######## design 1 ########
`config.mk`:
```
export PLATFORM = sky130hd
export DESIGN_NAME = sumador_acumulador
export DESIGN_NICKNAME = d
export VERILOG_FILES = /design/src/rtl/sumador_acumulador.sv
export SDC_FILE = /design/constraint.sdc
export NUM_CORES = 1
export LEC_CHECK = 0
export ABC_AREA = 1
export CAP_MARGIN = 0
export CELL_PAD_IN_SITES_DETAIL_PLACEMENT = 1
export CELL_PAD_IN_SITES_GLOBAL_PLACEMENT = 1
export CORE_MARGIN = 2
export CORE_UTILIZATION = 33
export CTS_CLUSTER_DIAMETER = 50
export DETAILED_ROUTE_END_ITERATION = 8
export PLACE_DENSITY = 0.74
export SETUP_SLACK_MARGIN = 0.5
export SKIP_LAST_GASP = 1
export SYNTH_ARGS = -nofsm -noshare
export SYNTH_HDL_FRONTEND = slang
export SYNTH_SLANG_ARGS = --single-unit
```
`constraint.sdc`:
```
create_clock -name clk -period 1.77 [get_ports clk]
set_input_delay 0.177 -clock clk [delete_from_list [all_inputs] [get_ports clk]]
set_output_delay 0.177 -clock clk [all_outputs]
set_load 0.05 [all_outputs]
```
`src/rtl/sumador_acumulador.sv`:
```
// Purpose : accumulates N_SAMPLES unsigned adder results into an ACC_W-bit total with a sticky carry flag.
// Latency : acc_valid rises the cycle after the Nth accepted sample; min period N_SAMPLES+1 cycles per result.
// Backpr. : c_ready drops while a finished total waits in DONE; the total is held until enb && acc_ready.
//
// Ports:
//   clk, rst        clock and synchronous active-high reset (reset wins over everything)
//   enb             block enable; 0 freezes all state and drops c_ready
//   c_in/c_valid    incoming sample and its valid; c_ready is the matching ready
//   acc_out         running sum during a block, final sum while acc_valid=1
//   acc_valid/rdy   output handshake for the completed total
//   ovf             sticky carry out of ACC_W within the current block
//   count           samples accepted in the current block
module sumador_acumulador #(
    parameter int DATA_W    = 4,
    parameter int N_SAMPLES = 4,
    parameter int ACC_W     = 6,
    parameter int CNT_W     = $clog2(N_SAMPLES + 1)
) (
    input  logic              clk,
    input  logic              rst,
    input  logic              enb,
    input  logic [DATA_W-1:0] c_in,
    input  logic              c_valid,
    output logic              c_ready,
    output logic [ACC_W-1:0]  acc_out,
    output logic              acc_valid,
    input  logic              acc_ready,
    output logic              ovf,
    output logic [CNT_W-1:0]  count
);

    typedef enum logic [1:0] {
        S_IDLE = 2'd0,
        S_ACC  = 2'd1,
        S_DONE = 2'd2
    } state_t;

    state_t             r_state;
    state_t             w_state_nxt;
    logic [ACC_W-1:0]   r_acc;
    logic               r_ovf;
    logic [CNT_W-1:0]   r_count;

    logic               w_accept;
    logic               w_consume;
    logic               w_last;
    logic [ACC_W:0]     w_sum;

    // One extra bit on the adder captures the carry out of ACC_W for ovf.
    assign w_sum     = {1'b0, r_acc} + {{(ACC_W + 1 - DATA_W){1'b0}}, c_in};
    assign w_accept  = enb && c_valid && c_ready;
    assign w_consume = enb && acc_ready && (r_state == S_DONE);
    // True when the sample being accepted now completes the block.
    assign w_last    = (r_count + CNT_W'(1)) == CNT_W'(N_SAMPLES);

    // State register
    always_ff @(posedge clk) begin
        if (rst) begin
            r_state <= S_IDLE;
        end else begin
            r_state <= w_state_nxt;
        end
    end

    // Next-state logic. IDLE and ACC share the same transition rule; with
    // N_SAMPLES=1 the first accept in IDLE is already the last one.
    always_comb begin
        w_state_nxt = r_state;
        case (r_state)
            S_IDLE, S_ACC: begin
                if (w_accept) begin
                    w_state_nxt = w_last ? S_DONE : S_ACC;
                end
            end
            S_DONE: begin
                if (w_consume) begin
                    w_state_nxt = S_IDLE;
                end
            end
            default: w_state_nxt = S_IDLE;
        endcase
    end

    // Output logic
    always_comb begin
        c_ready   = enb && (r_state != S_DONE);
        acc_valid = (r_state == S_DONE);
    end

    // Datapath. Accept and consume are mutually exclusive because c_ready
    // is low in DONE; c_in only reaches state through an accept, so an X on
    // c_in with c_valid=0 never lands in a register.
    always_ff @(posedge clk) begin
        if (rst) begin
            r_acc   <= '0;
            r_ovf   <= 1'b0;
            r_count <= '0;
        end else if (w_accept) begin
            r_acc   <= w_sum[ACC_W-1:0];
            r_ovf   <= r_ovf | w_sum[ACC_W];
            r_count <= r_count + CNT_W'(1);
        end else if (w_consume) begin
            r_acc   <= '0;
            r_ovf   <= 1'b0;
            r_count <= '0;
        end
    end

    assign acc_out = r_acc;
    assign ovf     = r_ovf;
    assign count   = r_count;

endmodule

```
######## design 2 ########
`config.mk`:
```
export PLATFORM = sky130hd
export DESIGN_NAME = fir_out_quant_flat
export DESIGN_NICKNAME = d
export VERILOG_FILES = /design/src/rtl/fir_out_quant_if.sv /design/src/rtl/fir_out_quant.sv /design/src/flat_wrapper.sv
export SDC_FILE = /design/constraint.sdc
export NUM_CORES = 1
export LEC_CHECK = 0
export CORE_AREA = 2 2 115 117
export DETAILED_ROUTE_END_ITERATION = 8
export DIE_AREA = 0 0 117 119
export PLACE_DENSITY = 0.75
export SLEW_MARGIN = 10
export SYNTH_ARGS = -nofsm -noshare
export SYNTH_HDL_FRONTEND = slang
export SYNTH_SLANG_ARGS = --single-unit
```
`constraint.sdc`:
```
create_clock -name clk -period 3 [get_ports clk]
set_input_delay 0.45 -clock clk [delete_from_list [all_inputs] [get_ports clk]]
set_output_delay 0.45 -clock clk [all_outputs]
set_load 0.05 [all_outputs]
```
`src/rtl/fir_out_quant_if.sv`:
```
// fir_out_quant_if: input stream (in_valid/in_data) and FWFT output stream
// (out_data/out_valid/out_ready) of the FIR output quantiser.
//   master: producer/consumer side (drives in_*, out_ready)
//   slave : quantiser side (drives out_data, out_valid)
interface fir_out_quant_if #(
    parameter int IN_W  = 48,
    parameter int OUT_W = 24
);
    logic                    in_valid;
    logic signed [IN_W-1:0]  in_data;
    logic signed [OUT_W-1:0] out_data;
    logic                    out_valid;
    logic                    out_ready;

    modport master (output in_valid, in_data, out_ready, input out_data, out_valid);
    modport slave  (input in_valid, in_data, out_ready, output out_data, out_valid);
endinterface

```
`src/rtl/fir_out_quant.sv`:
```
// fir_out_quant: rounds (half up) and saturates a FIR accumulator word to an
// output sample, then buffers it in a first-word-fall-through FIFO.
//   clk, rst   : clock, asynchronous active-high reset
//   s          : stream interface (in_valid/in_data in, out_data/out_valid/out_ready out)
//   level      : FIFO occupancy 0..DEPTH
//   sat_flag   : sticky, a sample was clamped
//   drop_flag  : sticky, a sample was discarded because the FIFO was full
//   flag_clr   : synchronous clear of both sticky flags (a same-edge set wins)
module fir_out_quant #(
    parameter int IN_W  = 48,
    parameter int OUT_W = 24,
    parameter int SHIFT = 17,
    parameter int DEPTH = 4
) (
    input  logic                   clk,
    input  logic                   rst,
    fir_out_quant_if.slave         s,
    output logic [$clog2(DEPTH):0] level,
    output logic                   sat_flag,
    output logic                   drop_flag,
    input  logic                   flag_clr
);
    localparam int AW = $clog2(DEPTH);
    localparam int LW = AW + 1;
    localparam logic [IN_W:0]    HALF = (IN_W+1)'(1) << (SHIFT - 1);
    localparam logic [OUT_W-1:0] MAXV = {1'b0, {(OUT_W-1){1'b1}}};
    localparam logic [OUT_W-1:0] MINV = {1'b1, {(OUT_W-1){1'b0}}};

    logic                   s1_v, s2_v, s2_sat;
    logic signed [IN_W:0]   s1_sum, shr;
    logic [OUT_W-1:0]       s2_data;
    logic [OUT_W-1:0]       mem [DEPTH];
    logic [AW-1:0]          wp, rp;
    logic                   fits, full, pop, wr_en, drop;

    assign shr = s1_sum >>> SHIFT;
    // The shifted value fits in OUT_W bits only if all bits above the output
    // sign bit are copies of it.
    assign fits  = (&shr[IN_W:OUT_W-1]) | ~(|shr[IN_W:OUT_W-1]);
    assign full  = level == LW'(DEPTH);
    assign pop   = s.out_valid && s.out_ready;
    assign wr_en = s2_v && (!full || pop);
    assign drop  = s2_v && full && !pop;

    assign s.out_valid = level != '0;
    assign s.out_data  = s.out_valid ? mem[rp] : '0;

    always_ff @(posedge clk) begin
        s1_sum  <= {s.in_data[IN_W-1], s.in_data} + HALF;
        s2_data <= fits ? shr[OUT_W-1:0] : (shr[IN_W] ? MINV : MAXV);
        s2_sat  <= !fits;
        if (wr_en)
            mem[wp] <= s2_data;
    end

    always_ff @(posedge clk or posedge rst) begin
        if (rst) begin
            s1_v      <= 1'b0;
            s2_v      <= 1'b0;
            wp        <= '0;
            rp        <= '0;
            level     <= '0;
            sat_flag  <= 1'b0;
            drop_flag <= 1'b0;
        end else begin
            s1_v      <= s.in_valid;
            s2_v      <= s1_v;
            wp        <= wp + AW'(wr_en);
            rp        <= rp + AW'(pop);
            level     <= level + LW'(wr_en) - LW'(pop);
            sat_flag  <= (sat_flag && !flag_clr) || (s2_v && s2_sat);
            drop_flag <= (drop_flag && !flag_clr) || drop;
        end
    end
endmodule

```
`src/flat_wrapper.sv`:
```
// flat-port wrapper written by rule: the top's interface ports become plain ports
module fir_out_quant_flat 
#(
    parameter int IN_W  = 48,
    parameter int OUT_W = 24,
    parameter int SHIFT = 17,
    parameter int DEPTH = 4
)
  (clk, rst, level, sat_flag, drop_flag, flag_clr, s_in_valid, s_in_data, s_out_ready, s_out_data, s_out_valid);
  fir_out_quant_if #(.IN_W(IN_W), .OUT_W(OUT_W)) s_i ();
  input  logic clk;
  input  logic rst;
  output logic [$clog2(DEPTH):0] level;
  output logic sat_flag;
  output logic drop_flag;
  input  logic flag_clr;
  input wire logic [$bits(s_i.in_valid)-1:0] s_in_valid;
  input wire logic [$bits(s_i.in_data)-1:0] s_in_data;
  input wire logic [$bits(s_i.out_ready)-1:0] s_out_ready;
  output wire logic [$bits(s_i.out_data)-1:0] s_out_data;
  output wire logic [$bits(s_i.out_valid)-1:0] s_out_valid;
  assign s_i.in_valid = s_in_valid;
  assign s_i.in_data = s_in_data;
  assign s_i.out_ready = s_out_ready;
  assign s_out_data = s_i.out_data;
  assign s_out_valid = s_i.out_valid;
  fir_out_quant #(.IN_W(IN_W), .OUT_W(OUT_W), .SHIFT(SHIFT), .DEPTH(DEPTH)) u_core (.clk(clk), .rst(rst), .s(s_i), .level(level), .sat_flag(sat_flag), .drop_flag(drop_flag), .flag_clr(flag_clr));
endmodule
```

==> notes/layouts.md <==
Pictures saved along the way, in no particular order.

Nets reached from selected ports.
Scale bar: 20 um.
(a)
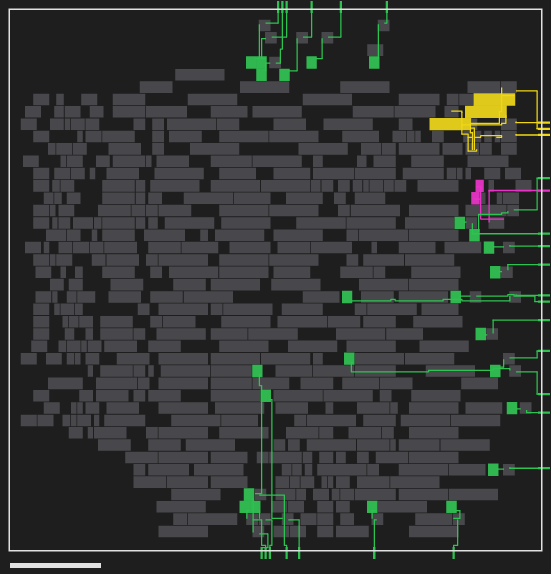
(b)
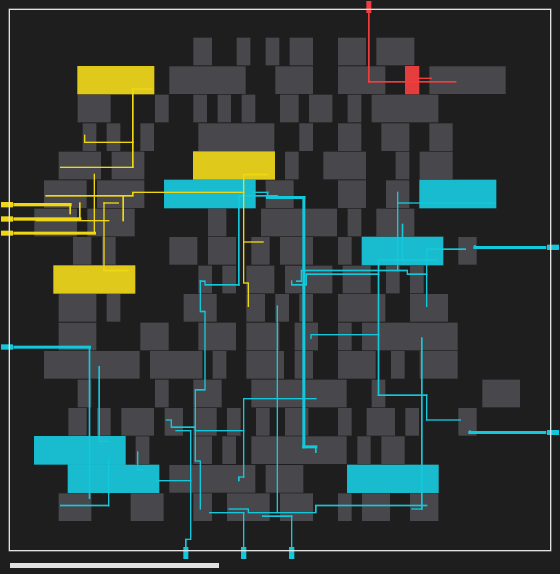
- (a) = design 2
- (b) = design 1
- largest die: (a)
- most cells: (a)

design_1/placed.png
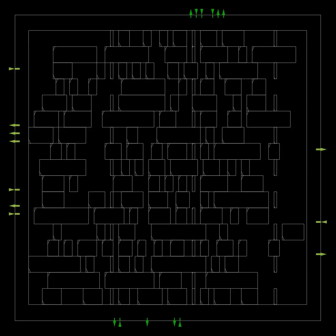
post-layout utilization of the core: 53.5%
Site Rows: 17
number of well taps: 28
fill count: 271
Std-Cell Core Area: 2170 um2

==> results_tabular.tex, design 1 <==
% Yosys + OpenROAD metrics
\begin{tabular}{lr}
\hline
Metric & Value \\
\hline
\multicolumn{2}{l}{\textbf{Final timing}} \\
\quad Worst slew margin relative to its limit & 66.7\% \\
\quad Setup\_tns & 0 ns \\
\multicolumn{2}{l}{\textbf{Logic synthesis}} \\
\quad Commonest cells in the netlist & sky130\_fd\_sc\_hd\_\_nand2\_1 (28), sky130\_fd\_sc\_hd\_\_dfxtp\_1 (12), sky130\_fd\_sc\_hd\_\_a21oi\_1 (8), sky130\_fd\_sc\_hd\_\_inv\_1 (8) \\
\quad Mapped Nets & 112 \\
\quad Yosys stat cell total & 96 \\
\quad Synth Area in Compound Gates & 12.9\% \\
\quad Post-synth EDFFs & 0 \\
\quad Cell variety after synth & 24 \\
\multicolumn{2}{l}{\textbf{Global routing}} \\
\quad Global-route wire length before repair & 3300 um \\
\multicolumn{2}{l}{\textbf{Power and ir drop}} \\
\quad Seq power & 291 uW \\
\quad Switching share of power & 31.0\% \\
\multicolumn{2}{l}{\textbf{Run}} \\
\quad Count of tool warnings & 30 \\
\multicolumn{2}{l}{\textbf{Detailed routing}} \\
\quad DRT Wirelength & 2100 um \\
\quad Detailed Route Iter0 Violations & 9 \\
\multicolumn{2}{l}{\textbf{Placed design}} \\
\quad Weighted congestion reported at the end of routability-driven placement & 0.773 \\
\multicolumn{2}{l}{\textbf{Outcome}} \\
\quad Run status & finished clean \\
\multicolumn{2}{l}{\textbf{Floorplan}} \\
\quad Effective utilization at floorplan & 34.4\% \\
\multicolumn{2}{l}{\textbf{Setup path}} \\
\quad Number of buffers and inverters on the critical path & 1 \\
\quad Maximum single-stage delay on the critical path & 0.44 ns \\
\multicolumn{2}{l}{\textbf{Finish}} \\
\quad Most common cell after layout, fill and taps aside & sky130\_fd\_sc\_hd\_\_nand2\_1 \\
\quad Number of flip-flops in the largest register & 6 \\
\quad Top cell class by occupied area & combinational gates \\
\hline
\end{tabular}
-- design 1: through the flow --
| step | cells | hold WS, ns | worst slack [ns] | area, um2 |
|---|---|---|---|---|
| after floorplan | 96 | 0.410 | 0.370 | 781 |
| after global placement | 143 | 0.457 | 0.112 | 1010 |
| after detailed placement | 143 | 0.467 | 0.0426 | 1010 |
| after CTS | 148 | 0.487 | 0.392 | 1100 |
| after global routing | 154 | 0.446 | 0.328 | 1160 |
| final | 154 | 0.414 | 0.396 | 1160 |
design_2/sizing.png
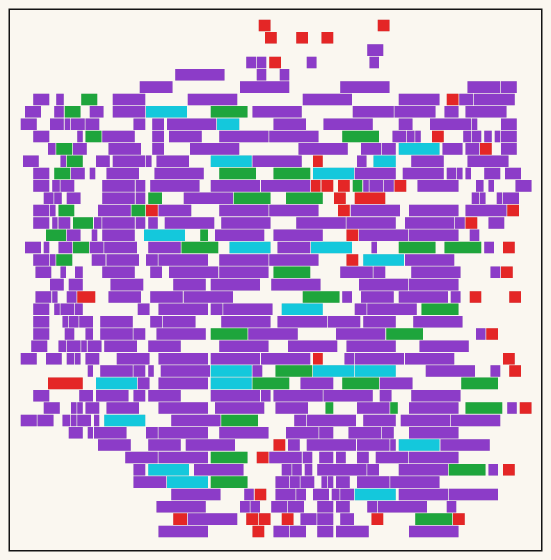
Green is x2, cells 41, share 8.6%, most used mux4_2. Cyan is x6 and larger, cells 21, share 4.4%, most used clkbuf_16. Purple is x1 and smaller, cells 370, share 78%, most used edfxtp_1. Red is x3 and x4, cells 44, share 9.2%, most used buf_4.

==> results_tabular.tex, design 2 <==
% Yosys + OpenROAD metrics
\begin{tabular}{lr}
\hline
Metric & Value \\
\hline
\multicolumn{2}{l}{\textbf{Outcome}} \\
\quad Run status & finished clean \\
\multicolumn{2}{l}{\textbf{Logic synthesis}} \\
\quad Commonest cells in the netlist & sky130\_fd\_sc\_hd\_\_edfxtp\_1 (96), sky130\_fd\_sc\_hd\_\_dfxtp\_1 (57), sky130\_fd\_sc\_hd\_\_and2\_1 (26) \\
\quad Yosys stat chip area & 6140 um2 \\
\quad Most popular library cell in the synthesized design by count & sky130\_fd\_sc\_hd\_\_edfxtp\_1 \\
\quad Post-Synth XOR/XNOR Area & 4.99\% \\
\quad Synth Area in Compound Gates & 3.30\% \\
\multicolumn{2}{l}{\textbf{Floorplan}} \\
\quad Die area & 13900 um2 \\
\multicolumn{2}{l}{\textbf{Finish}} \\
\quad Largest regs & u\_core.mem: 96 flops, u\_core.s1\_sum: 32 flops, u\_core.s2\_data: 24 flops \\
\quad Fraction of standard cell area that is sequential & 56.8\% \\
\quad Number of signal-net buffers in the layout & 79 \\
\quad Diodes inserted & 0 \\
\quad Final-stage net count & 520 \\
\quad FF/Latch Area & 4300 um2 \\
\multicolumn{2}{l}{\textbf{Setup path}} \\
\quad Nature of the critical path endpoint & output pin \\
\quad Cell mode on critical path & sky130\_fd\_sc\_hd\_\_buf\_4 \\
\multicolumn{2}{l}{\textbf{Final timing}} \\
\quad Unrepaired setup endpoints after global routing & no \\
\quad Final number of hold-violating endpoints & 0 \\
\quad Final setup violating endpoints & 0 \\
\quad Setup\_tns & 0 ns \\
\quad Number of slew-limit violations in the final report & 0 \\
\multicolumn{2}{l}{\textbf{Run}} \\
\quad Count of tool warnings & 42 \\
\multicolumn{2}{l}{\textbf{Global routing}} \\
\quad Met2 routing resource usage after global routing & 26.9\% \\
\quad Most used routing layer in global routing & met2 \\
\quad Routing usage on met1 & 19.6\% \\
\multicolumn{2}{l}{\textbf{Clocking}} \\
\quad Post\_cts resized & 0 \\
\multicolumn{2}{l}{\textbf{Power and ir drop}} \\
\quad Pwr/cell area & 1020 nW/um2 \\
\hline
\end{tabular}
-- design 2: where the power goes --
group	leakage, nW	total (mW)	switching, mW	internal [mW]
combinational	1.02	2.79	1.76	1.03
clock	0.282	1.99	0.793	1.20
sequential	1.48	2.91	0.132	2.78
total	2.78	7.69	2.68	5.01
-- design 2: critical path: cells and delay by family (launching register included) --
family / cells / cell delay (ns)
mux: 1 / 0.62
buf+inv: 2 / 0.61
flops: 1 / 0.33
simple gates: 1 / 0.18

######## design 3 ########
design_3/layers.png
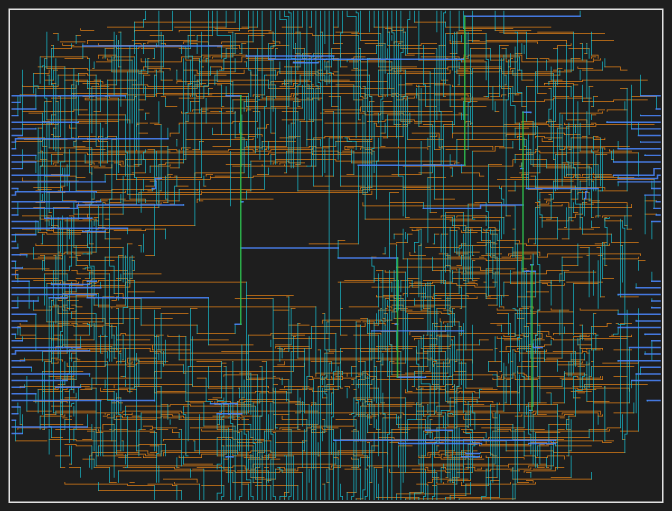

[src/rtl/mem_port_arbiter.sv]
// rtl/mem_port_arbiter.sv - fetch/data port arbiter for the single-ported unified memory (optional stats: ARB_STATS_EN)
module mem_port_arbiter #(
    parameter int ADDR_W     = 10,
    parameter int DATA_W     = 32,
    parameter int MEM_LAT    = 2,
    parameter int STARVE_MAX = 4
) (
    input  logic              clk,
    input  logic              rst_n,
    input  logic              if_req,
    input  logic [ADDR_W-1:0] if_addr,
    output logic              if_gnt,
    output logic              if_rvalid,
    output logic [DATA_W-1:0] if_rdata,
    input  logic              dm_req,
    input  logic              dm_we,
    input  logic [ADDR_W-1:0] dm_addr,
    input  logic [DATA_W-1:0] dm_wdata,
    output logic              dm_gnt,
    output logic              dm_rvalid,
    output logic [DATA_W-1:0] dm_rdata,
    output logic              mem_en,
    output logic              mem_we,
    output logic [ADDR_W-1:0] mem_addr,
    output logic [DATA_W-1:0] mem_wdata,
    input  logic [DATA_W-1:0] mem_rdata,
`ifdef ARB_STATS_EN
    output logic [15:0]       stat_if_gnts,
    output logic [15:0]       stat_dm_gnts,
    output logic [15:0]       stat_conflicts,
`endif
    output logic              busy
);

    typedef enum logic [1:0] {S_IDLE, S_ISSUE, S_WAIT, S_RESP} state_t;
    typedef enum logic [1:0] {OWN_NONE, OWN_IF, OWN_DM} owner_t;

    localparam logic [3:0] LAT_LAST   = 4'(MEM_LAT - 1);
    localparam logic [3:0] STARVE_LIM = 4'(STARVE_MAX);

    state_t              state_q, state_d;
    owner_t              owner_q, owner_d;
    logic [3:0]          wait_cnt_q, wait_cnt_d;
    logic [3:0]          starve_cnt_q, starve_cnt_d;
    logic                we_q, we_d;
    logic [ADDR_W-1:0]   addr_q, addr_d;
    logic [DATA_W-1:0]   wdata_q, wdata_d;
    logic [DATA_W-1:0]   if_rdata_q, if_rdata_d;
    logic [DATA_W-1:0]   dm_rdata_q, dm_rdata_d;
    logic                arb_point;
    logic                if_win;
    logic                dm_win;
`ifdef ARB_STATS_EN
    logic [15:0]         stat_if_q, stat_if_d;
    logic [15:0]         stat_dm_q, stat_dm_d;
    logic [15:0]         stat_cf_q, stat_cf_d;
`endif

    // Arbitration decision: data port first, fetch wins once its starvation count hits the limit
    always_comb begin
        arb_point = (state_q == S_IDLE) || (state_q == S_RESP);
        if_win    = if_req && (!dm_req || (starve_cnt_q == STARVE_LIM));
        dm_win    = dm_req && !if_win;
    end

    // Next-state logic: transaction sequencing, request capture, response capture, starvation tracking
    always_comb begin
        state_d      = state_q;
        owner_d      = owner_q;
        wait_cnt_d   = wait_cnt_q;
        starve_cnt_d = starve_cnt_q;
        we_d         = we_q;
        addr_d       = addr_q;
        wdata_d      = wdata_q;
        if_rdata_d   = if_rdata_q;
        dm_rdata_d   = dm_rdata_q;
`ifdef ARB_STATS_EN
        stat_if_d    = stat_if_q;
        stat_dm_d    = stat_dm_q;
        stat_cf_d    = stat_cf_q;
`endif
        case (state_q)
            S_IDLE, S_RESP: begin
                if (if_win || dm_win) begin
                    state_d = S_ISSUE;
                    owner_d = if_win ? OWN_IF : OWN_DM;
                    addr_d  = if_win ? if_addr : dm_addr;
                    we_d    = dm_win && dm_we;
                    wdata_d = dm_win ? dm_wdata : '0;
                end else begin
                    state_d = S_IDLE;
                    owner_d = OWN_NONE;
                end
                // Only a fetch that is actually waiting behind a data grant counts as starved
                if (!if_req || if_win) begin
                    starve_cnt_d = '0;
                end else if (starve_cnt_q < STARVE_LIM) begin
                    starve_cnt_d = starve_cnt_q + 4'd1;
                end
`ifdef ARB_STATS_EN
                if (if_win && stat_if_q != 16'hFFFF) stat_if_d = stat_if_q + 16'd1;
                if (dm_win && stat_dm_q != 16'hFFFF) stat_dm_d = stat_dm_q + 16'd1;
                if (if_req && dm_req && stat_cf_q != 16'hFFFF) stat_cf_d = stat_cf_q + 16'd1;
`endif
            end
            S_ISSUE: begin
                state_d    = S_WAIT;
                wait_cnt_d = '0;
            end
            S_WAIT: begin
                if (wait_cnt_q == LAT_LAST) begin
                    state_d    = S_RESP;
                    wait_cnt_d = '0;
                    if (owner_q == OWN_IF) begin
                        if_rdata_d = mem_rdata;
                    end else if (owner_q == OWN_DM) begin
                        dm_rdata_d = we_q ? '0 : mem_rdata;
                    end
                end else begin
                    wait_cnt_d = wait_cnt_q + 4'd1;
                end
            end
            default: begin
                state_d = S_IDLE;
                owner_d = OWN_NONE;
            end
        endcase
    end

    // State and datapath registers; reset discards any in-flight transaction
    always_ff @(posedge clk) begin
        if (!rst_n) begin
            state_q      <= S_IDLE;
            owner_q      <= OWN_NONE;
            wait_cnt_q   <= '0;
            starve_cnt_q <= '0;
            we_q         <= 1'b0;
            addr_q       <= '0;
            wdata_q      <= '0;
            if_rdata_q   <= '0;
            dm_rdata_q   <= '0;
        end else begin
            state_q      <= state_d;
            owner_q      <= owner_d;
            wait_cnt_q   <= wait_cnt_d;
            starve_cnt_q <= starve_cnt_d;
            we_q         <= we_d;
            addr_q       <= addr_d;
            wdata_q      <= wdata_d;
            if_rdata_q   <= if_rdata_d;
            dm_rdata_q   <= dm_rdata_d;
        end
    end

`ifdef ARB_STATS_EN
    // Saturating grant/conflict counters
    always_ff @(posedge clk) begin
        if (!rst_n) begin
            stat_if_q <= '0;
            stat_dm_q <= '0;
            stat_cf_q <= '0;
        end else begin
            stat_if_q <= stat_if_d;
            stat_dm_q <= stat_dm_d;
            stat_cf_q <= stat_cf_d;
        end
    end

    assign stat_if_gnts   = stat_if_q;
    assign stat_dm_gnts   = stat_dm_q;
    assign stat_conflicts = stat_cf_q;
`endif

    // Outputs decoded from registered state so every strobe is a clean one-cycle pulse
    always_comb begin
        if_gnt    = (state_q == S_ISSUE) && (owner_q == OWN_IF);
        dm_gnt    = (state_q == S_ISSUE) && (owner_q == OWN_DM);
        if_rvalid = (state_q == S_RESP) && (owner_q == OWN_IF);
        dm_rvalid = (state_q == S_RESP) && (owner_q == OWN_DM);
        mem_en    = (state_q == S_ISSUE);
        mem_we    = (state_q == S_ISSUE) && we_q;
        mem_addr  = (state_q == S_ISSUE) ? addr_q : '0;
        mem_wdata = (state_q == S_ISSUE) ? wdata_q : '0;
        if_rdata  = if_rdata_q;
        dm_rdata  = dm_rdata_q;
        busy      = (state_q != S_IDLE);
    end

endmodule

[config.mk]
export PLATFORM = sky130hd
export DESIGN_NAME = mem_port_arbiter
export DESIGN_NICKNAME = d
export VERILOG_FILES = /design/src/rtl/mem_port_arbiter.sv
export SDC_FILE = /design/constraint.sdc
export NUM_CORES = 1
export LEC_CHECK = 0
export CAP_MARGIN = 10
export CORE_ASPECT_RATIO = 0.75
export CORE_UTILIZATION = 39
export DETAILED_ROUTE_END_ITERATION = 8
export PLACE_DENSITY = 0.83
export SYNTH_ARGS = -nofsm -noshare
export SYNTH_HDL_FRONTEND = slang
export SYNTH_SLANG_ARGS = --single-unit
[constraint.sdc]
create_clock -name clk -period 1.6 [get_ports clk]
set_input_delay 0.32 -clock clk [delete_from_list [all_inputs] [get_ports clk]]
set_output_delay 0.32 -clock clk [all_outputs]
set_load 0.02 [all_outputs]
######## design 4 ########
<file path="config.mk">
export PLATFORM = sky130hd
export DESIGN_NAME = remainder_long_division
export DESIGN_NICKNAME = d
export VERILOG_FILES = /design/src/rtl/remainder_division_pkg.sv /design/src/rtl/remainder_long_division_div_step.sv /design/src/rtl/remainder_long_division.sv
export SDC_FILE = /design/constraint.sdc
export NUM_CORES = 1
export LEC_CHECK = 0
export ABC_AREA = 1
export CAP_MARGIN = 0
export CORE_MARGIN = 3
export CORE_UTILIZATION = 55
export DETAILED_ROUTE_END_ITERATION = 10
export GPL_TIMING_DRIVEN = 0
export PLACE_DENSITY = 0.76
export SLEW_MARGIN = 10
export SYNTH_ARGS = -nofsm -noshare
export SYNTH_HDL_FRONTEND = slang
export SYNTH_HIERARCHICAL = 1
export SYNTH_SLANG_ARGS = --single-unit
</file>
<file path="constraint.sdc">
create_clock -name clk -period 5.5 [get_ports clk]
set_clock_uncertainty 0.15 [all_clocks]
set_input_delay 1.1 -clock clk [delete_from_list [all_inputs] [get_ports clk]]
set_output_delay 1.1 -clock clk [all_outputs]
set_load 0.005 [all_outputs]
</file>
<file path="src/rtl/remainder_division_pkg.sv">
// rtl/remainder_division_pkg.sv - shared width, state encoding and step count for the long divider
package remainder_division_pkg;

  localparam int WIDTH_DEF = 32;

  typedef enum logic [1:0] {
    IDLE = 2'd0,
    BUSY = 2'd1,
    DONE = 2'd2
  } state_t;

  // Two quotient bits retire per clock, so the step count is half the width.
  function automatic int step_count(input int width);
    return width / 2;
  endfunction

  localparam int STEPS_DEF = WIDTH_DEF / 2;

endpackage

</file>
<file path="src/rtl/remainder_long_division_div_step.sv">
// rtl/remainder_long_division_div_step.sv - one combinational restoring division step
module div_step #(
  parameter int WIDTH = 32
) (
  input  logic [WIDTH-1:0] rem,
  input  logic             n_bit,
  input  logic [WIDTH-1:0] d,
  output logic [WIDTH-1:0] rem_next,
  output logic             q_bit
);

  logic [WIDTH:0] shifted;
  logic [WIDTH:0] diff;

  // Compare at WIDTH+1 bits: the shifted remainder can exceed the width when d is large.
  always_comb begin
    shifted = {rem, n_bit};
    diff    = shifted - {1'b0, d};
    q_bit   = (shifted >= {1'b0, d});
    rem_next = q_bit ? diff[WIDTH-1:0] : shifted[WIDTH-1:0];
  end

endmodule

</file>
<file path="src/rtl/remainder_long_division.sv">
// rtl/remainder_long_division.sv - iterative unsigned divider, two quotient bits per clock
module remainder_long_division
  import remainder_division_pkg::*;
#(
  parameter int WIDTH = WIDTH_DEF
) (
  input  logic             clk,
  input  logic             reset,
  input  logic [WIDTH-1:0] N,
  input  logic [WIDTH-1:0] D,
  input  logic             VALID,
  output logic [WIDTH-1:0] Q,
  output logic [WIDTH-1:0] R,
  output logic             READY,
  output logic             div_zero_err
);

  localparam int STEPS = step_count(WIDTH);
  localparam int CNT_W = $clog2(STEPS + 1);

  state_t           state_q, state_d;
  logic [WIDTH-1:0] n_q, d_q, rem_q, quo_q;
  logic [CNT_W-1:0] cnt_q;
  logic [WIDTH-1:0] rem_1, rem_2;
  logic             qb_1, qb_2;
  logic             last_step;

  div_step #(.WIDTH(WIDTH)) u_step_hi (
    .rem      (rem_q),
    .n_bit    (n_q[WIDTH-1]),
    .d        (d_q),
    .rem_next (rem_1),
    .q_bit    (qb_1)
  );

  div_step #(.WIDTH(WIDTH)) u_step_lo (
    .rem      (rem_1),
    .n_bit    (n_q[WIDTH-2]),
    .d        (d_q),
    .rem_next (rem_2),
    .q_bit    (qb_2)
  );

  assign last_step = (cnt_q == CNT_W'(1));
  assign READY     = (state_q == DONE);

  always_ff @(posedge clk or negedge reset) begin
    if (!reset) state_q <= IDLE;
    else        state_q <= state_d;
  end

  always_comb begin
    state_d = state_q;
    case (state_q)
      IDLE:    if (VALID) state_d = (D == '0) ? DONE : BUSY;
      BUSY:    if (last_step) state_d = DONE;
      DONE:    if (!VALID) state_d = IDLE;
      default: state_d = IDLE;
    endcase
  end

  always_ff @(posedge clk or negedge reset) begin
    if (!reset) begin
      n_q          <= '0;
      d_q          <= '0;
      rem_q        <= '0;
      quo_q        <= '0;
      cnt_q        <= '0;
      Q            <= '0;
      R            <= '0;
      div_zero_err <= 1'b0;
    end else begin
      case (state_q)
        IDLE: begin
          if (VALID) begin
            n_q   <= N;
            d_q   <= D;
            rem_q <= '0;
            quo_q <= '0;
            cnt_q <= CNT_W'(STEPS);
            // Divide by zero short-circuits straight to a defined result.
            if (D == '0) begin
              Q            <= '1;
              R            <= N;
              div_zero_err <= 1'b1;
            end else begin
              div_zero_err <= 1'b0;
            end
          end
        end
        BUSY: begin
          n_q   <= {n_q[WIDTH-3:0], 2'b00};
          rem_q <= rem_2;
          quo_q <= {quo_q[WIDTH-3:0], qb_1, qb_2};
          cnt_q <= cnt_q - CNT_W'(1);
          if (last_step) begin
            Q <= {quo_q[WIDTH-3:0], qb_1, qb_2};
            R <= rem_2;
          end
        end
        DONE: begin
          if (!VALID) div_zero_err <= 1'b0;
        end
        default: ;
      endcase
    end
  end

endmodule

</file>
######## design 5 ########
[src/rtl/kbd_rtc_ctrl.sv]
// Key-event controller for the RTC/date/chrono datapath: edge detection, view/edit FSM,
// field cursor, inc/dec with auto-repeat, commit/abort timeout and chrono run/clear.
module kbd_rtc_ctrl #(
   parameter int HOLD_CYC    = 50_000_000,
   parameter int REP_CYC     = 10_000_000,
   parameter int TIMEOUT_CYC = 1_000_000_000
) (
   input  logic       clk,
   input  logic       reset,
   input  logic       key_a,
   input  logic       key_b,
   input  logic       key_c,
   input  logic       key_d,
   input  logic       key_up,
   input  logic       key_down,
   input  logic       key_left,
   input  logic       key_right,
   output logic [1:0] mode,
   output logic       edit,
   output logic [1:0] field,
   output logic       inc_p,
   output logic       dec_p,
   output logic       commit_p,
   output logic       abort_p,
   output logic       crono_run,
   output logic       crono_clr_p
);

   localparam int RMAX = (HOLD_CYC > REP_CYC) ? HOLD_CYC : REP_CYC;
   localparam int RW   = $clog2(RMAX + 1);
   localparam int TW   = $clog2(TIMEOUT_CYC + 1);
   localparam logic [RW-1:0] HOLD_M1 = RW'(HOLD_CYC - 1);
   localparam logic [RW-1:0] REP_M1  = RW'(REP_CYC - 1);
   localparam logic [TW-1:0] TO_M1   = TW'(TIMEOUT_CYC - 1);

   typedef enum logic {VIEW, EDIT} state_t;

   // Bit order doubles as priority: lowest set bit wins (D > A > B > C > up > down > left > right).
   logic [7:0] key_cur;
   logic [7:0] key_prev_q;
   logic [7:0] edge_w;
   logic [7:0] win;
   assign key_cur = {key_right, key_left, key_down, key_up, key_c, key_b, key_a, key_d};
   assign edge_w  = key_cur & ~key_prev_q;
   assign win     = edge_w & (~edge_w + 8'd1);

   state_t          state_q;
   logic [1:0]      mode_q;
   logic [1:0]      field_q;
   logic            run_q;
   logic            inc_q, dec_q, commit_q, abort_q, clr_q;
   logic            rep_act_q, rep_dn_q, rep_first_q;
   logic [RW-1:0]   rep_cnt_q;
   logic [TW-1:0]   idle_q;

   logic rep_held;
   logic rep_fire;
   logic timeout;
   assign rep_held = rep_dn_q ? key_down : key_up;
   assign rep_fire = (state_q == EDIT) && rep_act_q && (edge_w == 8'd0) && rep_held &&
                     (rep_cnt_q == (rep_first_q ? HOLD_M1 : REP_M1));
   assign timeout  = (state_q == EDIT) && (idle_q == TO_M1);

   always_ff @(posedge clk) begin
      if (reset) begin
         key_prev_q  <= '0;
         state_q     <= VIEW;
         mode_q      <= 2'd0;
         field_q     <= 2'd0;
         run_q       <= 1'b0;
         inc_q       <= 1'b0;
         dec_q       <= 1'b0;
         commit_q    <= 1'b0;
         abort_q     <= 1'b0;
         clr_q       <= 1'b0;
         rep_act_q   <= 1'b0;
         rep_dn_q    <= 1'b0;
         rep_first_q <= 1'b0;
         rep_cnt_q   <= '0;
         idle_q      <= '0;
      end else begin
         key_prev_q <= key_cur;
         inc_q      <= 1'b0;
         dec_q      <= 1'b0;
         commit_q   <= 1'b0;
         abort_q    <= 1'b0;
         clr_q      <= 1'b0;
         case (state_q)
            VIEW: begin
               rep_act_q <= 1'b0;
               idle_q    <= '0;
               if (win[0]) begin
                  state_q <= EDIT;
                  field_q <= 2'd0;
               end else if (win[1]) begin
                  mode_q <= 2'd0;
               end else if (win[2]) begin
                  mode_q <= 2'd1;
               end else if (win[3]) begin
                  mode_q <= 2'd2;
               end else if (win[4] && mode_q == 2'd2) begin
                  run_q <= ~run_q;
               end else if (win[5] && mode_q == 2'd2) begin
                  clr_q <= 1'b1;
                  run_q <= 1'b0;
               end
            end
            EDIT: begin
               if (win[0]) begin
                  commit_q  <= 1'b1;
                  state_q   <= VIEW;
                  field_q   <= 2'd0;
                  rep_act_q <= 1'b0;
               end else if (win[4] || win[5]) begin
                  inc_q       <= win[4];
                  dec_q       <= win[5];
                  rep_act_q   <= 1'b1;
                  rep_dn_q    <= win[5];
                  rep_first_q <= 1'b1;
                  rep_cnt_q   <= '0;
                  idle_q      <= '0;
               end else if (win[6] || win[7]) begin
                  if (win[6])
                     field_q <= (field_q == 2'd0) ? 2'd2 : field_q - 2'd1;
                  else
                     field_q <= (field_q == 2'd2) ? 2'd0 : field_q + 2'd1;
                  rep_act_q <= 1'b0;
                  idle_q    <= '0;
               end else begin
                  // A/B/C edges are not acted on here but still cancel auto-repeat.
                  if (edge_w != 8'd0 || !rep_held)
                     rep_act_q <= 1'b0;
                  if (rep_fire) begin
                     inc_q       <= ~rep_dn_q;
                     dec_q       <= rep_dn_q;
                     rep_cnt_q   <= '0;
                     rep_first_q <= 1'b0;
                     idle_q      <= '0;
                  end else begin
                     if (rep_act_q)
                        rep_cnt_q <= rep_cnt_q + RW'(1);
                     if (timeout) begin
                        abort_q   <= 1'b1;
                        state_q   <= VIEW;
                        field_q   <= 2'd0;
                        rep_act_q <= 1'b0;
                     end else begin
                        idle_q <= idle_q + TW'(1);
                     end
                  end
               end
            end
            default: state_q <= VIEW;
         endcase
      end
   end

   assign mode        = mode_q;
   assign edit        = (state_q == EDIT);
   assign field       = field_q;
   assign inc_p       = inc_q;
   assign dec_p       = dec_q;
   assign commit_p    = commit_q;
   assign abort_p     = abort_q;
   assign crono_run   = run_q;
   assign crono_clr_p = clr_q;

endmodule

[config.mk]
export PLATFORM = sky130hd
export DESIGN_NAME = kbd_rtc_ctrl
export DESIGN_NICKNAME = d
export VERILOG_FILES = /design/src/rtl/kbd_rtc_ctrl.sv
export SDC_FILE = /design/constraint.sdc
export NUM_CORES = 1
export LEC_CHECK = 0
export CORE_AREA = 2 2 85 120
export DETAILED_ROUTE_END_ITERATION = 8
export DIE_AREA = 0 0 87 122
export SLEW_MARGIN = 30
export SYNTH_ARGS = -nofsm -noshare
export SYNTH_HDL_FRONTEND = slang
export SYNTH_SLANG_ARGS = --single-unit
[constraint.sdc]
create_clock -name clk -period 5.75 [get_ports clk]
set_input_delay 1.15 -clock clk [delete_from_list [all_inputs] [get_ports clk]]
set_output_delay 1.15 -clock clk [all_outputs]
set_load 0.05 [all_outputs]
######## design 6 ########
<file path="config.mk">
export PLATFORM = sky130hd
export DESIGN_NAME = stdp_net_core
export DESIGN_NICKNAME = d
export VERILOG_FILES = /design/src/rtl/stdp_net_pkg.sv /design/src/rtl/lif_neuron_p.sv /design/src/rtl/stdp_net_core.sv
export SDC_FILE = /design/constraint.sdc
export NUM_CORES = 1
export LEC_CHECK = 0
export ABC_CLOCK_PERIOD_IN_PS = 19100
export CAP_MARGIN = 15
export CORE_UTILIZATION = 45
export DETAILED_ROUTE_END_ITERATION = 10
export SLEW_MARGIN = 20
export SYNTH_ARGS = -nofsm -noshare
export SYNTH_HDL_FRONTEND = slang
export SYNTH_SLANG_ARGS = --single-unit
</file>
<file path="constraint.sdc">
create_clock -name clk -period 19.1 [get_ports clk]
set_input_delay 2.865 -clock clk [delete_from_list [all_inputs] [get_ports clk]]
set_output_delay 2.865 -clock clk [all_outputs]
set_load 0.01 [all_outputs]
</file>
<file path="src/rtl/stdp_net_pkg.sv">
// Shared constants and saturating arithmetic for the STDP spiking core.
package stdp_net_pkg;

    localparam int N_PRE_DEF       = 5;
    localparam int V_W_DEF         = 10;
    localparam int W_W_DEF         = 8;
    localparam int T_W_DEF         = 4;
    localparam int PRE_TH_BASE_DEF = 100;
    localparam int PRE_TH_STEP_DEF = 40;
    localparam int POST_TH_DEF     = 200;
    localparam int LEAK_SHIFT_DEF  = 2;
    localparam int WINDOW_DEF      = 8;
    localparam int W_INIT_DEF      = 16;
    localparam int W_MIN_DEF       = 0;
    localparam int W_MAX_DEF       = 255;

    // a + b, clamped to max_v (operands are small, so 32 bits never wrap)
    function automatic int unsigned sat_add(input int unsigned a, input int unsigned b,
                                            input int unsigned max_v);
        return (a + b > max_v) ? max_v : a + b;
    endfunction

    // a - b, clamped to min_v without going through a negative value
    function automatic int unsigned sat_sub(input int unsigned a, input int unsigned b,
                                            input int unsigned min_v);
        return (a < b + min_v) ? min_v : a - b;
    endfunction

endpackage

</file>
<file path="src/rtl/lif_neuron_p.sv">
// Leaky integrate-and-fire neuron: spike from the membrane register, reset on spike.
module lif_neuron_p
    import stdp_net_pkg::*;
#(
    parameter int V_W        = 10,
    parameter int TH         = 100,
    parameter int LEAK_SHIFT = 2,
    parameter int I_W        = 8
)(
    input  logic           clk,
    input  logic           rst_n,
    input  logic           en,
    input  logic [I_W-1:0] i_in,
    output logic           spike,
    output logic [V_W-1:0] v
);

    localparam int unsigned V_MAX = (1 << V_W) - 1;

    logic [V_W-1:0] v_q, v_d;

    assign spike = en && (int'(v_q) >= TH);
    assign v     = v_q;

    // Leak then integrate with saturation; a disabled or firing neuron goes to 0.
    always_comb begin
        v_d = '0;
        if (en && !spike)
            v_d = V_W'(sat_add(32'(v_q) - 32'(v_q >> LEAK_SHIFT), 32'(i_in), V_MAX));
    end

    // Membrane register.
    always_ff @(posedge clk or negedge rst_n) begin
        if (!rst_n) v_q <= '0;
        else        v_q <= v_d;
    end

endmodule

</file>
<file path="src/rtl/stdp_net_core.sv">
// N_PRE LIF inputs feeding one LIF output through STDP-learned weights,
// with a host weight read/write port.
module stdp_net_core
    import stdp_net_pkg::*;
#(
    parameter int N_PRE       = N_PRE_DEF,
    parameter int V_W         = V_W_DEF,
    parameter int W_W         = W_W_DEF,
    parameter int T_W         = T_W_DEF,
    parameter int PRE_TH_BASE = PRE_TH_BASE_DEF,
    parameter int PRE_TH_STEP = PRE_TH_STEP_DEF,
    parameter int POST_TH     = POST_TH_DEF,
    parameter int LEAK_SHIFT  = LEAK_SHIFT_DEF,
    parameter int WINDOW      = WINDOW_DEF,
    parameter int W_INIT      = W_INIT_DEF,
    parameter int W_MIN       = W_MIN_DEF,
    parameter int W_MAX       = W_MAX_DEF,
    localparam int SEL_W      = (N_PRE > 1) ? $clog2(N_PRE) : 1
)(
    input  logic             clk,
    input  logic             rst_n,
    input  logic [7:0]       current,
    input  logic [N_PRE-1:0] pre_en,
    input  logic             learn_en,
    input  logic [SEL_W-1:0] w_sel,
    input  logic             w_wr_en,
    input  logic [W_W-1:0]   w_wr_data,
    output logic [W_W-1:0]   w_rd,
    output logic [N_PRE-1:0] pre_spike,
    output logic             post_spike,
    output logic [V_W-1:0]   v_post,
    output logic             upd_flag
);

    localparam int AGE_MAX = (1 << T_W) - 1;
    localparam int V_MAX   = (1 << V_W) - 1;

    logic [N_PRE-1:0][V_W-1:0] v_pre;
    logic [N_PRE-1:0][W_W-1:0] weight, weight_d;
    logic [N_PRE-1:0][T_W-1:0] age, age_e;
    logic [N_PRE-1:0]          valid, changed;
    logic [T_W-1:0]            post_age, post_e;
    logic                      post_valid;
    logic [V_W-1:0]            post_i;

    // Presynaptic membranes stay internal; fold them so they are consumed.
    logic unused_v_pre;
    assign unused_v_pre = ^v_pre;

    for (genvar g = 0; g < N_PRE; g++) begin : g_pre
        lif_neuron_p #(
            .V_W(V_W), .TH(PRE_TH_BASE + g * PRE_TH_STEP),
            .LEAK_SHIFT(LEAK_SHIFT), .I_W(8)
        ) u_lif (
            .clk(clk), .rst_n(rst_n), .en(pre_en[g]), .i_in(current),
            .spike(pre_spike[g]), .v(v_pre[g])
        );
    end

    lif_neuron_p #(
        .V_W(V_W), .TH(POST_TH), .LEAK_SHIFT(LEAK_SHIFT), .I_W(V_W)
    ) u_post (
        .clk(clk), .rst_n(rst_n), .en(1'b1), .i_in(post_i),
        .spike(post_spike), .v(v_post)
    );

    assign w_rd = (int'(w_sel) < N_PRE) ? weight[w_sel] : '0;

    // Postsynaptic drive: saturating sum of weights on channels spiking now.
    always_comb begin
        int unsigned acc;
        acc = 0;
        for (int i = 0; i < N_PRE; i++)
            if (pre_spike[i]) acc = sat_add(acc, 32'(weight[i]), V_MAX);
        post_i = V_W'(acc);
    end

    // Effective spike ages: 0 on a spike, otherwise count up and stick at max.
    always_comb begin
        age_e  = '0;
        post_e = '0;
        for (int i = 0; i < N_PRE; i++) begin
            if (pre_spike[i])                  age_e[i] = '0;
            else if (int'(age[i]) == AGE_MAX)  age_e[i] = age[i];
            else                               age_e[i] = age[i] + T_W'(1);
        end
        if (post_spike)                   post_e = '0;
        else if (int'(post_age) == AGE_MAX) post_e = post_age;
        else                              post_e = post_age + T_W'(1);
    end

    // STDP: post spike potentiates recent pre activity (a coincident pre spike
    // counts as causal with age 0); a lone pre spike depresses after a recent
    // post spike. A host write to the same channel wins.
    always_comb begin
        int unsigned w_new;
        weight_d = weight;
        changed  = '0;
        w_new    = 0;
        for (int i = 0; i < N_PRE; i++) begin
            w_new = 32'(weight[i]);
            if (learn_en) begin
                if (post_spike) begin
                    if ((valid[i] || pre_spike[i]) && int'(age_e[i]) < WINDOW)
                        w_new = sat_add(w_new, WINDOW - int'(age_e[i]), W_MAX);
                end else if (pre_spike[i] && post_valid && int'(post_e) < WINDOW) begin
                    w_new = sat_sub(w_new, WINDOW - int'(post_e), W_MIN);
                end
            end
            if (w_wr_en && int'(w_sel) == i) begin
                weight_d[i] = w_wr_data;
            end else begin
                weight_d[i] = W_W'(w_new);
                changed[i]  = (W_W'(w_new) != weight[i]);
            end
        end
    end

    // Learning state: weights, ages, first-spike flags and the update pulse.
    always_ff @(posedge clk or negedge rst_n) begin
        if (!rst_n) begin
            for (int i = 0; i < N_PRE; i++) begin
                weight[i] <= W_W'(W_INIT);
                age[i]    <= T_W'(AGE_MAX);
            end
            valid      <= '0;
            post_age   <= T_W'(AGE_MAX);
            post_valid <= 1'b0;
            upd_flag   <= 1'b0;
        end else begin
            weight     <= weight_d;
            age        <= age_e;
            valid      <= valid | pre_spike;
            post_age   <= post_e;
            post_valid <= post_valid | post_spike;
            upd_flag   <= |changed;
        end
    end

endmodule

</file>
design_6/sizing.png
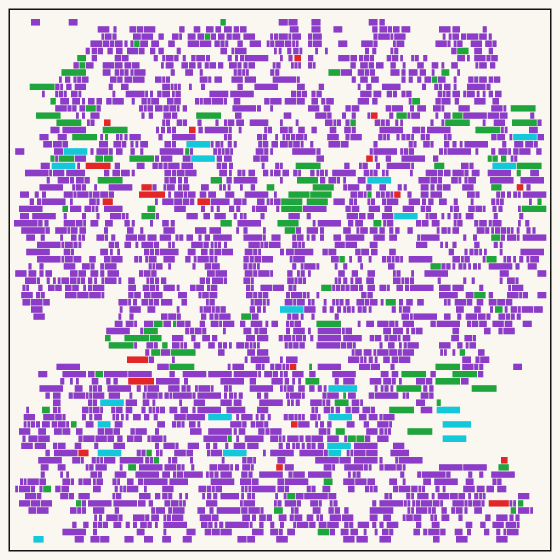
Red is x3 and x4, cells 20, share 0.84%, most used buf_4. Purple is x1 and smaller, cells 2231, share 93%, most used ha_1. Green is x2, cells 115, share 4.8%, most used dfstp_2. Cyan is x6 and larger, cells 22, share 0.92%, most used clkbuf_16.

==> results_tabular.tex, design 6 <==
% Yosys + OpenROAD metrics
\begin{tabular}{lr}
\hline
Metric & Value \\
\hline
\multicolumn{2}{l}{\textbf{Detailed routing}} \\
\quad Wirelength per Cell & 18.8 um \\
\quad Number of iterations in the first detailed-routing pass & 8 \\
\quad Routed wl met3 & 3320 um \\
\quad Number of DRC violations after detailed routing & 0 \\
\multicolumn{2}{l}{\textbf{Clocking}} \\
\quad CTS H-Tree Depth & 4 \\
\quad \# clock sinks & 131 \\
\multicolumn{2}{l}{\textbf{Logic synthesis}} \\
\quad Post-synth EDFFs & 0 \\
\quad Simple Share, Synth & 18.7\% \\
\quad Multiplexer share & 2.58\% \\
\multicolumn{2}{l}{\textbf{Global routing}} \\
\quad Most used routing layer in global routing & met2 \\
\quad Pin count of the biggest net entering global routing & 68 \\
\multicolumn{2}{l}{\textbf{Worst hold path}} \\
\quad Worst hold path endpoint & valid[1] \\
\multicolumn{2}{l}{\textbf{Outcome}} \\
\quad Run status & finished clean \\
\multicolumn{2}{l}{\textbf{Setup path}} \\
\quad Stages on the worst setup path & 57 \\
\quad Cell family contributing the most delay on the critical path & AND-OR/OR-AND gates \\
\multicolumn{2}{l}{\textbf{Final timing}} \\
\quad Unrepaired setup endpoints after global routing & no \\
\multicolumn{2}{l}{\textbf{Finish}} \\
\quad Most common cell after layout, fill and taps aside & sky130\_fd\_sc\_hd\_\_ha\_1 \\
\hline
\end{tabular}
## design 6: through the flow
step	worst slack [ns]	hold slack [ns]	instances	utilization (%)
detailed placement	4.66	0.463	2881	48.6
finish	5.02	0.478	2913	50.0
CTS	5.09	0.476	2913	50.0
global route	3.99	0.489	2913	50.0
floorplan	6.32	0.435	2352	-
global placement	5.05	0.456	2881	48.6
## design 6: area by class of cell
cell class                      instances  area [um2]
Tap cell                              525         657
Multi-Input combinational cell       1919       14000
Sequential cell                       131        3310
Clock buffer                           21         460
Clock inverter                         11         110
Fill cell                            3871       20100
Timing Repair Buffer                   61         584
Inverter                              245         920
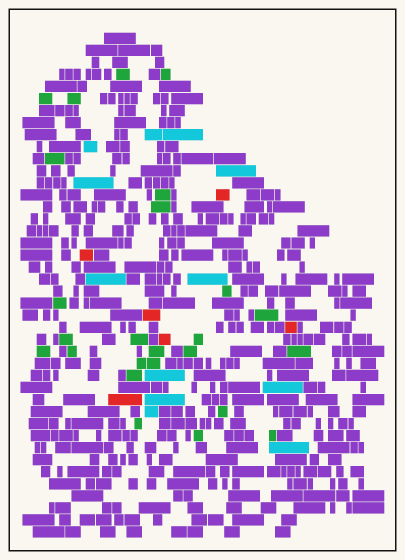
design_5/sizing.png
Cyan is x6 and larger, cells 12, share 2.5%, most used clkbuf_16. Red is x3 and x4, cells 6, share 1.2%. Purple is x1 and smaller, cells 438, share 91%, most used dfxtp_1. Green is x2, cells 25, share 5.2%, most used or2_2.

==> results_tabular.tex, design 5 <==
% Yosys + OpenROAD metrics
\begin{tabular}{lr}
\hline
Metric & Value \\
\hline
\multicolumn{2}{l}{\textbf{Final timing}} \\
\quad Unrepaired setup endpoints after global routing & no \\
\quad Max Clock Freq & 281 MHz \\
\quad Setup slack after layout & 2.19 ns \\
\multicolumn{2}{l}{\textbf{Finish}} \\
\quad Combinational fraction of the cell area & 50.2\% \\
\quad Fill count & 938 \\
\quad Fraction of standard cell area that is sequential & 35.1\% \\
\quad Count of sequential standard cells & 78 \\
\multicolumn{2}{l}{\textbf{Logic synthesis}} \\
\quad Multiplexer share & 2.30\% \\
\quad Portion of synthesized cell area occupied by the leading cell type & 39.8\% \\
\multicolumn{2}{l}{\textbf{Outcome}} \\
\quad Run status & finished clean \\
\multicolumn{2}{l}{\textbf{Setup path}} \\
\quad Register-to-register setup slack & 2.81 ns \\
\quad Worst reg2reg endpoint & idle\_q[25] \\
\multicolumn{2}{l}{\textbf{Worst hold path}} \\
\quad Hold Path Stages & 2 \\
\multicolumn{2}{l}{\textbf{Clocking}} \\
\quad CTS Hold Buffers Added & 0 \\
\multicolumn{2}{l}{\textbf{Floorplan}} \\
\quad Number of top-level pins & 21 \\
\hline
\end{tabular}
==> design 5: layer usage <==
metal  vias up  routed length (um)  GRT usage, %  share of wire, %
met1      1550                4050          21.9                47
met5         -                   0             0                 0
met3        12                 190          3.66               2.2
met4         0                 133          5.96               1.5
li1       1691                   -             -                 -
met2        37                4310          29.5                50
==> design 5: state kept, by name, summed over array words and instances, names as in the netlist <==
name / cells
abort_p: 1
commit_p: 1
crono_clr_p: 1
crono_run: 1
dec_p: 1
edit: 1
field: 2
idle_q: 30
inc_p: 1
key_prev_q: 8
mode: 2
rep_act_q: 1
rep_cnt_q: 26
rep_dn_q: 1
rep_first_q: 1
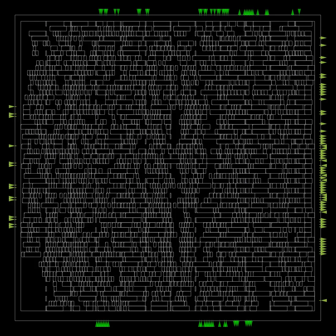
design_4/placed.png
number of well taps: 335
number of cells in the finished layout apart from fillers: 2770
Std-Cell Core Area: 26100 um2
count of sequential standard cells: 198
Site Rows: 59

==> results_tabular.tex, design 4 <==
% Yosys + OpenROAD metrics
\begin{tabular}{lr}
\hline
Metric & Value \\
\hline
\multicolumn{2}{l}{\textbf{Logic synthesis}} \\
\quad Simple Share, Synth & 38.3\% \\
\quad Yosys adder share & 5.89\% \\
\quad Register area share after synthesis & 33.7\% \\
\quad Yosys stat chip area & 14700 um2 \\
\multicolumn{2}{l}{\textbf{Detailed routing}} \\
\quad Number of DRC violations after detailed routing & 0 \\
\multicolumn{2}{l}{\textbf{Setup path}} \\
\quad Critical Path Fanout Max & 8 \\
\quad Worst reg2reg endpoint & R[20] \\
\quad Data arrival at the endpoint of the critical path & 5.06 ns \\
\quad Worst Setup Start Kind & register \\
\quad Critical path launch point & d\_q[20] \\
\multicolumn{2}{l}{\textbf{Placed design}} \\
\quad Count of buffers inserted at the top-level ports & 132 \\
\quad Placed cell area & 16500 um2 \\
\quad Final HPWL from detailed placement & 37400 um \\
\multicolumn{2}{l}{\textbf{Floorplan}} \\
\quad Die area & 28700 um2 \\
\multicolumn{2}{l}{\textbf{Clocking}} \\
\quad Post-CTS setup buffer count & 0 \\
\quad Clock slew seen by the registers of the worst setup and hold paths & 0.09 ns \\
\multicolumn{2}{l}{\textbf{Final timing}} \\
\quad Unrepaired setup endpoints after global routing & no \\
\quad Final setup violating endpoints & 0 \\
\multicolumn{2}{l}{\textbf{Finish}} \\
\quad Final-stage net count & 2557 \\
\multicolumn{2}{l}{\textbf{Outcome}} \\
\quad Run status & finished clean \\
\hline
\end{tabular}
## design 4: area by class of cell
cell class / instances / area [um2]
sequential: 198 / 4950
tap: 335 / 419
clock buffer: 18 / 429
buffer: 81 / 479
multi-input combinational: 1611 / 7830
inverter: 380 / 1430
fill: 2499 / 9060
clock inverter: 14 / 181
timing repair buffer: 133 / 1350
## design 4: layer usage
| metal | part of all wire, % | track usage [%] |
|---|---|---|
| met4 | 4.1 | 12.9 |
| met5 | 0 | 0 |
| met1 | 42 | 41.9 |
| met2 | 48 | 56.5 |
| met3 | 6.3 | 3.12 |
design_3/sizing.png
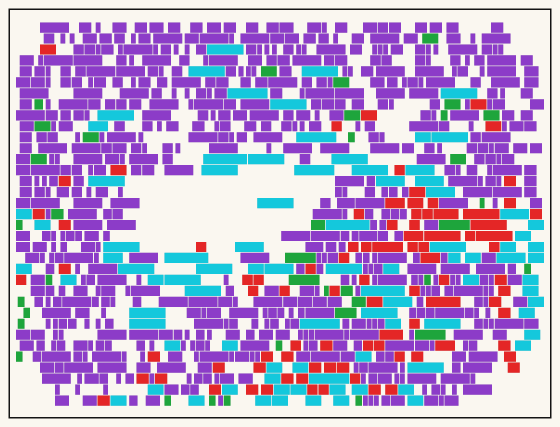
Cyan is x6 and larger, cells 88, share 10%, most used buf_6. Red is x3 and x4, cells 88, share 10%, most used and2_4. Purple is x1 and smaller, cells 649, share 75%, most used nand2_1. Green is x2, cells 37, share 4.3%, most used buf_2.

design_3/placed.png
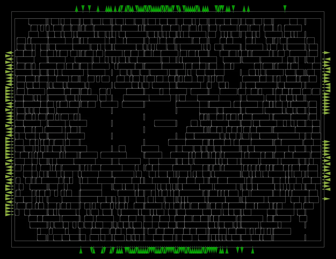
Std-Cell Core Area: 12500 um2
fill count: 995
fraction of standard cell area that is sequential: 27.4%

## Picture notes: design_3/layers.png
Orange is M1, wire length 8150 um. Green is M4, wire length 165 um. Cyan is M2, wire length 8230 um. Blue is M3, wire length 992 um.

==> results_tabular.tex, design 3 <==
% Yosys + OpenROAD metrics
\begin{tabular}{lr}
\hline
Metric & Value \\
\hline
\multicolumn{2}{l}{\textbf{Outcome}} \\
\quad Violated checks & negative setup slack \\
\quad Run status & finished, violations left \\
\multicolumn{2}{l}{\textbf{Setup path}} \\
\quad Setup Crit Path Kind & register to output pin \\
\quad Worst reg2reg path depth & 8 \\
\quad Critical Path Sink & mem\_wdata[26] \\
\multicolumn{2}{l}{\textbf{Final timing}} \\
\quad Post-route fraction of the period consumed by the critical path & 115\% \\
\quad Setup slack after layout & -0.247 ns \\
\quad Final setup violating endpoints & 51 \\
\multicolumn{2}{l}{\textbf{Logic synthesis}} \\
\quad Yosys stat cell total & 622 \\
\quad Yosys stat chip area & 5090 um2 \\
\quad Yosys adder share & 1.97\% \\
\multicolumn{2}{l}{\textbf{Clocking}} \\
\quad Clock tree root buffer cell & sky130\_fd\_sc\_hd\_\_clkbuf\_16 \\
\multicolumn{2}{l}{\textbf{Placed design}} \\
\quad Post-Place Worst Slack & -0.230 ns \\
\multicolumn{2}{l}{\textbf{Finish}} \\
\quad Diodes inserted & 0 \\
\multicolumn{2}{l}{\textbf{Detailed routing}} \\
\quad Detailed Route Iter0 Violations & 290 \\
\hline
\end{tabular}
design 3: flip-flops by register name, indices dropped and copies added, names as in the netlist, 2 cells and up:
signal	count
addr_q	10
dm_rdata	32
if_rdata	32
owner_q	2
starve_cnt_q	4
state_q	2
wait_cnt_q	4
wdata_q	32
design 3: area by class of cell:
cell class / count / area share [%]
inverter: 10 / 0.487
tap: 166 / 2.38
sequential: 119 / 27.4
multi-input combinational: 444 / 31.6
clock inverter: 9 / 1.72
clock buffer: 21 / 5.27
timing repair buffer: 259 / 31.2

==> notes/layouts.md <==
Pictures saved along the way, in no particular order.

Wiring by layer.
panel A
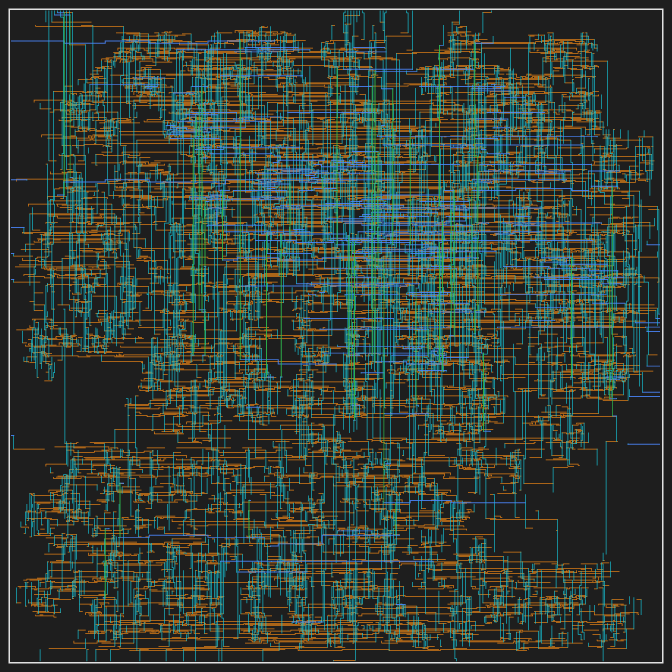
panel B
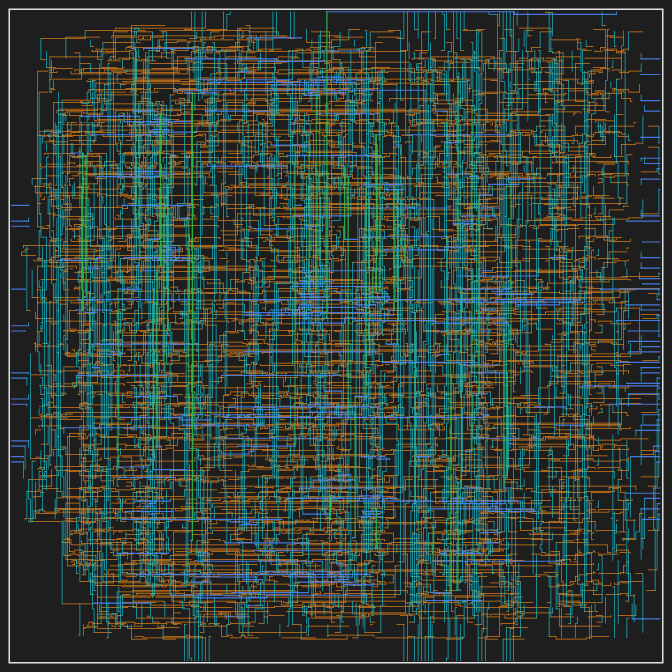
panel C
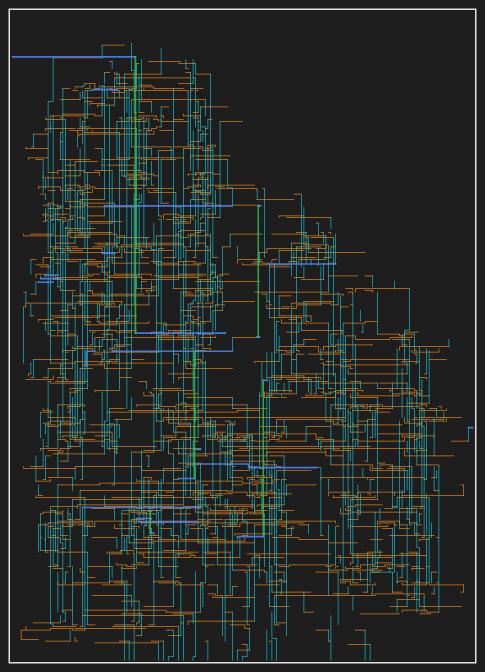
The one with the least wire is panel C.
The one with the most wire is panel A.
design 5: panel C
design 4: panel B
design 6: panel A

Key to panel A:
Blue is M3, wire length 3320 um. Cyan is M2, wire length 24.3 mm. Green is M4, wire length 1750 um. Orange is M1, wire length 25.5 mm.


######## design 7 ########
design_7/class_map.png
Fill, decap, tap and diode cells in grey.
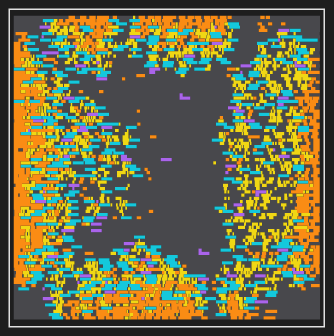

<file path="src/rtl/config_loop_seq_if.sv">
// rtl/config_loop_seq_if.sv - request/done handshake between the loop sequencer and the JTAG config masters
interface config_loop_seq_if #(
  parameter int N_CHAIN = 6
);
  logic               tdc_loop_start;
  logic               asd_loop_start;
  logic               loop_trst;
  logic               tdc_config_done;
  logic               asd_config_done;
  logic [N_CHAIN-1:0] chain_success;

  modport master (
    output tdc_loop_start,
    output asd_loop_start,
    output loop_trst,
    input  tdc_config_done,
    input  asd_config_done,
    input  chain_success
  );

  modport slave (
    input  tdc_loop_start,
    input  asd_loop_start,
    input  loop_trst,
    output tdc_config_done,
    output asd_config_done,
    output chain_success
  );
endinterface

</file>
<file path="src/rtl/config_loop_seq.sv">
// rtl/config_loop_seq.sv - JTAG stress-loop sequencer (TRST / TDC / ASD) with iteration, timeout and failure statistics
module config_loop_seq #(
  parameter int                 N_CHAIN        = 6,
  parameter logic [N_CHAIN-1:0] TDC_CHAIN_MASK = 6'b111110,
  parameter int                 CNT_W          = 32,
  parameter int                 TRST_W         = 8,
  parameter int                 TO_W           = 24
) (
  input  logic                     i_clk,
  input  logic                     i_rst_n,
  input  logic                     i_loop_start,
  input  logic                     i_trst_en,
  input  logic                     i_tdc_en,
  input  logic                     i_asd_en,
  input  logic [TRST_W-1:0]        i_trst_interval,
  input  logic [CNT_W-1:0]         i_loop_count,
  input  logic                     i_stop_on_fail,
  input  logic [TO_W-1:0]          i_timeout_cycles,
  config_loop_seq_if.master        jtag,
  output logic                     o_busy,
  output logic                     o_halted,
  output logic [1:0]               o_halt_cause,
  output logic [CNT_W-1:0]         o_iter_count,
  output logic [CNT_W-1:0]         o_tdc_done_count,
  output logic [CNT_W-1:0]         o_asd_done_count,
  output logic [N_CHAIN*CNT_W-1:0] o_fail_count,
  output logic [CNT_W-1:0]         o_timeout_count
);

  typedef enum logic [2:0] {
    ST_IDLE,
    ST_TRST,
    ST_TDC,
    ST_ASD,
    ST_NEXT,
    ST_STOP
  } state_t;

  localparam logic [1:0] CAUSE_NONE    = 2'b00;
  localparam logic [1:0] CAUSE_FAIL    = 2'b01;
  localparam logic [1:0] CAUSE_TIMEOUT = 2'b10;
  localparam logic [1:0] CAUSE_COUNT   = 2'b11;

  state_t              r_state;
  logic                r_loop_start_d;
  logic [TRST_W-1:0]   r_dwell;
  logic [TO_W-1:0]     r_to;
  logic                r_tdc_req;
  logic                r_asd_req;
  logic                r_trst_n;
  logic                r_busy;
  logic                r_halted;
  logic [1:0]          r_halt_cause;
  logic [CNT_W-1:0]    r_iter_cnt;
  logic [CNT_W-1:0]    r_tdc_cnt;
  logic [CNT_W-1:0]    r_asd_cnt;
  logic [CNT_W-1:0]    r_to_cnt;
  logic [CNT_W-1:0]    r_fail_cnt [N_CHAIN];

  logic                w_start_edge;
  state_t              w_first_phase;
  state_t              w_after_trst;
  logic                w_tdc_acc;
  logic                w_asd_acc;
  logic                w_in_wait;
  logic [N_CHAIN-1:0]  w_fails;
  logic                w_fail_stop;
  logic                w_timeout;
  logic [CNT_W-1:0]    w_iter_inc;
  state_t              w_nxt;

  function automatic logic [CNT_W-1:0] sat_inc(input logic [CNT_W-1:0] v);
    return (&v) ? v : v + CNT_W'(1);
  endfunction

  always_comb begin
    w_start_edge = i_loop_start & ~r_loop_start_d;

    w_first_phase = ST_IDLE;
    if (i_trst_en)     w_first_phase = ST_TRST;
    else if (i_tdc_en) w_first_phase = ST_TDC;
    else if (i_asd_en) w_first_phase = ST_ASD;

    w_after_trst = ST_NEXT;
    if (i_tdc_en)      w_after_trst = ST_TDC;
    else if (i_asd_en) w_after_trst = ST_ASD;

    // Done pulses outside the matching phase are dropped on the floor.
    w_tdc_acc = (r_state == ST_TDC) & jtag.tdc_config_done;
    w_asd_acc = (r_state == ST_ASD) & jtag.asd_config_done;
    w_in_wait = (r_state == ST_TDC) || (r_state == ST_ASD);

    w_fails = '0;
    if (w_tdc_acc)      w_fails = ~jtag.chain_success & TDC_CHAIN_MASK;
    else if (w_asd_acc) w_fails = ~jtag.chain_success & ~TDC_CHAIN_MASK;
    w_fail_stop = i_stop_on_fail & (|w_fails);

    w_timeout = w_in_wait & ~w_tdc_acc & ~w_asd_acc &
                (i_timeout_cycles != '0) & (r_to == i_timeout_cycles);

    w_iter_inc = sat_inc(r_iter_cnt);

    w_nxt = r_state;
    case (r_state)
      ST_IDLE: if (w_start_edge) w_nxt = w_first_phase;
      ST_TRST: if (r_dwell == i_trst_interval) w_nxt = w_after_trst;
      ST_TDC: begin
        if (w_tdc_acc) begin
          if (w_fail_stop)   w_nxt = ST_STOP;
          else if (i_asd_en) w_nxt = ST_ASD;
          else               w_nxt = ST_NEXT;
        end else if (w_timeout) begin
          w_nxt = ST_STOP;
        end
      end
      ST_ASD: begin
        if (w_asd_acc)      w_nxt = w_fail_stop ? ST_STOP : ST_NEXT;
        else if (w_timeout) w_nxt = ST_STOP;
      end
      ST_NEXT: begin
        if ((i_loop_count != '0) && (w_iter_inc == i_loop_count)) w_nxt = ST_STOP;
        else if (i_loop_start)                                    w_nxt = w_first_phase;
        else                                                      w_nxt = ST_IDLE;
      end
      ST_STOP: if (!i_loop_start) w_nxt = ST_IDLE;
      default: w_nxt = ST_IDLE;
    endcase
  end

  always_ff @(posedge i_clk or negedge i_rst_n) begin
    if (!i_rst_n) begin
      r_state        <= ST_IDLE;
      // Treat loop_start as already high so a level held across reset release is not an edge.
      r_loop_start_d <= 1'b1;
      r_dwell        <= '0;
      r_to           <= '0;
      r_tdc_req      <= 1'b0;
      r_asd_req      <= 1'b0;
      r_trst_n       <= 1'b1;
      r_busy         <= 1'b0;
      r_halted       <= 1'b0;
      r_halt_cause   <= CAUSE_NONE;
      r_iter_cnt     <= '0;
      r_tdc_cnt      <= '0;
      r_asd_cnt      <= '0;
      r_to_cnt       <= '0;
      for (int i = 0; i < N_CHAIN; i++) r_fail_cnt[i] <= '0;
    end else begin
      r_loop_start_d <= i_loop_start;
      r_state        <= w_nxt;
      r_busy         <= (w_nxt != ST_IDLE);
      r_tdc_req      <= (r_state == ST_TDC);
      r_asd_req      <= (r_state == ST_ASD);
      r_trst_n       <= !((w_nxt == ST_TRST) && (r_state != ST_TRST));
      r_dwell        <= ((r_state == ST_TRST) && (w_nxt == ST_TRST)) ? r_dwell + TRST_W'(1) : '0;

      // Phase timer restarts on every entry into TDC/ASD and parks at all-ones.
      if (w_in_wait && (w_nxt == r_state))
        r_to <= (&r_to) ? r_to : r_to + TO_W'(1);
      else
        r_to <= '0;

      if ((r_state == ST_IDLE) && w_start_edge) begin
        r_halted     <= 1'b0;
        r_halt_cause <= CAUSE_NONE;
        r_iter_cnt   <= '0;
        r_tdc_cnt    <= '0;
        r_asd_cnt    <= '0;
        r_to_cnt     <= '0;
        for (int i = 0; i < N_CHAIN; i++) r_fail_cnt[i] <= '0;
      end else begin
        if (w_tdc_acc) r_tdc_cnt <= sat_inc(r_tdc_cnt);
        if (w_asd_acc) r_asd_cnt <= sat_inc(r_asd_cnt);
        for (int i = 0; i < N_CHAIN; i++) begin
          if (w_fails[i]) r_fail_cnt[i] <= sat_inc(r_fail_cnt[i]);
        end
        if ((w_tdc_acc || w_asd_acc) && w_fail_stop) begin
          r_halted     <= 1'b1;
          r_halt_cause <= CAUSE_FAIL;
        end
        if (w_timeout) begin
          r_to_cnt     <= sat_inc(r_to_cnt);
          r_halted     <= 1'b1;
          r_halt_cause <= CAUSE_TIMEOUT;
        end
        if (r_state == ST_NEXT) begin
          r_iter_cnt <= w_iter_inc;
          if (w_nxt == ST_STOP) r_halt_cause <= CAUSE_COUNT;
        end
      end
    end
  end

  assign jtag.tdc_loop_start = r_tdc_req;
  assign jtag.asd_loop_start = r_asd_req;
  assign jtag.loop_trst      = r_trst_n;

  assign o_busy           = r_busy;
  assign o_halted         = r_halted;
  assign o_halt_cause     = r_halt_cause;
  assign o_iter_count     = r_iter_cnt;
  assign o_tdc_done_count = r_tdc_cnt;
  assign o_asd_done_count = r_asd_cnt;
  assign o_timeout_count  = r_to_cnt;

  for (genvar g = 0; g < N_CHAIN; g++) begin : g_fail_out
    assign o_fail_count[g*CNT_W +: CNT_W] = r_fail_cnt[g];
  end

endmodule
</file>
<file path="src/flat_wrapper.sv">
// flat-port wrapper written by rule: the top's interface ports become plain ports
module config_loop_seq_flat 
#(
  parameter int                 N_CHAIN        = 6,
  parameter logic [N_CHAIN-1:0] TDC_CHAIN_MASK = 6'b111110,
  parameter int                 CNT_W          = 32,
  parameter int                 TRST_W         = 8,
  parameter int                 TO_W           = 24
)
  (i_clk, i_rst_n, i_loop_start, i_trst_en, i_tdc_en, i_asd_en, i_trst_interval, i_loop_count, i_stop_on_fail, i_timeout_cycles, o_busy, o_halted, o_halt_cause, o_iter_count, o_tdc_done_count, o_asd_done_count, o_fail_count, o_timeout_count, jtag_tdc_loop_start, jtag_asd_loop_start, jtag_loop_trst, jtag_tdc_config_done, jtag_asd_config_done, jtag_chain_success);
  config_loop_seq_if #(.N_CHAIN(N_CHAIN)) jtag_i ();
  input  logic i_clk;
  input  logic i_rst_n;
  input  logic i_loop_start;
  input  logic i_trst_en;
  input  logic i_tdc_en;
  input  logic i_asd_en;
  input  logic [TRST_W-1:0] i_trst_interval;
  input  logic [CNT_W-1:0] i_loop_count;
  input  logic i_stop_on_fail;
  input  logic [TO_W-1:0] i_timeout_cycles;
  output logic o_busy;
  output logic o_halted;
  output logic [1:0] o_halt_cause;
  output logic [CNT_W-1:0] o_iter_count;
  output logic [CNT_W-1:0] o_tdc_done_count;
  output logic [CNT_W-1:0] o_asd_done_count;
  output logic [N_CHAIN*CNT_W-1:0] o_fail_count;
  output logic [CNT_W-1:0] o_timeout_count;
  output wire logic [$bits(jtag_i.tdc_loop_start)-1:0] jtag_tdc_loop_start;
  output wire logic [$bits(jtag_i.asd_loop_start)-1:0] jtag_asd_loop_start;
  output wire logic [$bits(jtag_i.loop_trst)-1:0] jtag_loop_trst;
  input wire logic [$bits(jtag_i.tdc_config_done)-1:0] jtag_tdc_config_done;
  input wire logic [$bits(jtag_i.asd_config_done)-1:0] jtag_asd_config_done;
  input wire logic [$bits(jtag_i.chain_success)-1:0] jtag_chain_success;
  assign jtag_tdc_loop_start = jtag_i.tdc_loop_start;
  assign jtag_asd_loop_start = jtag_i.asd_loop_start;
  assign jtag_loop_trst = jtag_i.loop_trst;
  assign jtag_i.tdc_config_done = jtag_tdc_config_done;
  assign jtag_i.asd_config_done = jtag_asd_config_done;
  assign jtag_i.chain_success = jtag_chain_success;
  config_loop_seq #(.N_CHAIN(N_CHAIN), .TDC_CHAIN_MASK(TDC_CHAIN_MASK), .CNT_W(CNT_W), .TRST_W(TRST_W), .TO_W(TO_W)) u_core (.i_clk(i_clk), .i_rst_n(i_rst_n), .i_loop_start(i_loop_start), .i_trst_en(i_trst_en), .i_tdc_en(i_tdc_en), .i_asd_en(i_asd_en), .i_trst_interval(i_trst_interval), .i_loop_count(i_loop_count), .i_stop_on_fail(i_stop_on_fail), .i_timeout_cycles(i_timeout_cycles), .jtag(jtag_i), .o_busy(o_busy), .o_halted(o_halted), .o_halt_cause(o_halt_cause), .o_iter_count(o_iter_count), .o_tdc_done_count(o_tdc_done_count), .o_asd_done_count(o_asd_done_count), .o_fail_count(o_fail_count), .o_timeout_count(o_timeout_count));
endmodule
</file>
<file path="config.mk">
export PLATFORM = sky130hd
export DESIGN_NAME = config_loop_seq_flat
export DESIGN_NICKNAME = d
export VERILOG_FILES = /design/src/rtl/config_loop_seq_if.sv /design/src/rtl/config_loop_seq.sv /design/src/flat_wrapper.sv
export SDC_FILE = /design/constraint.sdc
export NUM_CORES = 1
export LEC_CHECK = 0
export CAP_MARGIN = 40
export CORE_AREA = 3 3 261 263
export DETAILED_ROUTE_END_ITERATION = 8
export DIE_AREA = 0 0 264 266
export SLEW_MARGIN = 20
export SYNTH_ARGS = -nofsm -noshare
export SYNTH_HDL_FRONTEND = slang
export SYNTH_SLANG_ARGS = --single-unit
</file>
<file path="constraint.sdc">
create_clock -name i_clk -period 6 [get_ports i_clk]
set_input_delay 1.2 -clock i_clk [delete_from_list [all_inputs] [get_ports i_clk]]
set_output_delay 1.2 -clock i_clk [all_outputs]
set_load 0.1 [all_outputs]
</file>
######## design 8 ########
### src/rtl/lab_sweep_pkg.sv
// Shared types and helpers for the lab vector sweeper.
// Holds the sweep state enum and the MISR step function.
package lab_sweep_pkg;

    typedef enum logic [1:0] {
        IDLE  = 2'd0,
        DRIVE = 2'd1,
        DONE  = 2'd2
    } state_e;

    localparam logic [15:0] DEF_POLY = 16'h1021;
    localparam int          MISR_MAX_W = 32;

    // One MISR step on a w-bit register held in a 32-bit container.
    function automatic logic [MISR_MAX_W-1:0] misr_next(
        input logic [MISR_MAX_W-1:0] sig,
        input logic [MISR_MAX_W-1:0] din,
        input logic [MISR_MAX_W-1:0] poly,
        input int                    w
    );
        logic [MISR_MAX_W-1:0] r;
        r = (sig << 1) ^ (sig[w-1] ? poly : '0) ^ din;
        if (w < MISR_MAX_W) begin
            r &= (MISR_MAX_W'(1) << w) - MISR_MAX_W'(1);
        end
        return r;
    endfunction

endpackage

### src/rtl/lab_misr.sv
// Multiple-input signature register compacting sampled DUT responses.
// clr has priority over en.
module lab_misr
    import lab_sweep_pkg::*;
#(
    parameter int               SIG_W = 16,
    parameter logic [SIG_W-1:0] POLY  = SIG_W'(DEF_POLY)
) (
    input  logic             clk,
    input  logic             rst_n,
    input  logic             clr,
    input  logic             en,
    input  logic [SIG_W-1:0] din,
    output logic [SIG_W-1:0] sig
);

    logic [SIG_W-1:0] sig_q;
    logic [SIG_W-1:0] sig_d;

    assign sig_d = SIG_W'(misr_next(MISR_MAX_W'(sig_q), MISR_MAX_W'(din),
                                    MISR_MAX_W'(POLY), SIG_W));

    always_ff @(posedge clk or negedge rst_n) begin
        if (!rst_n) begin
            sig_q <= '0;
        end else if (clr) begin
            sig_q <= '0;
        end else if (en) begin
            sig_q <= sig_d;
        end
    end

    assign sig = sig_q;

endmodule

### src/rtl/lab_vector_sweeper.sv
// Exhaustive stimulus/capture engine for small combinational lab DUTs.
// Define LAB_SWEEP_GRAY_EN to issue vectors in reflected Gray order.
module lab_vector_sweeper
    import lab_sweep_pkg::*;
#(
    parameter int               N_IN        = 3,
    parameter int               N_OUT       = 2,
    parameter int               HOLD_CYCLES = 10,
    parameter int               SIG_W       = 16,
    parameter logic [SIG_W-1:0] POLY        = SIG_W'(DEF_POLY)
) (
    input  logic             clk,
    input  logic             rst_n,
    input  logic             start,
    input  logic             abort,
    input  logic [N_OUT-1:0] dut_out_i,
    output logic [N_IN-1:0]  vec_o,
    output logic             busy,
    output logic             done,
    output logic             log_valid,
    output logic [N_IN-1:0]  log_vec,
    output logic [N_OUT-1:0] log_out,
    output logic [SIG_W-1:0] signature
);

    localparam int             HW        = $clog2(HOLD_CYCLES);
    localparam logic [HW-1:0]  HOLD_LAST = HW'(HOLD_CYCLES - 1);
    localparam logic [N_IN:0]  CNT_LAST  = {1'b0, {N_IN{1'b1}}};

    state_e           state_q, state_d;
    logic [N_IN:0]    cnt_q, cnt_d;
    logic [HW-1:0]    hold_q, hold_d;
    logic             log_valid_q;
    logic [N_IN-1:0]  log_vec_q;
    logic [N_OUT-1:0] log_out_q;
    logic             clr;
    logic             smp;

`ifdef LAB_SWEEP_GRAY_EN
    assign vec_o = cnt_q[N_IN-1:0] ^ (cnt_q[N_IN-1:0] >> 1);
`else
    assign vec_o = cnt_q[N_IN-1:0];
`endif

    always_comb begin
        state_d = state_q;
        cnt_d   = cnt_q;
        hold_d  = hold_q;
        clr     = 1'b0;
        smp     = 1'b0;
        unique case (state_q)
            IDLE, DONE: begin
                if (start) begin
                    state_d = DRIVE;
                    cnt_d   = '0;
                    hold_d  = '0;
                    clr     = 1'b1;
                end
            end
            DRIVE: begin
                if (abort) begin
                    state_d = IDLE;
                    hold_d  = '0;
                end else if (hold_q == HOLD_LAST) begin
                    smp    = 1'b1;
                    hold_d = '0;
                    if (cnt_q == CNT_LAST) begin
                        state_d = DONE;
                    end else begin
                        cnt_d = cnt_q + 1'b1;
                    end
                end else begin
                    hold_d = hold_q + 1'b1;
                end
            end
            default: state_d = IDLE;
        endcase
    end

    always_ff @(posedge clk or negedge rst_n) begin
        if (!rst_n) begin
            state_q     <= IDLE;
            cnt_q       <= '0;
            hold_q      <= '0;
            log_valid_q <= 1'b0;
            log_vec_q   <= '0;
            log_out_q   <= '0;
        end else begin
            state_q     <= state_d;
            cnt_q       <= cnt_d;
            hold_q      <= hold_d;
            log_valid_q <= smp;
            if (smp) begin
                log_vec_q <= vec_o;
                log_out_q <= dut_out_i;
            end
        end
    end

    lab_misr #(
        .SIG_W (SIG_W),
        .POLY  (POLY)
    ) u_misr (
        .clk   (clk),
        .rst_n (rst_n),
        .clr   (clr),
        .en    (smp),
        .din   (SIG_W'(dut_out_i)),
        .sig   (signature)
    );

    assign busy      = (state_q == DRIVE);
    assign done      = (state_q == DONE);
    assign log_valid = log_valid_q;
    assign log_vec   = log_vec_q;
    assign log_out   = log_out_q;

endmodule

### config.mk
export PLATFORM = sky130hd
export DESIGN_NAME = lab_vector_sweeper
export DESIGN_NICKNAME = d
export VERILOG_FILES = /design/src/rtl/lab_sweep_pkg.sv /design/src/rtl/lab_misr.sv /design/src/rtl/lab_vector_sweeper.sv
export SDC_FILE = /design/constraint.sdc
export NUM_CORES = 1
export LEC_CHECK = 0
export CAP_MARGIN = 20
export CORE_MARGIN = 4
export CORE_UTILIZATION = 50
export CTS_CLUSTER_SIZE = 28
export DETAILED_ROUTE_END_ITERATION = 7
export PLACE_DENSITY = 0.78
export RECOVER_POWER = 50
export SKIP_LAST_GASP = 1
export SYNTH_ARGS = -nofsm -noshare
export SYNTH_HDL_FRONTEND = slang
export SYNTH_HIERARCHICAL = 1
export SYNTH_SLANG_ARGS = --single-unit
### constraint.sdc
create_clock -name clk -period 2.37 [get_ports clk]
set_input_delay 0.5925 -clock clk [delete_from_list [all_inputs] [get_ports clk]]
set_output_delay 0.5925 -clock clk [all_outputs]
set_load 0.005 [all_outputs]
######## design 9 ########
`src/rtl/datapath_sequencer_pkg.sv`:
```
// Shared definitions for the datapath control-step sequencer: state encoding,
// bus source codes, IR field positions and ALU function codes.
package datapath_sequencer_pkg;

  localparam int BUS_SEL_W = 5;

  typedef enum logic [2:0] {
    ST_IDLE,
    ST_T0,
    ST_T1,
    ST_T2,
    ST_T3,
    ST_T4,
    ST_T5
  } state_e;

  localparam logic [4:0] SEL_R0   = 5'd0;
  localparam logic [4:0] SEL_HI   = 5'd16;
  localparam logic [4:0] SEL_LO   = 5'd17;
  localparam logic [4:0] SEL_ZHI  = 5'd18;
  localparam logic [4:0] SEL_ZLO  = 5'd19;
  localparam logic [4:0] SEL_PC   = 5'd20;
  localparam logic [4:0] SEL_IR   = 5'd21;
  localparam logic [4:0] SEL_MDR  = 5'd22;
  localparam logic [4:0] SEL_NONE = 5'd31;

  localparam int OPC_LSB = 27;
  localparam int RA_LSB  = 23;
  localparam int RB_LSB  = 19;
  localparam int RC_LSB  = 15;

  typedef enum logic [4:0] {
    ALU_ADD  = 5'd0,
    ALU_SUB  = 5'd1,
    ALU_AND  = 5'd2,
    ALU_OR   = 5'd3,
    ALU_SHR  = 5'd4,
    ALU_SHRA = 5'd5,
    ALU_SHL  = 5'd6,
    ALU_ROR  = 5'd7,
    ALU_ROL  = 5'd8,
    ALU_NEG  = 5'd9,
    ALU_NOT  = 5'd10,
    ALU_MUL  = 5'd11
  } alu_op_e;

  localparam logic [4:0] LAST_ALU_OP = ALU_MUL;

  function automatic logic [4:0] ir_opcode(input logic [31:0] ir);
    return ir[OPC_LSB +: 5];
  endfunction

  function automatic logic [3:0] ir_ra(input logic [31:0] ir);
    return ir[RA_LSB +: 4];
  endfunction

  function automatic logic [3:0] ir_rb(input logic [31:0] ir);
    return ir[RB_LSB +: 4];
  endfunction

  function automatic logic [3:0] ir_rc(input logic [31:0] ir);
    return ir[RC_LSB +: 4];
  endfunction

endpackage

```
`src/rtl/datapath_sequencer_if.sv`:
```
// Control/handshake bundle between the sequencer and the surrounding datapath.
interface datapath_sequencer_if
  import datapath_sequencer_pkg::*;
#(
  parameter int SEL_W = BUS_SEL_W
);
  logic             start;
  logic [31:0]      ir_q;
  logic             mem_ready;
  logic [SEL_W-1:0] bus_sel;
  logic             mar_load;
  logic             pc_load;
  logic             inc_pc;
  logic             mdr_load;
  logic             mem_read;
  logic             ir_load;
  logic             y_load;
  logic             z_load;
  logic             reg_load;
  logic [3:0]       reg_addr_in;
  logic [3:0]       alu_op;
  logic             busy;
  logic             done;
  logic             err;

  modport master (
    output start, ir_q, mem_ready,
    input  bus_sel, mar_load, pc_load, inc_pc, mdr_load, mem_read, ir_load,
           y_load, z_load, reg_load, reg_addr_in, alu_op, busy, done, err
  );

  modport slave (
    input  start, ir_q, mem_ready,
    output bus_sel, mar_load, pc_load, inc_pc, mdr_load, mem_read, ir_load,
           y_load, z_load, reg_load, reg_addr_in, alu_op, busy, done, err
  );
endinterface

```
`src/rtl/datapath_sequencer_wait_counter.sv`:
```
// Memory-wait counter for the fetch step: counts stalled cycles and flags the
// last allowed one so the sequencer can abort on that same cycle.
module sequencer_wait_counter #(
  parameter int MAX = 15,
  parameter int W   = $clog2(MAX + 1)
) (
  input  logic clk,
  input  logic reset,
  input  logic clr,
  input  logic en,
  output logic term
);

  logic [W-1:0] count_q, count_d;

  // NOTE: every variable gets its default before the branches, so no path
  // leaves it unassigned and no latch is inferred.
  always_comb begin
    count_d = count_q;
    if (clr) begin
      count_d = '0;
    end else if (en && count_q != W'(MAX)) begin
      count_d = count_q + 1'b1;
    end
  end

  // NOTE: state registers use non-blocking assignments so every flop samples
  // pre-edge values regardless of block ordering.
  always_ff @(posedge clk) begin
    if (!reset) begin
      count_q <= '0;
    end else begin
      count_q <= count_d;
    end
  end

  // Terminal on the cycle whose stall would make the count reach MAX.
  assign term = (count_q == W'(MAX - 1));

endmodule

```
`src/rtl/datapath_sequencer.sv`:
```
// Control-step sequencer: fetches one instruction and runs a 3-register ALU
// op through steps T0..T5 on the shared datapath bus.
module datapath_sequencer
  import datapath_sequencer_pkg::*;
#(
  parameter int MEM_TIMEOUT = 15,
  parameter int SEL_W       = BUS_SEL_W
) (
  input  logic                 clk,
  input  logic                 reset,
  datapath_sequencer_if.slave  dp
);

  state_e     state_q, state_d;
  logic       wait_en;
  logic       wait_term;
  logic [4:0] opcode;
  logic       unused_ir_bits;

  assign opcode         = ir_opcode(dp.ir_q);
  assign unused_ir_bits = ^dp.ir_q[RC_LSB-1:0];
  assign dp.busy        = (state_q != ST_IDLE);

  sequencer_wait_counter #(
    .MAX (MEM_TIMEOUT)
  ) u_wait_counter (
    .clk   (clk),
    .reset (reset),
    .clr   (state_q != ST_T1),
    .en    (wait_en),
    .term  (wait_term)
  );

  always_comb begin
    state_d        = state_q;
    wait_en        = 1'b0;
    dp.bus_sel     = SEL_W'(SEL_NONE);
    dp.mar_load    = 1'b0;
    dp.pc_load     = 1'b0;
    dp.inc_pc      = 1'b0;
    dp.mdr_load    = 1'b0;
    dp.mem_read    = 1'b0;
    dp.ir_load     = 1'b0;
    dp.y_load      = 1'b0;
    dp.z_load      = 1'b0;
    dp.reg_load    = 1'b0;
    dp.reg_addr_in = 4'd0;
    dp.alu_op      = 4'd0;
    dp.done        = 1'b0;
    dp.err         = 1'b0;

    case (state_q)
      ST_IDLE: begin
        if (dp.start) state_d = ST_T0;
      end
      ST_T0: begin
        dp.bus_sel  = SEL_W'(SEL_PC);
        dp.mar_load = 1'b1;
        dp.inc_pc   = 1'b1;
        dp.z_load   = 1'b1;
        state_d     = ST_T1;
      end
      ST_T1: begin
        dp.mem_read = 1'b1;
        if (dp.mem_ready) begin
          dp.mdr_load = 1'b1;
          state_d     = ST_T2;
        end else begin
          wait_en = 1'b1;
          if (wait_term) begin
            dp.err  = 1'b1;
            state_d = ST_IDLE;
          end
        end
      end
      ST_T2: begin
        dp.bus_sel = SEL_W'(SEL_MDR);
        dp.ir_load = 1'b1;
        state_d    = ST_T3;
      end
      ST_T3: begin
        // IR was loaded at the end of T2, so ir_q now holds the new instruction.
        if (opcode <= LAST_ALU_OP) begin
          dp.bus_sel = SEL_W'(ir_rb(dp.ir_q));
          dp.y_load  = 1'b1;
          state_d    = ST_T4;
        end else begin
          dp.err  = 1'b1;
          state_d = ST_IDLE;
        end
      end
      ST_T4: begin
        dp.bus_sel = SEL_W'(ir_rc(dp.ir_q));
        dp.alu_op  = opcode[3:0];
        dp.z_load  = 1'b1;
        state_d    = ST_T5;
      end
      ST_T5: begin
        dp.bus_sel     = SEL_W'(SEL_ZLO);
        dp.reg_load    = 1'b1;
        dp.reg_addr_in = ir_ra(dp.ir_q);
        dp.done        = 1'b1;
        state_d        = ST_IDLE;
      end
      default: state_d = ST_IDLE;
    endcase
  end

  always_ff @(posedge clk) begin
    if (!reset) begin
      state_q <= ST_IDLE;
    end else begin
      state_q <= state_d;
    end
  end

endmodule

```
`src/flat_wrapper.sv`:
```
// flat-port wrapper written by rule: the top's interface ports become plain ports
module datapath_sequencer_flat import datapath_sequencer_pkg::*;
#(
  parameter int MEM_TIMEOUT = 15,
  parameter int SEL_W       = BUS_SEL_W
)
  (clk, reset, dp_start, dp_ir_q, dp_mem_ready, dp_bus_sel, dp_mar_load, dp_pc_load, dp_inc_pc, dp_mdr_load, dp_mem_read, dp_ir_load, dp_y_load, dp_z_load, dp_reg_load, dp_reg_addr_in, dp_alu_op, dp_busy, dp_done, dp_err);
  datapath_sequencer_if #(.SEL_W(SEL_W)) dp_i ();
  input  logic clk;
  input  logic reset;
  input wire logic [$bits(dp_i.start)-1:0] dp_start;
  input wire logic [$bits(dp_i.ir_q)-1:0] dp_ir_q;
  input wire logic [$bits(dp_i.mem_ready)-1:0] dp_mem_ready;
  output wire logic [$bits(dp_i.bus_sel)-1:0] dp_bus_sel;
  output wire logic [$bits(dp_i.mar_load)-1:0] dp_mar_load;
  output wire logic [$bits(dp_i.pc_load)-1:0] dp_pc_load;
  output wire logic [$bits(dp_i.inc_pc)-1:0] dp_inc_pc;
  output wire logic [$bits(dp_i.mdr_load)-1:0] dp_mdr_load;
  output wire logic [$bits(dp_i.mem_read)-1:0] dp_mem_read;
  output wire logic [$bits(dp_i.ir_load)-1:0] dp_ir_load;
  output wire logic [$bits(dp_i.y_load)-1:0] dp_y_load;
  output wire logic [$bits(dp_i.z_load)-1:0] dp_z_load;
  output wire logic [$bits(dp_i.reg_load)-1:0] dp_reg_load;
  output wire logic [$bits(dp_i.reg_addr_in)-1:0] dp_reg_addr_in;
  output wire logic [$bits(dp_i.alu_op)-1:0] dp_alu_op;
  output wire logic [$bits(dp_i.busy)-1:0] dp_busy;
  output wire logic [$bits(dp_i.done)-1:0] dp_done;
  output wire logic [$bits(dp_i.err)-1:0] dp_err;
  assign dp_i.start = dp_start;
  assign dp_i.ir_q = dp_ir_q;
  assign dp_i.mem_ready = dp_mem_ready;
  assign dp_bus_sel = dp_i.bus_sel;
  assign dp_mar_load = dp_i.mar_load;
  assign dp_pc_load = dp_i.pc_load;
  assign dp_inc_pc = dp_i.inc_pc;
  assign dp_mdr_load = dp_i.mdr_load;
  assign dp_mem_read = dp_i.mem_read;
  assign dp_ir_load = dp_i.ir_load;
  assign dp_y_load = dp_i.y_load;
  assign dp_z_load = dp_i.z_load;
  assign dp_reg_load = dp_i.reg_load;
  assign dp_reg_addr_in = dp_i.reg_addr_in;
  assign dp_alu_op = dp_i.alu_op;
  assign dp_busy = dp_i.busy;
  assign dp_done = dp_i.done;
  assign dp_err = dp_i.err;
  datapath_sequencer #(.MEM_TIMEOUT(MEM_TIMEOUT), .SEL_W(SEL_W)) u_core (.clk(clk), .reset(reset), .dp(dp_i));
endmodule
```
`config.mk`:
```
export PLATFORM = sky130hd
export DESIGN_NAME = datapath_sequencer_flat
export DESIGN_NICKNAME = d
export VERILOG_FILES = /design/src/rtl/datapath_sequencer_pkg.sv /design/src/rtl/datapath_sequencer_if.sv /design/src/rtl/datapath_sequencer_wait_counter.sv /design/src/rtl/datapath_sequencer.sv /design/src/flat_wrapper.sv
export SDC_FILE = /design/constraint.sdc
export NUM_CORES = 1
export LEC_CHECK = 0
export ABC_AREA = 1
export ABC_CLOCK_PERIOD_IN_PS = 2080
export CAP_MARGIN = 20
export CORE_AREA = 3 3 44 61
export DETAILED_ROUTE_END_ITERATION = 8
export DIE_AREA = 0 0 47 64
export PLACE_DENSITY = 0.82
export SYNTH_ARGS = -nofsm -noshare
export SYNTH_HDL_FRONTEND = slang
export SYNTH_HIERARCHICAL = 1
export SYNTH_SLANG_ARGS = --single-unit
```
`constraint.sdc`:
```
create_clock -name clk -period 2.08 [get_ports clk]
set_clock_uncertainty 0.2 [all_clocks]
set_input_delay 0.208 -clock clk [delete_from_list [all_inputs] [get_ports clk]]
set_output_delay 0.208 -clock clk [all_outputs]
set_load 0.01 [all_outputs]
```
######## design 10 ########
[src/rtl/mult_seq_ctrl.sv]
// Sequenced radix-2 shift-add multiplier with architectural HI/LO registers.
// Runs one partial-product step per cycle, then sign-corrects and commits.
module mult_seq_ctrl #(
  parameter int unsigned DATA_W = 32
) (
  input  logic              CLK,
  input  logic              RST,
  input  logic              START,
  input  logic              SIGNED,
  input  logic [DATA_W-1:0] A,
  input  logic [DATA_W-1:0] B,
  input  logic              HI_WE,
  input  logic              LO_WE,
  input  logic [DATA_W-1:0] WDATA,
  output logic [DATA_W-1:0] HI,
  output logic [DATA_W-1:0] LO,
  output logic              BUSY,
  output logic              DONE
);

  localparam int unsigned ACC_W = 2 * DATA_W;
  localparam int unsigned CNT_W = (DATA_W > 1) ? $clog2(DATA_W) : 1;
  localparam int unsigned MSB   = DATA_W - 1;
  localparam logic [CNT_W-1:0] LAST_CNT = CNT_W'(DATA_W - 1);

  typedef enum logic [1:0] {
    IDLE = 2'd0,
    RUN  = 2'd1,
    FIX  = 2'd2
  } state_t;

  state_t            state;
  logic [ACC_W-1:0]  acc;
  logic [DATA_W-1:0] mcand;
  logic [DATA_W-1:0] mplier;
  logic [CNT_W-1:0]  cnt;
  logic              neg;

  logic [DATA_W-1:0] mag_a;
  logic [DATA_W-1:0] mag_b;
  logic [ACC_W-1:0]  addend;

  // The most negative value negates to itself, which read as unsigned is
  // exactly its magnitude, so no extra bit is needed.
  always_comb begin
    mag_a  = (SIGNED && A[MSB]) ? (~A + 1'b1) : A;
    mag_b  = (SIGNED && B[MSB]) ? (~B + 1'b1) : B;
    addend = ACC_W'(mcand) << cnt;
  end

  always_ff @(posedge CLK) begin
    if (RST) begin
      state  <= IDLE;
      HI     <= '0;
      LO     <= '0;
      BUSY   <= 1'b0;
      DONE   <= 1'b0;
      acc    <= '0;
      mcand  <= '0;
      mplier <= '0;
      cnt    <= '0;
      neg    <= 1'b0;
    end else begin
      DONE <= 1'b0;
      case (state)
        IDLE: begin
          if (START) begin
            neg    <= SIGNED & (A[MSB] ^ B[MSB]);
            mcand  <= mag_a;
            mplier <= mag_b;
            acc    <= '0;
            cnt    <= '0;
            BUSY   <= 1'b1;
            state  <= RUN;
          end else begin
            if (HI_WE) HI <= WDATA;
            if (LO_WE) LO <= WDATA;
          end
        end
        RUN: begin
          if (mplier[0]) acc <= acc + addend;
          mplier <= mplier >> 1;
          cnt    <= cnt + 1'b1;
          if (cnt == LAST_CNT) state <= FIX;
        end
        FIX: begin
          {HI, LO} <= neg ? (~acc + 1'b1) : acc;
          DONE     <= 1'b1;
          BUSY     <= 1'b0;
          state    <= IDLE;
        end
        default: begin
          BUSY  <= 1'b0;
          state <= IDLE;
        end
      endcase
    end
  end

endmodule

[config.mk]
export PLATFORM = sky130hd
export DESIGN_NAME = mult_seq_ctrl
export DESIGN_NICKNAME = d
export VERILOG_FILES = /design/src/rtl/mult_seq_ctrl.sv
export SDC_FILE = /design/constraint.sdc
export NUM_CORES = 1
export LEC_CHECK = 0
export CAP_MARGIN = 20
export CORE_ASPECT_RATIO = 1.4
export CORE_UTILIZATION = 63
export DETAILED_ROUTE_END_ITERATION = 8
export PLACE_DENSITY_LB_ADDON = 0.2
export SLEW_MARGIN = 15
export SYNTH_ARGS = -nofsm -noshare
export SYNTH_HDL_FRONTEND = slang
export SYNTH_SLANG_ARGS = --single-unit
[constraint.sdc]
create_clock -name CLK -period 14.65 [get_ports CLK]
set_input_delay 3.6625 -clock CLK [delete_from_list [all_inputs] [get_ports CLK]]
set_output_delay 3.6625 -clock CLK [all_outputs]
set_load 0.03 [all_outputs]
design_7/port_trees.png
Scale bar: 100 um.
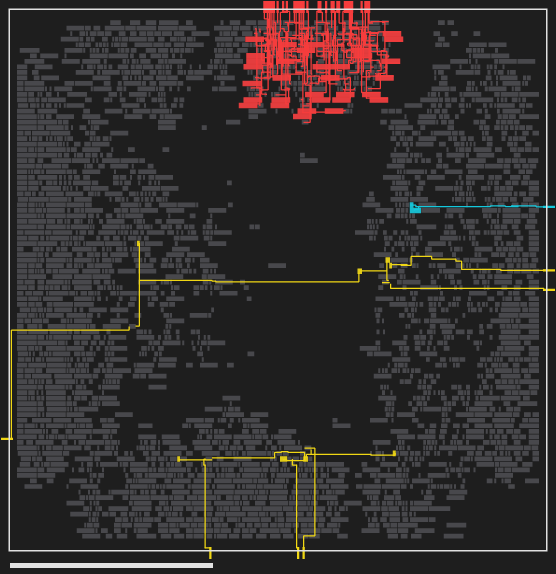
Yellow is jtag_chain_success, bits 6, direction input, end cells 9, buffers 6, wire 754 um. Cyan is i_trst_en, bits 1, direction input, end cells 3, buffers 1, wire 75.9 um. Red is o_timeout_count, bits 32, direction output, end cells 32, buffers 64, wire 2220 um.

design_7/layers.png
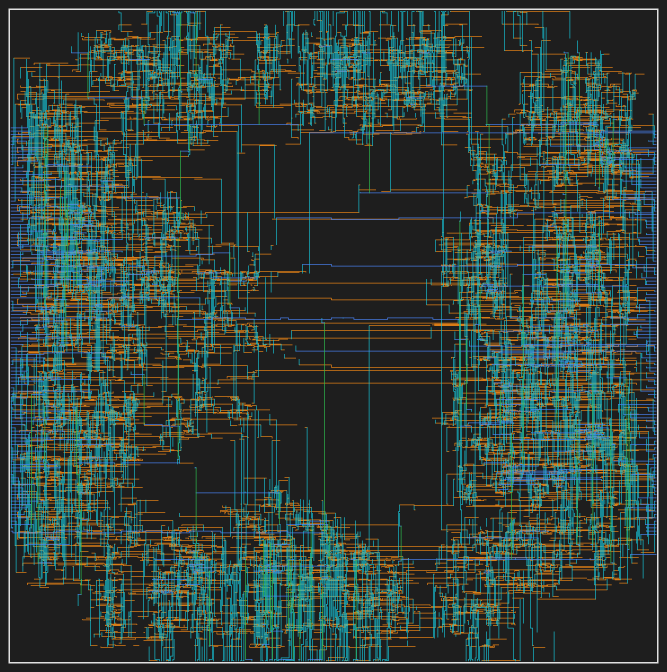
Green is M4, wire length 2290 um. Orange is M1, wire length 31.6 mm. Cyan is M2, wire length 36.1 mm. Blue is M3, wire length 5380 um.

About design_7/class_map.png:
Orange is remaining buffers and delay cells, cells 748, share of their area 34%. Yellow is remaining logic cells, cells 1738, share of their area 33%. Cyan is registers, cells 363, share of their area 29%. Purple is clock drivers and dummy loads, cells 82, share of their area 4.7%.

==> results_tabular.tex, design 7 <==
% Yosys + OpenROAD metrics
\begin{tabular}{lr}
\hline
Metric & Value \\
\hline
\multicolumn{2}{l}{\textbf{Logic synthesis}} \\
\quad Yosys adder share & 0.763\% \\
\quad Portion of synthesized cell area occupied by the leading cell type & 45.9\% \\
\quad Post-synth top area cell & sky130\_fd\_sc\_hd\_\_dfrtp\_1 \\
\quad Most popular library cell in the synthesized design by count & sky130\_fd\_sc\_hd\_\_nor2\_1 \\
\multicolumn{2}{l}{\textbf{Finish}} \\
\quad Combinational gate count & 1687 \\
\quad Combinational fraction of the cell area & 31.0\% \\
\multicolumn{2}{l}{\textbf{Setup path}} \\
\quad Register-to-register setup slack & 1.99 ns \\
\quad Worst Setup Start Kind & register \\
\quad RR Startpoint & u\_core.o\_iter\_count[6] \\
\multicolumn{2}{l}{\textbf{Global routing}} \\
\quad Met2 routing resource usage after global routing & 35.1\% \\
\quad Met3 global-route usage & 4.32\% \\
\multicolumn{2}{l}{\textbf{Clocking}} \\
\quad Post\_cts resized & 0 \\
\quad Clock tree root buffer cell & sky130\_fd\_sc\_hd\_\_clkbuf\_16 \\
\multicolumn{2}{l}{\textbf{Outcome}} \\
\quad Run status & finished clean \\
\hline
\end{tabular}
design 7: report_power, final:
| group | leakage (nW) | internal (mW) | switching [mW] |
|---|---|---|---|
| combinational | 7.84 | 0.756 | 1.28 |
| clock | 0.704 | 1.57 | 1.14 |
| sequential | 5.04 | 2.56 | 0.227 |
design 7: sequential cells by signal, summed over array words and instances (netlist names), 2 cells and up:
register,cells
u_core.r_dwell,8
u_core.o_asd_done_count,32
u_core.r_state,3
u_core.o_iter_count,32
u_core.o_fail_count,192
u_core.o_halt_cause,2
u_core.r_to,24
u_core.o_timeout_count,32
u_core.o_tdc_done_count,32
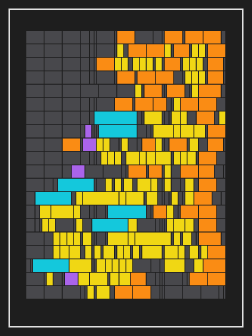
design_9/class_map.png
Fill, decap, tap and diode cells in grey.
Cyan is registers, cells 7, share of their area 12%. Yellow is remaining logic cells, cells 107, share of their area 47%. Purple is clock drivers and dummy loads, cells 4, share of their area 2.2%. Orange is remaining buffers and delay cells, cells 48, share of their area 39%.

==> results_tabular.tex, design 9 <==
% Yosys + OpenROAD metrics
\begin{tabular}{lr}
\hline
Metric & Value \\
\hline
\multicolumn{2}{l}{\textbf{Power and ir drop}} \\
\quad Cell internal power dissipation & 415 uW \\
\quad Switching share of power & 39.0\% \\
\multicolumn{2}{l}{\textbf{Logic synthesis}} \\
\quad Most popular library cell in the synthesized design by count & sky130\_fd\_sc\_hd\_\_nor2\_1 \\
\quad Netlist area before placement & 751 um2 \\
\quad Simple Share, Synth & 46.7\% \\
\quad Yosys adder share & 3.33\% \\
\quad Commonest cells in the netlist & sky130\_fd\_sc\_hd\_\_nor2\_1 (25), sky130\_fd\_sc\_hd\_\_inv\_1 (22), sky130\_fd\_sc\_hd\_\_nand2\_1 (16) \\
\quad Warnings, synthesis & 6 \\
\multicolumn{2}{l}{\textbf{Floorplan}} \\
\quad Vertical extent of the die & 64 um \\
\multicolumn{2}{l}{\textbf{Outcome}} \\
\quad Run status & finished clean \\
\multicolumn{2}{l}{\textbf{Setup path}} \\
\quad RR Startpoint & u\_core/u\_wait\_counter/count\_q[0] \\
\multicolumn{2}{l}{\textbf{Global routing}} \\
\quad Via count of the first global-routing pass & 843 \\
\multicolumn{2}{l}{\textbf{Finish}} \\
\quad Combinational gate count & 80 \\
\quad Final-stage net count & 205 \\
\multicolumn{2}{l}{\textbf{Detailed routing}} \\
\quad Detailed Route Iter0 Violations & 26 \\
\quad DRT Wirelength & 2030 um \\
\quad Routed via count divided by cell count & 4.78 \\
\multicolumn{2}{l}{\textbf{Final timing}} \\
\quad Final setup violating endpoints & 0 \\
\quad Final number of hold-violating endpoints & 0 \\
\multicolumn{2}{l}{\textbf{Worst hold path}} \\
\quad Worst hold start & u\_core/u\_wait\_counter/count\_q[0] \\
\multicolumn{2}{l}{\textbf{Clocking}} \\
\quad Post-CTS setup buffer count & 0 \\
\quad Clock tree from TritonCTS & built \\
\quad Clock insertion delay at the later pin of the skew report & 0.25 ns \\
\hline
\end{tabular}
-- design 9: flip-flops by register name, indices dropped and copies added, names as in the netlist --
name                           flops
u_core/state_q                     3
u_core/u_wait_counter/count_q      4
-- design 9: critical path: stages, from the launching register on --
cell and delay, ns:
sky130_fd_sc_hd__dfxtp_2 0.39, sky130_fd_sc_hd__buf_4 0.17, sky130_fd_sc_hd__nand2_1 0.08, sky130_fd_sc_hd__nor2_1 0.13, sky130_fd_sc_hd__clkdlybuf4s50_1 0.55
-- design 9: what timing repair did --
action | 4_1_cts | 5_1_grt
hold buffers | 0 | 0
setup endpoints to repair | 19 | 10
resized | 13 | 4
design_8/class_map.png
Fill, decap, tap and diode cells in grey.
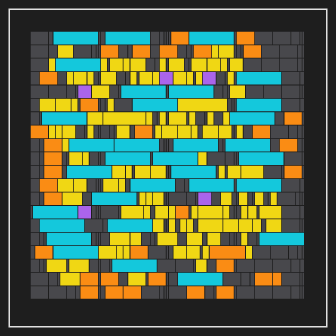
Purple is clock-net drivers, cells 5, share of their area 1.9%. Yellow is remaining logic cells, cells 112, share of their area 39%. Cyan is registers, cells 32, share of their area 41%. Orange is remaining buffers and delay cells, cells 35, share of their area 18%.

==> results_tabular.tex, design 8 <==
% Yosys + OpenROAD metrics
\begin{tabular}{lr}
\hline
Metric & Value \\
\hline
\multicolumn{2}{l}{\textbf{Power and ir drop}} \\
\quad Switching share of power & 25.6\% \\
\quad Power of the clock network & 265 uW \\
\multicolumn{2}{l}{\textbf{Floorplan}} \\
\quad Effective utilization at floorplan & 52.1\% \\
\quad Site Rows & 20 \\
\multicolumn{2}{l}{\textbf{Clocking}} \\
\quad Clock insertion delay at the later pin of the skew report & 0.32 ns \\
\quad Clock slew seen by the registers of the worst setup and hold paths & 0.09 ns \\
\multicolumn{2}{l}{\textbf{Setup path}} \\
\quad Data arrival at the endpoint of the critical path & 1.57 ns \\
\quad Maximum single-stage delay on the critical path & 0.52 ns \\
\quad Cell type of the slowest stage on the worst timing path & sky130\_fd\_sc\_hd\_\_clkdlybuf4s50\_1 \\
\quad Cell family contributing the most delay on the critical path & buffers and inverters \\
\quad Register-to-register setup slack & 0.49 ns \\
\quad Nature of the critical path endpoint & output pin \\
\quad Crit path required time & 1.78 ns \\
\multicolumn{2}{l}{\textbf{Finish}} \\
\quad Tally of clock buffers in the finished layout & 5 \\
\quad Count of sequential standard cells & 32 \\
\quad Fraction of standard cell area that is sequential & 39.8\% \\
\quad Number of signal-net buffers in the layout & 35 \\
\quad Number of cells in the finished layout apart from fillers & 228 \\
\multicolumn{2}{l}{\textbf{Final timing}} \\
\quad Worst slew margin relative to its limit & 48.4\% \\
\quad Post-Route Hold Slack & 0.508 ns \\
\multicolumn{2}{l}{\textbf{Outcome}} \\
\quad Run status & finished clean \\
\multicolumn{2}{l}{\textbf{Detailed routing}} \\
\quad Number of iterations in the first detailed-routing pass & 4 \\
\multicolumn{2}{l}{\textbf{Logic synthesis}} \\
\quad Portion of synthesized cell area occupied by the leading cell type & 50.7\% \\
\multicolumn{2}{l}{\textbf{Run}} \\
\quad Number of maximum-capacitance constraint violations & 0 \\
\hline
\end{tabular}
## design 8: logic make-up (layout without fill, tap and decap cells)
family	after synthesis	in the layout	synth area share, %
AND-OR/OR-AND	25	25	11.4
AND/OR/NAND/NOR	39	39	12.9
multiplexers	10	10	6.81
flip-flops	32	32	50.7
XOR/XNOR	17	17	11.6
buffers and inverters	12	44	3.96
other	1	14	0.237
adder cells (fa/ha/maj)	3	3	2.38
## design 8: per-layer routing
layer  routed length [um]  up-vias  track usage [%]
met1                 1380      562             20.2
met2                 1500       27             25.0
met4                   20        0             4.49
met5                    0        -                0
li1                     -      555                -
met3                  160        2             6.33
design_10/sizing.png
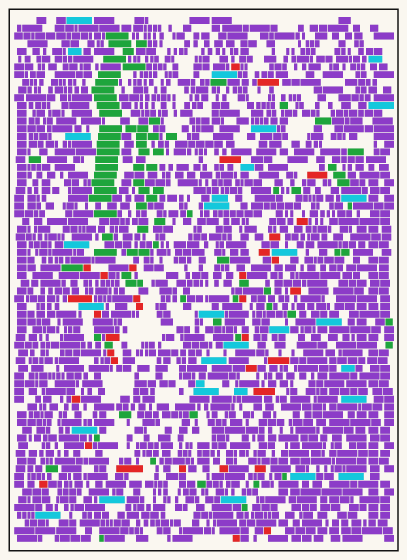
Cyan is x6 and larger, cells 30, share 1.5%, most used clkbuf_16. Green is x2, cells 87, share 4.2%, most used mux2_2. Red is x3 and x4, cells 34, share 1.7%, most used buf_4. Purple is x1 and smaller, cells 1905, share 93%, most used nor2_1.

==> results_tabular.tex, design 10 <==
% Yosys + OpenROAD metrics
\begin{tabular}{lr}
\hline
Metric & Value \\
\hline
\multicolumn{2}{l}{\textbf{Outcome}} \\
\quad Run status & finished clean \\
\multicolumn{2}{l}{\textbf{Floorplan}} \\
\quad Site Rows & 68 \\
\multicolumn{2}{l}{\textbf{Global routing}} \\
\quad Pin count of the biggest net entering global routing & 111 \\
\multicolumn{2}{l}{\textbf{Finish}} \\
\quad Tally of clock buffers in the finished layout & 28 \\
\quad Area of all placed cells without fillers & 18200 um2 \\
\quad Number of logic inverters in the finished layout & 38 \\
\quad Top cell class by occupied area & combinational gates \\
\multicolumn{2}{l}{\textbf{Final timing}} \\
\quad Setup\_tns & 0 ns \\
\quad Setup slack after layout & 8.19 ns \\
\quad Number of slew-limit violations in the final report & 0 \\
\multicolumn{2}{l}{\textbf{Logic synthesis}} \\
\quad Mapped Nets & 2152 \\
\quad Netlist area before placement & 15900 um2 \\
\quad Post-synth EDFFs & 0 \\
\quad Top area cell types & sky130\_fd\_sc\_hd\_\_dfxtp\_1 (25\%), sky130\_fd\_sc\_hd\_\_mux2i\_1 (6.8\%), sky130\_fd\_sc\_hd\_\_xnor2\_1 (6.1\%) \\
\quad Portion of synthesized cell area occupied by the leading cell type & 25.4\% \\
\quad Post-Synth XOR/XNOR Area & 9.69\% \\
\multicolumn{2}{l}{\textbf{Placed design}} \\
\quad Placed cell area & 17500 um2 \\
\quad Count of buffers inserted at the top-level ports & 167 \\
\quad Weighted congestion reported at the end of routability-driven placement & 0.997 \\
\multicolumn{2}{l}{\textbf{Clocking}} \\
\quad CTS Hold Buffers Added & 0 \\
\multicolumn{2}{l}{\textbf{Setup path}} \\
\quad Worst reg2reg endpoint & acc[61] \\
\hline
\end{tabular}
## design 10: metal layers
metal	GRT usage, %	vias to the layer above	part of all wire (%)
met4	23.7	0	7.1
met2	62.0	618	48
met5	0	-	0
met3	3.81	158	5.8
met1	41.8	7128	39
li1	-	7390	-
## design 10: report_power, final
group / switching (mW) / total [mW] / leakage [nW] / internal (mW)
clock network: 0.241 / 0.545 / 0.348 / 0.304
logic: 0.179 / 0.313 / 5.21 / 0.134
registers: 0.0232 / 0.598 / 1.65 / 0.575
total: 0.444 / 1.46 / 7.20 / 1.01

######## design 11 ########
design_11/sizing.png
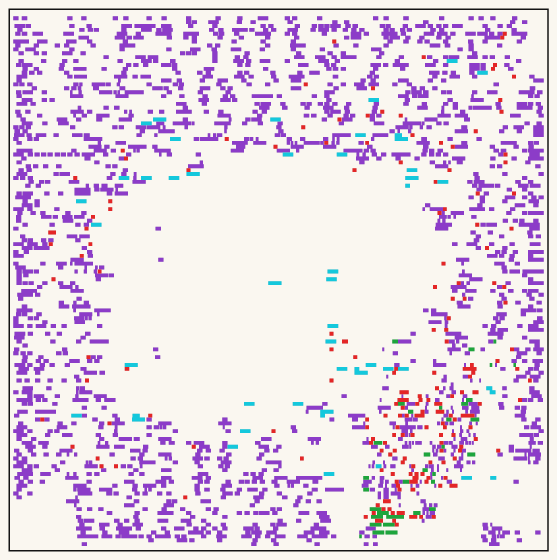

`src/rtl/bgpu_pkg.sv`:
```
// Shared GPU core types: instruction encoding and warp-id width helpers.
package bgpu_pkg;

  typedef struct packed {
    logic [3:0] eu_sel;
    logic [7:0] opcode;
  } inst_t;

  function automatic int unsigned warp_id_width(int unsigned num_warps);
    return (num_warps > 1) ? $clog2(num_warps) : 1;
  endfunction

  localparam int unsigned DefaultNumWarps   = 8;
  localparam int unsigned DefaultWarpIdWidth = warp_id_width(DefaultNumWarps);

  typedef logic [DefaultWarpIdWidth-1:0] warp_id_t;

endpackage

```
`src/rtl/dispatch_arbiter_rr_grant.sv`:
```
// Round-robin one-hot grant with a registered rotating priority pointer.
module rr_grant #(
  parameter int unsigned NumReq = 8,
  localparam int unsigned IdxWidth = (NumReq > 1) ? $clog2(NumReq) : 1
) (
  input  logic                clk_i,
  input  logic                rst_ni,
  input  logic [NumReq-1:0]   req_i,
  input  logic                en_i,
  output logic [NumReq-1:0]   grant_o,
  output logic [IdxWidth-1:0] grant_idx_o
);

  logic [IdxWidth-1:0] ptr_q, ptr_d;
  logic [IdxWidth-1:0] cand_idx;
  int unsigned         cand;
  logic                found;

  // Scan from the pointer upward, wrapping modulo NumReq; first request wins.
  always_comb begin
    grant_o     = '0;
    grant_idx_o = '0;
    found       = 1'b0;
    cand        = 0;
    cand_idx    = '0;
    for (int unsigned k = 0; k < NumReq; k++) begin
      cand = 32'(ptr_q) + k;
      if (cand >= NumReq) cand = cand - NumReq;
      cand_idx = IdxWidth'(cand);
      if (en_i && !found && req_i[cand_idx]) begin
        found             = 1'b1;
        grant_o[cand_idx] = 1'b1;
        grant_idx_o       = cand_idx;
      end
    end
  end

  always_comb begin
    ptr_d = ptr_q;
    if (found) begin
      ptr_d = (grant_idx_o == IdxWidth'(NumReq - 1)) ? '0 : grant_idx_o + 1'b1;
    end
  end

  always_ff @(posedge clk_i or negedge rst_ni) begin
    if (!rst_ni) begin
      ptr_q <= '0;
    end else begin
      ptr_q <= ptr_d;
    end
  end

endmodule

```
`src/rtl/dispatch_arbiter.sv`:
```
// Picks one ready warp per cycle into a one-entry output stage and routes
// writebacks / operand-read handshakes back to the owning warp dispatcher.
module dispatch_arbiter
  import bgpu_pkg::*;
#(
  parameter int unsigned NumWarps        = 8,
  parameter int unsigned NumTags         = 8,
  parameter int unsigned PcWidth         = 32,
  parameter int unsigned WarpWidth       = 32,
  parameter int unsigned RegIdxWidth     = 6,
  parameter int unsigned OperandsPerInst = 2,
  parameter int unsigned DispatchWidth   = 1,
  parameter int unsigned WritebackWidth  = 1,
  localparam int unsigned WarpIdWidth    = warp_id_width(NumWarps),
  localparam int unsigned TagWidth       = $clog2(NumTags),
  localparam int unsigned OpsWidth       = OperandsPerInst * RegIdxWidth
) (
  input  logic                                  clk_i,
  input  logic                                  rst_ni,
  input  logic [NumWarps-1:0]                   disp_valid_i,
  output logic [NumWarps-1:0]                   disp_ready_o,
  input  logic [NumWarps*TagWidth-1:0]          disp_tag_i,
  input  logic [NumWarps*PcWidth-1:0]           disp_pc_i,
  input  logic [NumWarps*WarpWidth-1:0]         disp_act_mask_i,
  input  inst_t [NumWarps-1:0]                  disp_inst_i,
  input  logic [NumWarps*RegIdxWidth-1:0]       disp_dst_i,
  input  logic [NumWarps*OperandsPerInst-1:0]   disp_operands_is_reg_i,
  input  logic [NumWarps*OpsWidth-1:0]          disp_operands_i,
  input  logic                                  opc_ready_i,
  output logic                                  arb_valid_o,
  output logic [WarpIdWidth-1:0]                arb_warp_id_o,
  output logic [TagWidth-1:0]                   arb_tag_o,
  output logic [PcWidth-1:0]                    arb_pc_o,
  output logic [WarpWidth-1:0]                  arb_act_mask_o,
  output inst_t                                 arb_inst_o,
  output logic [RegIdxWidth-1:0]                arb_dst_o,
  output logic [OperandsPerInst-1:0]            arb_operands_is_reg_o,
  output logic [OpsWidth-1:0]                   arb_operands_o,
  input  logic [DispatchWidth-1:0]              opc_eu_handshake_i,
  input  logic [DispatchWidth*WarpIdWidth-1:0]  opc_eu_warp_id_i,
  input  logic [DispatchWidth*TagWidth-1:0]     opc_eu_tag_i,
  output logic [NumWarps*DispatchWidth-1:0]     disp_opc_eu_handshake_o,
  output logic [DispatchWidth*TagWidth-1:0]     disp_opc_eu_tag_o,
  input  logic [WritebackWidth-1:0]             eu_valid_i,
  input  logic [WritebackWidth*WarpIdWidth-1:0] eu_warp_id_i,
  input  logic [WritebackWidth*TagWidth-1:0]    eu_tag_i,
  output logic [NumWarps*WritebackWidth-1:0]    disp_eu_valid_o,
  output logic [WritebackWidth*TagWidth-1:0]    disp_eu_tag_o
);

  logic                       load;
  logic [NumWarps-1:0]        grant;
  logic [WarpIdWidth-1:0]     grant_idx;

  logic                       valid_q, valid_d;
  logic [WarpIdWidth-1:0]     warp_id_q, warp_id_d;
  logic [TagWidth-1:0]        tag_q, tag_d;
  logic [PcWidth-1:0]         pc_q, pc_d;
  logic [WarpWidth-1:0]       mask_q, mask_d;
  inst_t                      inst_q, inst_d;
  logic [RegIdxWidth-1:0]     dst_q, dst_d;
  logic [OperandsPerInst-1:0] is_reg_q, is_reg_d;
  logic [OpsWidth-1:0]        ops_q, ops_d;

  assign load = ~valid_q | opc_ready_i;

  // Gating with rst_ni keeps grants silent while reset is asserted.
  rr_grant #(
    .NumReq (NumWarps)
  ) u_rr_grant (
    .clk_i       (clk_i),
    .rst_ni      (rst_ni),
    .req_i       (disp_valid_i),
    .en_i        (load & rst_ni),
    .grant_o     (grant),
    .grant_idx_o (grant_idx)
  );

  assign disp_ready_o = grant;

  always_comb begin
    valid_d   = valid_q;
    warp_id_d = warp_id_q;
    tag_d     = tag_q;
    pc_d      = pc_q;
    mask_d    = mask_q;
    inst_d    = inst_q;
    dst_d     = dst_q;
    is_reg_d  = is_reg_q;
    ops_d     = ops_q;
    if (load) begin
      valid_d = |grant;
      if (|grant) begin
        warp_id_d = grant_idx;
        tag_d     = disp_tag_i[grant_idx*TagWidth +: TagWidth];
        pc_d      = disp_pc_i[grant_idx*PcWidth +: PcWidth];
        mask_d    = disp_act_mask_i[grant_idx*WarpWidth +: WarpWidth];
        inst_d    = disp_inst_i[grant_idx];
        dst_d     = disp_dst_i[grant_idx*RegIdxWidth +: RegIdxWidth];
        is_reg_d  = disp_operands_is_reg_i[grant_idx*OperandsPerInst +: OperandsPerInst];
        ops_d     = disp_operands_i[grant_idx*OpsWidth +: OpsWidth];
      end
    end
  end

  always_ff @(posedge clk_i or negedge rst_ni) begin
    if (!rst_ni) begin
      valid_q   <= 1'b0;
      warp_id_q <= '0;
      tag_q     <= '0;
      pc_q      <= '0;
      mask_q    <= '0;
      inst_q    <= '0;
      dst_q     <= '0;
      is_reg_q  <= '0;
      ops_q     <= '0;
    end else begin
      valid_q   <= valid_d;
      warp_id_q <= warp_id_d;
      tag_q     <= tag_d;
      pc_q      <= pc_d;
      mask_q    <= mask_d;
      inst_q    <= inst_d;
      dst_q     <= dst_d;
      is_reg_q  <= is_reg_d;
      ops_q     <= ops_d;
    end
  end

  assign arb_valid_o           = valid_q;
  assign arb_warp_id_o         = warp_id_q;
  assign arb_tag_o             = tag_q;
  assign arb_pc_o              = pc_q;
  assign arb_act_mask_o        = mask_q;
  assign arb_inst_o            = inst_q;
  assign arb_dst_o             = dst_q;
  assign arb_operands_is_reg_o = is_reg_q;
  assign arb_operands_o        = ops_q;

  // Return-path demux: bit [w*Width + i] is lane i addressed to warp w.
  always_comb begin
    disp_eu_valid_o         = '0;
    disp_opc_eu_handshake_o = '0;
    for (int unsigned w = 0; w < NumWarps; w++) begin
      for (int unsigned i = 0; i < WritebackWidth; i++) begin
        disp_eu_valid_o[w*WritebackWidth+i] = eu_valid_i[i] &&
            (eu_warp_id_i[i*WarpIdWidth +: WarpIdWidth] == WarpIdWidth'(w));
      end
      for (int unsigned i = 0; i < DispatchWidth; i++) begin
        disp_opc_eu_handshake_o[w*DispatchWidth+i] = opc_eu_handshake_i[i] &&
            (opc_eu_warp_id_i[i*WarpIdWidth +: WarpIdWidth] == WarpIdWidth'(w));
      end
    end
  end

  assign disp_eu_tag_o     = eu_tag_i;
  assign disp_opc_eu_tag_o = opc_eu_tag_i;

endmodule

```
`config.mk`:
```
export PLATFORM = sky130hd
export DESIGN_NAME = dispatch_arbiter
export DESIGN_NICKNAME = d
export VERILOG_FILES = /design/src/rtl/bgpu_pkg.sv /design/src/rtl/dispatch_arbiter_rr_grant.sv /design/src/rtl/dispatch_arbiter.sv
export SDC_FILE = /design/constraint.sdc
export NUM_CORES = 1
export LEC_CHECK = 0
export CORE_AREA = 2 2 373 375
export DETAILED_ROUTE_END_ITERATION = 8
export DIE_AREA = 0 0 375 377
export GPL_ROUTABILITY_DRIVEN = 0
export PLACE_DENSITY_LB_ADDON = 0.08
export SYNTH_ARGS = -nofsm -noshare
export SYNTH_HDL_FRONTEND = slang
export SYNTH_SLANG_ARGS = --single-unit
```
`constraint.sdc`:
```
create_clock -name clk_i -period 5.35 [get_ports clk_i]
set_clock_uncertainty 0.2 [all_clocks]
set_input_delay 1.07 -clock clk_i [delete_from_list [all_inputs] [get_ports clk_i]]
set_output_delay 1.07 -clock clk_i [all_outputs]
set_load 0.01 [all_outputs]
```
######## design 12 ########
[config.mk]
export PLATFORM = sky130hd
export DESIGN_NAME = seq_detect_ctrl
export DESIGN_NICKNAME = d
export VERILOG_FILES = /design/src/rtl/seq_det_pkg.sv /design/src/rtl/seq_moore_core.sv /design/src/rtl/seq_detect_ctrl.sv
export SDC_FILE = /design/constraint.sdc
export NUM_CORES = 1
export LEC_CHECK = 0
export ABC_AREA = 1
export CAP_MARGIN = 20
export CORE_MARGIN = 2
export CORE_UTILIZATION = 52
export CTS_CLUSTER_DIAMETER = 40
export DETAILED_ROUTE_END_ITERATION = 10
export PLACE_DENSITY = 0.78
export SETUP_SLACK_MARGIN = 0.4
export SLEW_MARGIN = 20
export SYNTH_ARGS = -nofsm -noshare
export SYNTH_HDL_FRONTEND = slang
export SYNTH_SLANG_ARGS = --single-unit
[constraint.sdc]
create_clock -name clk -period 1.3 [get_ports clk]
set_input_delay 0.26 -clock clk [delete_from_list [all_inputs] [get_ports clk]]
set_output_delay 0.26 -clock clk [all_outputs]
set_load 0.05 [all_outputs]
[src/rtl/seq_det_pkg.sv]
// Shared definitions for the sequence-detector controller and its Moore core.
package seq_det_pkg;
  localparam int DEF_W     = 8;
  localparam int DEF_CNT_W = $clog2(DEF_W + 1);

  localparam logic [2:0] ST_IDLE  = 3'd0;
  localparam logic [2:0] ST_LOAD  = 3'd1;
  localparam logic [2:0] ST_SHIFT = 3'd2;
  localparam logic [2:0] ST_DRAIN = 3'd3;
  localparam logic [2:0] ST_DONE  = 3'd4;

  typedef enum logic [2:0] {
    IDLE  = ST_IDLE,
    LOAD  = ST_LOAD,
    SHIFT = ST_SHIFT,
    DRAIN = ST_DRAIN,
    DONE  = ST_DONE
  } ctrl_state_t;

  // Core states name the longest input suffix that is a prefix of "011" or "100".
  typedef enum logic [2:0] {
    C_IDLE = 3'd0,
    C_S0   = 3'd1,
    C_S01  = 3'd2,
    C_S011 = 3'd3,
    C_S1   = 3'd4,
    C_S10  = 3'd5,
    C_S100 = 3'd6
  } core_state_t;
endpackage

[src/rtl/seq_moore_core.sv]
// 7-state Moore detector for the overlapping patterns "011" and "100".
// state  | meaning
// C_IDLE | nothing seen since reset
// C_S0   | suffix "0"
// C_S01  | suffix "01"
// C_S011 | "011" seen (output high)
// C_S1   | suffix "1"
// C_S10  | suffix "10"
// C_S100 | "100" seen (output high)
module seq_moore_core
  import seq_det_pkg::*;
(
  input  logic reset,
  input  logic clk,
  input  logic in_seq,
  output logic out_seq
);

  core_state_t state;

  always_ff @(posedge clk) begin
    if (reset) begin
      state <= C_IDLE;
    end else begin
      case (state)
        C_IDLE:  state <= in_seq ? C_S1  : C_S0;
        C_S0:    state <= in_seq ? C_S01 : C_S0;
        C_S01:   state <= in_seq ? C_S011 : C_S10;
        C_S011:  state <= in_seq ? C_S1  : C_S10;
        C_S1:    state <= in_seq ? C_S1  : C_S10;
        C_S10:   state <= in_seq ? C_S01 : C_S100;
        C_S100:  state <= in_seq ? C_S01 : C_S0;
        default: state <= C_IDLE;
      endcase
    end
  end

  assign out_seq = (state == C_S011) || (state == C_S100);

endmodule

[src/rtl/seq_detect_ctrl.sv]
// Word-to-bit sequencer around seq_moore_core: accepts a word, scans it serially,
// and returns the number of detector hits over a result handshake.
// state | meaning
// IDLE  | ready for a word
// LOAD  | core cleared, hit count cleared
// SHIFT | one bit per cycle into the core, W cycles
// DRAIN | last bit's Moore output sampled
// DONE  | result held until taken
module seq_detect_ctrl
  import seq_det_pkg::*;
#(
  parameter int W         = DEF_W,
  parameter int CNT_W     = $clog2(W + 1),
  parameter bit MSB_FIRST = 1'b1
) (
  input  logic             clk,
  input  logic             reset,
  input  logic             clr,
  input  logic             in_valid,
  input  logic [W-1:0]     in_data,
  output logic             in_ready,
  output logic             res_valid,
  input  logic             res_ready,
  output logic [CNT_W-1:0] res_count,
  output logic             res_hit,
  output logic             busy
);

  localparam int BC_W = $clog2(W);
  localparam logic [BC_W-1:0] LAST_BIT = BC_W'(W - 1);

  ctrl_state_t     state;
  logic [W-1:0]    shreg;
  logic [BC_W-1:0] bit_cnt;
  logic            applied_q;
  logic            core_in;
  logic            core_out;
  logic            core_rst;

  assign core_in  = (state == SHIFT) ? (MSB_FIRST ? shreg[W-1] : shreg[0]) : 1'b0;
  assign core_rst = reset | (state == LOAD) | clr;

  seq_moore_core u_core (
    .reset   (core_rst),
    .clk     (clk),
    .in_seq  (core_in),
    .out_seq (core_out)
  );

  always_ff @(posedge clk or posedge reset) begin
    if (reset) begin
      state     <= IDLE;
      in_ready  <= 1'b1;
      res_valid <= 1'b0;
      res_count <= '0;
      res_hit   <= 1'b0;
      busy      <= 1'b0;
      shreg     <= '0;
      bit_cnt   <= '0;
      applied_q <= 1'b0;
    end else if (clr) begin
      state     <= IDLE;
      in_ready  <= 1'b1;
      res_valid <= 1'b0;
      res_count <= '0;
      res_hit   <= 1'b0;
      busy      <= 1'b0;
      bit_cnt   <= '0;
      applied_q <= 1'b0;
    end else begin
      // Moore output lags its bit by one cycle, so count one cycle behind SHIFT
      applied_q <= (state == SHIFT);
      if (applied_q && core_out) begin
        res_count <= res_count + CNT_W'(1);
        res_hit   <= 1'b1;
      end
      case (state)
        IDLE: begin
          if (in_valid) begin
            shreg    <= in_data;
            state    <= LOAD;
            in_ready <= 1'b0;
            busy     <= 1'b1;
          end
        end
        LOAD: begin
          res_count <= '0;
          res_hit   <= 1'b0;
          bit_cnt   <= '0;
          state     <= SHIFT;
        end
        SHIFT: begin
          shreg   <= MSB_FIRST ? {shreg[W-2:0], 1'b0} : {1'b0, shreg[W-1:1]};
          bit_cnt <= bit_cnt + BC_W'(1);
          if (bit_cnt == LAST_BIT) state <= DRAIN;
        end
        DRAIN: begin
          state     <= DONE;
          res_valid <= 1'b1;
        end
        DONE: begin
          if (res_ready) begin
            state     <= IDLE;
            res_valid <= 1'b0;
            in_ready  <= 1'b1;
            busy      <= 1'b0;
          end
        end
        default: begin
          state     <= IDLE;
          res_valid <= 1'b0;
          in_ready  <= 1'b1;
          busy      <= 1'b0;
        end
      endcase
    end
  end

endmodule

######## design 13 ########
<file path="config.mk">
export PLATFORM = sky130hd
export DESIGN_NAME = motor602_cmd_seq
export DESIGN_NICKNAME = d
export VERILOG_FILES = /design/src/rtl/motor602_cmd_seq.sv
export SDC_FILE = /design/constraint.sdc
export NUM_CORES = 1
export LEC_CHECK = 0
export CAP_MARGIN = 20
export CORE_MARGIN = 3
export CORE_UTILIZATION = 50
export DETAILED_ROUTE_END_ITERATION = 10
export PLACE_DENSITY = 0.71
export SLEW_MARGIN = 20
export SYNTH_ARGS = -nofsm -noshare
export SYNTH_HDL_FRONTEND = slang
export SYNTH_SLANG_ARGS = --single-unit
</file>
<file path="constraint.sdc">
create_clock -name clkI -period 2.9 [get_ports clkI]
set_input_delay 0.87 -clock clkI [delete_from_list [all_inputs] [get_ports clkI]]
set_output_delay 0.87 -clock clkI [all_outputs]
set_load 0.03 [all_outputs]
</file>
<file path="src/rtl/motor602_cmd_seq.sv">
// Operator command sequencer for the 3-phase bridge: debounced push-buttons drive
// setpoints and a start/stop/reverse state machine with speed ramping and dead-time.
module motor602_cmd_seq #(
  parameter int DB_CYCLES = 10000,
  parameter int SPD_MIN   = 8,
  parameter int SPD_MAX   = 200,
  parameter int SPD_INIT  = 64,
  parameter int SPD_STEP  = 4,
  parameter int PWR_MAX   = 240,
  parameter int PWR_INIT  = 128,
  parameter int PWR_STEP  = 8,
  parameter int RAMP_DIV  = 1000,
  parameter int DEAD_CYC  = 5000
) (
  input  logic       clkI,
  input  logic       nRstI,
  input  logic       m3startI,
  input  logic       m3forceStopI,
  input  logic       m3invRotateI,
  input  logic       m3speedINCi,
  input  logic       m3speedDECi,
  input  logic       m3powerINCi,
  input  logic       m3powerDECi,
  output logic       runEnO,
  output logic       dirO,
  output logic [7:0] speedCurO,
  output logic [7:0] speedSetO,
  output logic [7:0] powerO,
  output logic [2:0] stateO,
  output logic       busyO
);

  localparam int NB      = 7;
  localparam int B_START = 0;
  localparam int B_FSTOP = 1;
  localparam int B_INV   = 2;
  localparam int B_SINC  = 3;
  localparam int B_SDEC  = 4;
  localparam int B_PINC  = 5;
  localparam int B_PDEC  = 6;
  localparam int DB_W    = $clog2(DB_CYCLES + 1);
  localparam int TMR_TOP = (RAMP_DIV > DEAD_CYC) ? RAMP_DIV : DEAD_CYC;
  localparam int TMR_W   = $clog2(TMR_TOP + 1);

  typedef enum logic [2:0] {
    IDLE = 3'd0, RAMP_UP = 3'd1, RUN = 3'd2, RAMP_DOWN = 3'd3, DEAD = 3'd4, FSTOP = 3'd5
  } state_t;

  // Add a signed offset and clamp into [lo, hi]; covers every setpoint and ramp step.
  function automatic logic [7:0] sat_step(input int val, input int delta, input int lo, input int hi);
    int r;
    r = val + delta;
    if (r > hi) r = hi;
    if (r < lo) r = lo;
    return 8'(r);
  endfunction

  logic [NB-1:0]   raw;
  logic [NB-1:0]   sync1_q, sync2_q, acc_q, accPrev_q, press_q;
  logic [DB_W-1:0] dbCnt_q [NB];

  assign raw = {m3powerDECi, m3powerINCi, m3speedDECi, m3speedINCi,
                m3invRotateI, m3forceStopI, m3startI};

  always_ff @(posedge clkI or negedge nRstI) begin
    if (!nRstI) begin
      sync1_q   <= '0;
      sync2_q   <= '0;
      acc_q     <= '0;
      accPrev_q <= '0;
      press_q   <= '0;
      for (int i = 0; i < NB; i++) dbCnt_q[i] <= '0;
    end else begin
      sync1_q   <= raw;
      sync2_q   <= sync1_q;
      accPrev_q <= acc_q;
      press_q   <= acc_q & ~accPrev_q;
      for (int i = 0; i < NB; i++) begin
        if (sync2_q[i] == acc_q[i]) begin
          dbCnt_q[i] <= '0;
        end else if (dbCnt_q[i] == DB_W'(DB_CYCLES - 1)) begin
          dbCnt_q[i] <= '0;
          acc_q[i]   <= sync2_q[i];
        end else begin
          dbCnt_q[i] <= dbCnt_q[i] + 1'b1;
        end
      end
    end
  end

  state_t           state_q, state_d;
  logic             runEn_q, runEn_d, dir_q, dir_d, rev_q, rev_d;
  logic [7:0]       cur_q, cur_d, set_q, set_d, pwr_q, pwr_d, upNxt;
  logic [TMR_W-1:0] tmr_q, tmr_d;
  logic             tick, deadDone;

  assign tick     = (tmr_q == TMR_W'(RAMP_DIV - 1));
  assign deadDone = (tmr_q == TMR_W'(DEAD_CYC - 1));

  always_comb begin
    state_d = state_q;
    runEn_d = runEn_q;
    dir_d   = dir_q;
    rev_d   = rev_q;
    cur_d   = cur_q;
    set_d   = set_q;
    pwr_d   = pwr_q;
    upNxt   = sat_step(int'(cur_q), SPD_STEP, 0, int'(set_q));
    tmr_d   = (state_q != DEAD && tick) ? '0 : tmr_q + 1'b1;

    if (state_q != FSTOP) begin
      if (press_q[B_SINC] && !press_q[B_SDEC])
        set_d = sat_step(int'(set_q), SPD_STEP, SPD_MIN, SPD_MAX);
      else if (press_q[B_SDEC] && !press_q[B_SINC])
        set_d = sat_step(int'(set_q), -SPD_STEP, SPD_MIN, SPD_MAX);
      if (press_q[B_PINC] && !press_q[B_PDEC])
        pwr_d = sat_step(int'(pwr_q), PWR_STEP, 0, PWR_MAX);
      else if (press_q[B_PDEC] && !press_q[B_PINC])
        pwr_d = sat_step(int'(pwr_q), -PWR_STEP, 0, PWR_MAX);
    end

    case (state_q)
      IDLE: begin
        if (press_q[B_START]) begin
          state_d = RAMP_UP;
          cur_d   = 8'(SPD_MIN);
          runEn_d = 1'b1;
        end else if (press_q[B_INV]) begin
          dir_d = ~dir_q;
        end
      end
      RAMP_UP: begin
        if (press_q[B_START]) begin
          state_d = RAMP_DOWN;
        end else if (press_q[B_INV]) begin
          state_d = RAMP_DOWN;
          rev_d   = 1'b1;
        end else if (tick) begin
          cur_d = upNxt;
          if (upNxt == set_q) state_d = RUN;
        end
      end
      RUN: begin
        if (press_q[B_START]) begin
          state_d = RAMP_DOWN;
        end else if (press_q[B_INV]) begin
          state_d = RAMP_DOWN;
          rev_d   = 1'b1;
        end else if (tick) begin
          if (cur_q < set_q)      cur_d = upNxt;
          else if (cur_q > set_q) cur_d = sat_step(int'(cur_q), -SPD_STEP, int'(set_q), 255);
        end
      end
      RAMP_DOWN: begin
        if (press_q[B_START] && rev_q) rev_d = 1'b0;
        if (tick) begin
          if (cur_q == 8'(SPD_MIN)) begin
            state_d = DEAD;
            runEn_d = 1'b0;
            cur_d   = '0;
          end else begin
            cur_d = sat_step(int'(cur_q), -SPD_STEP, SPD_MIN, 255);
          end
        end
      end
      DEAD: begin
        if (deadDone) begin
          if (rev_q) begin
            dir_d   = ~dir_q;
            rev_d   = 1'b0;
            state_d = RAMP_UP;
            cur_d   = 8'(SPD_MIN);
            runEn_d = 1'b1;
          end else begin
            state_d = IDLE;
          end
        end
      end
      FSTOP: begin
        if (!acc_q[B_FSTOP]) state_d = DEAD;
      end
      default: state_d = IDLE;
    endcase

    // Emergency stop overrides whatever the state decided this cycle.
    if (press_q[B_FSTOP]) begin
      state_d = FSTOP;
      runEn_d = 1'b0;
      cur_d   = '0;
      rev_d   = 1'b0;
    end

    if (state_d != state_q) tmr_d = '0;
  end

  always_ff @(posedge clkI or negedge nRstI) begin
    if (!nRstI) begin
      state_q <= IDLE;
      runEn_q <= 1'b0;
      dir_q   <= 1'b0;
      rev_q   <= 1'b0;
      cur_q   <= '0;
      set_q   <= 8'(SPD_INIT);
      pwr_q   <= 8'(PWR_INIT);
      tmr_q   <= '0;
    end else begin
      state_q <= state_d;
      runEn_q <= runEn_d;
      dir_q   <= dir_d;
      rev_q   <= rev_d;
      cur_q   <= cur_d;
      set_q   <= set_d;
      pwr_q   <= pwr_d;
      tmr_q   <= tmr_d;
    end
  end

  assign runEnO    = runEn_q;
  assign dirO      = dir_q;
  assign speedCurO = cur_q;
  assign speedSetO = set_q;
  assign powerO    = pwr_q;
  assign stateO    = state_q;
  assign busyO     = (state_q == RAMP_UP) || (state_q == RAMP_DOWN) ||
                     (state_q == DEAD)    || (state_q == FSTOP);

endmodule

</file>
######## design 14 ########
===== src/rtl/uart_tx_fifo.sv =====
// 8N1 UART transmitter behind a FIFO_DEPTH-byte valid/ready queue; the line is one flop behind the FSM.
// Define UART_TX_PARITY_EN to insert an even-parity bit between the data bits and the stop bit.
module uart_tx_fifo #(
  parameter int CLK_FREQ     = 100000000,
  parameter int BAUD         = 115200,
  parameter int CLKS_PER_BIT = CLK_FREQ / BAUD,
  parameter int FIFO_DEPTH   = 16
) (
  input  logic                        CLK,
  input  logic                        reset_n,
  input  logic [7:0]                  tx_data,
  input  logic                        tx_valid,
  output logic                        tx_ready,
  output logic                        tx_out,
  output logic                        busy,
  output logic [$clog2(FIFO_DEPTH):0] fifo_count
);

  localparam int PW = $clog2(FIFO_DEPTH);
  localparam int CW = $clog2(CLKS_PER_BIT);
  localparam logic [CW-1:0] BAUD_LAST = CW'(CLKS_PER_BIT - 1);
  localparam logic [PW:0]   FIFO_FULL = (PW+1)'(FIFO_DEPTH);

`ifdef UART_TX_PARITY_EN
  typedef enum logic [2:0] {S_IDLE, S_START, S_DATA, S_PARITY, S_STOP} state_t;
`else
  typedef enum logic [2:0] {S_IDLE, S_START, S_DATA, S_STOP} state_t;
`endif

  // Assertion is immediate; release is delayed two edges so no flop sees a runt reset edge.
  logic [1:0] rst_sync_q, rst_sync_d;
  logic       rst_n_int;

  always_comb begin
    rst_sync_d = {rst_sync_q[0], 1'b1};
  end

  always_ff @(posedge CLK or negedge reset_n) begin
    if (!reset_n) rst_sync_q <= 2'b00;
    else          rst_sync_q <= rst_sync_d;
  end

  assign rst_n_int = rst_sync_q[1];

  state_t        state_q, state_d;
  logic [CW-1:0] baud_q, baud_d;
  logic [2:0]    idx_q, idx_d;
  logic [7:0]    sh_q, sh_d;
  logic          tx_out_q, tx_out_d;
  logic          busy_q, busy_d;
  logic          tx_ready_q, tx_ready_d;
  logic [PW-1:0] wr_ptr_q, wr_ptr_d;
  logic [PW-1:0] rd_ptr_q, rd_ptr_d;
  logic [PW:0]   count_q, count_d;
  logic [7:0]    mem_q [FIFO_DEPTH];
  logic          push, pop, bit_end;

  assign push = tx_valid && tx_ready_q;

  always_ff @(posedge CLK) begin
    if (push) mem_q[wr_ptr_q] <= tx_data;
  end

  always_comb begin
    state_d = state_q;
    baud_d  = baud_q;
    idx_d   = idx_q;
    sh_d    = sh_q;
    pop     = 1'b0;
    bit_end = (baud_q == BAUD_LAST);
    case (state_q)
      S_IDLE: begin
        if (count_q != '0) begin
          pop     = 1'b1;
          sh_d    = mem_q[rd_ptr_q];
          baud_d  = '0;
          state_d = S_START;
        end
      end
      S_START: begin
        if (bit_end) begin
          baud_d  = '0;
          idx_d   = 3'd0;
          state_d = S_DATA;
        end else begin
          baud_d = baud_q + 1'b1;
        end
      end
      S_DATA: begin
        if (bit_end) begin
          baud_d = '0;
          if (idx_q == 3'd7) begin
`ifdef UART_TX_PARITY_EN
            state_d = S_PARITY;
`else
            state_d = S_STOP;
`endif
          end else begin
            idx_d = idx_q + 3'd1;
          end
        end else begin
          baud_d = baud_q + 1'b1;
        end
      end
`ifdef UART_TX_PARITY_EN
      S_PARITY: begin
        if (bit_end) begin
          baud_d  = '0;
          state_d = S_STOP;
        end else begin
          baud_d = baud_q + 1'b1;
        end
      end
`endif
      S_STOP: begin
        if (bit_end) begin
          baud_d = '0;
          // Chain straight into the next start bit so queued frames leave with no idle gap.
          if (count_q != '0) begin
            pop     = 1'b1;
            sh_d    = mem_q[rd_ptr_q];
            state_d = S_START;
          end else begin
            state_d = S_IDLE;
          end
        end else begin
          baud_d = baud_q + 1'b1;
        end
      end
      default: state_d = S_IDLE;
    endcase
  end

  always_comb begin
    wr_ptr_d = push ? wr_ptr_q + 1'b1 : wr_ptr_q;
    rd_ptr_d = pop  ? rd_ptr_q + 1'b1 : rd_ptr_q;
    count_d  = count_q;
    if (push && !pop)      count_d = count_q + 1'b1;
    else if (!push && pop) count_d = count_q - 1'b1;
    tx_ready_d = (count_d != FIFO_FULL);
    busy_d     = (state_q != S_IDLE) || (count_q != '0);
    tx_out_d   = 1'b1;
    case (state_q)
      S_START:  tx_out_d = 1'b0;
      S_DATA:   tx_out_d = sh_q[idx_q];
`ifdef UART_TX_PARITY_EN
      S_PARITY: tx_out_d = ^sh_q;
`endif
      default:  tx_out_d = 1'b1;
    endcase
  end

  always_ff @(posedge CLK or negedge rst_n_int) begin
    if (!rst_n_int) begin
      state_q    <= S_IDLE;
      baud_q     <= '0;
      idx_q      <= 3'd0;
      sh_q       <= 8'h00;
      tx_out_q   <= 1'b1;
      busy_q     <= 1'b0;
      tx_ready_q <= 1'b0;
      wr_ptr_q   <= '0;
      rd_ptr_q   <= '0;
      count_q    <= '0;
    end else begin
      state_q    <= state_d;
      baud_q     <= baud_d;
      idx_q      <= idx_d;
      sh_q       <= sh_d;
      tx_out_q   <= tx_out_d;
      busy_q     <= busy_d;
      tx_ready_q <= tx_ready_d;
      wr_ptr_q   <= wr_ptr_d;
      rd_ptr_q   <= rd_ptr_d;
      count_q    <= count_d;
    end
  end

  assign tx_ready   = tx_ready_q;
  assign tx_out     = tx_out_q;
  assign busy       = busy_q;
  assign fifo_count = count_q;

endmodule


===== config.mk =====
export PLATFORM = sky130hd
export DESIGN_NAME = uart_tx_fifo
export DESIGN_NICKNAME = d
export VERILOG_FILES = /design/src/rtl/uart_tx_fifo.sv
export SDC_FILE = /design/constraint.sdc
export NUM_CORES = 1
export LEC_CHECK = 0
export ABC_AREA = 0
export ABC_CLOCK_PERIOD_IN_PS = 3300
export CAP_MARGIN = 15
export CORE_ASPECT_RATIO = 0.8
export CORE_MARGIN = 5
export CORE_UTILIZATION = 35
export CTS_CLUSTER_SIZE = 8
export DETAILED_ROUTE_END_ITERATION = 6
export PLACE_DENSITY = 0.47
export SKIP_LAST_GASP = 1
export SLEW_MARGIN = 15
export SYNTH_ARGS = -nofsm -noshare
export SYNTH_HDL_FRONTEND = slang
export SYNTH_SLANG_ARGS = --single-unit

===== constraint.sdc =====
create_clock -name CLK -period 3.3 [get_ports CLK]
set_input_delay 0.99 -clock CLK [delete_from_list [all_inputs] [get_ports CLK]]
set_output_delay 0.99 -clock CLK [all_outputs]
set_load 0.03 [all_outputs]

design_12/layers.png
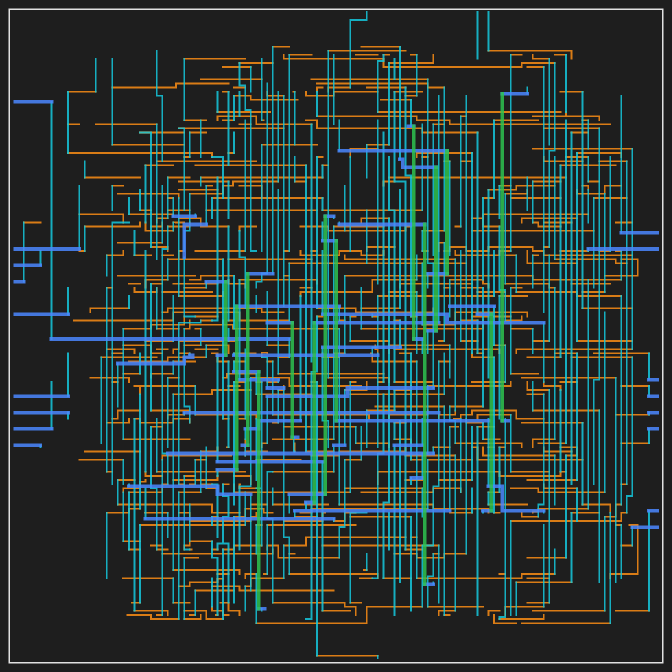
Cyan is M2, wire length 2480 um. Green is M4, wire length 231 um. Orange is M1, wire length 1710 um. Blue is M3, wire length 320 um.

==> results_tabular.tex, design 12 <==
% Yosys + OpenROAD metrics
\begin{tabular}{lr}
\hline
Metric & Value \\
\hline
\multicolumn{2}{l}{\textbf{Outcome}} \\
\quad Run status & finished, violations left \\
\quad Violated checks & negative setup slack \\
\multicolumn{2}{l}{\textbf{Final timing}} \\
\quad Setup slack after layout & -0.0872 ns \\
\quad Final setup violating endpoints & 16 \\
\quad Final number of hold-violating endpoints & 0 \\
\quad Post-Route Hold Slack & 0.228 ns \\
\multicolumn{2}{l}{\textbf{Run}} \\
\quad Count of tool warnings & 29 \\
\multicolumn{2}{l}{\textbf{Logic synthesis}} \\
\quad Commonest cells in the netlist & sky130\_fd\_sc\_hd\_\_nand2\_1 (41), sky130\_fd\_sc\_hd\_\_dfrtp\_1 (22), sky130\_fd\_sc\_hd\_\_nor2\_1 (19) \\
\multicolumn{2}{l}{\textbf{Detailed routing}} \\
\quad Wirelength per Cell & 18.9 um \\
\quad Routed wl met3 & 320 um \\
\multicolumn{2}{l}{\textbf{Setup path}} \\
\quad Critical Path Fanout Max & 4 \\
\quad Worst reg2reg path depth & 7 \\
\quad RR Startpoint & state[0] \\
\quad Setup Crit Path Kind & register to register \\
\multicolumn{2}{l}{\textbf{Placed design}} \\
\quad Weighted congestion reported at the end of routability-driven placement & 0.833 \\
\quad Placed insts & 220 \\
\quad Post-Place Worst Slack & -0.220 ns \\
\multicolumn{2}{l}{\textbf{Finish}} \\
\quad Largest register by flop count & shreg \\
\quad Diodes inserted & 0 \\
\quad Combined area of the multi-input logic cells & 786 um2 \\
\quad Fill count & 106 \\
\multicolumn{2}{l}{\textbf{Power and ir drop}} \\
\quad Switching share of power & 37.3\% \\
\quad Seq power & 1.08 mW \\
\quad Total Power Consumption & 2.40 mW \\
\quad Switching power total & 896 uW \\
\multicolumn{2}{l}{\textbf{Clocking}} \\
\quad Post\_cts resized & 44 \\
\quad Worst-case clock buffer depth & 2 \\
\multicolumn{2}{l}{\textbf{Global routing}} \\
\quad Initial antenna violation count & 0 \\
\quad Total routing resource utilization after global routing & 27.9\% \\
\multicolumn{2}{l}{\textbf{Worst hold path}} \\
\quad Class of the tightest hold or removal check & input pin to asynchronous set/reset pin \\
\hline
\end{tabular}
[design 12: critical path, cell delays in order (launching register included)]
cell and delay [ns]:
sky130_fd_sc_hd__dfrtp_2 0.47, sky130_fd_sc_hd__buf_4 0.14, sky130_fd_sc_hd__buf_6 0.11, sky130_fd_sc_hd__nand3_4 0.09, sky130_fd_sc_hd__nand2_4 0.09, sky130_fd_sc_hd__nor2_2 0.21, sky130_fd_sc_hd__nand2_1 0.09, sky130_fd_sc_hd__nor2_1 0.12
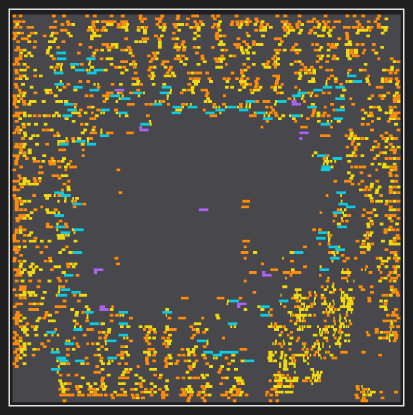
design_11/class_map.png
Fill, decap, tap and diode cells in grey.
Orange is remaining buffers and delay cells, cells 1138, share of their area 47%. Cyan is registers, cells 106, share of their area 11%. Yellow is remaining logic cells, cells 1153, share of their area 41%. Purple is clock drivers and dummy loads, cells 16, share of their area 1.2%.

design_11/port_trees.png
Scale bar: 100 um.
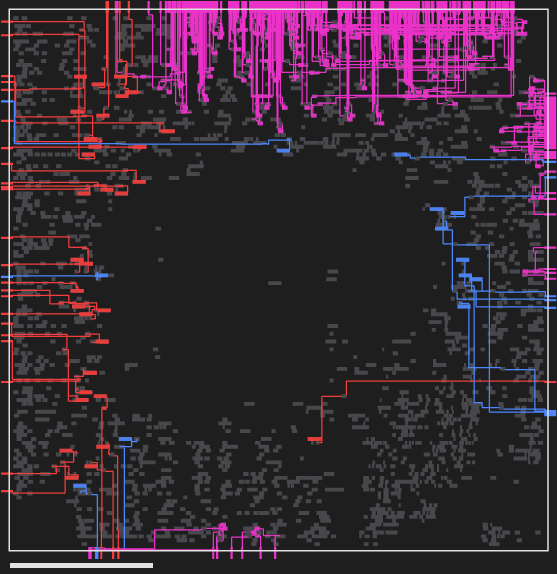
Blue is arb_inst_o, bits 12, direction output, end cells 12, buffers 12, wire 1440 um. Red is arb_pc_o, bits 32, direction output, end cells 32, buffers 32, wire 2900 um. Magenta is disp_act_mask_i, bits 256, direction input, end cells 128, buffers 256, wire 11700 um.

About design_11/sizing.png:
Red is x3 and x4, cells 184, share 7.6%, most used buf_4. Purple is x1 and smaller, cells 2146, share 89%, most used clkdlybuf4s50_1. Green is x2, cells 34, share 1.4%, most used mux4_2. Cyan is x6 and larger, cells 49, share 2.0%, most used buf_12.

==> results_tabular.tex, design 11 <==
% Yosys + OpenROAD metrics
\begin{tabular}{lr}
\hline
Metric & Value \\
\hline
\multicolumn{2}{l}{\textbf{Outcome}} \\
\quad Run status & finished clean \\
\multicolumn{2}{l}{\textbf{Setup path}} \\
\quad Register-to-register setup slack & 0.32 ns \\
\quad RR Startpoint & u\_rr\_grant.ptr\_q[1] \\
\quad Critical Path Fanout Max & 4 \\
\quad Cell mode on critical path & sky130\_fd\_sc\_hd\_\_or4\_4 \\
\quad Worst reg2reg endpoint & arb\_dst\_o[2] \\
\multicolumn{2}{l}{\textbf{Logic synthesis}} \\
\quad Register area share after synthesis & 19.8\% \\
\quad Most used DFF post-synth & sky130\_fd\_sc\_hd\_\_dfrtp\_1 \\
\quad Synth Area in Compound Gates & 8.18\% \\
\multicolumn{2}{l}{\textbf{Detailed routing}} \\
\quad DRT Wirelength & 96200 um \\
\multicolumn{2}{l}{\textbf{Run}} \\
\quad Count of tool warnings & 34 \\
\multicolumn{2}{l}{\textbf{Finish}} \\
\quad Most common cell after layout, fill and taps aside & sky130\_fd\_sc\_hd\_\_clkdlybuf4s50\_1 \\
\quad Top cell class by occupied area & buffers \\
\quad Count of sequential standard cells & 106 \\
\quad Combined area of the multi-input logic cells & 9930 um2 \\
\multicolumn{2}{l}{\textbf{Placed design}} \\
\quad Placed insts & 4189 \\
\multicolumn{2}{l}{\textbf{Power and ir drop}} \\
\quad Pwr/cell area & 944 nW/um2 \\
\quad Cell internal power dissipation & 12.0 mW \\
\quad Highest-power group & combinational logic \\
\quad Total leakage power & 11.6 nW \\
\quad Comb power & 22.5 mW \\
\multicolumn{2}{l}{\textbf{Floorplan}} \\
\quad Effective utilization at floorplan & 9.79\% \\
\quad Site Rows & 136 \\
\multicolumn{2}{l}{\textbf{Global routing}} \\
\quad Global-route wire length before repair & 131000 um \\
\multicolumn{2}{l}{\textbf{Worst hold path}} \\
\quad Class of the tightest hold or removal check & register to register \\
\hline
\end{tabular}
==> design 11: worst min-delay path by stage <==
stage                     startpoint               end  cells after the start
finish              arb_warp_id_o[2]  arb_warp_id_o[2]                      1
global route        arb_warp_id_o[0]  arb_warp_id_o[0]                      2
floorplan           arb_warp_id_o[0]  arb_warp_id_o[0]                      2
CTS                 arb_warp_id_o[2]  arb_warp_id_o[2]                      1
global placement    arb_warp_id_o[2]  arb_warp_id_o[2]                      1
detailed placement  arb_warp_id_o[2]  arb_warp_id_o[2]                      1
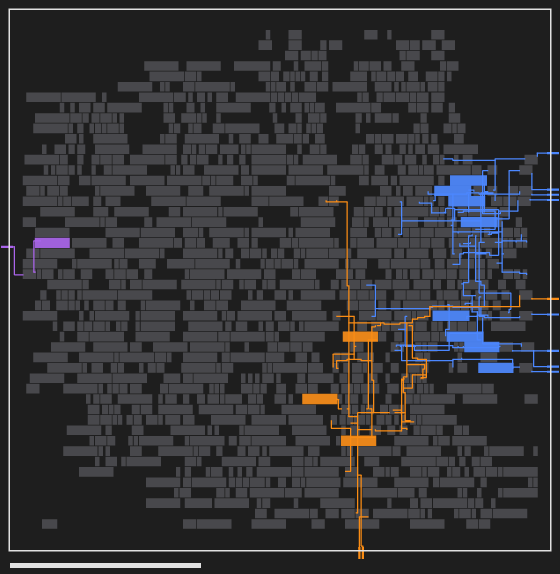
design_13/port_trees.png
Scale bar: 50 um.
Blue is speedCurO, bits 8, direction output, end cells 8, buffers 13, wire 653 um. Purple is m3powerINCi, bits 1, direction input, end cells 1, buffers 1, wire 20.8 um. Orange is stateO, bits 3, direction output, end cells 3, buffers 5, wire 415 um.

design_13/sizing.png
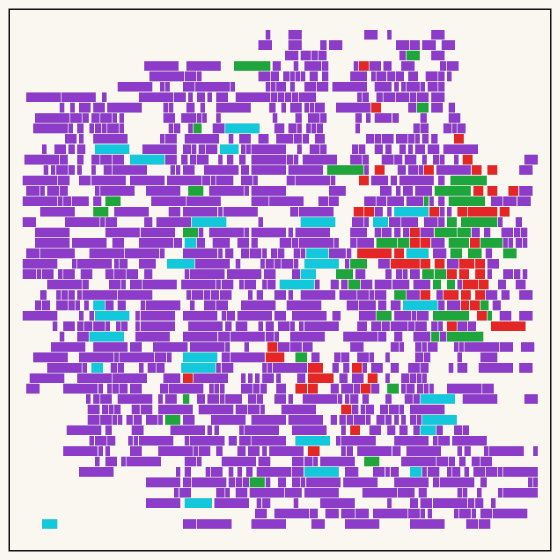
Green is x2, cells 44, share 4.2%, most used mux2_2. Purple is x1 and smaller, cells 906, share 87%, most used dfrtp_1. Red is x3 and x4, cells 56, share 5.4%, most used buf_4. Cyan is x6 and larger, cells 30, share 2.9%, most used clkbuf_16.

==> results_tabular.tex, design 13 <==
% Yosys + OpenROAD metrics
\begin{tabular}{lr}
\hline
Metric & Value \\
\hline
\multicolumn{2}{l}{\textbf{Outcome}} \\
\quad Run status & finished, violations left \\
\quad Violated checks & negative setup slack \\
\multicolumn{2}{l}{\textbf{Clocking}} \\
\quad Clock tree from TritonCTS & built \\
\quad Post\_cts resized & 11 \\
\multicolumn{2}{l}{\textbf{Finish}} \\
\quad Most instantiated logic cells after routing & sky130\_fd\_sc\_hd\_\_dfrtp\_1 (163), sky130\_fd\_sc\_hd\_\_nor2\_1 (149), sky130\_fd\_sc\_hd\_\_nand2\_1 (69) \\
\quad Share of final-layout standard cells stronger than drive strength 1 & 12.5\% \\
\quad Most common cell after layout, fill and taps aside & sky130\_fd\_sc\_hd\_\_dfrtp\_1 \\
\multicolumn{2}{l}{\textbf{Final timing}} \\
\quad Slew @ Worst Pin & 0.714 ns \\
\quad Final setup violating endpoints & 4 \\
\quad Setup slack after layout & -0.102 ns \\
\multicolumn{2}{l}{\textbf{Logic synthesis}} \\
\quad Number of synthesized register bits & 171 \\
\quad Portion of synthesized cell area occupied by the leading cell type & 46.3\% \\
\quad Synth Area in Compound Gates & 10.3\% \\
\quad Post-Synth XOR/XNOR Area & 10.9\% \\
\multicolumn{2}{l}{\textbf{Floorplan}} \\
\quad Effective utilization at floorplan & 51.9\% \\
\multicolumn{2}{l}{\textbf{Detailed routing}} \\
\quad Count of vias placed by the detailed router & 7105 \\
\quad Routed wl met3 & 801 um \\
\quad Sum of routed wire segments on met1 & 8530 um \\
\multicolumn{2}{l}{\textbf{Setup path}} \\
\quad Nature of the critical path endpoint & register \\
\quad Register-to-register setup slack & -0.10 ns \\
\quad Worst reg2reg endpoint & speedCurO[5] \\
\multicolumn{2}{l}{\textbf{Power and ir drop}} \\
\quad Part of the total power dissipated in sequential elements & 51.2\% \\
\quad Cell internal power dissipation & 3.62 mW \\
\quad Switching share of power & 24.0\% \\
\multicolumn{2}{l}{\textbf{Placed design}} \\
\quad Count of buffers inserted at the top-level ports & 33 \\
\quad Weighted congestion reported at the end of routability-driven placement & 0.966 \\
\hline
\end{tabular}
-- design 13: worst reg2reg max path, delay by kind of cell, from the launching register on --
kind | cells | cell delay, ns
flip-flops | 1 | 0.46
adder cells (fa/ha/maj) | 1 | 0.28
buffers and inverters | 3 | 0.51
AND/OR/NAND/NOR | 2 | 0.25
AND-OR/OR-AND | 7 | 1.37
-- design 13: final cells by class --
type                    count  area, um2  share of cell area [%]
repair buffers             77        687                    6.43
clock buffers              19        443                    4.14
multi-input cells         734       4770                    44.6
flip-flops and latches    171       4290                    40.1
clock inverters            13        131                    1.23
inverters                  22       85.1                   0.796
well taps                 225        282                    2.63
design_14/sizing.png
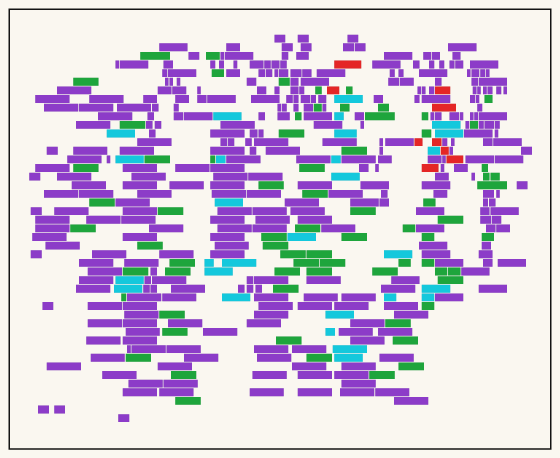
Red is x3 and x4, cells 9, share 2.1%. Green is x2, cells 72, share 16%, most used mux4_2. Purple is x1 and smaller, cells 330, share 75%, most used edfxtp_1. Cyan is x6 and larger, cells 28, share 6.4%, most used clkbuf_16.

==> results_tabular.tex, design 14 <==
% Yosys + OpenROAD metrics
\begin{tabular}{lr}
\hline
Metric & Value \\
\hline
\multicolumn{2}{l}{\textbf{Logic synthesis}} \\
\quad Yosys adder share & 2.77\% \\
\quad Most used DFF post-synth & sky130\_fd\_sc\_hd\_\_edfxtp\_1 \\
\quad Post-synth EDFFs & 128 \\
\quad Number of instances in the synthesized netlist & 400 \\
\multicolumn{2}{l}{\textbf{Clocking}} \\
\quad \# clock sinks & 169 \\
\quad Post\_cts resized & 0 \\
\quad Clock insertion delay at the later pin of the skew report & 0.43 ns \\
\quad Clock tree from TritonCTS & built \\
\multicolumn{2}{l}{\textbf{Final timing}} \\
\quad Post-Route Hold Slack & 0.350 ns \\
\quad Setup slack after layout & 0.489 ns \\
\quad Final number of hold-violating endpoints & 0 \\
\multicolumn{2}{l}{\textbf{Setup path}} \\
\quad Critical path launch point & fifo\_count[2] \\
\quad Nature of the critical path endpoint & output pin \\
\quad Critical Path Fanout Max & 13 \\
\quad Cell family contributing the most delay on the critical path & buffers and inverters \\
\quad Worst Setup Start Kind & register \\
\quad Register-to-register setup slack & 0.83 ns \\
\quad Worst reg2reg endpoint & tx\_ready \\
\quad Data arrival at the endpoint of the critical path & 1.82 ns \\
\multicolumn{2}{l}{\textbf{Detailed routing}} \\
\quad Routed wl met3 & 822 um \\
\quad Highest Signal Layer & met5 \\
\multicolumn{2}{l}{\textbf{Outcome}} \\
\quad Run status & finished clean \\
\multicolumn{2}{l}{\textbf{Finish}} \\
\quad Combined area of the multi-input logic cells & 2200 um2 \\
\quad Fraction of standard cell area that is sequential & 59.1\% \\
\quad Top cell class by occupied area & registers \\
\multicolumn{2}{l}{\textbf{Global routing}} \\
\quad Initial antenna violation count & 1 \\
\multicolumn{2}{l}{\textbf{Floorplan}} \\
\quad Effective utilization at floorplan & 35.9\% \\
\multicolumn{2}{l}{\textbf{Power and ir drop}} \\
\quad Seq power & 2.63 mW \\
\quad Share of power burned in the clock network & 38.1\% \\
\multicolumn{2}{l}{\textbf{Run}} \\
\quad Number of maximum-capacitance constraint violations & 0 \\
\hline
\end{tabular}
==> design 14: flip-flops by register name, indices dropped and copies added, names as in the netlist <==
signal / count
mem_q: 128
fifo_count: 5
state_q: 2
tx_out: 1
wr_ptr_q: 4
baud_q: 10
sh_q: 8
rd_ptr_q: 4
rst_sync_q: 2
busy: 1
idx_q: 3
tx_ready: 1

######## design 15 ########
design_15/layers.png
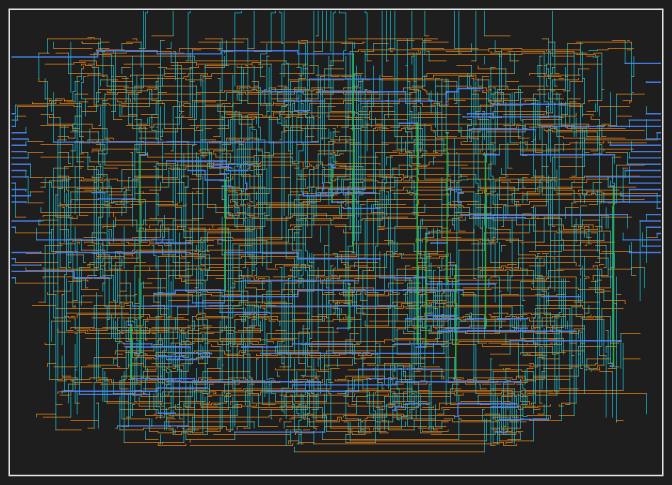

### config.mk
export PLATFORM = sky130hd
export DESIGN_NAME = muldiv_unit
export DESIGN_NICKNAME = d
export VERILOG_FILES = /design/src/rtl/scrisc_muldiv_pkg.sv /design/src/rtl/muldiv_step.sv /design/src/rtl/muldiv_unit.sv
export SDC_FILE = /design/constraint.sdc
export NUM_CORES = 1
export LEC_CHECK = 0
export CAP_MARGIN = 20
export CORE_ASPECT_RATIO = 0.7
export CORE_MARGIN = 3
export CORE_UTILIZATION = 55
export CTS_CLUSTER_DIAMETER = 50
export DETAILED_ROUTE_END_ITERATION = 16
export MAX_ROUTING_LAYER = met4
export PLACE_DENSITY_LB_ADDON = 0.12
export SYNTH_ARGS = -nofsm -noshare
export SYNTH_HDL_FRONTEND = slang
export SYNTH_SLANG_ARGS = --single-unit
export TNS_END_PERCENT = 1
### constraint.sdc
create_clock -name clk -period 5.2 [get_ports clk]
set_input_delay 0.52 -clock clk [delete_from_list [all_inputs] [get_ports clk]]
set_output_delay 0.52 -clock clk [all_outputs]
set_load 0.02 [all_outputs]
### src/rtl/scrisc_muldiv_pkg.sv
// Shared types and sizing for the SCRISC-16 iterative multiply/divide unit.
// Latency: n/a (declarations only).
// Backpressure: n/a.
package scrisc_muldiv_pkg;

    typedef enum logic {
        OP_MUL = 1'b0,
        OP_DIV = 1'b1
    } muldiv_op_e;

    typedef enum logic [1:0] {
        IDLE = 2'd0,
        RUN  = 2'd1,
        DONE = 2'd2
    } muldiv_state_e;

    localparam int MD_WIDTH = 16;
    localparam int MD_CNT_W = $clog2(MD_WIDTH);

endpackage

### src/rtl/muldiv_step.sv
// One multiply (shift-add) or restoring-divide (shift-subtract) iteration on a {hi,lo} pair.
// Latency: purely combinational.
// Backpressure: none; the caller decides when to register the result.
module muldiv_step
    import scrisc_muldiv_pkg::*;
#(
    parameter int WIDTH = MD_WIDTH
) (
    input  muldiv_op_e       op,
    input  logic [WIDTH-1:0] hi_i,
    input  logic [WIDTH-1:0] lo_i,
    input  logic [WIDTH-1:0] opnd_i,
    output logic [WIDTH-1:0] hi_o,
    output logic [WIDTH-1:0] lo_o
);

    logic [WIDTH:0] sum;
    logic [WIDTH:0] shifted;
    logic [WIDTH:0] diff;
    logic           no_borrow;

    // mul: {acc,mplr} >> 1 after a conditional add; div: shift in dividend bit, trial subtract
    always_comb begin
        sum       = {1'b0, hi_i} + {1'b0, opnd_i};
        shifted   = {hi_i, lo_i[WIDTH-1]};
        no_borrow = (shifted >= {1'b0, opnd_i});
        diff      = shifted - {1'b0, opnd_i};
        hi_o      = hi_i;
        lo_o      = lo_i;
        if (op == OP_MUL) begin
            if (lo_i[0]) begin
                {hi_o, lo_o} = {sum, lo_i[WIDTH-1:1]};
            end else begin
                {hi_o, lo_o} = {1'b0, hi_i, lo_i[WIDTH-1:1]};
            end
        end else begin
            // the remainder after a successful subtract is below the divisor, so it fits in WIDTH bits
            if (no_borrow) begin
                hi_o = diff[WIDTH-1:0];
                lo_o = {lo_i[WIDTH-2:0], 1'b1};
            end else begin
                hi_o = shifted[WIDTH-1:0];
                lo_o = {lo_i[WIDTH-2:0], 1'b0};
            end
        end
    end

endmodule

### src/rtl/muldiv_unit.sv
// Iterative 16x16 multiply / 16/16 divide with a one-cycle write-back request; MULDIV_SIGNED_EN adds sgn.
// Latency: accept in cycle 0, done/wb_en in cycle WIDTH+1 (divide by zero: cycle 2).
// Backpressure: busy high from the cycle after acceptance through DONE; start while busy is dropped.
module muldiv_unit
    import scrisc_muldiv_pkg::*;
#(
    parameter int WIDTH      = MD_WIDTH,
    parameter int REG_ADDR_W = 2
) (
    input  logic                  clk,
    input  logic                  reset,
    input  logic                  start,
    input  logic                  op,
`ifdef MULDIV_SIGNED_EN
    input  logic                  sgn,
`endif
    input  logic [WIDTH-1:0]      a,
    input  logic [WIDTH-1:0]      b,
    input  logic [REG_ADDR_W-1:0] dst,
    output logic                  busy,
    output logic                  done,
    output logic                  wb_en,
    output logic [REG_ADDR_W-1:0] wb_addr,
    output logic [2*WIDTH-1:0]    wb_data,
    output logic                  div_by_zero
);

    localparam int CNT_W = $clog2(WIDTH);

    muldiv_state_e         state_q, state_d;
    muldiv_op_e            op_q, op_d;
    logic [CNT_W-1:0]      cnt_q, cnt_d;
    logic [WIDTH-1:0]      hi_q, hi_d;
    logic [WIDTH-1:0]      lo_q, lo_d;
    logic [WIDTH-1:0]      opnd_q, opnd_d;
    logic [WIDTH-1:0]      a_raw_q, a_raw_d;
    logic                  neg_hi_q, neg_hi_d;
    logic                  neg_lo_q, neg_lo_d;
    logic                  busy_q, busy_d;
    logic                  done_q, done_d;
    logic                  dbz_q, dbz_d;
    logic [REG_ADDR_W-1:0] wb_addr_q, wb_addr_d;
    logic [2*WIDTH-1:0]    wb_data_q, wb_data_d;

    logic                  sgn_eff;
    logic                  a_neg;
    logic                  b_neg;
    logic [WIDTH-1:0]      a_mag;
    logic [WIDTH-1:0]      b_mag;
    logic [WIDTH-1:0]      step_hi;
    logic [WIDTH-1:0]      step_lo;
    logic [2*WIDTH-1:0]    step_pair;
    logic [2*WIDTH-1:0]    mul_res;
    logic [WIDTH-1:0]      quo_res;
    logic [WIDTH-1:0]      rem_res;

`ifdef MULDIV_SIGNED_EN
    assign sgn_eff = sgn;
`else
    assign sgn_eff = 1'b0;
`endif

    // Magnitudes are taken once at acceptance; the core iteration is always unsigned.
    assign a_neg = sgn_eff & a[WIDTH-1];
    assign b_neg = sgn_eff & b[WIDTH-1];
    assign a_mag = a_neg ? -a : a;
    assign b_mag = b_neg ? -b : b;

    muldiv_step #(
        .WIDTH (WIDTH)
    ) u_step (
        .op     (op_q),
        .hi_i   (hi_q),
        .lo_i   (lo_q),
        .opnd_i (opnd_q),
        .hi_o   (step_hi),
        .lo_o   (step_lo)
    );

    // Sign fix-up applied to the final iteration output as it is captured for write-back.
    assign step_pair = {step_hi, step_lo};
    assign mul_res   = neg_lo_q ? -step_pair : step_pair;
    assign quo_res   = neg_lo_q ? -step_lo : step_lo;
    assign rem_res   = neg_hi_q ? -step_hi : step_hi;

    // Next-state: FSM sequencing, operand capture, iteration and result capture.
    always_comb begin
        state_d   = state_q;
        op_d      = op_q;
        cnt_d     = cnt_q;
        hi_d      = hi_q;
        lo_d      = lo_q;
        opnd_d    = opnd_q;
        a_raw_d   = a_raw_q;
        neg_hi_d  = neg_hi_q;
        neg_lo_d  = neg_lo_q;
        busy_d    = busy_q;
        done_d    = 1'b0;
        dbz_d     = 1'b0;
        wb_addr_d = wb_addr_q;
        wb_data_d = wb_data_q;
        case (state_q)
            IDLE: begin
                if (start) begin
                    state_d   = RUN;
                    busy_d    = 1'b1;
                    op_d      = muldiv_op_e'(op);
                    cnt_d     = CNT_W'(WIDTH - 1);
                    wb_addr_d = dst;
                    a_raw_d   = a;
                    hi_d      = '0;
                    if (muldiv_op_e'(op) == OP_MUL) begin
                        // accumulator starts at zero, multiplier shifts out of lo
                        lo_d     = b_mag;
                        opnd_d   = a_mag;
                        neg_lo_d = a_neg ^ b_neg;
                        neg_hi_d = a_neg ^ b_neg;
                    end else begin
                        // partial remainder starts at zero, dividend shifts out of lo
                        lo_d     = a_mag;
                        opnd_d   = b_mag;
                        neg_lo_d = a_neg ^ b_neg;
                        neg_hi_d = a_neg;
                    end
                end
            end
            RUN: begin
                if (op_q == OP_DIV && opnd_q == '0) begin
                    // divide by zero: all-ones quotient, untouched dividend as remainder
                    state_d   = DONE;
                    done_d    = 1'b1;
                    dbz_d     = 1'b1;
                    cnt_d     = '0;
                    wb_data_d = {a_raw_q, {WIDTH{1'b1}}};
                end else begin
                    hi_d = step_hi;
                    lo_d = step_lo;
                    if (cnt_q == '0) begin
                        state_d   = DONE;
                        done_d    = 1'b1;
                        wb_data_d = (op_q == OP_MUL) ? mul_res : {rem_res, quo_res};
                    end else begin
                        cnt_d = cnt_q - 1'b1;
                    end
                end
            end
            DONE: begin
                state_d = IDLE;
                busy_d  = 1'b0;
            end
            default: begin
                state_d = IDLE;
                busy_d  = 1'b0;
            end
        endcase
    end

    // State and output registers; reset aborts any operation in flight without write-back.
    always_ff @(posedge clk or posedge reset) begin
        if (reset) begin
            state_q   <= IDLE;
            op_q      <= OP_MUL;
            cnt_q     <= '0;
            hi_q      <= '0;
            lo_q      <= '0;
            opnd_q    <= '0;
            a_raw_q   <= '0;
            neg_hi_q  <= 1'b0;
            neg_lo_q  <= 1'b0;
            busy_q    <= 1'b0;
            done_q    <= 1'b0;
            dbz_q     <= 1'b0;
            wb_addr_q <= '0;
            wb_data_q <= '0;
        end else begin
            state_q   <= state_d;
            op_q      <= op_d;
            cnt_q     <= cnt_d;
            hi_q      <= hi_d;
            lo_q      <= lo_d;
            opnd_q    <= opnd_d;
            a_raw_q   <= a_raw_d;
            neg_hi_q  <= neg_hi_d;
            neg_lo_q  <= neg_lo_d;
            busy_q    <= busy_d;
            done_q    <= done_d;
            dbz_q     <= dbz_d;
            wb_addr_q <= wb_addr_d;
            wb_data_q <= wb_data_d;
        end
    end

    assign busy        = busy_q;
    assign done        = done_q;
    assign wb_en       = done_q;
    assign wb_addr     = wb_addr_q;
    assign wb_data     = wb_data_q;
    assign div_by_zero = dbz_q;

endmodule

######## design 16 ########
[src/rtl/core_pkg.sv]
// Shared types and constants for the PC / instruction-fetch controller.
package core_pkg;

    typedef enum logic [1:0] {
        S_REQ  = 2'd0,
        S_WAIT = 2'd1,
        S_HOLD = 2'd2,
        S_HALT = 2'd3
    } state_t;

    // Redirect source IDs; a larger value means higher priority.
    typedef logic [1:0] src_t;
    localparam src_t SRC_NONE = 2'd0;
    localparam src_t SRC_JMP  = 2'd1;
    localparam src_t SRC_BR   = 2'd2;
    localparam src_t SRC_TRAP = 2'd3;

    localparam logic [31:0] DEFAULT_FAULT_VEC = 32'h0000_0010;

    function automatic logic is_misaligned(input logic [1:0] lsb);
        return lsb != 2'b00;
    endfunction

endpackage

[src/rtl/redirect_arb.sv]
// Fixed-priority redirect select (trap > branch > jump) with alignment check.
module redirect_arb
    import core_pkg::*;
(
    input  logic        trap,
    input  logic [31:0] trap_pc,
    input  logic        br,
    input  logic [31:0] br_pc,
    input  logic        jmp,
    input  logic [31:0] jmp_pc,
    output logic        taken,
    output logic [31:0] target,
    output src_t        src,
    output logic        misalign
);

    // Pick the highest-priority asserted source.
    always_comb begin
        taken  = 1'b0;
        target = 32'h0;
        src    = SRC_NONE;
        if (trap) begin
            taken  = 1'b1;
            target = trap_pc;
            src    = SRC_TRAP;
        end else if (br) begin
            taken  = 1'b1;
            target = br_pc;
            src    = SRC_BR;
        end else if (jmp) begin
            taken  = 1'b1;
            target = jmp_pc;
            src    = SRC_JMP;
        end
    end

    assign misalign = taken && is_misaligned(target[1:0]);

endmodule

[src/rtl/pc_fetch_ctrl.sv]
// PC sequencing and imem fetch handshake with decode valid/ready hand-off.
//
// state  | meaning
// S_REQ  | issue a fetch at i_pc, or take a redirect / halt instead
// S_WAIT | request outstanding; collect redirects as pending, run timeout
// S_HOLD | instruction presented to decode until consumed or redirected
// S_HALT | debug halt; only i_resume leaves
//
// o_pc_en/o_pc_set/o_pc_target/o_fault are same-cycle decisions; the rest
// are registered. After any o_pc_en pulse the following cycle refuses to
// pulse again (a redirect in S_REQ or a resume is retried one cycle later),
// which also gives the external PC a cycle to update before it is latched.
module pc_fetch_ctrl
    import core_pkg::*;
#(
    parameter int          ACK_TIMEOUT = 16,
    parameter logic [31:0] FAULT_VEC   = DEFAULT_FAULT_VEC
) (
    input  logic        i_CLK,
    input  logic        i_RST,
    input  logic [31:0] i_pc,
    output logic        o_pc_en,
    output logic        o_pc_set,
    output logic [31:0] o_pc_target,
    output logic        o_imem_req,
    output logic [31:0] o_imem_addr,
    input  logic        i_imem_ack,
    input  logic [31:0] i_imem_rdata,
    output logic        o_inst_valid,
    output logic [31:0] o_inst,
    output logic [31:0] o_inst_pc,
    input  logic        i_dec_ready,
    input  logic        i_trap,
    input  logic [31:0] i_trap_pc,
    input  logic        i_br,
    input  logic [31:0] i_br_pc,
    input  logic        i_jmp,
    input  logic [31:0] i_jmp_pc,
    input  logic        i_halt,
    input  logic        i_resume,
    input  logic [31:0] i_resume_pc,
    output logic        o_halted,
    output logic        o_fault
);

    localparam int             CW       = $clog2(ACK_TIMEOUT);
    localparam logic [CW-1:0]  TMO_LOAD = CW'(ACK_TIMEOUT - 1);

    state_t        state, nxt;
    logic          pend_vld;
    src_t          pend_src;
    logic [31:0]   pend_pc;
    logic [CW-1:0] tmo_cnt;
    logic          pc_en_q;

    logic          rd_taken, rd_misalign;
    logic [31:0]   rd_target;
    src_t          rd_src;

    logic          mrg_vld;
    src_t          mrg_src;
    logic [31:0]   mrg_pc;
    logic          tmo_hit;

    logic          pc_en_c, pc_set_c, bad, tmo_fault;
    logic [31:0]   raw;

    redirect_arb u_arb (
        .trap     (i_trap),
        .trap_pc  (i_trap_pc),
        .br       (i_br),
        .br_pc    (i_br_pc),
        .jmp      (i_jmp),
        .jmp_pc   (i_jmp_pc),
        .taken    (rd_taken),
        .target   (rd_target),
        .src      (rd_src),
        .misalign (rd_misalign)
    );

    // Fold this cycle's redirect into the pending one; equal or higher priority wins.
    always_comb begin
        mrg_vld = pend_vld || rd_taken;
        mrg_src = pend_src;
        mrg_pc  = pend_pc;
        if (rd_taken && (!pend_vld || rd_src >= pend_src)) begin
            mrg_src = rd_src;
            mrg_pc  = rd_target;
        end
        tmo_hit = (state == S_WAIT) && !i_imem_ack && (tmo_cnt == '0);
    end

    // Next-state and same-cycle PC update decision.
    always_comb begin
        nxt       = state;
        pc_en_c   = 1'b0;
        pc_set_c  = 1'b0;
        raw       = 32'h0;
        bad       = 1'b0;
        tmo_fault = 1'b0;
        case (state)
            S_REQ: begin
                if (rd_taken) begin
                    nxt = S_REQ;
                    if (!pc_en_q) begin
                        pc_en_c  = 1'b1;
                        pc_set_c = 1'b1;
                        raw      = rd_target;
                        bad      = rd_misalign;
                    end
                end else if (i_halt) begin
                    nxt = S_HALT;
                end else begin
                    nxt = S_WAIT;
                end
            end
            S_WAIT: begin
                if (tmo_hit) begin
                    pc_en_c   = 1'b1;
                    pc_set_c  = 1'b1;
                    raw       = FAULT_VEC;
                    tmo_fault = 1'b1;
                    nxt       = S_REQ;
                end else if (i_imem_ack) begin
                    if (mrg_vld) begin
                        pc_en_c  = 1'b1;
                        pc_set_c = 1'b1;
                        raw      = mrg_pc;
                        bad      = is_misaligned(mrg_pc[1:0]);
                        nxt      = S_REQ;
                    end else begin
                        nxt = S_HOLD;
                    end
                end
            end
            S_HOLD: begin
                if (rd_taken) begin
                    pc_en_c  = 1'b1;
                    pc_set_c = 1'b1;
                    raw      = rd_target;
                    bad      = rd_misalign;
                    nxt      = S_REQ;
                end else if (i_dec_ready) begin
                    pc_en_c = 1'b1;
                    nxt     = i_halt ? S_HALT : S_REQ;
                end
            end
            S_HALT: begin
                if (i_resume && !pc_en_q) begin
                    pc_en_c  = 1'b1;
                    pc_set_c = 1'b1;
                    raw      = i_resume_pc;
                    bad      = is_misaligned(i_resume_pc[1:0]);
                    nxt      = S_REQ;
                end
            end
            default: nxt = S_REQ;
        endcase
    end

    assign o_pc_en     = !i_RST && pc_en_c;
    assign o_pc_set    = !i_RST && pc_set_c;
    assign o_pc_target = i_RST ? 32'h0 : (bad ? FAULT_VEC : raw);
    assign o_fault     = !i_RST && (tmo_fault || bad);

    // State register, fetch handshake, pending redirect and timeout counter.
    always_ff @(posedge i_CLK) begin
        if (i_RST) begin
            state        <= S_REQ;
            o_imem_req   <= 1'b0;
            o_imem_addr  <= 32'h0;
            o_inst_valid <= 1'b0;
            o_inst       <= 32'h0;
            o_inst_pc    <= 32'h0;
            o_halted     <= 1'b0;
            pend_vld     <= 1'b0;
            pend_src     <= SRC_NONE;
            pend_pc      <= 32'h0;
            tmo_cnt      <= '0;
            pc_en_q      <= 1'b0;
        end else begin
            state   <= nxt;
            pc_en_q <= pc_en_c;
            case (state)
                S_REQ: begin
                    if (nxt == S_WAIT) begin
                        o_imem_req  <= 1'b1;
                        o_imem_addr <= i_pc;
                        tmo_cnt     <= TMO_LOAD;
                        pend_vld    <= 1'b0;
                    end
                    if (nxt == S_HALT) o_halted <= 1'b1;
                end
                S_WAIT: begin
                    if (nxt != S_WAIT) begin
                        o_imem_req <= 1'b0;
                        pend_vld   <= 1'b0;
                        if (nxt == S_HOLD) begin
                            o_inst_valid <= 1'b1;
                            o_inst       <= i_imem_rdata;
                            o_inst_pc    <= o_imem_addr;
                        end
                    end else begin
                        tmo_cnt <= tmo_cnt - CW'(1);
                        if (rd_taken) begin
                            pend_vld <= 1'b1;
                            pend_src <= mrg_src;
                            pend_pc  <= mrg_pc;
                        end
                    end
                end
                S_HOLD: begin
                    if (nxt != S_HOLD) o_inst_valid <= 1'b0;
                    if (nxt == S_HALT) o_halted <= 1'b1;
                end
                S_HALT: begin
                    if (nxt == S_REQ) o_halted <= 1'b0;
                end
                default: ;
            endcase
        end
    end

endmodule
[config.mk]
export PLATFORM = sky130hd
export DESIGN_NAME = pc_fetch_ctrl
export DESIGN_NICKNAME = d
export VERILOG_FILES = /design/src/rtl/core_pkg.sv /design/src/rtl/redirect_arb.sv /design/src/rtl/pc_fetch_ctrl.sv
export SDC_FILE = /design/constraint.sdc
export NUM_CORES = 1
export LEC_CHECK = 0
export CAP_MARGIN = 20
export CORE_ASPECT_RATIO = 0.75
export CORE_MARGIN = 3
export CORE_UTILIZATION = 40
export DETAILED_ROUTE_END_ITERATION = 10
export GPL_ROUTABILITY_DRIVEN = 0
export PLACE_DENSITY = 0.81
export SLEW_MARGIN = 0
export SYNTH_ARGS = -nofsm -noshare
export SYNTH_HDL_FRONTEND = slang
export SYNTH_SLANG_ARGS = --single-unit
[constraint.sdc]
create_clock -name i_CLK -period 4.2 [get_ports i_CLK]
set_input_delay 0.84 -clock i_CLK [delete_from_list [all_inputs] [get_ports i_CLK]]
set_output_delay 0.84 -clock i_CLK [all_outputs]
set_load 0.005 [all_outputs]
design_15/placed.png
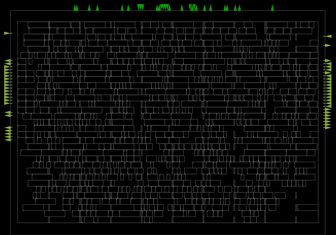
number of well taps: 157
count of sequential standard cells: 108

design_15/sizing.png
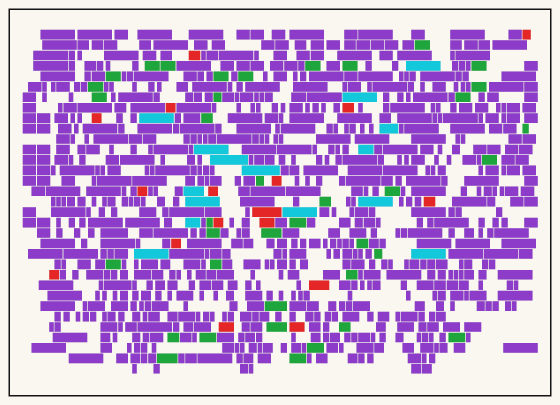
Purple is x1 and smaller, cells 787, share 92%, most used nand2_1. Cyan is x6 and larger, cells 15, share 1.8%, most used clkbuf_16. Red is x3 and x4, cells 17, share 2.0%, most used buf_4. Green is x2, cells 38, share 4.4%, most used mux2_2.

## Picture notes: design_15/layers.png
Orange is M1, wire length 9230 um. Blue is M3, wire length 1490 um. Cyan is M2, wire length 8980 um. Green is M4, wire length 343 um.

==> results_tabular.tex, design 15 <==
% Yosys + OpenROAD metrics
\begin{tabular}{lr}
\hline
Metric & Value \\
\hline
\multicolumn{2}{l}{\textbf{Final timing}} \\
\quad Worst slew margin relative to its limit & 35.2\% \\
\quad Min cycle time layout & 3.20 ns \\
\quad Clock Skews & 0.0119 ns \\
\multicolumn{2}{l}{\textbf{Logic synthesis}} \\
\quad Most used DFF post-synth & sky130\_fd\_sc\_hd\_\_dfrtp\_1 \\
\multicolumn{2}{l}{\textbf{Global routing}} \\
\quad Routing usage on met1 & 41.6\% \\
\quad Total routing resource utilization after global routing & 29.6\% \\
\multicolumn{2}{l}{\textbf{Setup path}} \\
\quad Nature of the critical path endpoint & register \\
\quad RR Startpoint & lo\_q[15] \\
\quad Worst Setup Start Kind & register \\
\quad Data arrival at the endpoint of the critical path & 3.44 ns \\
\quad Number of buffers and inverters on the critical path & 2 \\
\multicolumn{2}{l}{\textbf{Detailed routing}} \\
\quad DRT Wirelength & 20000 um \\
\quad Sum of routed wire segments on met1 & 9230 um \\
\multicolumn{2}{l}{\textbf{Power and ir drop}} \\
\quad Total Power Consumption & 6.56 mW \\
\quad Part of the total power dissipated in sequential elements & 24.4\% \\
\quad Pwr/cell area & 802 nW/um2 \\
\multicolumn{2}{l}{\textbf{Worst hold path}} \\
\quad Worst hold path endpoint & a\_raw\_q[8] \\
\multicolumn{2}{l}{\textbf{Finish}} \\
\quad Most common cell after layout, fill and taps aside & sky130\_fd\_sc\_hd\_\_nand2\_1 \\
\quad Final-stage net count & 926 \\
\quad Diodes inserted & 0 \\
\quad Number of cells in the finished layout apart from fillers & 1014 \\
\quad ClkCell Share & 3.61\% \\
\multicolumn{2}{l}{\textbf{Outcome}} \\
\quad Run status & finished clean \\
\multicolumn{2}{l}{\textbf{Placed design}} \\
\quad Post-Place Worst Slack & 2.10 ns \\
\multicolumn{2}{l}{\textbf{Floorplan}} \\
\quad Number of top-level pins & 76 \\
\quad Std-Cell Core Area & 12100 um2 \\
\hline
\end{tabular}
-- design 15: worst register-to-register path: cells and delay by family, from the launching register on --
kind | cells | cell delay, ns
compound gates | 5 | 1.21
xor+xnor | 1 | 0.19
flops | 1 | 0.42
buf+inv | 2 | 0.24
simple gates | 1 | 0.11
fa+ha+maj | 2 | 0.65
mux | 1 | 0.28
design_16/sizing.png
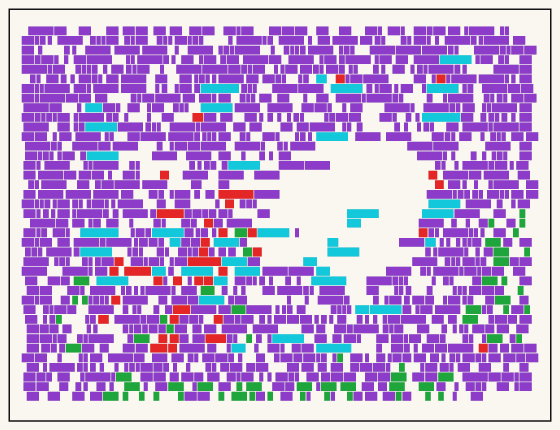
Purple is x1 and smaller, cells 1077, share 89%, most used nand2_1. Cyan is x6 and larger, cells 40, share 3.3%, most used clkbuf_16. Green is x2, cells 61, share 5.0%, most used a211oi_2. Red is x3 and x4, cells 36, share 3.0%, most used buf_4.

design_16/port_trees.png
Scale bar: 50 um.
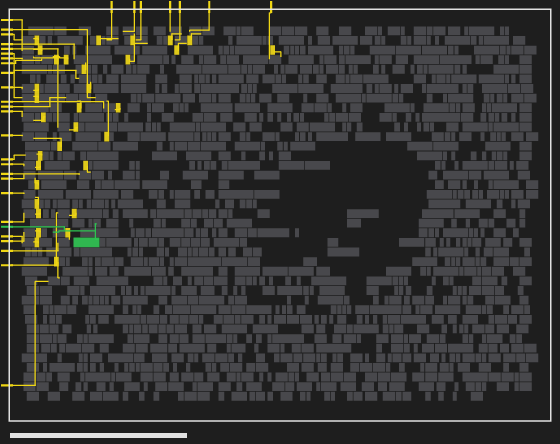
Green is o_halted, bits 1, direction output, end cells 1, buffers 1, wire 33.4 um. Yellow is i_imem_rdata, bits 32, direction input, end cells 32, buffers 32, wire 547 um.

==> results_tabular.tex, design 16 <==
% Yosys + OpenROAD metrics
\begin{tabular}{lr}
\hline
Metric & Value \\
\hline
\multicolumn{2}{l}{\textbf{Outcome}} \\
\quad Run status & finished clean \\
\multicolumn{2}{l}{\textbf{Global routing}} \\
\quad Initial antenna violation count & 0 \\
\multicolumn{2}{l}{\textbf{Finish}} \\
\quad Area growth, synth to finish & 67.5\% \\
\quad Most instantiated logic cells after routing & sky130\_fd\_sc\_hd\_\_nand2\_1 (322), sky130\_fd\_sc\_hd\_\_clkdlybuf4s50\_1 (297), sky130\_fd\_sc\_hd\_\_a21oi\_1 (148) \\
\multicolumn{2}{l}{\textbf{Floorplan}} \\
\quad Number of well taps & 205 \\
\quad Vertical extent of the die & 116 um \\
\quad Number of top-level pins & 335 \\
\quad X dimension of the die & 153 um \\
\quad Std-Cell Core Area & 15500 um2 \\
\quad Site Rows & 39 \\
\multicolumn{2}{l}{\textbf{Logic synthesis}} \\
\quad Portion of synthesized cell area occupied by the leading cell type & 43.7\% \\
\quad Number of instances in the synthesized netlist & 893 \\
\quad Cell variety after synth & 40 \\
\multicolumn{2}{l}{\textbf{Final timing}} \\
\quad Worst slew margin relative to its limit & 41.8\% \\
\quad Final number of hold-violating endpoints & 0 \\
\quad Post-route fraction of the period consumed by the critical path & 96.3\% \\
\multicolumn{2}{l}{\textbf{Clocking}} \\
\quad Clock insertion delay at the later pin of the skew report & 0.41 ns \\
\quad Post-CTS setup buffer count & 2 \\
\quad CTS Hold Buffers Added & 0 \\
\multicolumn{2}{l}{\textbf{Placed design}} \\
\quad Final HPWL from detailed placement & 16300 um \\
\multicolumn{2}{l}{\textbf{Worst hold path}} \\
\quad Worst hold path endpoint & o\_inst\_pc[30] \\
\multicolumn{2}{l}{\textbf{Power and ir drop}} \\
\quad Logic gate share of total power & 14.8\% \\
\quad Pwr/cell area & 319 nW/um2 \\
\hline
\end{tabular}
==> design 16: sequential cells by signal, indices dropped and copies added, names as in the netlist <==
| register | count |
|---|---|
| pend_pc | 32 |
| o_inst_valid | 1 |
| pend_vld | 1 |
| state | 2 |
| o_imem_req | 1 |
| o_inst_pc | 32 |
| o_inst | 32 |
| pend_src | 2 |
| pc_en_q | 1 |
| o_halted | 1 |
| o_imem_addr | 32 |
| tmo_cnt | 4 |
==> design 16: metal layers <==
metal / up-vias / part of all wire [%]
li1: 3667 / -
met1: 3484 / 41
met2: 346 / 48
met3: 36 / 9.1
met4: 0 / 1.9
met5: - / 0

######## design 17 ########
design_17/layers.png
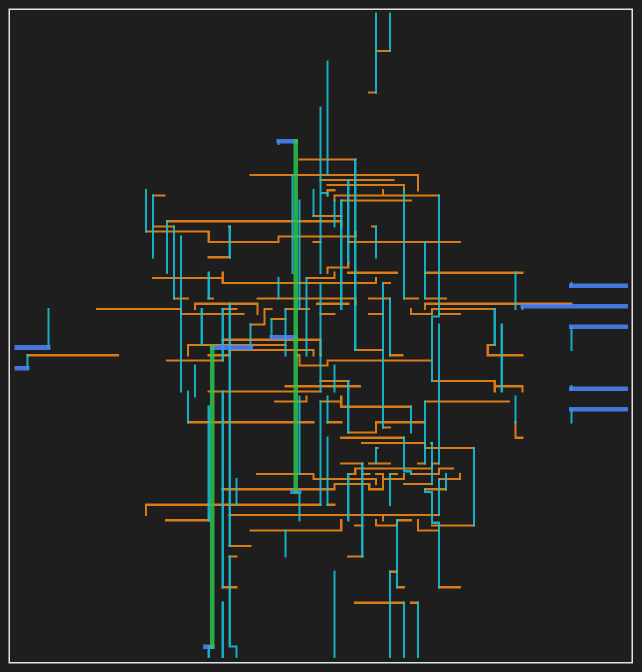

File: config.mk
export PLATFORM = sky130hd
export DESIGN_NAME = req_encoder_4_2
export DESIGN_NICKNAME = d
export VERILOG_FILES = /design/src/rtl/req_encoder_4_2.sv
export SDC_FILE = /design/constraint.sdc
export NUM_CORES = 1
export LEC_CHECK = 0
export CAP_MARGIN = 20
export CORE_AREA = 2 2 39 41
export CTS_CLUSTER_DIAMETER = 150
export DETAILED_ROUTE_END_ITERATION = 8
export DIE_AREA = 0 0 41 43
export GPL_ROUTABILITY_DRIVEN = 0
export GPL_TIMING_DRIVEN = 0
export SYNTH_ARGS = -nofsm -noshare
export SYNTH_HDL_FRONTEND = slang
export SYNTH_SLANG_ARGS = --single-unit
File: constraint.sdc
create_clock -name clk -period 2.8 [get_ports clk]
set_clock_uncertainty 0.05 [all_clocks]
set_input_delay 0.84 -clock clk [delete_from_list [all_inputs] [get_ports clk]]
set_output_delay 0.84 -clock clk [all_outputs]
set_load 0.02 [all_outputs]
File: src/rtl/req_encoder_4_2.sv
// req_encoder_4_2: captures request pulses into a pending register and
// presents one pending index at a time as a registered code with valid/ack.
//
// Parameters:
//   RR_MODE    0 = fixed priority (d[3] highest), 1 = round-robin
//   CLR_ON_ACK 1 = ack clears the granted pending bit, 0 = ack ignored
//
// Ports:
//   clk   in   rising-edge clock
//   rst   in   synchronous active-high reset
//   en    in   capture enable for d (does not gate ack)
//   d     in   [3:0] request pulses, bit i = request for index i
//   e     out  [1:0] registered index of the granted request
//   valid out  e holds a pending index
//   ack   in   consumer accepted e (effective only when valid=1)
//   pend  out  [3:0] pending request register
//   ovf   out  sticky: a request hit an already-pending index

module req_encoder_4_2 #(
    parameter int unsigned RR_MODE    = 0,
    parameter int unsigned CLR_ON_ACK = 1
) (
    input  logic       clk,
    input  logic       rst,
    input  logic       en,
    input  logic [3:0] d,
    output logic [1:0] e,
    output logic       valid,
    input  logic       ack,
    output logic [3:0] pend,
    output logic       ovf
);

    logic [3:0] pend_q, pend_d;
    logic [1:0] e_q, e_d;
    logic       valid_q, valid_d;
    logic       ovf_q, ovf_d;
    logic [1:0] ptr_q, ptr_d;

    logic       take;
    logic [3:0] clr;
    logic [3:0] set;
    logic [1:0] sel;

    // Index of the highest set bit; v is known non-zero when used.
    function automatic logic [1:0] pick_hi(input logic [3:0] v);
        logic [1:0] r;
        r = 2'd0;
        if (v[3])      r = 2'd3;
        else if (v[2]) r = 2'd2;
        else if (v[1]) r = 2'd1;
        else           r = 2'd0;
        return r;
    endfunction

    // First set bit scanning start, start+1, ... modulo 4.
    // Rotate right by start, take the lowest set bit, then add start back.
    function automatic logic [1:0] pick_rr(input logic [3:0] v,
                                           input logic [1:0] start);
        logic [7:0] dbl;
        logic [3:0] rot;
        logic [1:0] off;
        dbl = {v, v};
        rot = dbl[start +: 4];
        off = 2'd0;
        if (rot[0])      off = 2'd0;
        else if (rot[1]) off = 2'd1;
        else if (rot[2]) off = 2'd2;
        else             off = 2'd3;
        return start + off;
    endfunction

    always_comb begin
        take    = 1'b0;
        clr     = 4'b0000;
        set     = 4'b0000;
        sel     = 2'd0;
        pend_d  = pend_q;
        e_d     = e_q;
        valid_d = valid_q;
        ovf_d   = ovf_q;
        ptr_d   = ptr_q;

        take = valid_q & ack & (CLR_ON_ACK != 0);
        if (take) begin
            clr = 4'b0001 << e_q;
        end
        if (en) begin
            set = d;
        end

        // Set wins over clear on the same bit, so a re-request of the
        // index being acked simply stays pending without flagging ovf.
        pend_d = (pend_q & ~clr) | set;
        ovf_d  = ovf_q | (|(set & pend_q & ~clr));

        if (take) begin
            ptr_d = e_q + 2'd1;
        end

        // Round-robin scans from the updated pointer so the index just
        // serviced is the last candidate at the same edge.
        if (RR_MODE != 0) begin
            sel = pick_rr(pend_d, ptr_d);
        end else begin
            sel = pick_hi(pend_d);
        end

        valid_d = |pend_d;
        if (valid_d) begin
            e_d = sel;
        end
    end

    always_ff @(posedge clk) begin
        if (rst) begin
            pend_q  <= 4'b0000;
            e_q     <= 2'b00;
            valid_q <= 1'b0;
            ovf_q   <= 1'b0;
            ptr_q   <= 2'b00;
        end else begin
            pend_q  <= pend_d;
            e_q     <= e_d;
            valid_q <= valid_d;
            ovf_q   <= ovf_d;
            ptr_q   <= ptr_d;
        end
    end

    assign pend  = pend_q;
    assign e     = e_q;
    assign valid = valid_q;
    assign ovf   = ovf_q;

endmodule

######## design 18 ########
===== src/rtl/usb_rx_ctrl_if.sv =====
// ---------------------------------------------------------------------------
// usb_rx_ctrl_if
// Groups the signals between the USB RX control FSM and its surroundings
// (bit/byte timer, receive shift register, EOP detector, RX FIFO).
//
//   slave  : the controller side (usb_rx_ctrl)
//   master : the datapath / FIFO side (or a testbench standing in for it)
//
// Signals
//   d_edge         datapath -> ctrl  one-cycle pulse on a D+ transition
//   eop            datapath -> ctrl  SE0 level currently on the bus
//   shift_enable   timer    -> ctrl  one-cycle bit strobe
//   byte_received  timer    -> ctrl  one-cycle pulse, 8 bits shifted
//   rcv_data[7:0]  shifter  -> ctrl  parallel byte, also the FIFO write data
//   fifo_full      fifo     -> ctrl  FIFO cannot accept a write
//   rcving         ctrl -> out       packet reception in progress
//   w_enable       ctrl -> fifo      one-cycle write strobe
//   r_error        ctrl -> out       sticky receive error
//   disable_timer  ctrl -> timer     holds the timer idle when high
//   pid_out[3:0]   ctrl -> out       last valid PID
//   pid_valid      ctrl -> out       one-cycle pulse when pid_out updates
//   byte_count[6:0]ctrl -> out       data bytes stored in current packet
// ---------------------------------------------------------------------------
interface usb_rx_ctrl_if;
  logic       d_edge;
  logic       eop;
  logic       shift_enable;
  logic       byte_received;
  logic [7:0] rcv_data;
  logic       fifo_full;
  logic       rcving;
  logic       w_enable;
  logic       r_error;
  logic       disable_timer;
  logic [3:0] pid_out;
  logic       pid_valid;
  logic [6:0] byte_count;

  modport slave (
    input  d_edge, eop, shift_enable, byte_received, rcv_data, fifo_full,
    output rcving, w_enable, r_error, disable_timer, pid_out, pid_valid,
           byte_count
  );

  modport master (
    output d_edge, eop, shift_enable, byte_received, rcv_data, fifo_full,
    input  rcving, w_enable, r_error, disable_timer, pid_out, pid_valid,
           byte_count
  );
endinterface


===== src/rtl/usb_rx_ctrl.sv =====
// ---------------------------------------------------------------------------
// usb_rx_ctrl
// Receive control unit for the USB RX path. Enables the bit/byte timer,
// checks the SYNC and PID bytes, writes data bytes into the RX FIFO and
// validates EOP framing. Any framing or overflow problem parks the FSM in an
// error path that waits for the bus to return to idle.
//
// Ports
//   clk   system clock
//   rst   synchronous reset, active-high
//   bus   usb_rx_ctrl_if.slave (datapath inputs, control/status outputs)
//
// Parameters
//   MAX_BYTES  data bytes allowed after the PID; one more is an error
//   SYNC_BYTE  required first byte as assembled in rcv_data
//
// All outputs come from registers or from a decode of the state register,
// so there is no combinational path from any input to any output.
// ---------------------------------------------------------------------------
module usb_rx_ctrl #(
  parameter int         MAX_BYTES = 64,
  parameter logic [7:0] SYNC_BYTE = 8'h80
) (
  input logic           clk,
  input logic           rst,
  usb_rx_ctrl_if.slave  bus
);

  localparam logic [6:0] MAX_CNT = 7'(MAX_BYTES);

  typedef enum logic [3:0] {
    IDLE,
    EIDLE,
    SYNC_WAIT,
    SYNC_CHK,
    PID_WAIT,
    PID_CHK,
    DATA_WAIT,
    STORE,
    EOP1,
    EOP2,
    ERR,
    ERR_EOP
  } state_t;

  state_t     state, next;
  logic [2:0] bit_cnt;
  logic       r_error_q;
  logic [3:0] pid_out_q;
  logic       pid_valid_q;
  logic [6:0] byte_count_q;
  // Write permission for the byte in flight, captured on its byte_received.
  // Sampling fifo_full/byte_count one cycle early lets w_enable be a pure
  // state decode in STORE instead of a path from the fifo_full pin.
  logic       wr_ok;

  logic idle_st;
  logic timer_en;
  logic pid_ok;

  assign idle_st  = (state == IDLE) || (state == EIDLE);
  assign timer_en = !(idle_st || (state == EOP2));
  assign pid_ok   = (bus.rcv_data[7:4] == ~bus.rcv_data[3:0]);

  // ---------------- next-state logic ----------------
  always_comb begin
    next = state;
    case (state)
      IDLE, EIDLE: begin
        if (bus.d_edge) next = SYNC_WAIT;
      end
      SYNC_WAIT: begin
        if (bus.eop)                next = ERR;
        else if (bus.byte_received) next = SYNC_CHK;
      end
      SYNC_CHK: begin
        if (bus.eop)                        next = ERR;
        else if (bus.rcv_data == SYNC_BYTE) next = PID_WAIT;
        else                                next = ERR;
      end
      PID_WAIT: begin
        if (bus.eop)                next = ERR;
        else if (bus.byte_received) next = PID_CHK;
      end
      PID_CHK: begin
        if (bus.eop)     next = ERR;
        else if (pid_ok) next = DATA_WAIT;
        else             next = ERR;
      end
      DATA_WAIT: begin
        // A full byte wins over an EOP arriving in the same cycle.
        if (bus.byte_received)
          next = STORE;
        else if (bus.eop && bus.shift_enable)
          next = (bit_cnt == 3'd0) ? EOP1 : ERR;  // EOP must sit on a byte boundary
      end
      STORE: begin
        next = wr_ok ? DATA_WAIT : ERR;
      end
      EOP1: begin
        // SE0 must last a second bit time.
        if (bus.shift_enable) next = bus.eop ? EOP2 : ERR;
      end
      EOP2: begin
        if (bus.d_edge) next = IDLE;
      end
      ERR: begin
        if (bus.eop) next = ERR_EOP;
      end
      ERR_EOP: begin
        if (bus.d_edge) next = EIDLE;
      end
      default: next = IDLE;
    endcase
  end

  // ---------------- state and datapath registers ----------------
  always_ff @(posedge clk) begin
    if (rst) begin
      state        <= IDLE;
      bit_cnt      <= 3'd0;
      r_error_q    <= 1'b0;
      pid_out_q    <= 4'd0;
      pid_valid_q  <= 1'b0;
      byte_count_q <= 7'd0;
      wr_ok        <= 1'b0;
    end else begin
      state       <= next;
      pid_valid_q <= 1'b0;

      // Packet start: EIDLE keeps the error visible until this point.
      if (idle_st && bus.d_edge) begin
        r_error_q    <= 1'b0;
        byte_count_q <= 7'd0;
      end

      // Registered on entry so r_error rises together with the ERR state.
      if (next == ERR) r_error_q <= 1'b1;

      if (state == PID_CHK && next == DATA_WAIT) begin
        pid_out_q   <= bus.rcv_data[3:0];
        pid_valid_q <= 1'b1;
      end

      if (state == DATA_WAIT && bus.byte_received)
        wr_ok <= !bus.fifo_full && (byte_count_q != MAX_CNT);

      // A refused write leaves byte_count at its value, so it saturates
      // at MAX_BYTES without any extra clamp.
      if (state == STORE && wr_ok) byte_count_q <= byte_count_q + 7'd1;

      // Bit position within the current byte, used for EOP alignment.
      if (bus.byte_received || (idle_st && next != state))
        bit_cnt <= 3'd0;
      else if (bus.shift_enable && timer_en)
        bit_cnt <= bit_cnt + 3'd1;
    end
  end

  // ---------------- outputs ----------------
  assign bus.rcving        = !idle_st;
  assign bus.disable_timer = !timer_en;
  assign bus.w_enable      = (state == STORE) && wr_ok;
  assign bus.r_error       = r_error_q;
  assign bus.pid_out       = pid_out_q;
  assign bus.pid_valid     = pid_valid_q;
  assign bus.byte_count    = byte_count_q;

endmodule

===== src/flat_wrapper.sv =====
// flat-port wrapper written by rule: the top's interface ports become plain ports
module usb_rx_ctrl_flat 
#(
  parameter int         MAX_BYTES = 64,
  parameter logic [7:0] SYNC_BYTE = 8'h80
)
  (clk, rst, bus_d_edge, bus_eop, bus_shift_enable, bus_byte_received, bus_rcv_data, bus_fifo_full, bus_rcving, bus_w_enable, bus_r_error, bus_disable_timer, bus_pid_out, bus_pid_valid, bus_byte_count);
  usb_rx_ctrl_if bus_i ();
  input logic clk;
  input logic rst;
  input wire logic [$bits(bus_i.d_edge)-1:0] bus_d_edge;
  input wire logic [$bits(bus_i.eop)-1:0] bus_eop;
  input wire logic [$bits(bus_i.shift_enable)-1:0] bus_shift_enable;
  input wire logic [$bits(bus_i.byte_received)-1:0] bus_byte_received;
  input wire logic [$bits(bus_i.rcv_data)-1:0] bus_rcv_data;
  input wire logic [$bits(bus_i.fifo_full)-1:0] bus_fifo_full;
  output wire logic [$bits(bus_i.rcving)-1:0] bus_rcving;
  output wire logic [$bits(bus_i.w_enable)-1:0] bus_w_enable;
  output wire logic [$bits(bus_i.r_error)-1:0] bus_r_error;
  output wire logic [$bits(bus_i.disable_timer)-1:0] bus_disable_timer;
  output wire logic [$bits(bus_i.pid_out)-1:0] bus_pid_out;
  output wire logic [$bits(bus_i.pid_valid)-1:0] bus_pid_valid;
  output wire logic [$bits(bus_i.byte_count)-1:0] bus_byte_count;
  assign bus_i.d_edge = bus_d_edge;
  assign bus_i.eop = bus_eop;
  assign bus_i.shift_enable = bus_shift_enable;
  assign bus_i.byte_received = bus_byte_received;
  assign bus_i.rcv_data = bus_rcv_data;
  assign bus_i.fifo_full = bus_fifo_full;
  assign bus_rcving = bus_i.rcving;
  assign bus_w_enable = bus_i.w_enable;
  assign bus_r_error = bus_i.r_error;
  assign bus_disable_timer = bus_i.disable_timer;
  assign bus_pid_out = bus_i.pid_out;
  assign bus_pid_valid = bus_i.pid_valid;
  assign bus_byte_count = bus_i.byte_count;
  usb_rx_ctrl #(.MAX_BYTES(MAX_BYTES), .SYNC_BYTE(SYNC_BYTE)) u_core (.clk(clk), .rst(rst), .bus(bus_i));
endmodule

===== config.mk =====
export PLATFORM = sky130hd
export DESIGN_NAME = usb_rx_ctrl_flat
export DESIGN_NICKNAME = d
export VERILOG_FILES = /design/src/rtl/usb_rx_ctrl_if.sv /design/src/rtl/usb_rx_ctrl.sv /design/src/flat_wrapper.sv
export SDC_FILE = /design/constraint.sdc
export NUM_CORES = 1
export LEC_CHECK = 0
export ABC_AREA = 1
export CAP_MARGIN = 20
export CELL_PAD_IN_SITES_DETAIL_PLACEMENT = 0
export CELL_PAD_IN_SITES_GLOBAL_PLACEMENT = 2
export CORE_MARGIN = 2
export CORE_UTILIZATION = 28
export CTS_CLUSTER_DIAMETER = 80
export DETAILED_ROUTE_END_ITERATION = 10
export PLACE_DENSITY_LB_ADDON = 0.3
export SYNTH_ARGS = -nofsm -noshare
export SYNTH_HDL_FRONTEND = slang
export SYNTH_SLANG_ARGS = --single-unit

===== constraint.sdc =====
create_clock -name clk -period 2.2 [get_ports clk]
set_input_delay 0.22 -clock clk [delete_from_list [all_inputs] [get_ports clk]]
set_output_delay 0.22 -clock clk [all_outputs]
set_load 0.1 [all_outputs]

######## design 19 ########
$ cat src/rtl/daq_pkg.sv
// Shared word codes, FSM states and helpers
// for the DAQ raw-hit readout generator.
package daq_pkg;

  localparam logic [18:0] HDR_MARK = 19'h0DB0A;
  localparam logic [18:0] TRL_MARK = 19'h0DE0D;
  localparam logic [18:0] LY_ZERO  = 19'h01000;
  localparam logic [18:0] TB_ZERO  = 19'h02000;
  localparam logic [18:0] PAD      = 19'h03000;
  localparam logic [7:0]  TRL2_TAG = 8'b00111010;

  localparam int DEF_NWG = 48;
  localparam int WPL     = DEF_NWG / 12;

  typedef enum logic [3:0] {
    S_IDLE,
    S_POP,
    S_HDR0,
    S_HDR1,
    S_HDR2,
    S_HDR3,
    S_FETCH,
    S_CAPT,
    S_EMIT,
    S_PAD,
    S_TRL0,
    S_TRL1,
    S_TRL2
  } state_t;

  function automatic logic [4:0] clamp_tbins(
    input logic [4:0]  n,
    input int unsigned lim
  );
    logic [31:0] l;
    l = lim;
    if (32'(n) > l) return l[4:0];
    return n;
  endfunction

endpackage

$ cat src/rtl/daq_desc_fifo.sv
// L1A descriptor FIFO, first-word-fall-through.
// Extra pointer bit distinguishes full from empty.
module daq_desc_fifo #(
  parameter int W     = 37,
  parameter int DEPTH = 4
) (
  input  logic         clk,
  input  logic         rst,
  input  logic         push,
  input  logic [W-1:0] wdata,
  input  logic         pop,
  output logic [W-1:0] rdata,
  output logic         full,
  output logic         empty
);

  localparam int AW = (DEPTH > 1) ? $clog2(DEPTH) : 1;

  logic [W-1:0] mem [DEPTH];
  logic [AW:0]  wp;
  logic [AW:0]  rp;
  logic         do_push;
  logic         do_pop;

  assign full    = (wp[AW] != rp[AW]) &&
                   (wp[AW-1:0] == rp[AW-1:0]);
  assign empty   = (wp == rp);
  assign do_push = push && !full;
  assign do_pop  = pop && !empty;
  assign rdata   = mem[rp[AW-1:0]];

  always_ff @(posedge clk) begin
    if (do_push) mem[wp[AW-1:0]] <= wdata;
  end

  always_ff @(posedge clk or posedge rst) begin
    if (rst) begin
      wp <= '0;
      rp <= '0;
    end else begin
      if (do_push) wp <= wp + 1'b1;
      if (do_pop)  rp <= rp + 1'b1;
    end
  end

endmodule

$ cat src/rtl/daq_readout_gen.sv
// DAQ frame builder: headers, zero-suppressed raw
// timebins, padding and checksummed trailer.
module daq_readout_gen
  import daq_pkg::*;
#(
  parameter int NLY        = 6,
  parameter int NWG        = DEF_NWG,
  parameter int ADDR_W     = 8,
  parameter int MAX_TBINS  = 31,
  parameter int DESC_DEPTH = 4
) (
  input  logic              clk,
  input  logic              hard_rst,
  input  logic              desc_valid,
  output logic              desc_ready,
  input  logic [11:0]       desc_bxn,
  input  logic [11:0]       desc_l1a_cnt,
  input  logic [ADDR_W-1:0] desc_base,
  input  logic [4:0]        fifo_tbins,
  input  logic              zero_suppress,
  output logic [ADDR_W-1:0] raw_adr,
  input  logic [NLY*NWG-1:0] raw_data,
  output logic [18:0]       daq_data,
  output logic              daq_valid,
  input  logic              daq_ready,
  output logic              busy,
  output logic [11:0]       readout_count
);

  localparam int NWPL = NWG / 12;
  localparam int LW   = (NLY > 1) ? $clog2(NLY) : 1;
  localparam int KW   = (NWPL > 1) ? $clog2(NWPL) : 1;
  localparam int FW   = 24 + ADDR_W + 5;

  state_t state, state_n;

  logic              fifo_full;
  logic              fifo_empty;
  logic              pop;
  logic [FW-1:0]     fifo_q;
  logic [FW-1:0]     fifo_d;

  logic [11:0]       bxn_r;
  logic [11:0]       cnt_r;
  logic [ADDR_W-1:0] base_r;
  logic [4:0]        tbins_r;
  logic [4:0]        t_r;
  logic              zs_r;
  logic [NLY*NWG-1:0] hold_r;
  logic [LW-1:0]     ly_r;
  logic [KW-1:0]     k_r;
  logic [10:0]       wc_r;
  logic [11:0]       chk_r;

  logic [11:0]       wd [NLY][NWPL];
  logic [NLY-1:0]    lz;
  logic              xfer;
  logic              tb_zero;
  logic              ly_done;
  logic              tb_last;
  logic              more_tb;
  logic              in_trl;

  assign desc_ready = !fifo_full;
  assign fifo_d = {desc_bxn, desc_l1a_cnt, desc_base,
                   clamp_tbins(fifo_tbins, MAX_TBINS)};

  daq_desc_fifo #(
    .W     (FW),
    .DEPTH (DESC_DEPTH)
  ) u_fifo (
    .clk   (clk),
    .rst   (hard_rst),
    .push  (desc_valid && desc_ready),
    .wdata (fifo_d),
    .pop   (pop),
    .rdata (fifo_q),
    .full  (fifo_full),
    .empty (fifo_empty)
  );

  for (genvar l = 0; l < NLY; l++) begin : g_ly
    assign lz[l] = ~|hold_r[l*NWG +: NWG];
    for (genvar k = 0; k < NWPL; k++) begin : g_wd
      assign wd[l][k] = hold_r[l*NWG + k*12 +: 12];
    end
  end

  assign xfer    = daq_valid && daq_ready;
  assign tb_zero = zs_r && (hold_r == '0);
  assign ly_done = tb_zero || (zs_r && lz[ly_r]) ||
                   (k_r == KW'(NWPL - 1));
  assign tb_last = tb_zero ||
                   (ly_done && ly_r == LW'(NLY - 1));
  assign more_tb = ({1'b0, t_r} + 6'd1) < {1'b0, tbins_r};
  assign in_trl  = (state == S_TRL0) || (state == S_TRL1) ||
                   (state == S_TRL2);
  assign busy    = (state != S_IDLE);
  assign raw_adr = base_r + ADDR_W'(t_r);

  always_ff @(posedge clk or posedge hard_rst) begin
    if (hard_rst) state <= S_IDLE;
    else          state <= state_n;
  end

  always_comb begin
    state_n   = state;
    pop       = 1'b0;
    daq_valid = 1'b0;
    daq_data  = '0;
    unique case (state)
      S_IDLE: begin
        if (!fifo_empty) begin
          pop     = 1'b1;
          state_n = S_POP;
        end
      end
      S_POP: state_n = S_HDR0;
      S_HDR0: begin
        daq_valid = 1'b1;
        daq_data  = HDR_MARK;
        if (xfer) state_n = S_HDR1;
      end
      S_HDR1: begin
        daq_valid = 1'b1;
        daq_data  = {7'h0D, bxn_r};
        if (xfer) state_n = S_HDR2;
      end
      S_HDR2: begin
        daq_valid = 1'b1;
        daq_data  = {7'h0D, cnt_r};
        if (xfer) state_n = S_HDR3;
      end
      S_HDR3: begin
        daq_valid = 1'b1;
        daq_data  = {8'h0, zs_r, 5'h0, tbins_r};
        if (xfer)
          state_n = (tbins_r == 5'd0) ? S_PAD : S_FETCH;
      end
      S_FETCH: state_n = S_CAPT;
      S_CAPT:  state_n = S_EMIT;
      S_EMIT: begin
        daq_valid = 1'b1;
        if (tb_zero)
          daq_data = TB_ZERO;
        else if (zs_r && lz[ly_r])
          daq_data = LY_ZERO;
        else
          daq_data = {7'b0, wd[ly_r][k_r]};
        if (xfer && tb_last)
          state_n = more_tb ? S_FETCH : S_PAD;
      end
      S_PAD: begin
        // Pad only when the word count is not already 4-aligned
        if (wc_r[1:0] == 2'd0) begin
          state_n = S_TRL0;
        end else begin
          daq_valid = 1'b1;
          daq_data  = PAD;
          if (xfer && wc_r[1:0] == 2'd3) state_n = S_TRL0;
        end
      end
      S_TRL0: begin
        daq_valid = 1'b1;
        daq_data  = TRL_MARK;
        if (xfer) state_n = S_TRL1;
      end
      S_TRL1: begin
        daq_valid = 1'b1;
        daq_data  = {7'h0, chk_r};
        if (xfer) state_n = S_TRL2;
      end
      S_TRL2: begin
        daq_valid = 1'b1;
        daq_data  = {TRL2_TAG, wc_r};
        if (xfer) state_n = S_IDLE;
      end
      default: state_n = S_IDLE;
    endcase
  end

  always_ff @(posedge clk or posedge hard_rst) begin
    if (hard_rst) begin
      bxn_r         <= '0;
      cnt_r         <= '0;
      base_r        <= '0;
      tbins_r       <= '0;
      t_r           <= '0;
      zs_r          <= 1'b0;
      hold_r        <= '0;
      ly_r          <= '0;
      k_r           <= '0;
      wc_r          <= '0;
      chk_r         <= '0;
      readout_count <= '0;
    end else begin
      if (pop) {bxn_r, cnt_r, base_r, tbins_r} <= fifo_q;
      if (state == S_POP) begin
        zs_r  <= zero_suppress;
        t_r   <= '0;
        ly_r  <= '0;
        k_r   <= '0;
        wc_r  <= '0;
        chk_r <= '0;
      end
      if (state == S_CAPT) hold_r <= raw_data;
      if (xfer) begin
        wc_r <= wc_r + 11'd1;
        if (!in_trl) chk_r <= chk_r ^ daq_data[11:0];
      end
      if (xfer && state == S_EMIT) begin
        if (tb_last) begin
          t_r  <= t_r + 5'd1;
          ly_r <= '0;
          k_r  <= '0;
        end else if (ly_done) begin
          ly_r <= ly_r + 1'b1;
          k_r  <= '0;
        end else begin
          k_r <= k_r + 1'b1;
        end
      end
      if (xfer && state == S_TRL2)
        readout_count <= readout_count + 12'd1;
    end
  end

endmodule
$ cat config.mk
export PLATFORM = sky130hd
export DESIGN_NAME = daq_readout_gen
export DESIGN_NICKNAME = d
export VERILOG_FILES = /design/src/rtl/daq_pkg.sv /design/src/rtl/daq_desc_fifo.sv /design/src/rtl/daq_readout_gen.sv
export SDC_FILE = /design/constraint.sdc
export NUM_CORES = 1
export LEC_CHECK = 0
export CAP_MARGIN = 10
export CORE_UTILIZATION = 25
export CTS_CLUSTER_SIZE = 30
export DETAILED_ROUTE_END_ITERATION = 10
export GPL_TIMING_DRIVEN = 0
export SETUP_SLACK_MARGIN = 0.15
export SLEW_MARGIN = 20
export SYNTH_ARGS = -nofsm -noshare
export SYNTH_HDL_FRONTEND = slang
export SYNTH_SLANG_ARGS = --single-unit
$ cat constraint.sdc
create_clock -name clk -period 25.1 [get_ports clk]
set_input_delay 5.02 -clock clk [delete_from_list [all_inputs] [get_ports clk]]
set_output_delay 5.02 -clock clk [all_outputs]
set_load 0.01 [all_outputs]

==> layout pictures side by side <==
Cell outlines without signal wires.
shot_01.png
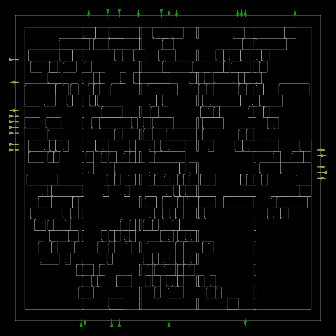
shot_02.png
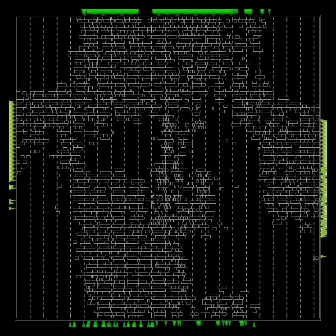
shot_03.png
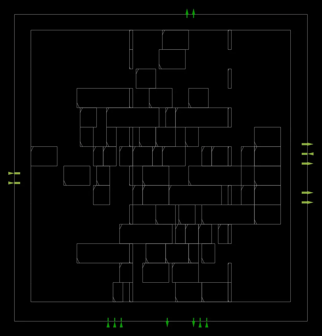
Of these, most sequential cells: shot_02.png
Of these, fewest sequential cells: shot_03.png
shot_01.png: design 18
shot_02.png: design 19
shot_03.png: design 17

design_18/port_trees.png
Scale bar: 20 um.
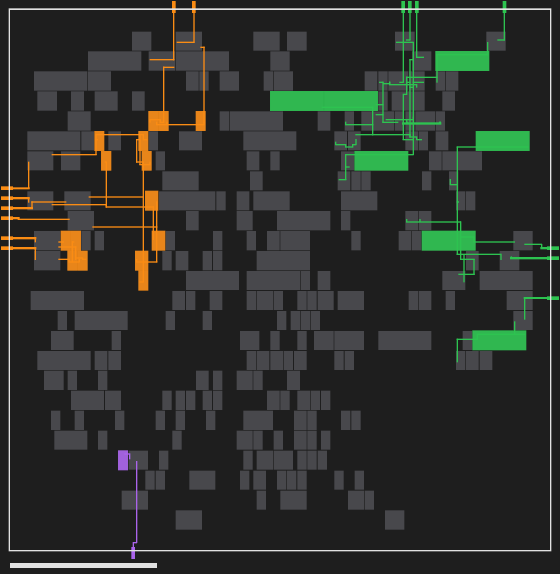
Green is bus_byte_count, bits 7, direction output, end cells 7, buffers 7, wire 244 um. Orange is bus_rcv_data, bits 8, direction input, end cells 15, buffers 8, wire 186 um. Purple is bus_disable_timer, bits 1, direction output, end cells 1, buffers 1, wire 13.6 um.

==> results_tabular.tex, design 18 <==
% Yosys + OpenROAD metrics
\begin{tabular}{lr}
\hline
Metric & Value \\
\hline
\multicolumn{2}{l}{\textbf{Logic synthesis}} \\
\quad Commonest cells in the netlist & sky130\_fd\_sc\_hd\_\_nand2\_1 (45), sky130\_fd\_sc\_hd\_\_nor2\_1 (32), sky130\_fd\_sc\_hd\_\_inv\_1 (29) \\
\quad Yosys stat chip area & 1360 um2 \\
\quad Post-Synthesis Mean Instance Area & 6.46 um2 \\
\multicolumn{2}{l}{\textbf{Setup path}} \\
\quad Worst reg2reg path depth & 6 \\
\quad Cell type of the slowest stage on the worst timing path & sky130\_fd\_sc\_hd\_\_dfxtp\_1 \\
\quad Maximum single-stage delay on the critical path & 0.60 ns \\
\quad Cell mode on critical path & sky130\_fd\_sc\_hd\_\_inv\_2 \\
\quad Nature of the critical path endpoint & output pin \\
\multicolumn{2}{l}{\textbf{Power and ir drop}} \\
\quad Pwr/cell area & 533 nW/um2 \\
\quad Total Power Consumption & 927 uW \\
\quad Total leakage power & 0.790 nW \\
\quad Seq power & 411 uW \\
\quad Cell internal power dissipation & 597 uW \\
\quad Switching power total & 330 uW \\
\quad Share of power burned in the clock network & 27.6\% \\
\multicolumn{2}{l}{\textbf{Floorplan}} \\
\quad X dimension of the die & 73.6 um \\
\multicolumn{2}{l}{\textbf{Detailed routing}} \\
\quad Routed wl met3 & 112 um \\
\quad Highest Signal Layer & met4 \\
\quad Number of nets still failing antenna checks after routing & 0 \\
\multicolumn{2}{l}{\textbf{Global routing}} \\
\quad Via count of the first global-routing pass & 1369 \\
\quad Remaining Overflow, GRT & 0 \\
\multicolumn{2}{l}{\textbf{Final timing}} \\
\quad Post-Route Hold Slack & 0.476 ns \\
\multicolumn{2}{l}{\textbf{Finish}} \\
\quad Number of flip-flops in the largest register & 7 \\
\quad Diodes inserted & 0 \\
\multicolumn{2}{l}{\textbf{Clocking}} \\
\quad Clock tree from TritonCTS & built \\
\multicolumn{2}{l}{\textbf{Worst hold path}} \\
\quad Worst hold start & u\_core.bus.r\_error \\
\multicolumn{2}{l}{\textbf{Outcome}} \\
\quad Run status & finished clean \\
\hline
\end{tabular}
## design 18: critical path: cells and delay by family, from the launching register on
family                 cells  cell delay, ns
buffers and inverters      3            0.49
and+or+nand+nor            2            0.23
DFF                        1            0.60
## design 18: cell type report
cell class,count,area [um2],share of cell area [%]
Inverter,34,133,7.63
Sequential cell,21,420,24.2
Clock buffer,4,45.0,2.59
Tap cell,54,67.6,3.89
Multi-Input combinational cell,153,792,45.6
Timing Repair Buffer,31,280,16.1
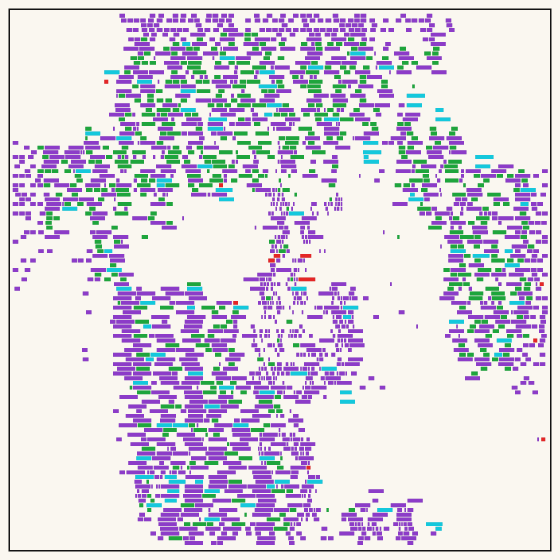
design_19/sizing.png
Cyan is x6 and larger, cells 91, share 4.4%, most used clkbuf_16. Green is x2, cells 492, share 24%, most used mux2_2. Red is x3 and x4, cells 11, share 0.53%. Purple is x1 and smaller, cells 1478, share 71%, most used dfrtp_1.

==> results_tabular.tex, design 19 <==
% Yosys + OpenROAD metrics
\begin{tabular}{lr}
\hline
Metric & Value \\
\hline
\multicolumn{2}{l}{\textbf{Global routing}} \\
\quad Via count of the first global-routing pass & 17200 \\
\quad Most used routing layer in global routing & met2 \\
\multicolumn{2}{l}{\textbf{Power and ir drop}} \\
\quad Comb power & 1.24 mW \\
\quad Pwr/cell area & 117 nW/um2 \\
\quad Switching share of power & 34.4\% \\
\multicolumn{2}{l}{\textbf{Setup path}} \\
\quad Cell family contributing the most delay on the critical path & buffers and inverters \\
\quad Critical Path, Cell by Cell & buf\_2 -> buf\_2 -> buf\_1 -> mux4\_2 -> mux2i\_1 -> nor2\_1 -> a21oi\_1 -> o21ai\_1 -> clkdlybuf4s50\_1 \\
\multicolumn{2}{l}{\textbf{Logic synthesis}} \\
\quad Portion of synthesized cell area occupied by the leading cell type & 39.7\% \\
\quad Cell variety after synth & 61 \\
\quad Synth Area in Compound Gates & 3.37\% \\
\quad Multiplexer share & 28.1\% \\
\quad Simple Share, Synth & 6.25\% \\
\quad Number of synthesized register bits & 529 \\
\quad Commonest cells in the netlist & sky130\_fd\_sc\_hd\_\_dfrtp\_1 (381), sky130\_fd\_sc\_hd\_\_mux2\_2 (328), sky130\_fd\_sc\_hd\_\_edfxtp\_1 (148) \\
\multicolumn{2}{l}{\textbf{Clocking}} \\
\quad \# clock sinks & 529 \\
\quad Worst-case clock buffer depth & 3 \\
\multicolumn{2}{l}{\textbf{Finish}} \\
\quad Number of cells in the finished layout apart from fillers & 3341 \\
\quad Count of sequential standard cells & 529 \\
\multicolumn{2}{l}{\textbf{Final timing}} \\
\quad Final number of hold-violating endpoints & 0 \\
\quad Final setup violating endpoints & 0 \\
\multicolumn{2}{l}{\textbf{Outcome}} \\
\quad Run status & finished clean \\
\hline
\end{tabular}
## design 19: state kept, by name (all words and copies together), names as in the netlist
name and cells:
cnt_r 12, zs_r 1, chk_r 12, t_r 5, wc_r 11, tbins_r 5, readout_count 12, u_fifo.rp 3
k_r 2, state 4, u_fifo.wp 3, u_fifo.mem 148, ly_r 3, base_r 8, hold_r 288, bxn_r 12
design_17/port_trees.png
Scale bar: 10 um.
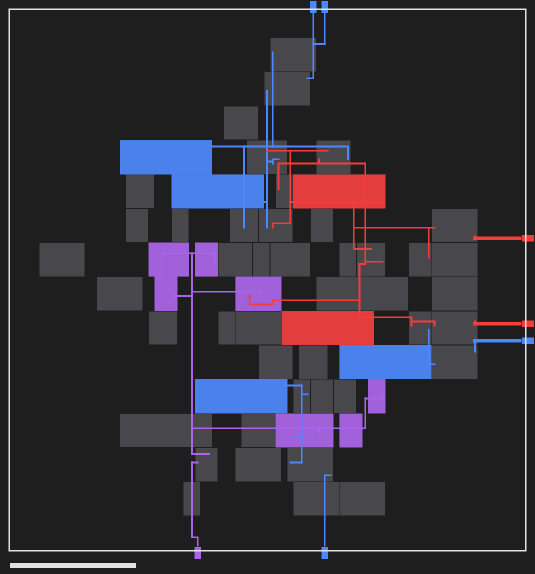
Red is e, bits 2, direction output, end cells 2, buffers 2, wire 81.4 um. Blue is pend, bits 4, direction output, end cells 4, buffers 4, wire 70.8 um. Purple is en, bits 1, direction input, end cells 9, buffers 1, wire 55.9 um.

Notes on design_17/layers.png above:
Orange is M1, wire length 373 um. Blue is M3, wire length 29.6 um. Green is M4, wire length 42.8 um. Cyan is M2, wire length 331 um.

==> results_tabular.tex, design 17 <==
% Yosys + OpenROAD metrics
\begin{tabular}{lr}
\hline
Metric & Value \\
\hline
\multicolumn{2}{l}{\textbf{Setup path}} \\
\quad Worst Setup Start Kind & register \\
\quad Crit path required time & 1.91 ns \\
\multicolumn{2}{l}{\textbf{Clocking}} \\
\quad Post-CTS setup buffer count & 0 \\
\quad Clock slew seen by the registers of the worst setup and hold paths & 0.05 ns \\
\multicolumn{2}{l}{\textbf{Finish}} \\
\quad Combinational fraction of the cell area & 32.9\% \\
\quad Fraction of standard cell area that is sequential & 30.5\% \\
\quad Fill count & 158 \\
\quad Combinational gate count & 29 \\
\quad Post-layout utilization of the core & 38.0\% \\
\multicolumn{2}{l}{\textbf{Floorplan}} \\
\quad Effective utilization at floorplan & 25.5\% \\
\multicolumn{2}{l}{\textbf{Detailed routing}} \\
\quad Routed via count divided by cell count & 4.88 \\
\quad Count of vias placed by the detailed router & 361 \\
\multicolumn{2}{l}{\textbf{Global routing}} \\
\quad Pin count of the biggest net entering global routing & 10 \\
\multicolumn{2}{l}{\textbf{Logic synthesis}} \\
\quad Netlist area before placement & 353 um2 \\
\quad Warnings, synthesis & 0 \\
\multicolumn{2}{l}{\textbf{Power and ir drop}} \\
\quad Switching power total & 83.4 uW \\
\multicolumn{2}{l}{\textbf{Placed design}} \\
\quad Placed cell area & 503 um2 \\
\multicolumn{2}{l}{\textbf{Outcome}} \\
\quad Run status & finished clean \\
\multicolumn{2}{l}{\textbf{Worst hold path}} \\
\quad Hold Path Stages & 2 \\
\multicolumn{2}{l}{\textbf{Final timing}} \\
\quad Final number of hold-violating endpoints & 0 \\
\hline
\end{tabular}
design 17: metal layers:
layer | GRT usage [%] | wire (um) | vias up | share of wire, %
li1 | - | - | 187 | -
met1 | 15.2 | 372 | 157 | 48
met2 | 14.7 | 330 | 12 | 43
met3 | 1.57 | 29 | 5 | 3.7
met4 | 12.0 | 42 | 0 | 5.4
met5 | 0 | 0 | - | 0
design 17: worst min-delay path: cells and delay by family, from the launching register on:
kind / cells / cell delay [ns]
simple gates: 1 / 0.07
compound gates: 1 / 0.07
flops: 1 / 0.32
design 17: registers in the layout (all words and copies together) (netlist names):
signal / count
valid: 1
ovf: 1
e: 2
pend: 4

######## design 20 ########
design_20/layers.png
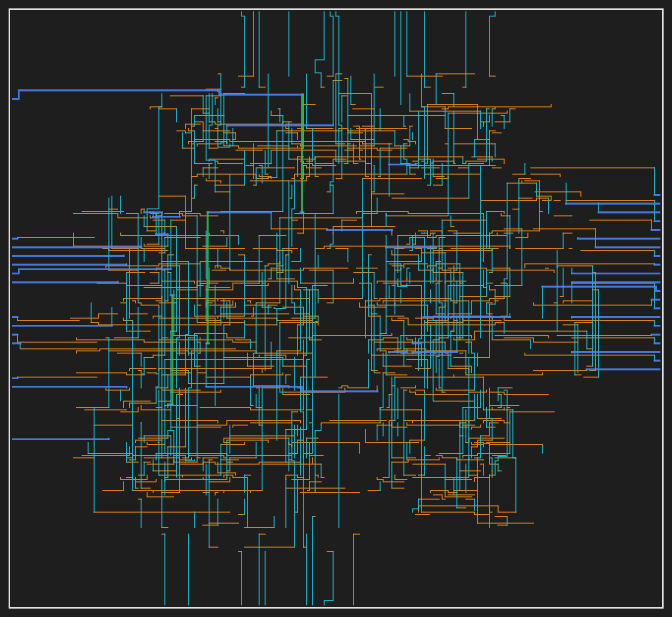

<file path="src/rtl/seq_pkg.sv">
// Shared encodings for the multi-cycle sequencer: state codes and the
// opcodes the sequencer itself recognises.
package seq_pkg;

    localparam int STATE_W = 3;

    typedef enum logic [STATE_W-1:0] {
        S_FETCH  = 3'd0,
        S_DECODE = 3'd1,
        S_EXEC   = 3'd2,
        S_MEM    = 3'd3,
        S_WB     = 3'd4,
        S_HALT   = 3'd5,
        S_FAULT  = 3'd6
    } state_t;

    localparam logic [5:0] OP_HALT = 6'b111111;
    localparam logic [5:0] OP_NOP  = 6'b111110;

endpackage

</file>
<file path="src/rtl/seq_wait_timer.sv">
// Saturating 8-bit wait counter; expired flags the cycle where the
// count has reached the programmed limit.
module seq_wait_timer (
    input  logic       clk,
    input  logic       reset,
    input  logic       clear,
    input  logic       tick,
    input  logic [7:0] limit,
    output logic       expired
);

    logic [7:0] wait_cnt;

    always_ff @(posedge clk) begin
        if (reset || clear)
            wait_cnt <= 8'd0;
        else if (tick && wait_cnt != 8'hFF)
            wait_cnt <= wait_cnt + 8'd1;
    end

    assign expired = (wait_cnt == limit);

endmodule

</file>
<file path="src/rtl/multicycle_sequencer.sv">
// Multi-cycle FETCH/DECODE/EXEC/MEM/WB sequencer with memory handshake
// timeout, sticky halt/fault stop states and a retired-instruction counter.
module multicycle_sequencer
    import seq_pkg::*;
#(
    parameter int MEM_TIMEOUT = 15,
    parameter int CNT_W       = 32
) (
    input  logic               clk,
    input  logic               reset,
    input  logic [5:0]         opcode,
    input  logic               halt,
    input  logic               MemRead,
    input  logic               MemWrite,
    input  logic               RegWrite,
    input  logic               imem_ready,
    input  logic               dmem_ready,
    output logic               imem_req,
    output logic               ir_load,
    output logic               dmem_req,
    output logic               dmem_we,
    output logic               reg_wr_en,
    output logic               pc_write,
    output logic               halted,
    output logic               fault,
    output logic [STATE_W-1:0] state,
    output logic [CNT_W-1:0]   instr_count
);

    state_t cur, nxt;
    logic   tick, expired, is_halt;
    logic   imem_req_c, ir_load_c, dmem_req_c, dmem_we_c, reg_wr_en_c, pc_write_c;

    assign is_halt = halt || (opcode == OP_HALT);

    always_ff @(posedge clk) begin
        if (reset) cur <= S_FETCH;
        else       cur <= nxt;
    end

    always_comb begin
        nxt         = cur;
        tick        = 1'b0;
        imem_req_c  = 1'b0;
        ir_load_c   = 1'b0;
        dmem_req_c  = 1'b0;
        dmem_we_c   = 1'b0;
        reg_wr_en_c = 1'b0;
        pc_write_c  = 1'b0;
        case (cur)
            S_FETCH: begin
                imem_req_c = 1'b1;
                if (imem_ready) begin
                    ir_load_c = 1'b1;
                    nxt       = S_DECODE;
                end else if (expired) begin
                    nxt = S_FAULT;
                end else begin
                    tick = 1'b1;
                end
            end
            S_DECODE: nxt = is_halt ? S_HALT : S_EXEC;
            S_EXEC: begin
                if (MemRead || MemWrite) nxt = S_MEM;
                else if (RegWrite)       nxt = S_WB;
                else begin
                    pc_write_c = 1'b1;
                    nxt        = S_FETCH;
                end
            end
            S_MEM: begin
                // Both flags set is illegal and handled as a load.
                dmem_req_c = 1'b1;
                dmem_we_c  = MemWrite && !MemRead;
                if (dmem_ready) begin
                    if (MemRead) nxt = S_WB;
                    else begin
                        pc_write_c = 1'b1;
                        nxt        = S_FETCH;
                    end
                end else if (expired) begin
                    nxt = S_FAULT;
                end else begin
                    tick = 1'b1;
                end
            end
            S_WB: begin
                reg_wr_en_c = 1'b1;
                pc_write_c  = 1'b1;
                nxt         = S_FETCH;
            end
            S_HALT:  nxt = S_HALT;
            S_FAULT: nxt = S_FAULT;
            default: nxt = S_FETCH;
        endcase
    end

    seq_wait_timer u_timer (
        .clk     (clk),
        .reset   (reset),
        .clear   (nxt != cur),
        .tick    (tick),
        .limit   (8'(MEM_TIMEOUT)),
        .expired (expired)
    );

    always_ff @(posedge clk) begin
        if (reset)         instr_count <= '0;
        else if (pc_write) instr_count <= instr_count + 1'b1;
    end

    // Everything visible is held low while reset is asserted.
    assign imem_req  = !reset && imem_req_c;
    assign ir_load   = !reset && ir_load_c;
    assign dmem_req  = !reset && dmem_req_c;
    assign dmem_we   = !reset && dmem_we_c;
    assign reg_wr_en = !reset && reg_wr_en_c;
    assign pc_write  = !reset && pc_write_c;
    assign halted    = !reset && (cur == S_HALT);
    assign fault     = !reset && (cur == S_FAULT);
    assign state     = reset ? STATE_W'(S_FETCH) : cur;

endmodule

</file>
<file path="config.mk">
export PLATFORM = sky130hd
export DESIGN_NAME = multicycle_sequencer
export DESIGN_NICKNAME = d
export VERILOG_FILES = /design/src/rtl/seq_pkg.sv /design/src/rtl/seq_wait_timer.sv /design/src/rtl/multicycle_sequencer.sv
export SDC_FILE = /design/constraint.sdc
export NUM_CORES = 1
export LEC_CHECK = 0
export CAP_MARGIN = 20
export CORE_ASPECT_RATIO = 0.9
export CORE_MARGIN = 8
export CORE_UTILIZATION = 35
export CTS_BUF_LIST = sky130_fd_sc_hd__clkbuf_4
export CTS_CLUSTER_SIZE = 10
export DETAILED_ROUTE_END_ITERATION = 8
export GPL_TIMING_DRIVEN = 0
export PLACE_DENSITY = 0.59
export SYNTH_ARGS = -nofsm -noshare
export SYNTH_HDL_FRONTEND = slang
export SYNTH_SLANG_ARGS = --single-unit
</file>
<file path="constraint.sdc">
create_clock -name clk -period 2.1 [get_ports clk]
set_input_delay 0.42 -clock clk [delete_from_list [all_inputs] [get_ports clk]]
set_output_delay 0.42 -clock clk [all_outputs]
set_load 0.03 [all_outputs]
</file>
######## design 21 ########
<file path="src/rtl/fix_stream_arbiter.sv">
// rtl/fix_stream_arbiter.sv - round-robin arbiter merging session byte streams into one FIX parser
module fix_stream_arbiter #(
    parameter int N_REQ       = 4,
    parameter int MAX_MSG_LEN = 1024,
    localparam int SW         = (N_REQ > 1) ? $clog2(N_REQ) : 1,
    localparam int LW         = $clog2(MAX_MSG_LEN + 1)
) (
    input  logic               clk,
    input  logic               rst_n,
    input  logic [N_REQ-1:0]   req_valid_i,
    input  logic [8*N_REQ-1:0] req_data_i,
    input  logic [N_REQ-1:0]   req_last_i,
    output logic [N_REQ-1:0]   req_ready_o,
    output logic [7:0]         data_o,
    output logic               valid_o,
    input  logic               ready_i,
    output logic               last_o,
    output logic [SW-1:0]      sel_o,
    output logic               busy_o,
    output logic               abort_o
);

    typedef enum logic [1:0] {
        IDLE   = 2'd0,
        SYNC   = 2'd1,
        STREAM = 2'd2,
        DRAIN  = 2'd3
    } state_t;

    localparam logic [7:0] SOH = 8'h01;

    state_t          state, state_n;
    logic [SW-1:0]   sel;
    logic [SW-1:0]   last_grant;
    logic [LW-1:0]   len_cnt;
    logic            abort_q;

    logic [SW-1:0]   winner;
    logic            any_req;
    logic            do_grant;
    logic            len_inc;
    logic            enter_drain;

    logic [7:0]      data_arr [N_REQ];
    logic            sel_valid;
    logic            sel_last;
    logic [7:0]      sel_data;

    // Unpack the flat data bus so the granted byte can be picked by index
    always_comb begin
        for (int k = 0; k < N_REQ; k++) begin
            data_arr[k] = req_data_i[8*k +: 8];
        end
    end

    assign sel_valid = req_valid_i[sel];
    assign sel_last  = req_last_i[sel];
    assign sel_data  = data_arr[sel];
    assign any_req   = |req_valid_i;

    // Round-robin search starting one past the previous grant, wrapping around
    always_comb begin
        logic [SW-1:0] idx;
        logic          found;
        winner = last_grant;
        found  = 1'b0;
        idx    = '0;
        for (int i = 1; i <= N_REQ; i++) begin
            idx = SW'((int'(last_grant) + i) % N_REQ);
            if (!found && req_valid_i[idx]) begin
                found  = 1'b1;
                winner = idx;
            end
        end
    end

    // Next-state and output decode; outputs stay inactive unless a state drives them
    always_comb begin
        state_n     = state;
        valid_o     = 1'b0;
        data_o      = 8'h00;
        last_o      = 1'b0;
        req_ready_o = '0;
        do_grant    = 1'b0;
        len_inc     = 1'b0;
        enter_drain = 1'b0;
        case (state)
            IDLE: begin
                if (any_req) begin
                    do_grant = 1'b1;
                    state_n  = SYNC;
                end
            end
            SYNC: begin
                valid_o = 1'b1;
                data_o  = SOH;
                if (ready_i) begin
                    state_n = STREAM;
                end
            end
            STREAM: begin
                valid_o          = sel_valid;
                data_o           = sel_data;
                last_o           = sel_last;
                req_ready_o[sel] = ready_i;
                if (sel_valid && ready_i) begin
                    len_inc = 1'b1;
                    if (sel_last) begin
                        state_n = IDLE;
                    end else if (len_cnt == LW'(MAX_MSG_LEN - 1)) begin
                        enter_drain = 1'b1;
                        state_n     = DRAIN;
                    end
                end
            end
            DRAIN: begin
                req_ready_o[sel] = 1'b1;
                if (sel_valid && sel_last) begin
                    state_n = IDLE;
                end
            end
            default: state_n = IDLE;
        endcase
    end

    assign busy_o  = (state != IDLE);
    assign sel_o   = sel;
    assign abort_o = abort_q;

    // State, grant bookkeeping, saturating length counter and abort pulse
    always_ff @(posedge clk or negedge rst_n) begin
        if (!rst_n) begin
            state      <= IDLE;
            sel        <= '0;
            last_grant <= SW'(N_REQ - 1);
            len_cnt    <= '0;
            abort_q    <= 1'b0;
        end else begin
            state   <= state_n;
            abort_q <= enter_drain;
            if (do_grant) begin
                sel        <= winner;
                last_grant <= winner;
                len_cnt    <= '0;
            end else if (len_inc && (len_cnt != LW'(MAX_MSG_LEN))) begin
                len_cnt <= len_cnt + LW'(1);
            end
        end
    end

endmodule
</file>
<file path="config.mk">
export PLATFORM = sky130hd
export DESIGN_NAME = fix_stream_arbiter
export DESIGN_NICKNAME = d
export VERILOG_FILES = /design/src/rtl/fix_stream_arbiter.sv
export SDC_FILE = /design/constraint.sdc
export NUM_CORES = 1
export LEC_CHECK = 0
export CAP_MARGIN = 20
export CORE_ASPECT_RATIO = 2
export CORE_UTILIZATION = 32
export CTS_BUF_LIST = sky130_fd_sc_hd__clkbuf_16
export CTS_CLUSTER_SIZE = 20
export DETAILED_ROUTE_END_ITERATION = 7
export PLACE_DENSITY_LB_ADDON = 0.3
export REMOVE_ABC_BUFFERS = 1
export SYNTH_ARGS = -nofsm -noshare
export SYNTH_HDL_FRONTEND = slang
export SYNTH_SLANG_ARGS = --single-unit
</file>
<file path="constraint.sdc">
create_clock -name clk -period 5.4 [get_ports clk]
set_input_delay 1.08 -clock clk [delete_from_list [all_inputs] [get_ports clk]]
set_output_delay 1.08 -clock clk [all_outputs]
set_load 0.01 [all_outputs]
</file>
design_20/port_trees.png
Scale bar: 20 um.
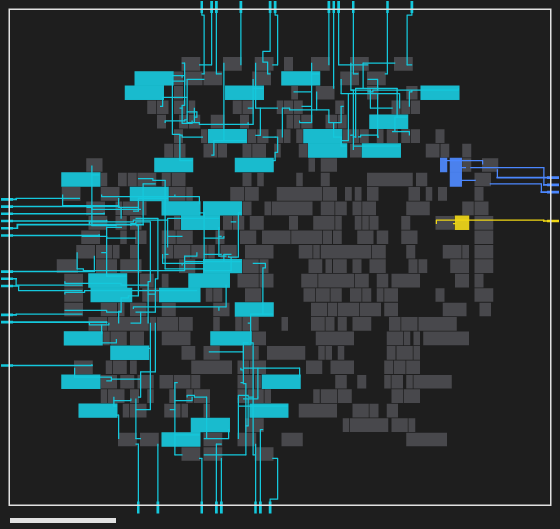
Blue is state, bits 3, direction output, end cells 3, buffers 3, wire 52.7 um. Yellow is halt, bits 1, direction input, end cells 1, buffers 1, wire 22.3 um. Cyan is instr_count, bits 32, direction output, end cells 32, buffers 32, wire 1470 um.

## Picture notes: design_20/layers.png
Blue is M3, wire length 448 um. Cyan is M2, wire length 2840 um. Orange is M1, wire length 3100 um. Green is M4, wire length 55.8 um.

==> results_tabular.tex, design 20 <==
% Yosys + OpenROAD metrics
\begin{tabular}{lr}
\hline
Metric & Value \\
\hline
\multicolumn{2}{l}{\textbf{Outcome}} \\
\quad Run status & finished, violations left \\
\quad Violated checks & negative setup slack \\
\multicolumn{2}{l}{\textbf{Final timing}} \\
\quad Setup slack after layout & -0.0781 ns \\
\quad Final setup violating endpoints & 1 \\
\multicolumn{2}{l}{\textbf{Logic synthesis}} \\
\quad Simple Share, Synth & 27.4\% \\
\quad Mapped Nets & 300 \\
\quad Top area cell types & sky130\_fd\_sc\_hd\_\_dfxtp\_1 (37\%), sky130\_fd\_sc\_hd\_\_xor2\_1 (6.8\%), sky130\_fd\_sc\_hd\_\_nor2\_1 (6.3\%) \\
\multicolumn{2}{l}{\textbf{Placed design}} \\
\quad Post-Place Worst Slack & -1.23 ns \\
\multicolumn{2}{l}{\textbf{Floorplan}} \\
\quad Site Rows & 28 \\
\quad Vertical extent of the die & 93.1 um \\
\multicolumn{2}{l}{\textbf{Finish}} \\
\quad Number of signal-net buffers in the layout & 80 \\
\quad ClkCell Share & 1.65\% \\
\multicolumn{2}{l}{\textbf{Clocking}} \\
\quad Clock slew seen by the registers of the worst setup and hold paths & 0.13 ns \\
\quad Clock tree from TritonCTS & built \\
\multicolumn{2}{l}{\textbf{Setup path}} \\
\quad Data arrival at the endpoint of the critical path & 1.76 ns \\
\multicolumn{2}{l}{\textbf{Global routing}} \\
\quad Met3 global-route usage & 5.35\% \\
\hline
\end{tabular}
[design 20: path summary, 6_finish.rpt]
kind | start | to | slack, ns | cells past startpoint
max | cur[0] | pc_write | -0.08 | 7
min | instr_count[31] | instr_count[31] | 0.50 | 2
max reg2reg | instr_count[4] | instr_count[29] | 0.08 | 6
min reg2reg | instr_count[31] | instr_count[31] | 0.50 | 2
[design 20: timing repair]
item                       CTS  global route
setup endpoints to repair   34            27
pin swaps                    4             4
resized                     78            28
buffers inserted             4             4
design_21/port_trees.png
Scale bar: 20 um.
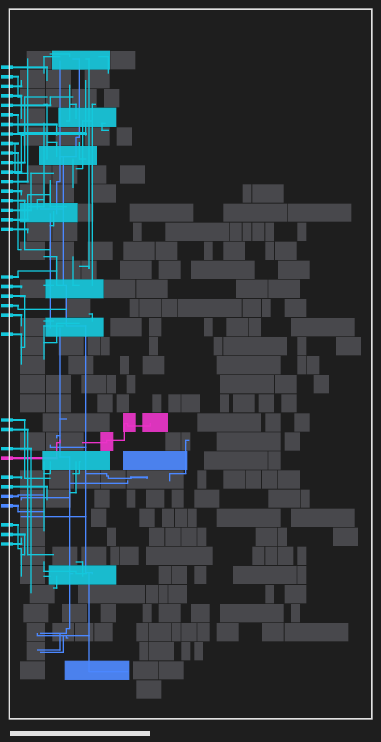
Magenta is ready_i, bits 1, direction input, end cells 3, buffers 1, wire 22.3 um. Blue is sel_o, bits 2, direction output, end cells 2, buffers 2, wire 272 um. Cyan is req_data_i, bits 32, direction input, end cells 8, buffers 32, wire 483 um.

==> results_tabular.tex, design 21 <==
% Yosys + OpenROAD metrics
\begin{tabular}{lr}
\hline
Metric & Value \\
\hline
\multicolumn{2}{l}{\textbf{Detailed routing}} \\
\quad Count of vias placed by the detailed router & 1478 \\
\multicolumn{2}{l}{\textbf{Run}} \\
\quad Count of tool warnings & 30 \\
\multicolumn{2}{l}{\textbf{Final timing}} \\
\quad Setup\_tns & 0 ns \\
\multicolumn{2}{l}{\textbf{Clocking}} \\
\quad Clock insertion delay at the later pin of the skew report & 0.25 ns \\
\multicolumn{2}{l}{\textbf{Power and ir drop}} \\
\quad Total Power Consumption & 858 uW \\
\multicolumn{2}{l}{\textbf{Outcome}} \\
\quad Run status & finished clean \\
\multicolumn{2}{l}{\textbf{Placed design}} \\
\quad Placed insts & 271 \\
\multicolumn{2}{l}{\textbf{Setup path}} \\
\quad Setup Crit Path Kind & input pin to output pin \\
\quad Number of buffers and inverters on the critical path & 2 \\
\quad Maximum single-stage delay on the critical path & 0.58 ns \\
\multicolumn{2}{l}{\textbf{Floorplan}} \\
\quad Die area & 5200 um2 \\
\multicolumn{2}{l}{\textbf{Logic synthesis}} \\
\quad Post-synth top area cell & sky130\_fd\_sc\_hd\_\_dfrtp\_1 \\
\quad Most popular library cell in the synthesized design by count & sky130\_fd\_sc\_hd\_\_dfrtp\_1 \\
\multicolumn{2}{l}{\textbf{Finish}} \\
\quad Most instantiated logic cells after routing & sky130\_fd\_sc\_hd\_\_clkdlybuf4s50\_1 (60), sky130\_fd\_sc\_hd\_\_dfrtp\_1 (16), sky130\_fd\_sc\_hd\_\_nor2\_1 (15) \\
\quad Share of final layout cell area taken by non-clock buffers & 26.9\% \\
\multicolumn{2}{l}{\textbf{Worst hold path}} \\
\quad Hold Path Stages & 2 \\
\hline
\end{tabular}
design 21: report_power, final:
group	internal, mW	total, mW	switching [mW]
registers	0.168	0.243	0.0755
clock network	0.0983	0.147	0.0490
logic	0.263	0.467	0.204
design 21: registers in the layout (all words and copies together), names as in the netlist:
signal	cells
state	2
abort_o	1
len_cnt	11
sel_o	2
last_grant	2

==> screenshots <==
Placement by cell class.
Fill, decap, tap and diode cells in grey.
image #1
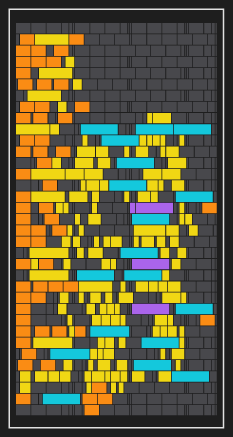
image #2
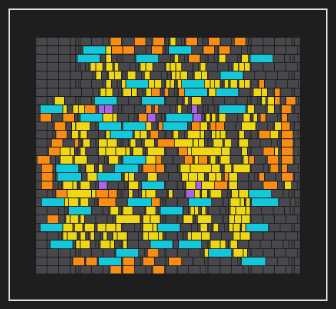
- image #1 = design 21
- image #2 = design 20
- most cells: image #2


######## design 22 ########
design_22/class_map.png
Fill, decap, tap and diode cells in grey.
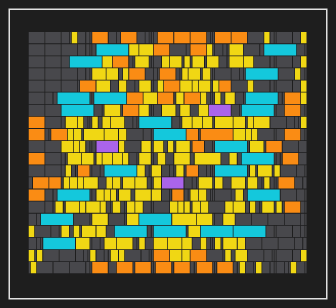
design_22/layers.png
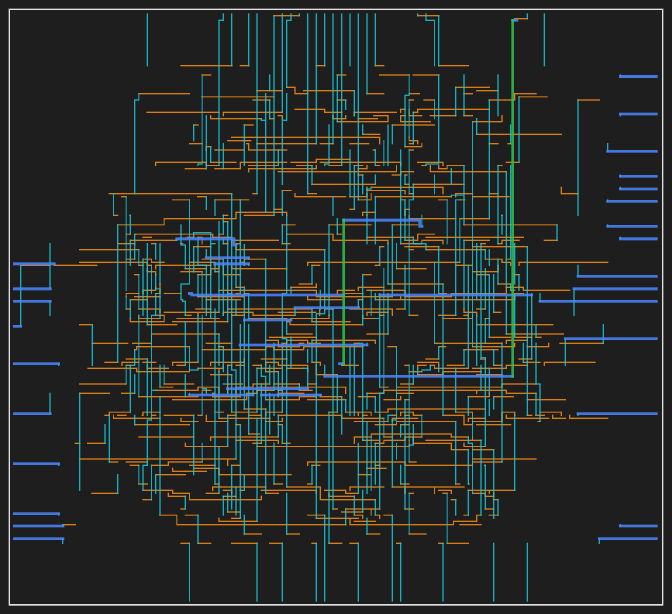
design_22/port_trees.png
Scale bar: 20 um.
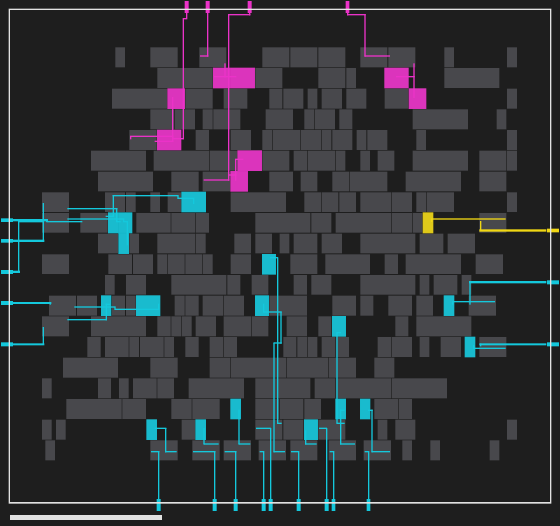
File: src/rtl/trigger_unit_if.sv
// Bus bundle between the trigger-source side and trigger_unit.
// The slave modport is the trigger unit; the master is the source/controller side.
interface trigger_unit_if #(
    parameter int NUM_CH = 4,
    parameter int CNT_W  = 16
);
    logic              Capture_En;
    logic              trigger_ready;
    logic [NUM_CH-1:0] trigger_vector;
    logic [NUM_CH-1:0] ch_mask;
    logic [NUM_CH-1:0] ch_edge;
    logic [NUM_CH-1:0] ch_pol;
    logic              combine_and;
    logic              arm;
    logic              auto_rearm;
    logic [CNT_W-1:0]  holdoff;
    logic              trigger_start;
    logic              armed;
    logic [CNT_W-1:0]  trig_count;

    modport master (
        output Capture_En, trigger_ready, trigger_vector, ch_mask, ch_edge, ch_pol,
               combine_and, arm, auto_rearm, holdoff,
        input  trigger_start, armed, trig_count
    );

    modport slave (
        input  Capture_En, trigger_ready, trigger_vector, ch_mask, ch_edge, ch_pol,
               combine_and, arm, auto_rearm, holdoff,
        output trigger_start, armed, trig_count
    );
endinterface

File: src/rtl/trigger_unit.sv
// Multi-channel trigger qualifier with arm/fire/holdoff FSM and one-cycle start pulse.
// Optional fire counter enabled by defining TRIG_CNT_EN; otherwise trig_count is tied to 0.
module trigger_unit #(
    parameter int NUM_CH = 4,
    parameter int CNT_W  = 16
) (
    input  logic          clk,
    input  logic          rst_n,
    trigger_unit_if.slave bus
);
    typedef enum logic [1:0] {S_IDLE, S_ARMED, S_HOLDOFF} state_t;

    state_t            state_q, state_d;
    logic [NUM_CH-1:0] prev_q;
    logic [NUM_CH-1:0] hit;
    logic [NUM_CH-1:0] contrib;
    logic              match;
    logic              fire;
    logic [CNT_W-1:0]  hcnt_q, hcnt_d;
    logic              start_q;
    logic              armed_q;

    // Masked channels are neutral for the chosen combine operator.
    always_comb begin
        hit     = '0;
        contrib = '0;
        for (int i = 0; i < NUM_CH; i++) begin
            if (bus.ch_edge[i])
                hit[i] = bus.ch_pol[i] ? (bus.trigger_vector[i] & ~prev_q[i])
                                       : (~bus.trigger_vector[i] & prev_q[i]);
            else
                hit[i] = bus.ch_pol[i] ? bus.trigger_vector[i] : ~bus.trigger_vector[i];
            contrib[i] = bus.ch_mask[i] ? hit[i] : bus.combine_and;
        end
        match = (|bus.ch_mask) & (bus.combine_and ? (&contrib) : (|contrib));
    end

    always_comb begin
        state_d = state_q;
        hcnt_d  = hcnt_q;
        fire    = 1'b0;
        unique case (state_q)
            S_IDLE: begin
                if (bus.Capture_En && bus.arm)
                    state_d = S_ARMED;
            end
            S_ARMED: begin
                if (!bus.Capture_En) begin
                    state_d = S_IDLE;
                end else if (bus.trigger_ready && match) begin
                    state_d = S_HOLDOFF;
                    fire    = 1'b1;
                    hcnt_d  = bus.holdoff;
                end
            end
            S_HOLDOFF: begin
                if (!bus.Capture_En)
                    state_d = S_IDLE;
                else if (hcnt_q == '0)
                    state_d = bus.auto_rearm ? S_ARMED : S_IDLE;
                else
                    hcnt_d = hcnt_q - 1'b1;
            end
            default: state_d = S_IDLE;
        endcase
    end

    always_ff @(posedge clk) begin
        if (!rst_n) begin
            state_q <= S_IDLE;
            hcnt_q  <= '0;
            prev_q  <= '0;
            start_q <= 1'b0;
            armed_q <= 1'b0;
        end else begin
            state_q <= state_d;
            hcnt_q  <= hcnt_d;
            prev_q  <= bus.trigger_vector;
            start_q <= fire;
            armed_q <= (state_d == S_ARMED);
        end
    end

    assign bus.trigger_start = start_q;
    assign bus.armed         = armed_q;

`ifdef TRIG_CNT_EN
    logic [CNT_W-1:0] cnt_q, cnt_d;

    // Counts pulses since the last arm, saturating at all-ones.
    always_comb begin
        cnt_d = cnt_q;
        if (state_q == S_IDLE && state_d == S_ARMED)
            cnt_d = '0;
        else if (start_q && cnt_q != '1)
            cnt_d = cnt_q + 1'b1;
    end

    always_ff @(posedge clk) begin
        if (!rst_n) cnt_q <= '0;
        else        cnt_q <= cnt_d;
    end

    assign bus.trig_count = cnt_q;
`else
    assign bus.trig_count = '0;
`endif
endmodule
File: src/flat_wrapper.sv
// flat-port wrapper written by rule: the top's interface ports become plain ports
module trigger_unit_flat 
#(
    parameter int NUM_CH = 4,
    parameter int CNT_W  = 16
)
  (clk, rst_n, bus_Capture_En, bus_trigger_ready, bus_trigger_vector, bus_ch_mask, bus_ch_edge, bus_ch_pol, bus_combine_and, bus_arm, bus_auto_rearm, bus_holdoff, bus_trigger_start, bus_armed, bus_trig_count);
  trigger_unit_if #(.NUM_CH(NUM_CH), .CNT_W(CNT_W)) bus_i ();
  input  logic clk;
  input  logic rst_n;
  input wire logic [$bits(bus_i.Capture_En)-1:0] bus_Capture_En;
  input wire logic [$bits(bus_i.trigger_ready)-1:0] bus_trigger_ready;
  input wire logic [$bits(bus_i.trigger_vector)-1:0] bus_trigger_vector;
  input wire logic [$bits(bus_i.ch_mask)-1:0] bus_ch_mask;
  input wire logic [$bits(bus_i.ch_edge)-1:0] bus_ch_edge;
  input wire logic [$bits(bus_i.ch_pol)-1:0] bus_ch_pol;
  input wire logic [$bits(bus_i.combine_and)-1:0] bus_combine_and;
  input wire logic [$bits(bus_i.arm)-1:0] bus_arm;
  input wire logic [$bits(bus_i.auto_rearm)-1:0] bus_auto_rearm;
  input wire logic [$bits(bus_i.holdoff)-1:0] bus_holdoff;
  output wire logic [$bits(bus_i.trigger_start)-1:0] bus_trigger_start;
  output wire logic [$bits(bus_i.armed)-1:0] bus_armed;
  output wire logic [$bits(bus_i.trig_count)-1:0] bus_trig_count;
  assign bus_i.Capture_En = bus_Capture_En;
  assign bus_i.trigger_ready = bus_trigger_ready;
  assign bus_i.trigger_vector = bus_trigger_vector;
  assign bus_i.ch_mask = bus_ch_mask;
  assign bus_i.ch_edge = bus_ch_edge;
  assign bus_i.ch_pol = bus_ch_pol;
  assign bus_i.combine_and = bus_combine_and;
  assign bus_i.arm = bus_arm;
  assign bus_i.auto_rearm = bus_auto_rearm;
  assign bus_i.holdoff = bus_holdoff;
  assign bus_trigger_start = bus_i.trigger_start;
  assign bus_armed = bus_i.armed;
  assign bus_trig_count = bus_i.trig_count;
  trigger_unit #(.NUM_CH(NUM_CH), .CNT_W(CNT_W)) u_core (.clk(clk), .rst_n(rst_n), .bus(bus_i));
endmodule
File: config.mk
export PLATFORM = sky130hd
export DESIGN_NAME = trigger_unit_flat
export DESIGN_NICKNAME = d
export VERILOG_FILES = /design/src/rtl/trigger_unit_if.sv /design/src/rtl/trigger_unit.sv /design/src/flat_wrapper.sv
export SDC_FILE = /design/constraint.sdc
export NUM_CORES = 1
export LEC_CHECK = 0
export ABC_CLOCK_PERIOD_IN_PS = 2450
export CORE_ASPECT_RATIO = 0.9
export CORE_MARGIN = 4
export CORE_UTILIZATION = 45
export DETAILED_ROUTE_END_ITERATION = 6
export PLACE_DENSITY = 0.8
export SKIP_LAST_GASP = 1
export SLEW_MARGIN = 25
export SYNTH_ARGS = -nofsm -noshare
export SYNTH_HDL_FRONTEND = slang
export SYNTH_SLANG_ARGS = --single-unit
File: constraint.sdc
create_clock -name clk -period 2.45 [get_ports clk]
set_input_delay 0.245 -clock clk [delete_from_list [all_inputs] [get_ports clk]]
set_output_delay 0.245 -clock clk [all_outputs]
set_load 0.01 [all_outputs]
==> results_tabular.tex <==
% Yosys + OpenROAD metrics
\begin{tabular}{lr}
\hline
Metric & Value \\
\hline
\multicolumn{2}{l}{\textbf{Floorplan}} \\
\quad Die area & 4590 um2 \\
\quad Std-Cell Core Area & 3400 um2 \\
\quad X dimension of the die & 71.0 um \\
\quad Number of top-level pins & 57 \\
\multicolumn{2}{l}{\textbf{Detailed routing}} \\
\quad Number of nets still failing antenna checks after routing & 0 \\
\quad Routed wl met3 & 262 um \\
\quad Number of DRC violations after detailed routing & 0 \\
\multicolumn{2}{l}{\textbf{Logic synthesis}} \\
\quad Post-synth top area cell & sky130\_fd\_sc\_hd\_\_dfxtp\_1 \\
\quad Post-synth EDFFs & 0 \\
\quad Cell variety after synth & 48 \\
\quad Most popular library cell in the synthesized design by count & sky130\_fd\_sc\_hd\_\_nand2\_1 \\
\quad Portion of synthesized cell area occupied by the leading cell type & 29.9\% \\
\multicolumn{2}{l}{\textbf{Power and ir drop}} \\
\quad VDD IR-drop max & 0.000243 V \\
\multicolumn{2}{l}{\textbf{Setup path}} \\
\quad Cell type of the slowest stage on the worst timing path & sky130\_fd\_sc\_hd\_\_or4\_1 \\
\quad Worst reg2reg endpoint & u\_core.hcnt\_q[7] \\
\quad Data arrival at the endpoint of the critical path & 2.42 ns \\
\multicolumn{2}{l}{\textbf{Worst hold path}} \\
\quad Worst hold path endpoint & u\_core.hcnt\_q[1] \\
\multicolumn{2}{l}{\textbf{Finish}} \\
\quad FF/Latch Area & 480 um2 \\
\quad Tally of clock buffers in the finished layout & 3 \\
\quad Number of logic inverters in the finished layout & 8 \\
\quad Fraction of standard cell area that is sequential & 23.2\% \\
\multicolumn{2}{l}{\textbf{Outcome}} \\
\quad Run status & finished clean \\
\multicolumn{2}{l}{\textbf{Run}} \\
\quad Number of maximum-capacitance constraint violations & 0 \\
\multicolumn{2}{l}{\textbf{Placed design}} \\
\quad Weighted congestion reported at the end of routability-driven placement & 0.842 \\
\multicolumn{2}{l}{\textbf{Global routing}} \\
\quad Total routing resource utilization after global routing & 16.7\% \\
\multicolumn{2}{l}{\textbf{Final timing}} \\
\quad Max Clock Freq & 442 MHz \\
\quad Min cycle time layout & 2.26 ns \\
\hline
\end{tabular}
## Picture notes: design_22/class_map.png
Cyan is registers, cells 24, share of their area 24%. Yellow is remaining logic cells, cells 170, share of their area 51%. Purple is clock-net drivers, cells 3, share of their area 2.0%. Orange is remaining buffers and delay cells, cells 48, share of their area 23%.

## Picture notes: design_22/layers.png
Orange is M1, wire length 1680 um. Green is M4, wire length 54.4 um. Cyan is M2, wire length 1790 um. Blue is M3, wire length 263 um.

## Picture notes: design_22/port_trees.png
Magenta is bus_trigger_vector, bits 4, direction input, end cells 8, buffers 4, wire 93.9 um. Cyan is bus_holdoff, bits 16, direction input, end cells 17, buffers 16, wire 293 um. Yellow is bus_auto_rearm, bits 1, direction input, end cells 1, buffers 1, wire 19.7 um.

worst reg2reg max path, delay by kind of cell, from the launching register on:
kind / cells / cell delay [ns]
AOI/OAI and AO/OA: 3 / 0.56
muxes: 1 / 0.19
and+or+nand+nor: 3 / 0.70
DFF: 1 / 0.37
buffers and inverters: 1 / 0.18
power by group:
part	switching, mW	internal [mW]	total (mW)
registers	0.00571	0.397	0.403
logic	0.0811	0.0990	0.180
clock network	0.119	0.110	0.229
total	0.206	0.606	0.812


## Gallery

Cell outlines without signal wires.
Plate I
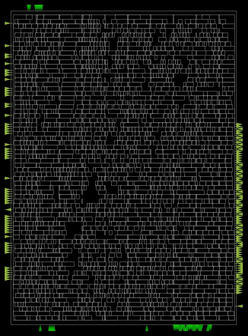
Plate II
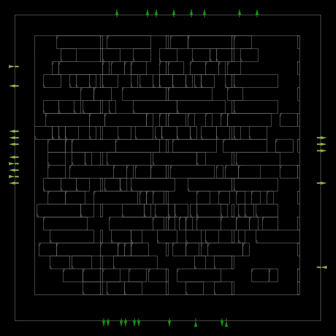
Plate III
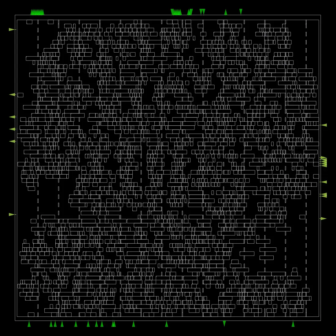
Plate IV
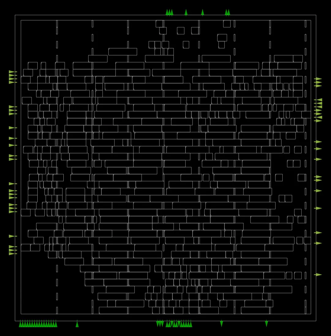
Plate V
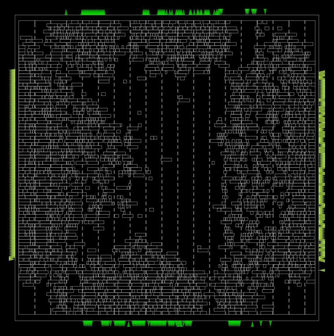
Plate VI
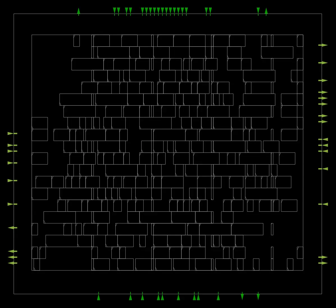
The one with the most cells is Plate V.
For design 7, see Plate V.
For design 8, see Plate II.
For design 10, see Plate I.
For design 6, see Plate III.
For design 2, see Plate IV.
For design 22, see Plate VI.


==> screenshots <==
Placement by cell class.
Fill, decap, tap and diode cells in grey.
picture 1
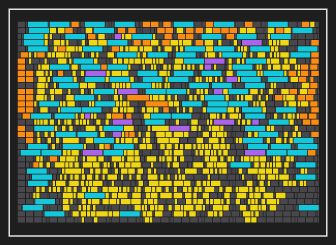
picture 2
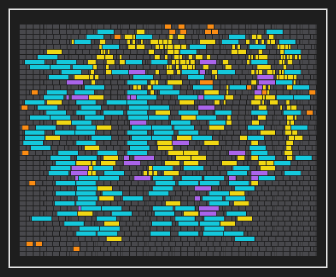
picture 3
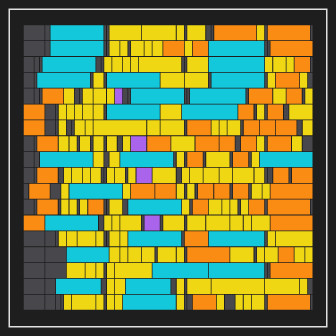
picture 4
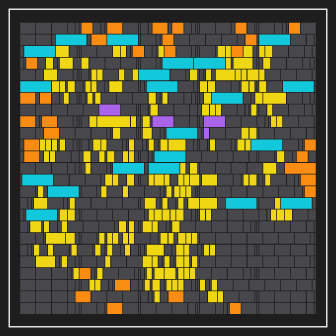
picture 5
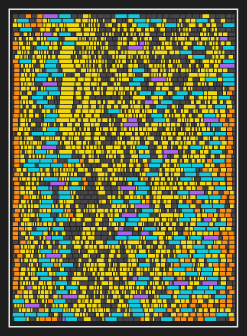
picture 6
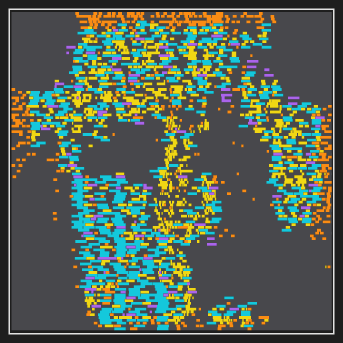
design 15 -> picture 1
design 10 -> picture 5
design 18 -> picture 4
design 12 -> picture 3
design 14 -> picture 2
design 19 -> picture 6
- highest utilization: picture 3
- fewest cells: picture 3

Key to picture 1:
Orange is remaining buffers and delay cells, cells 86, share of their area 11%. Cyan is registers, cells 108, share of their area 34%. Yellow is remaining logic cells, cells 647, share of their area 51%. Purple is clock drivers and dummy loads, cells 16, share of their area 3.7%.

Power is estimated from default activity; no workload was simulated.
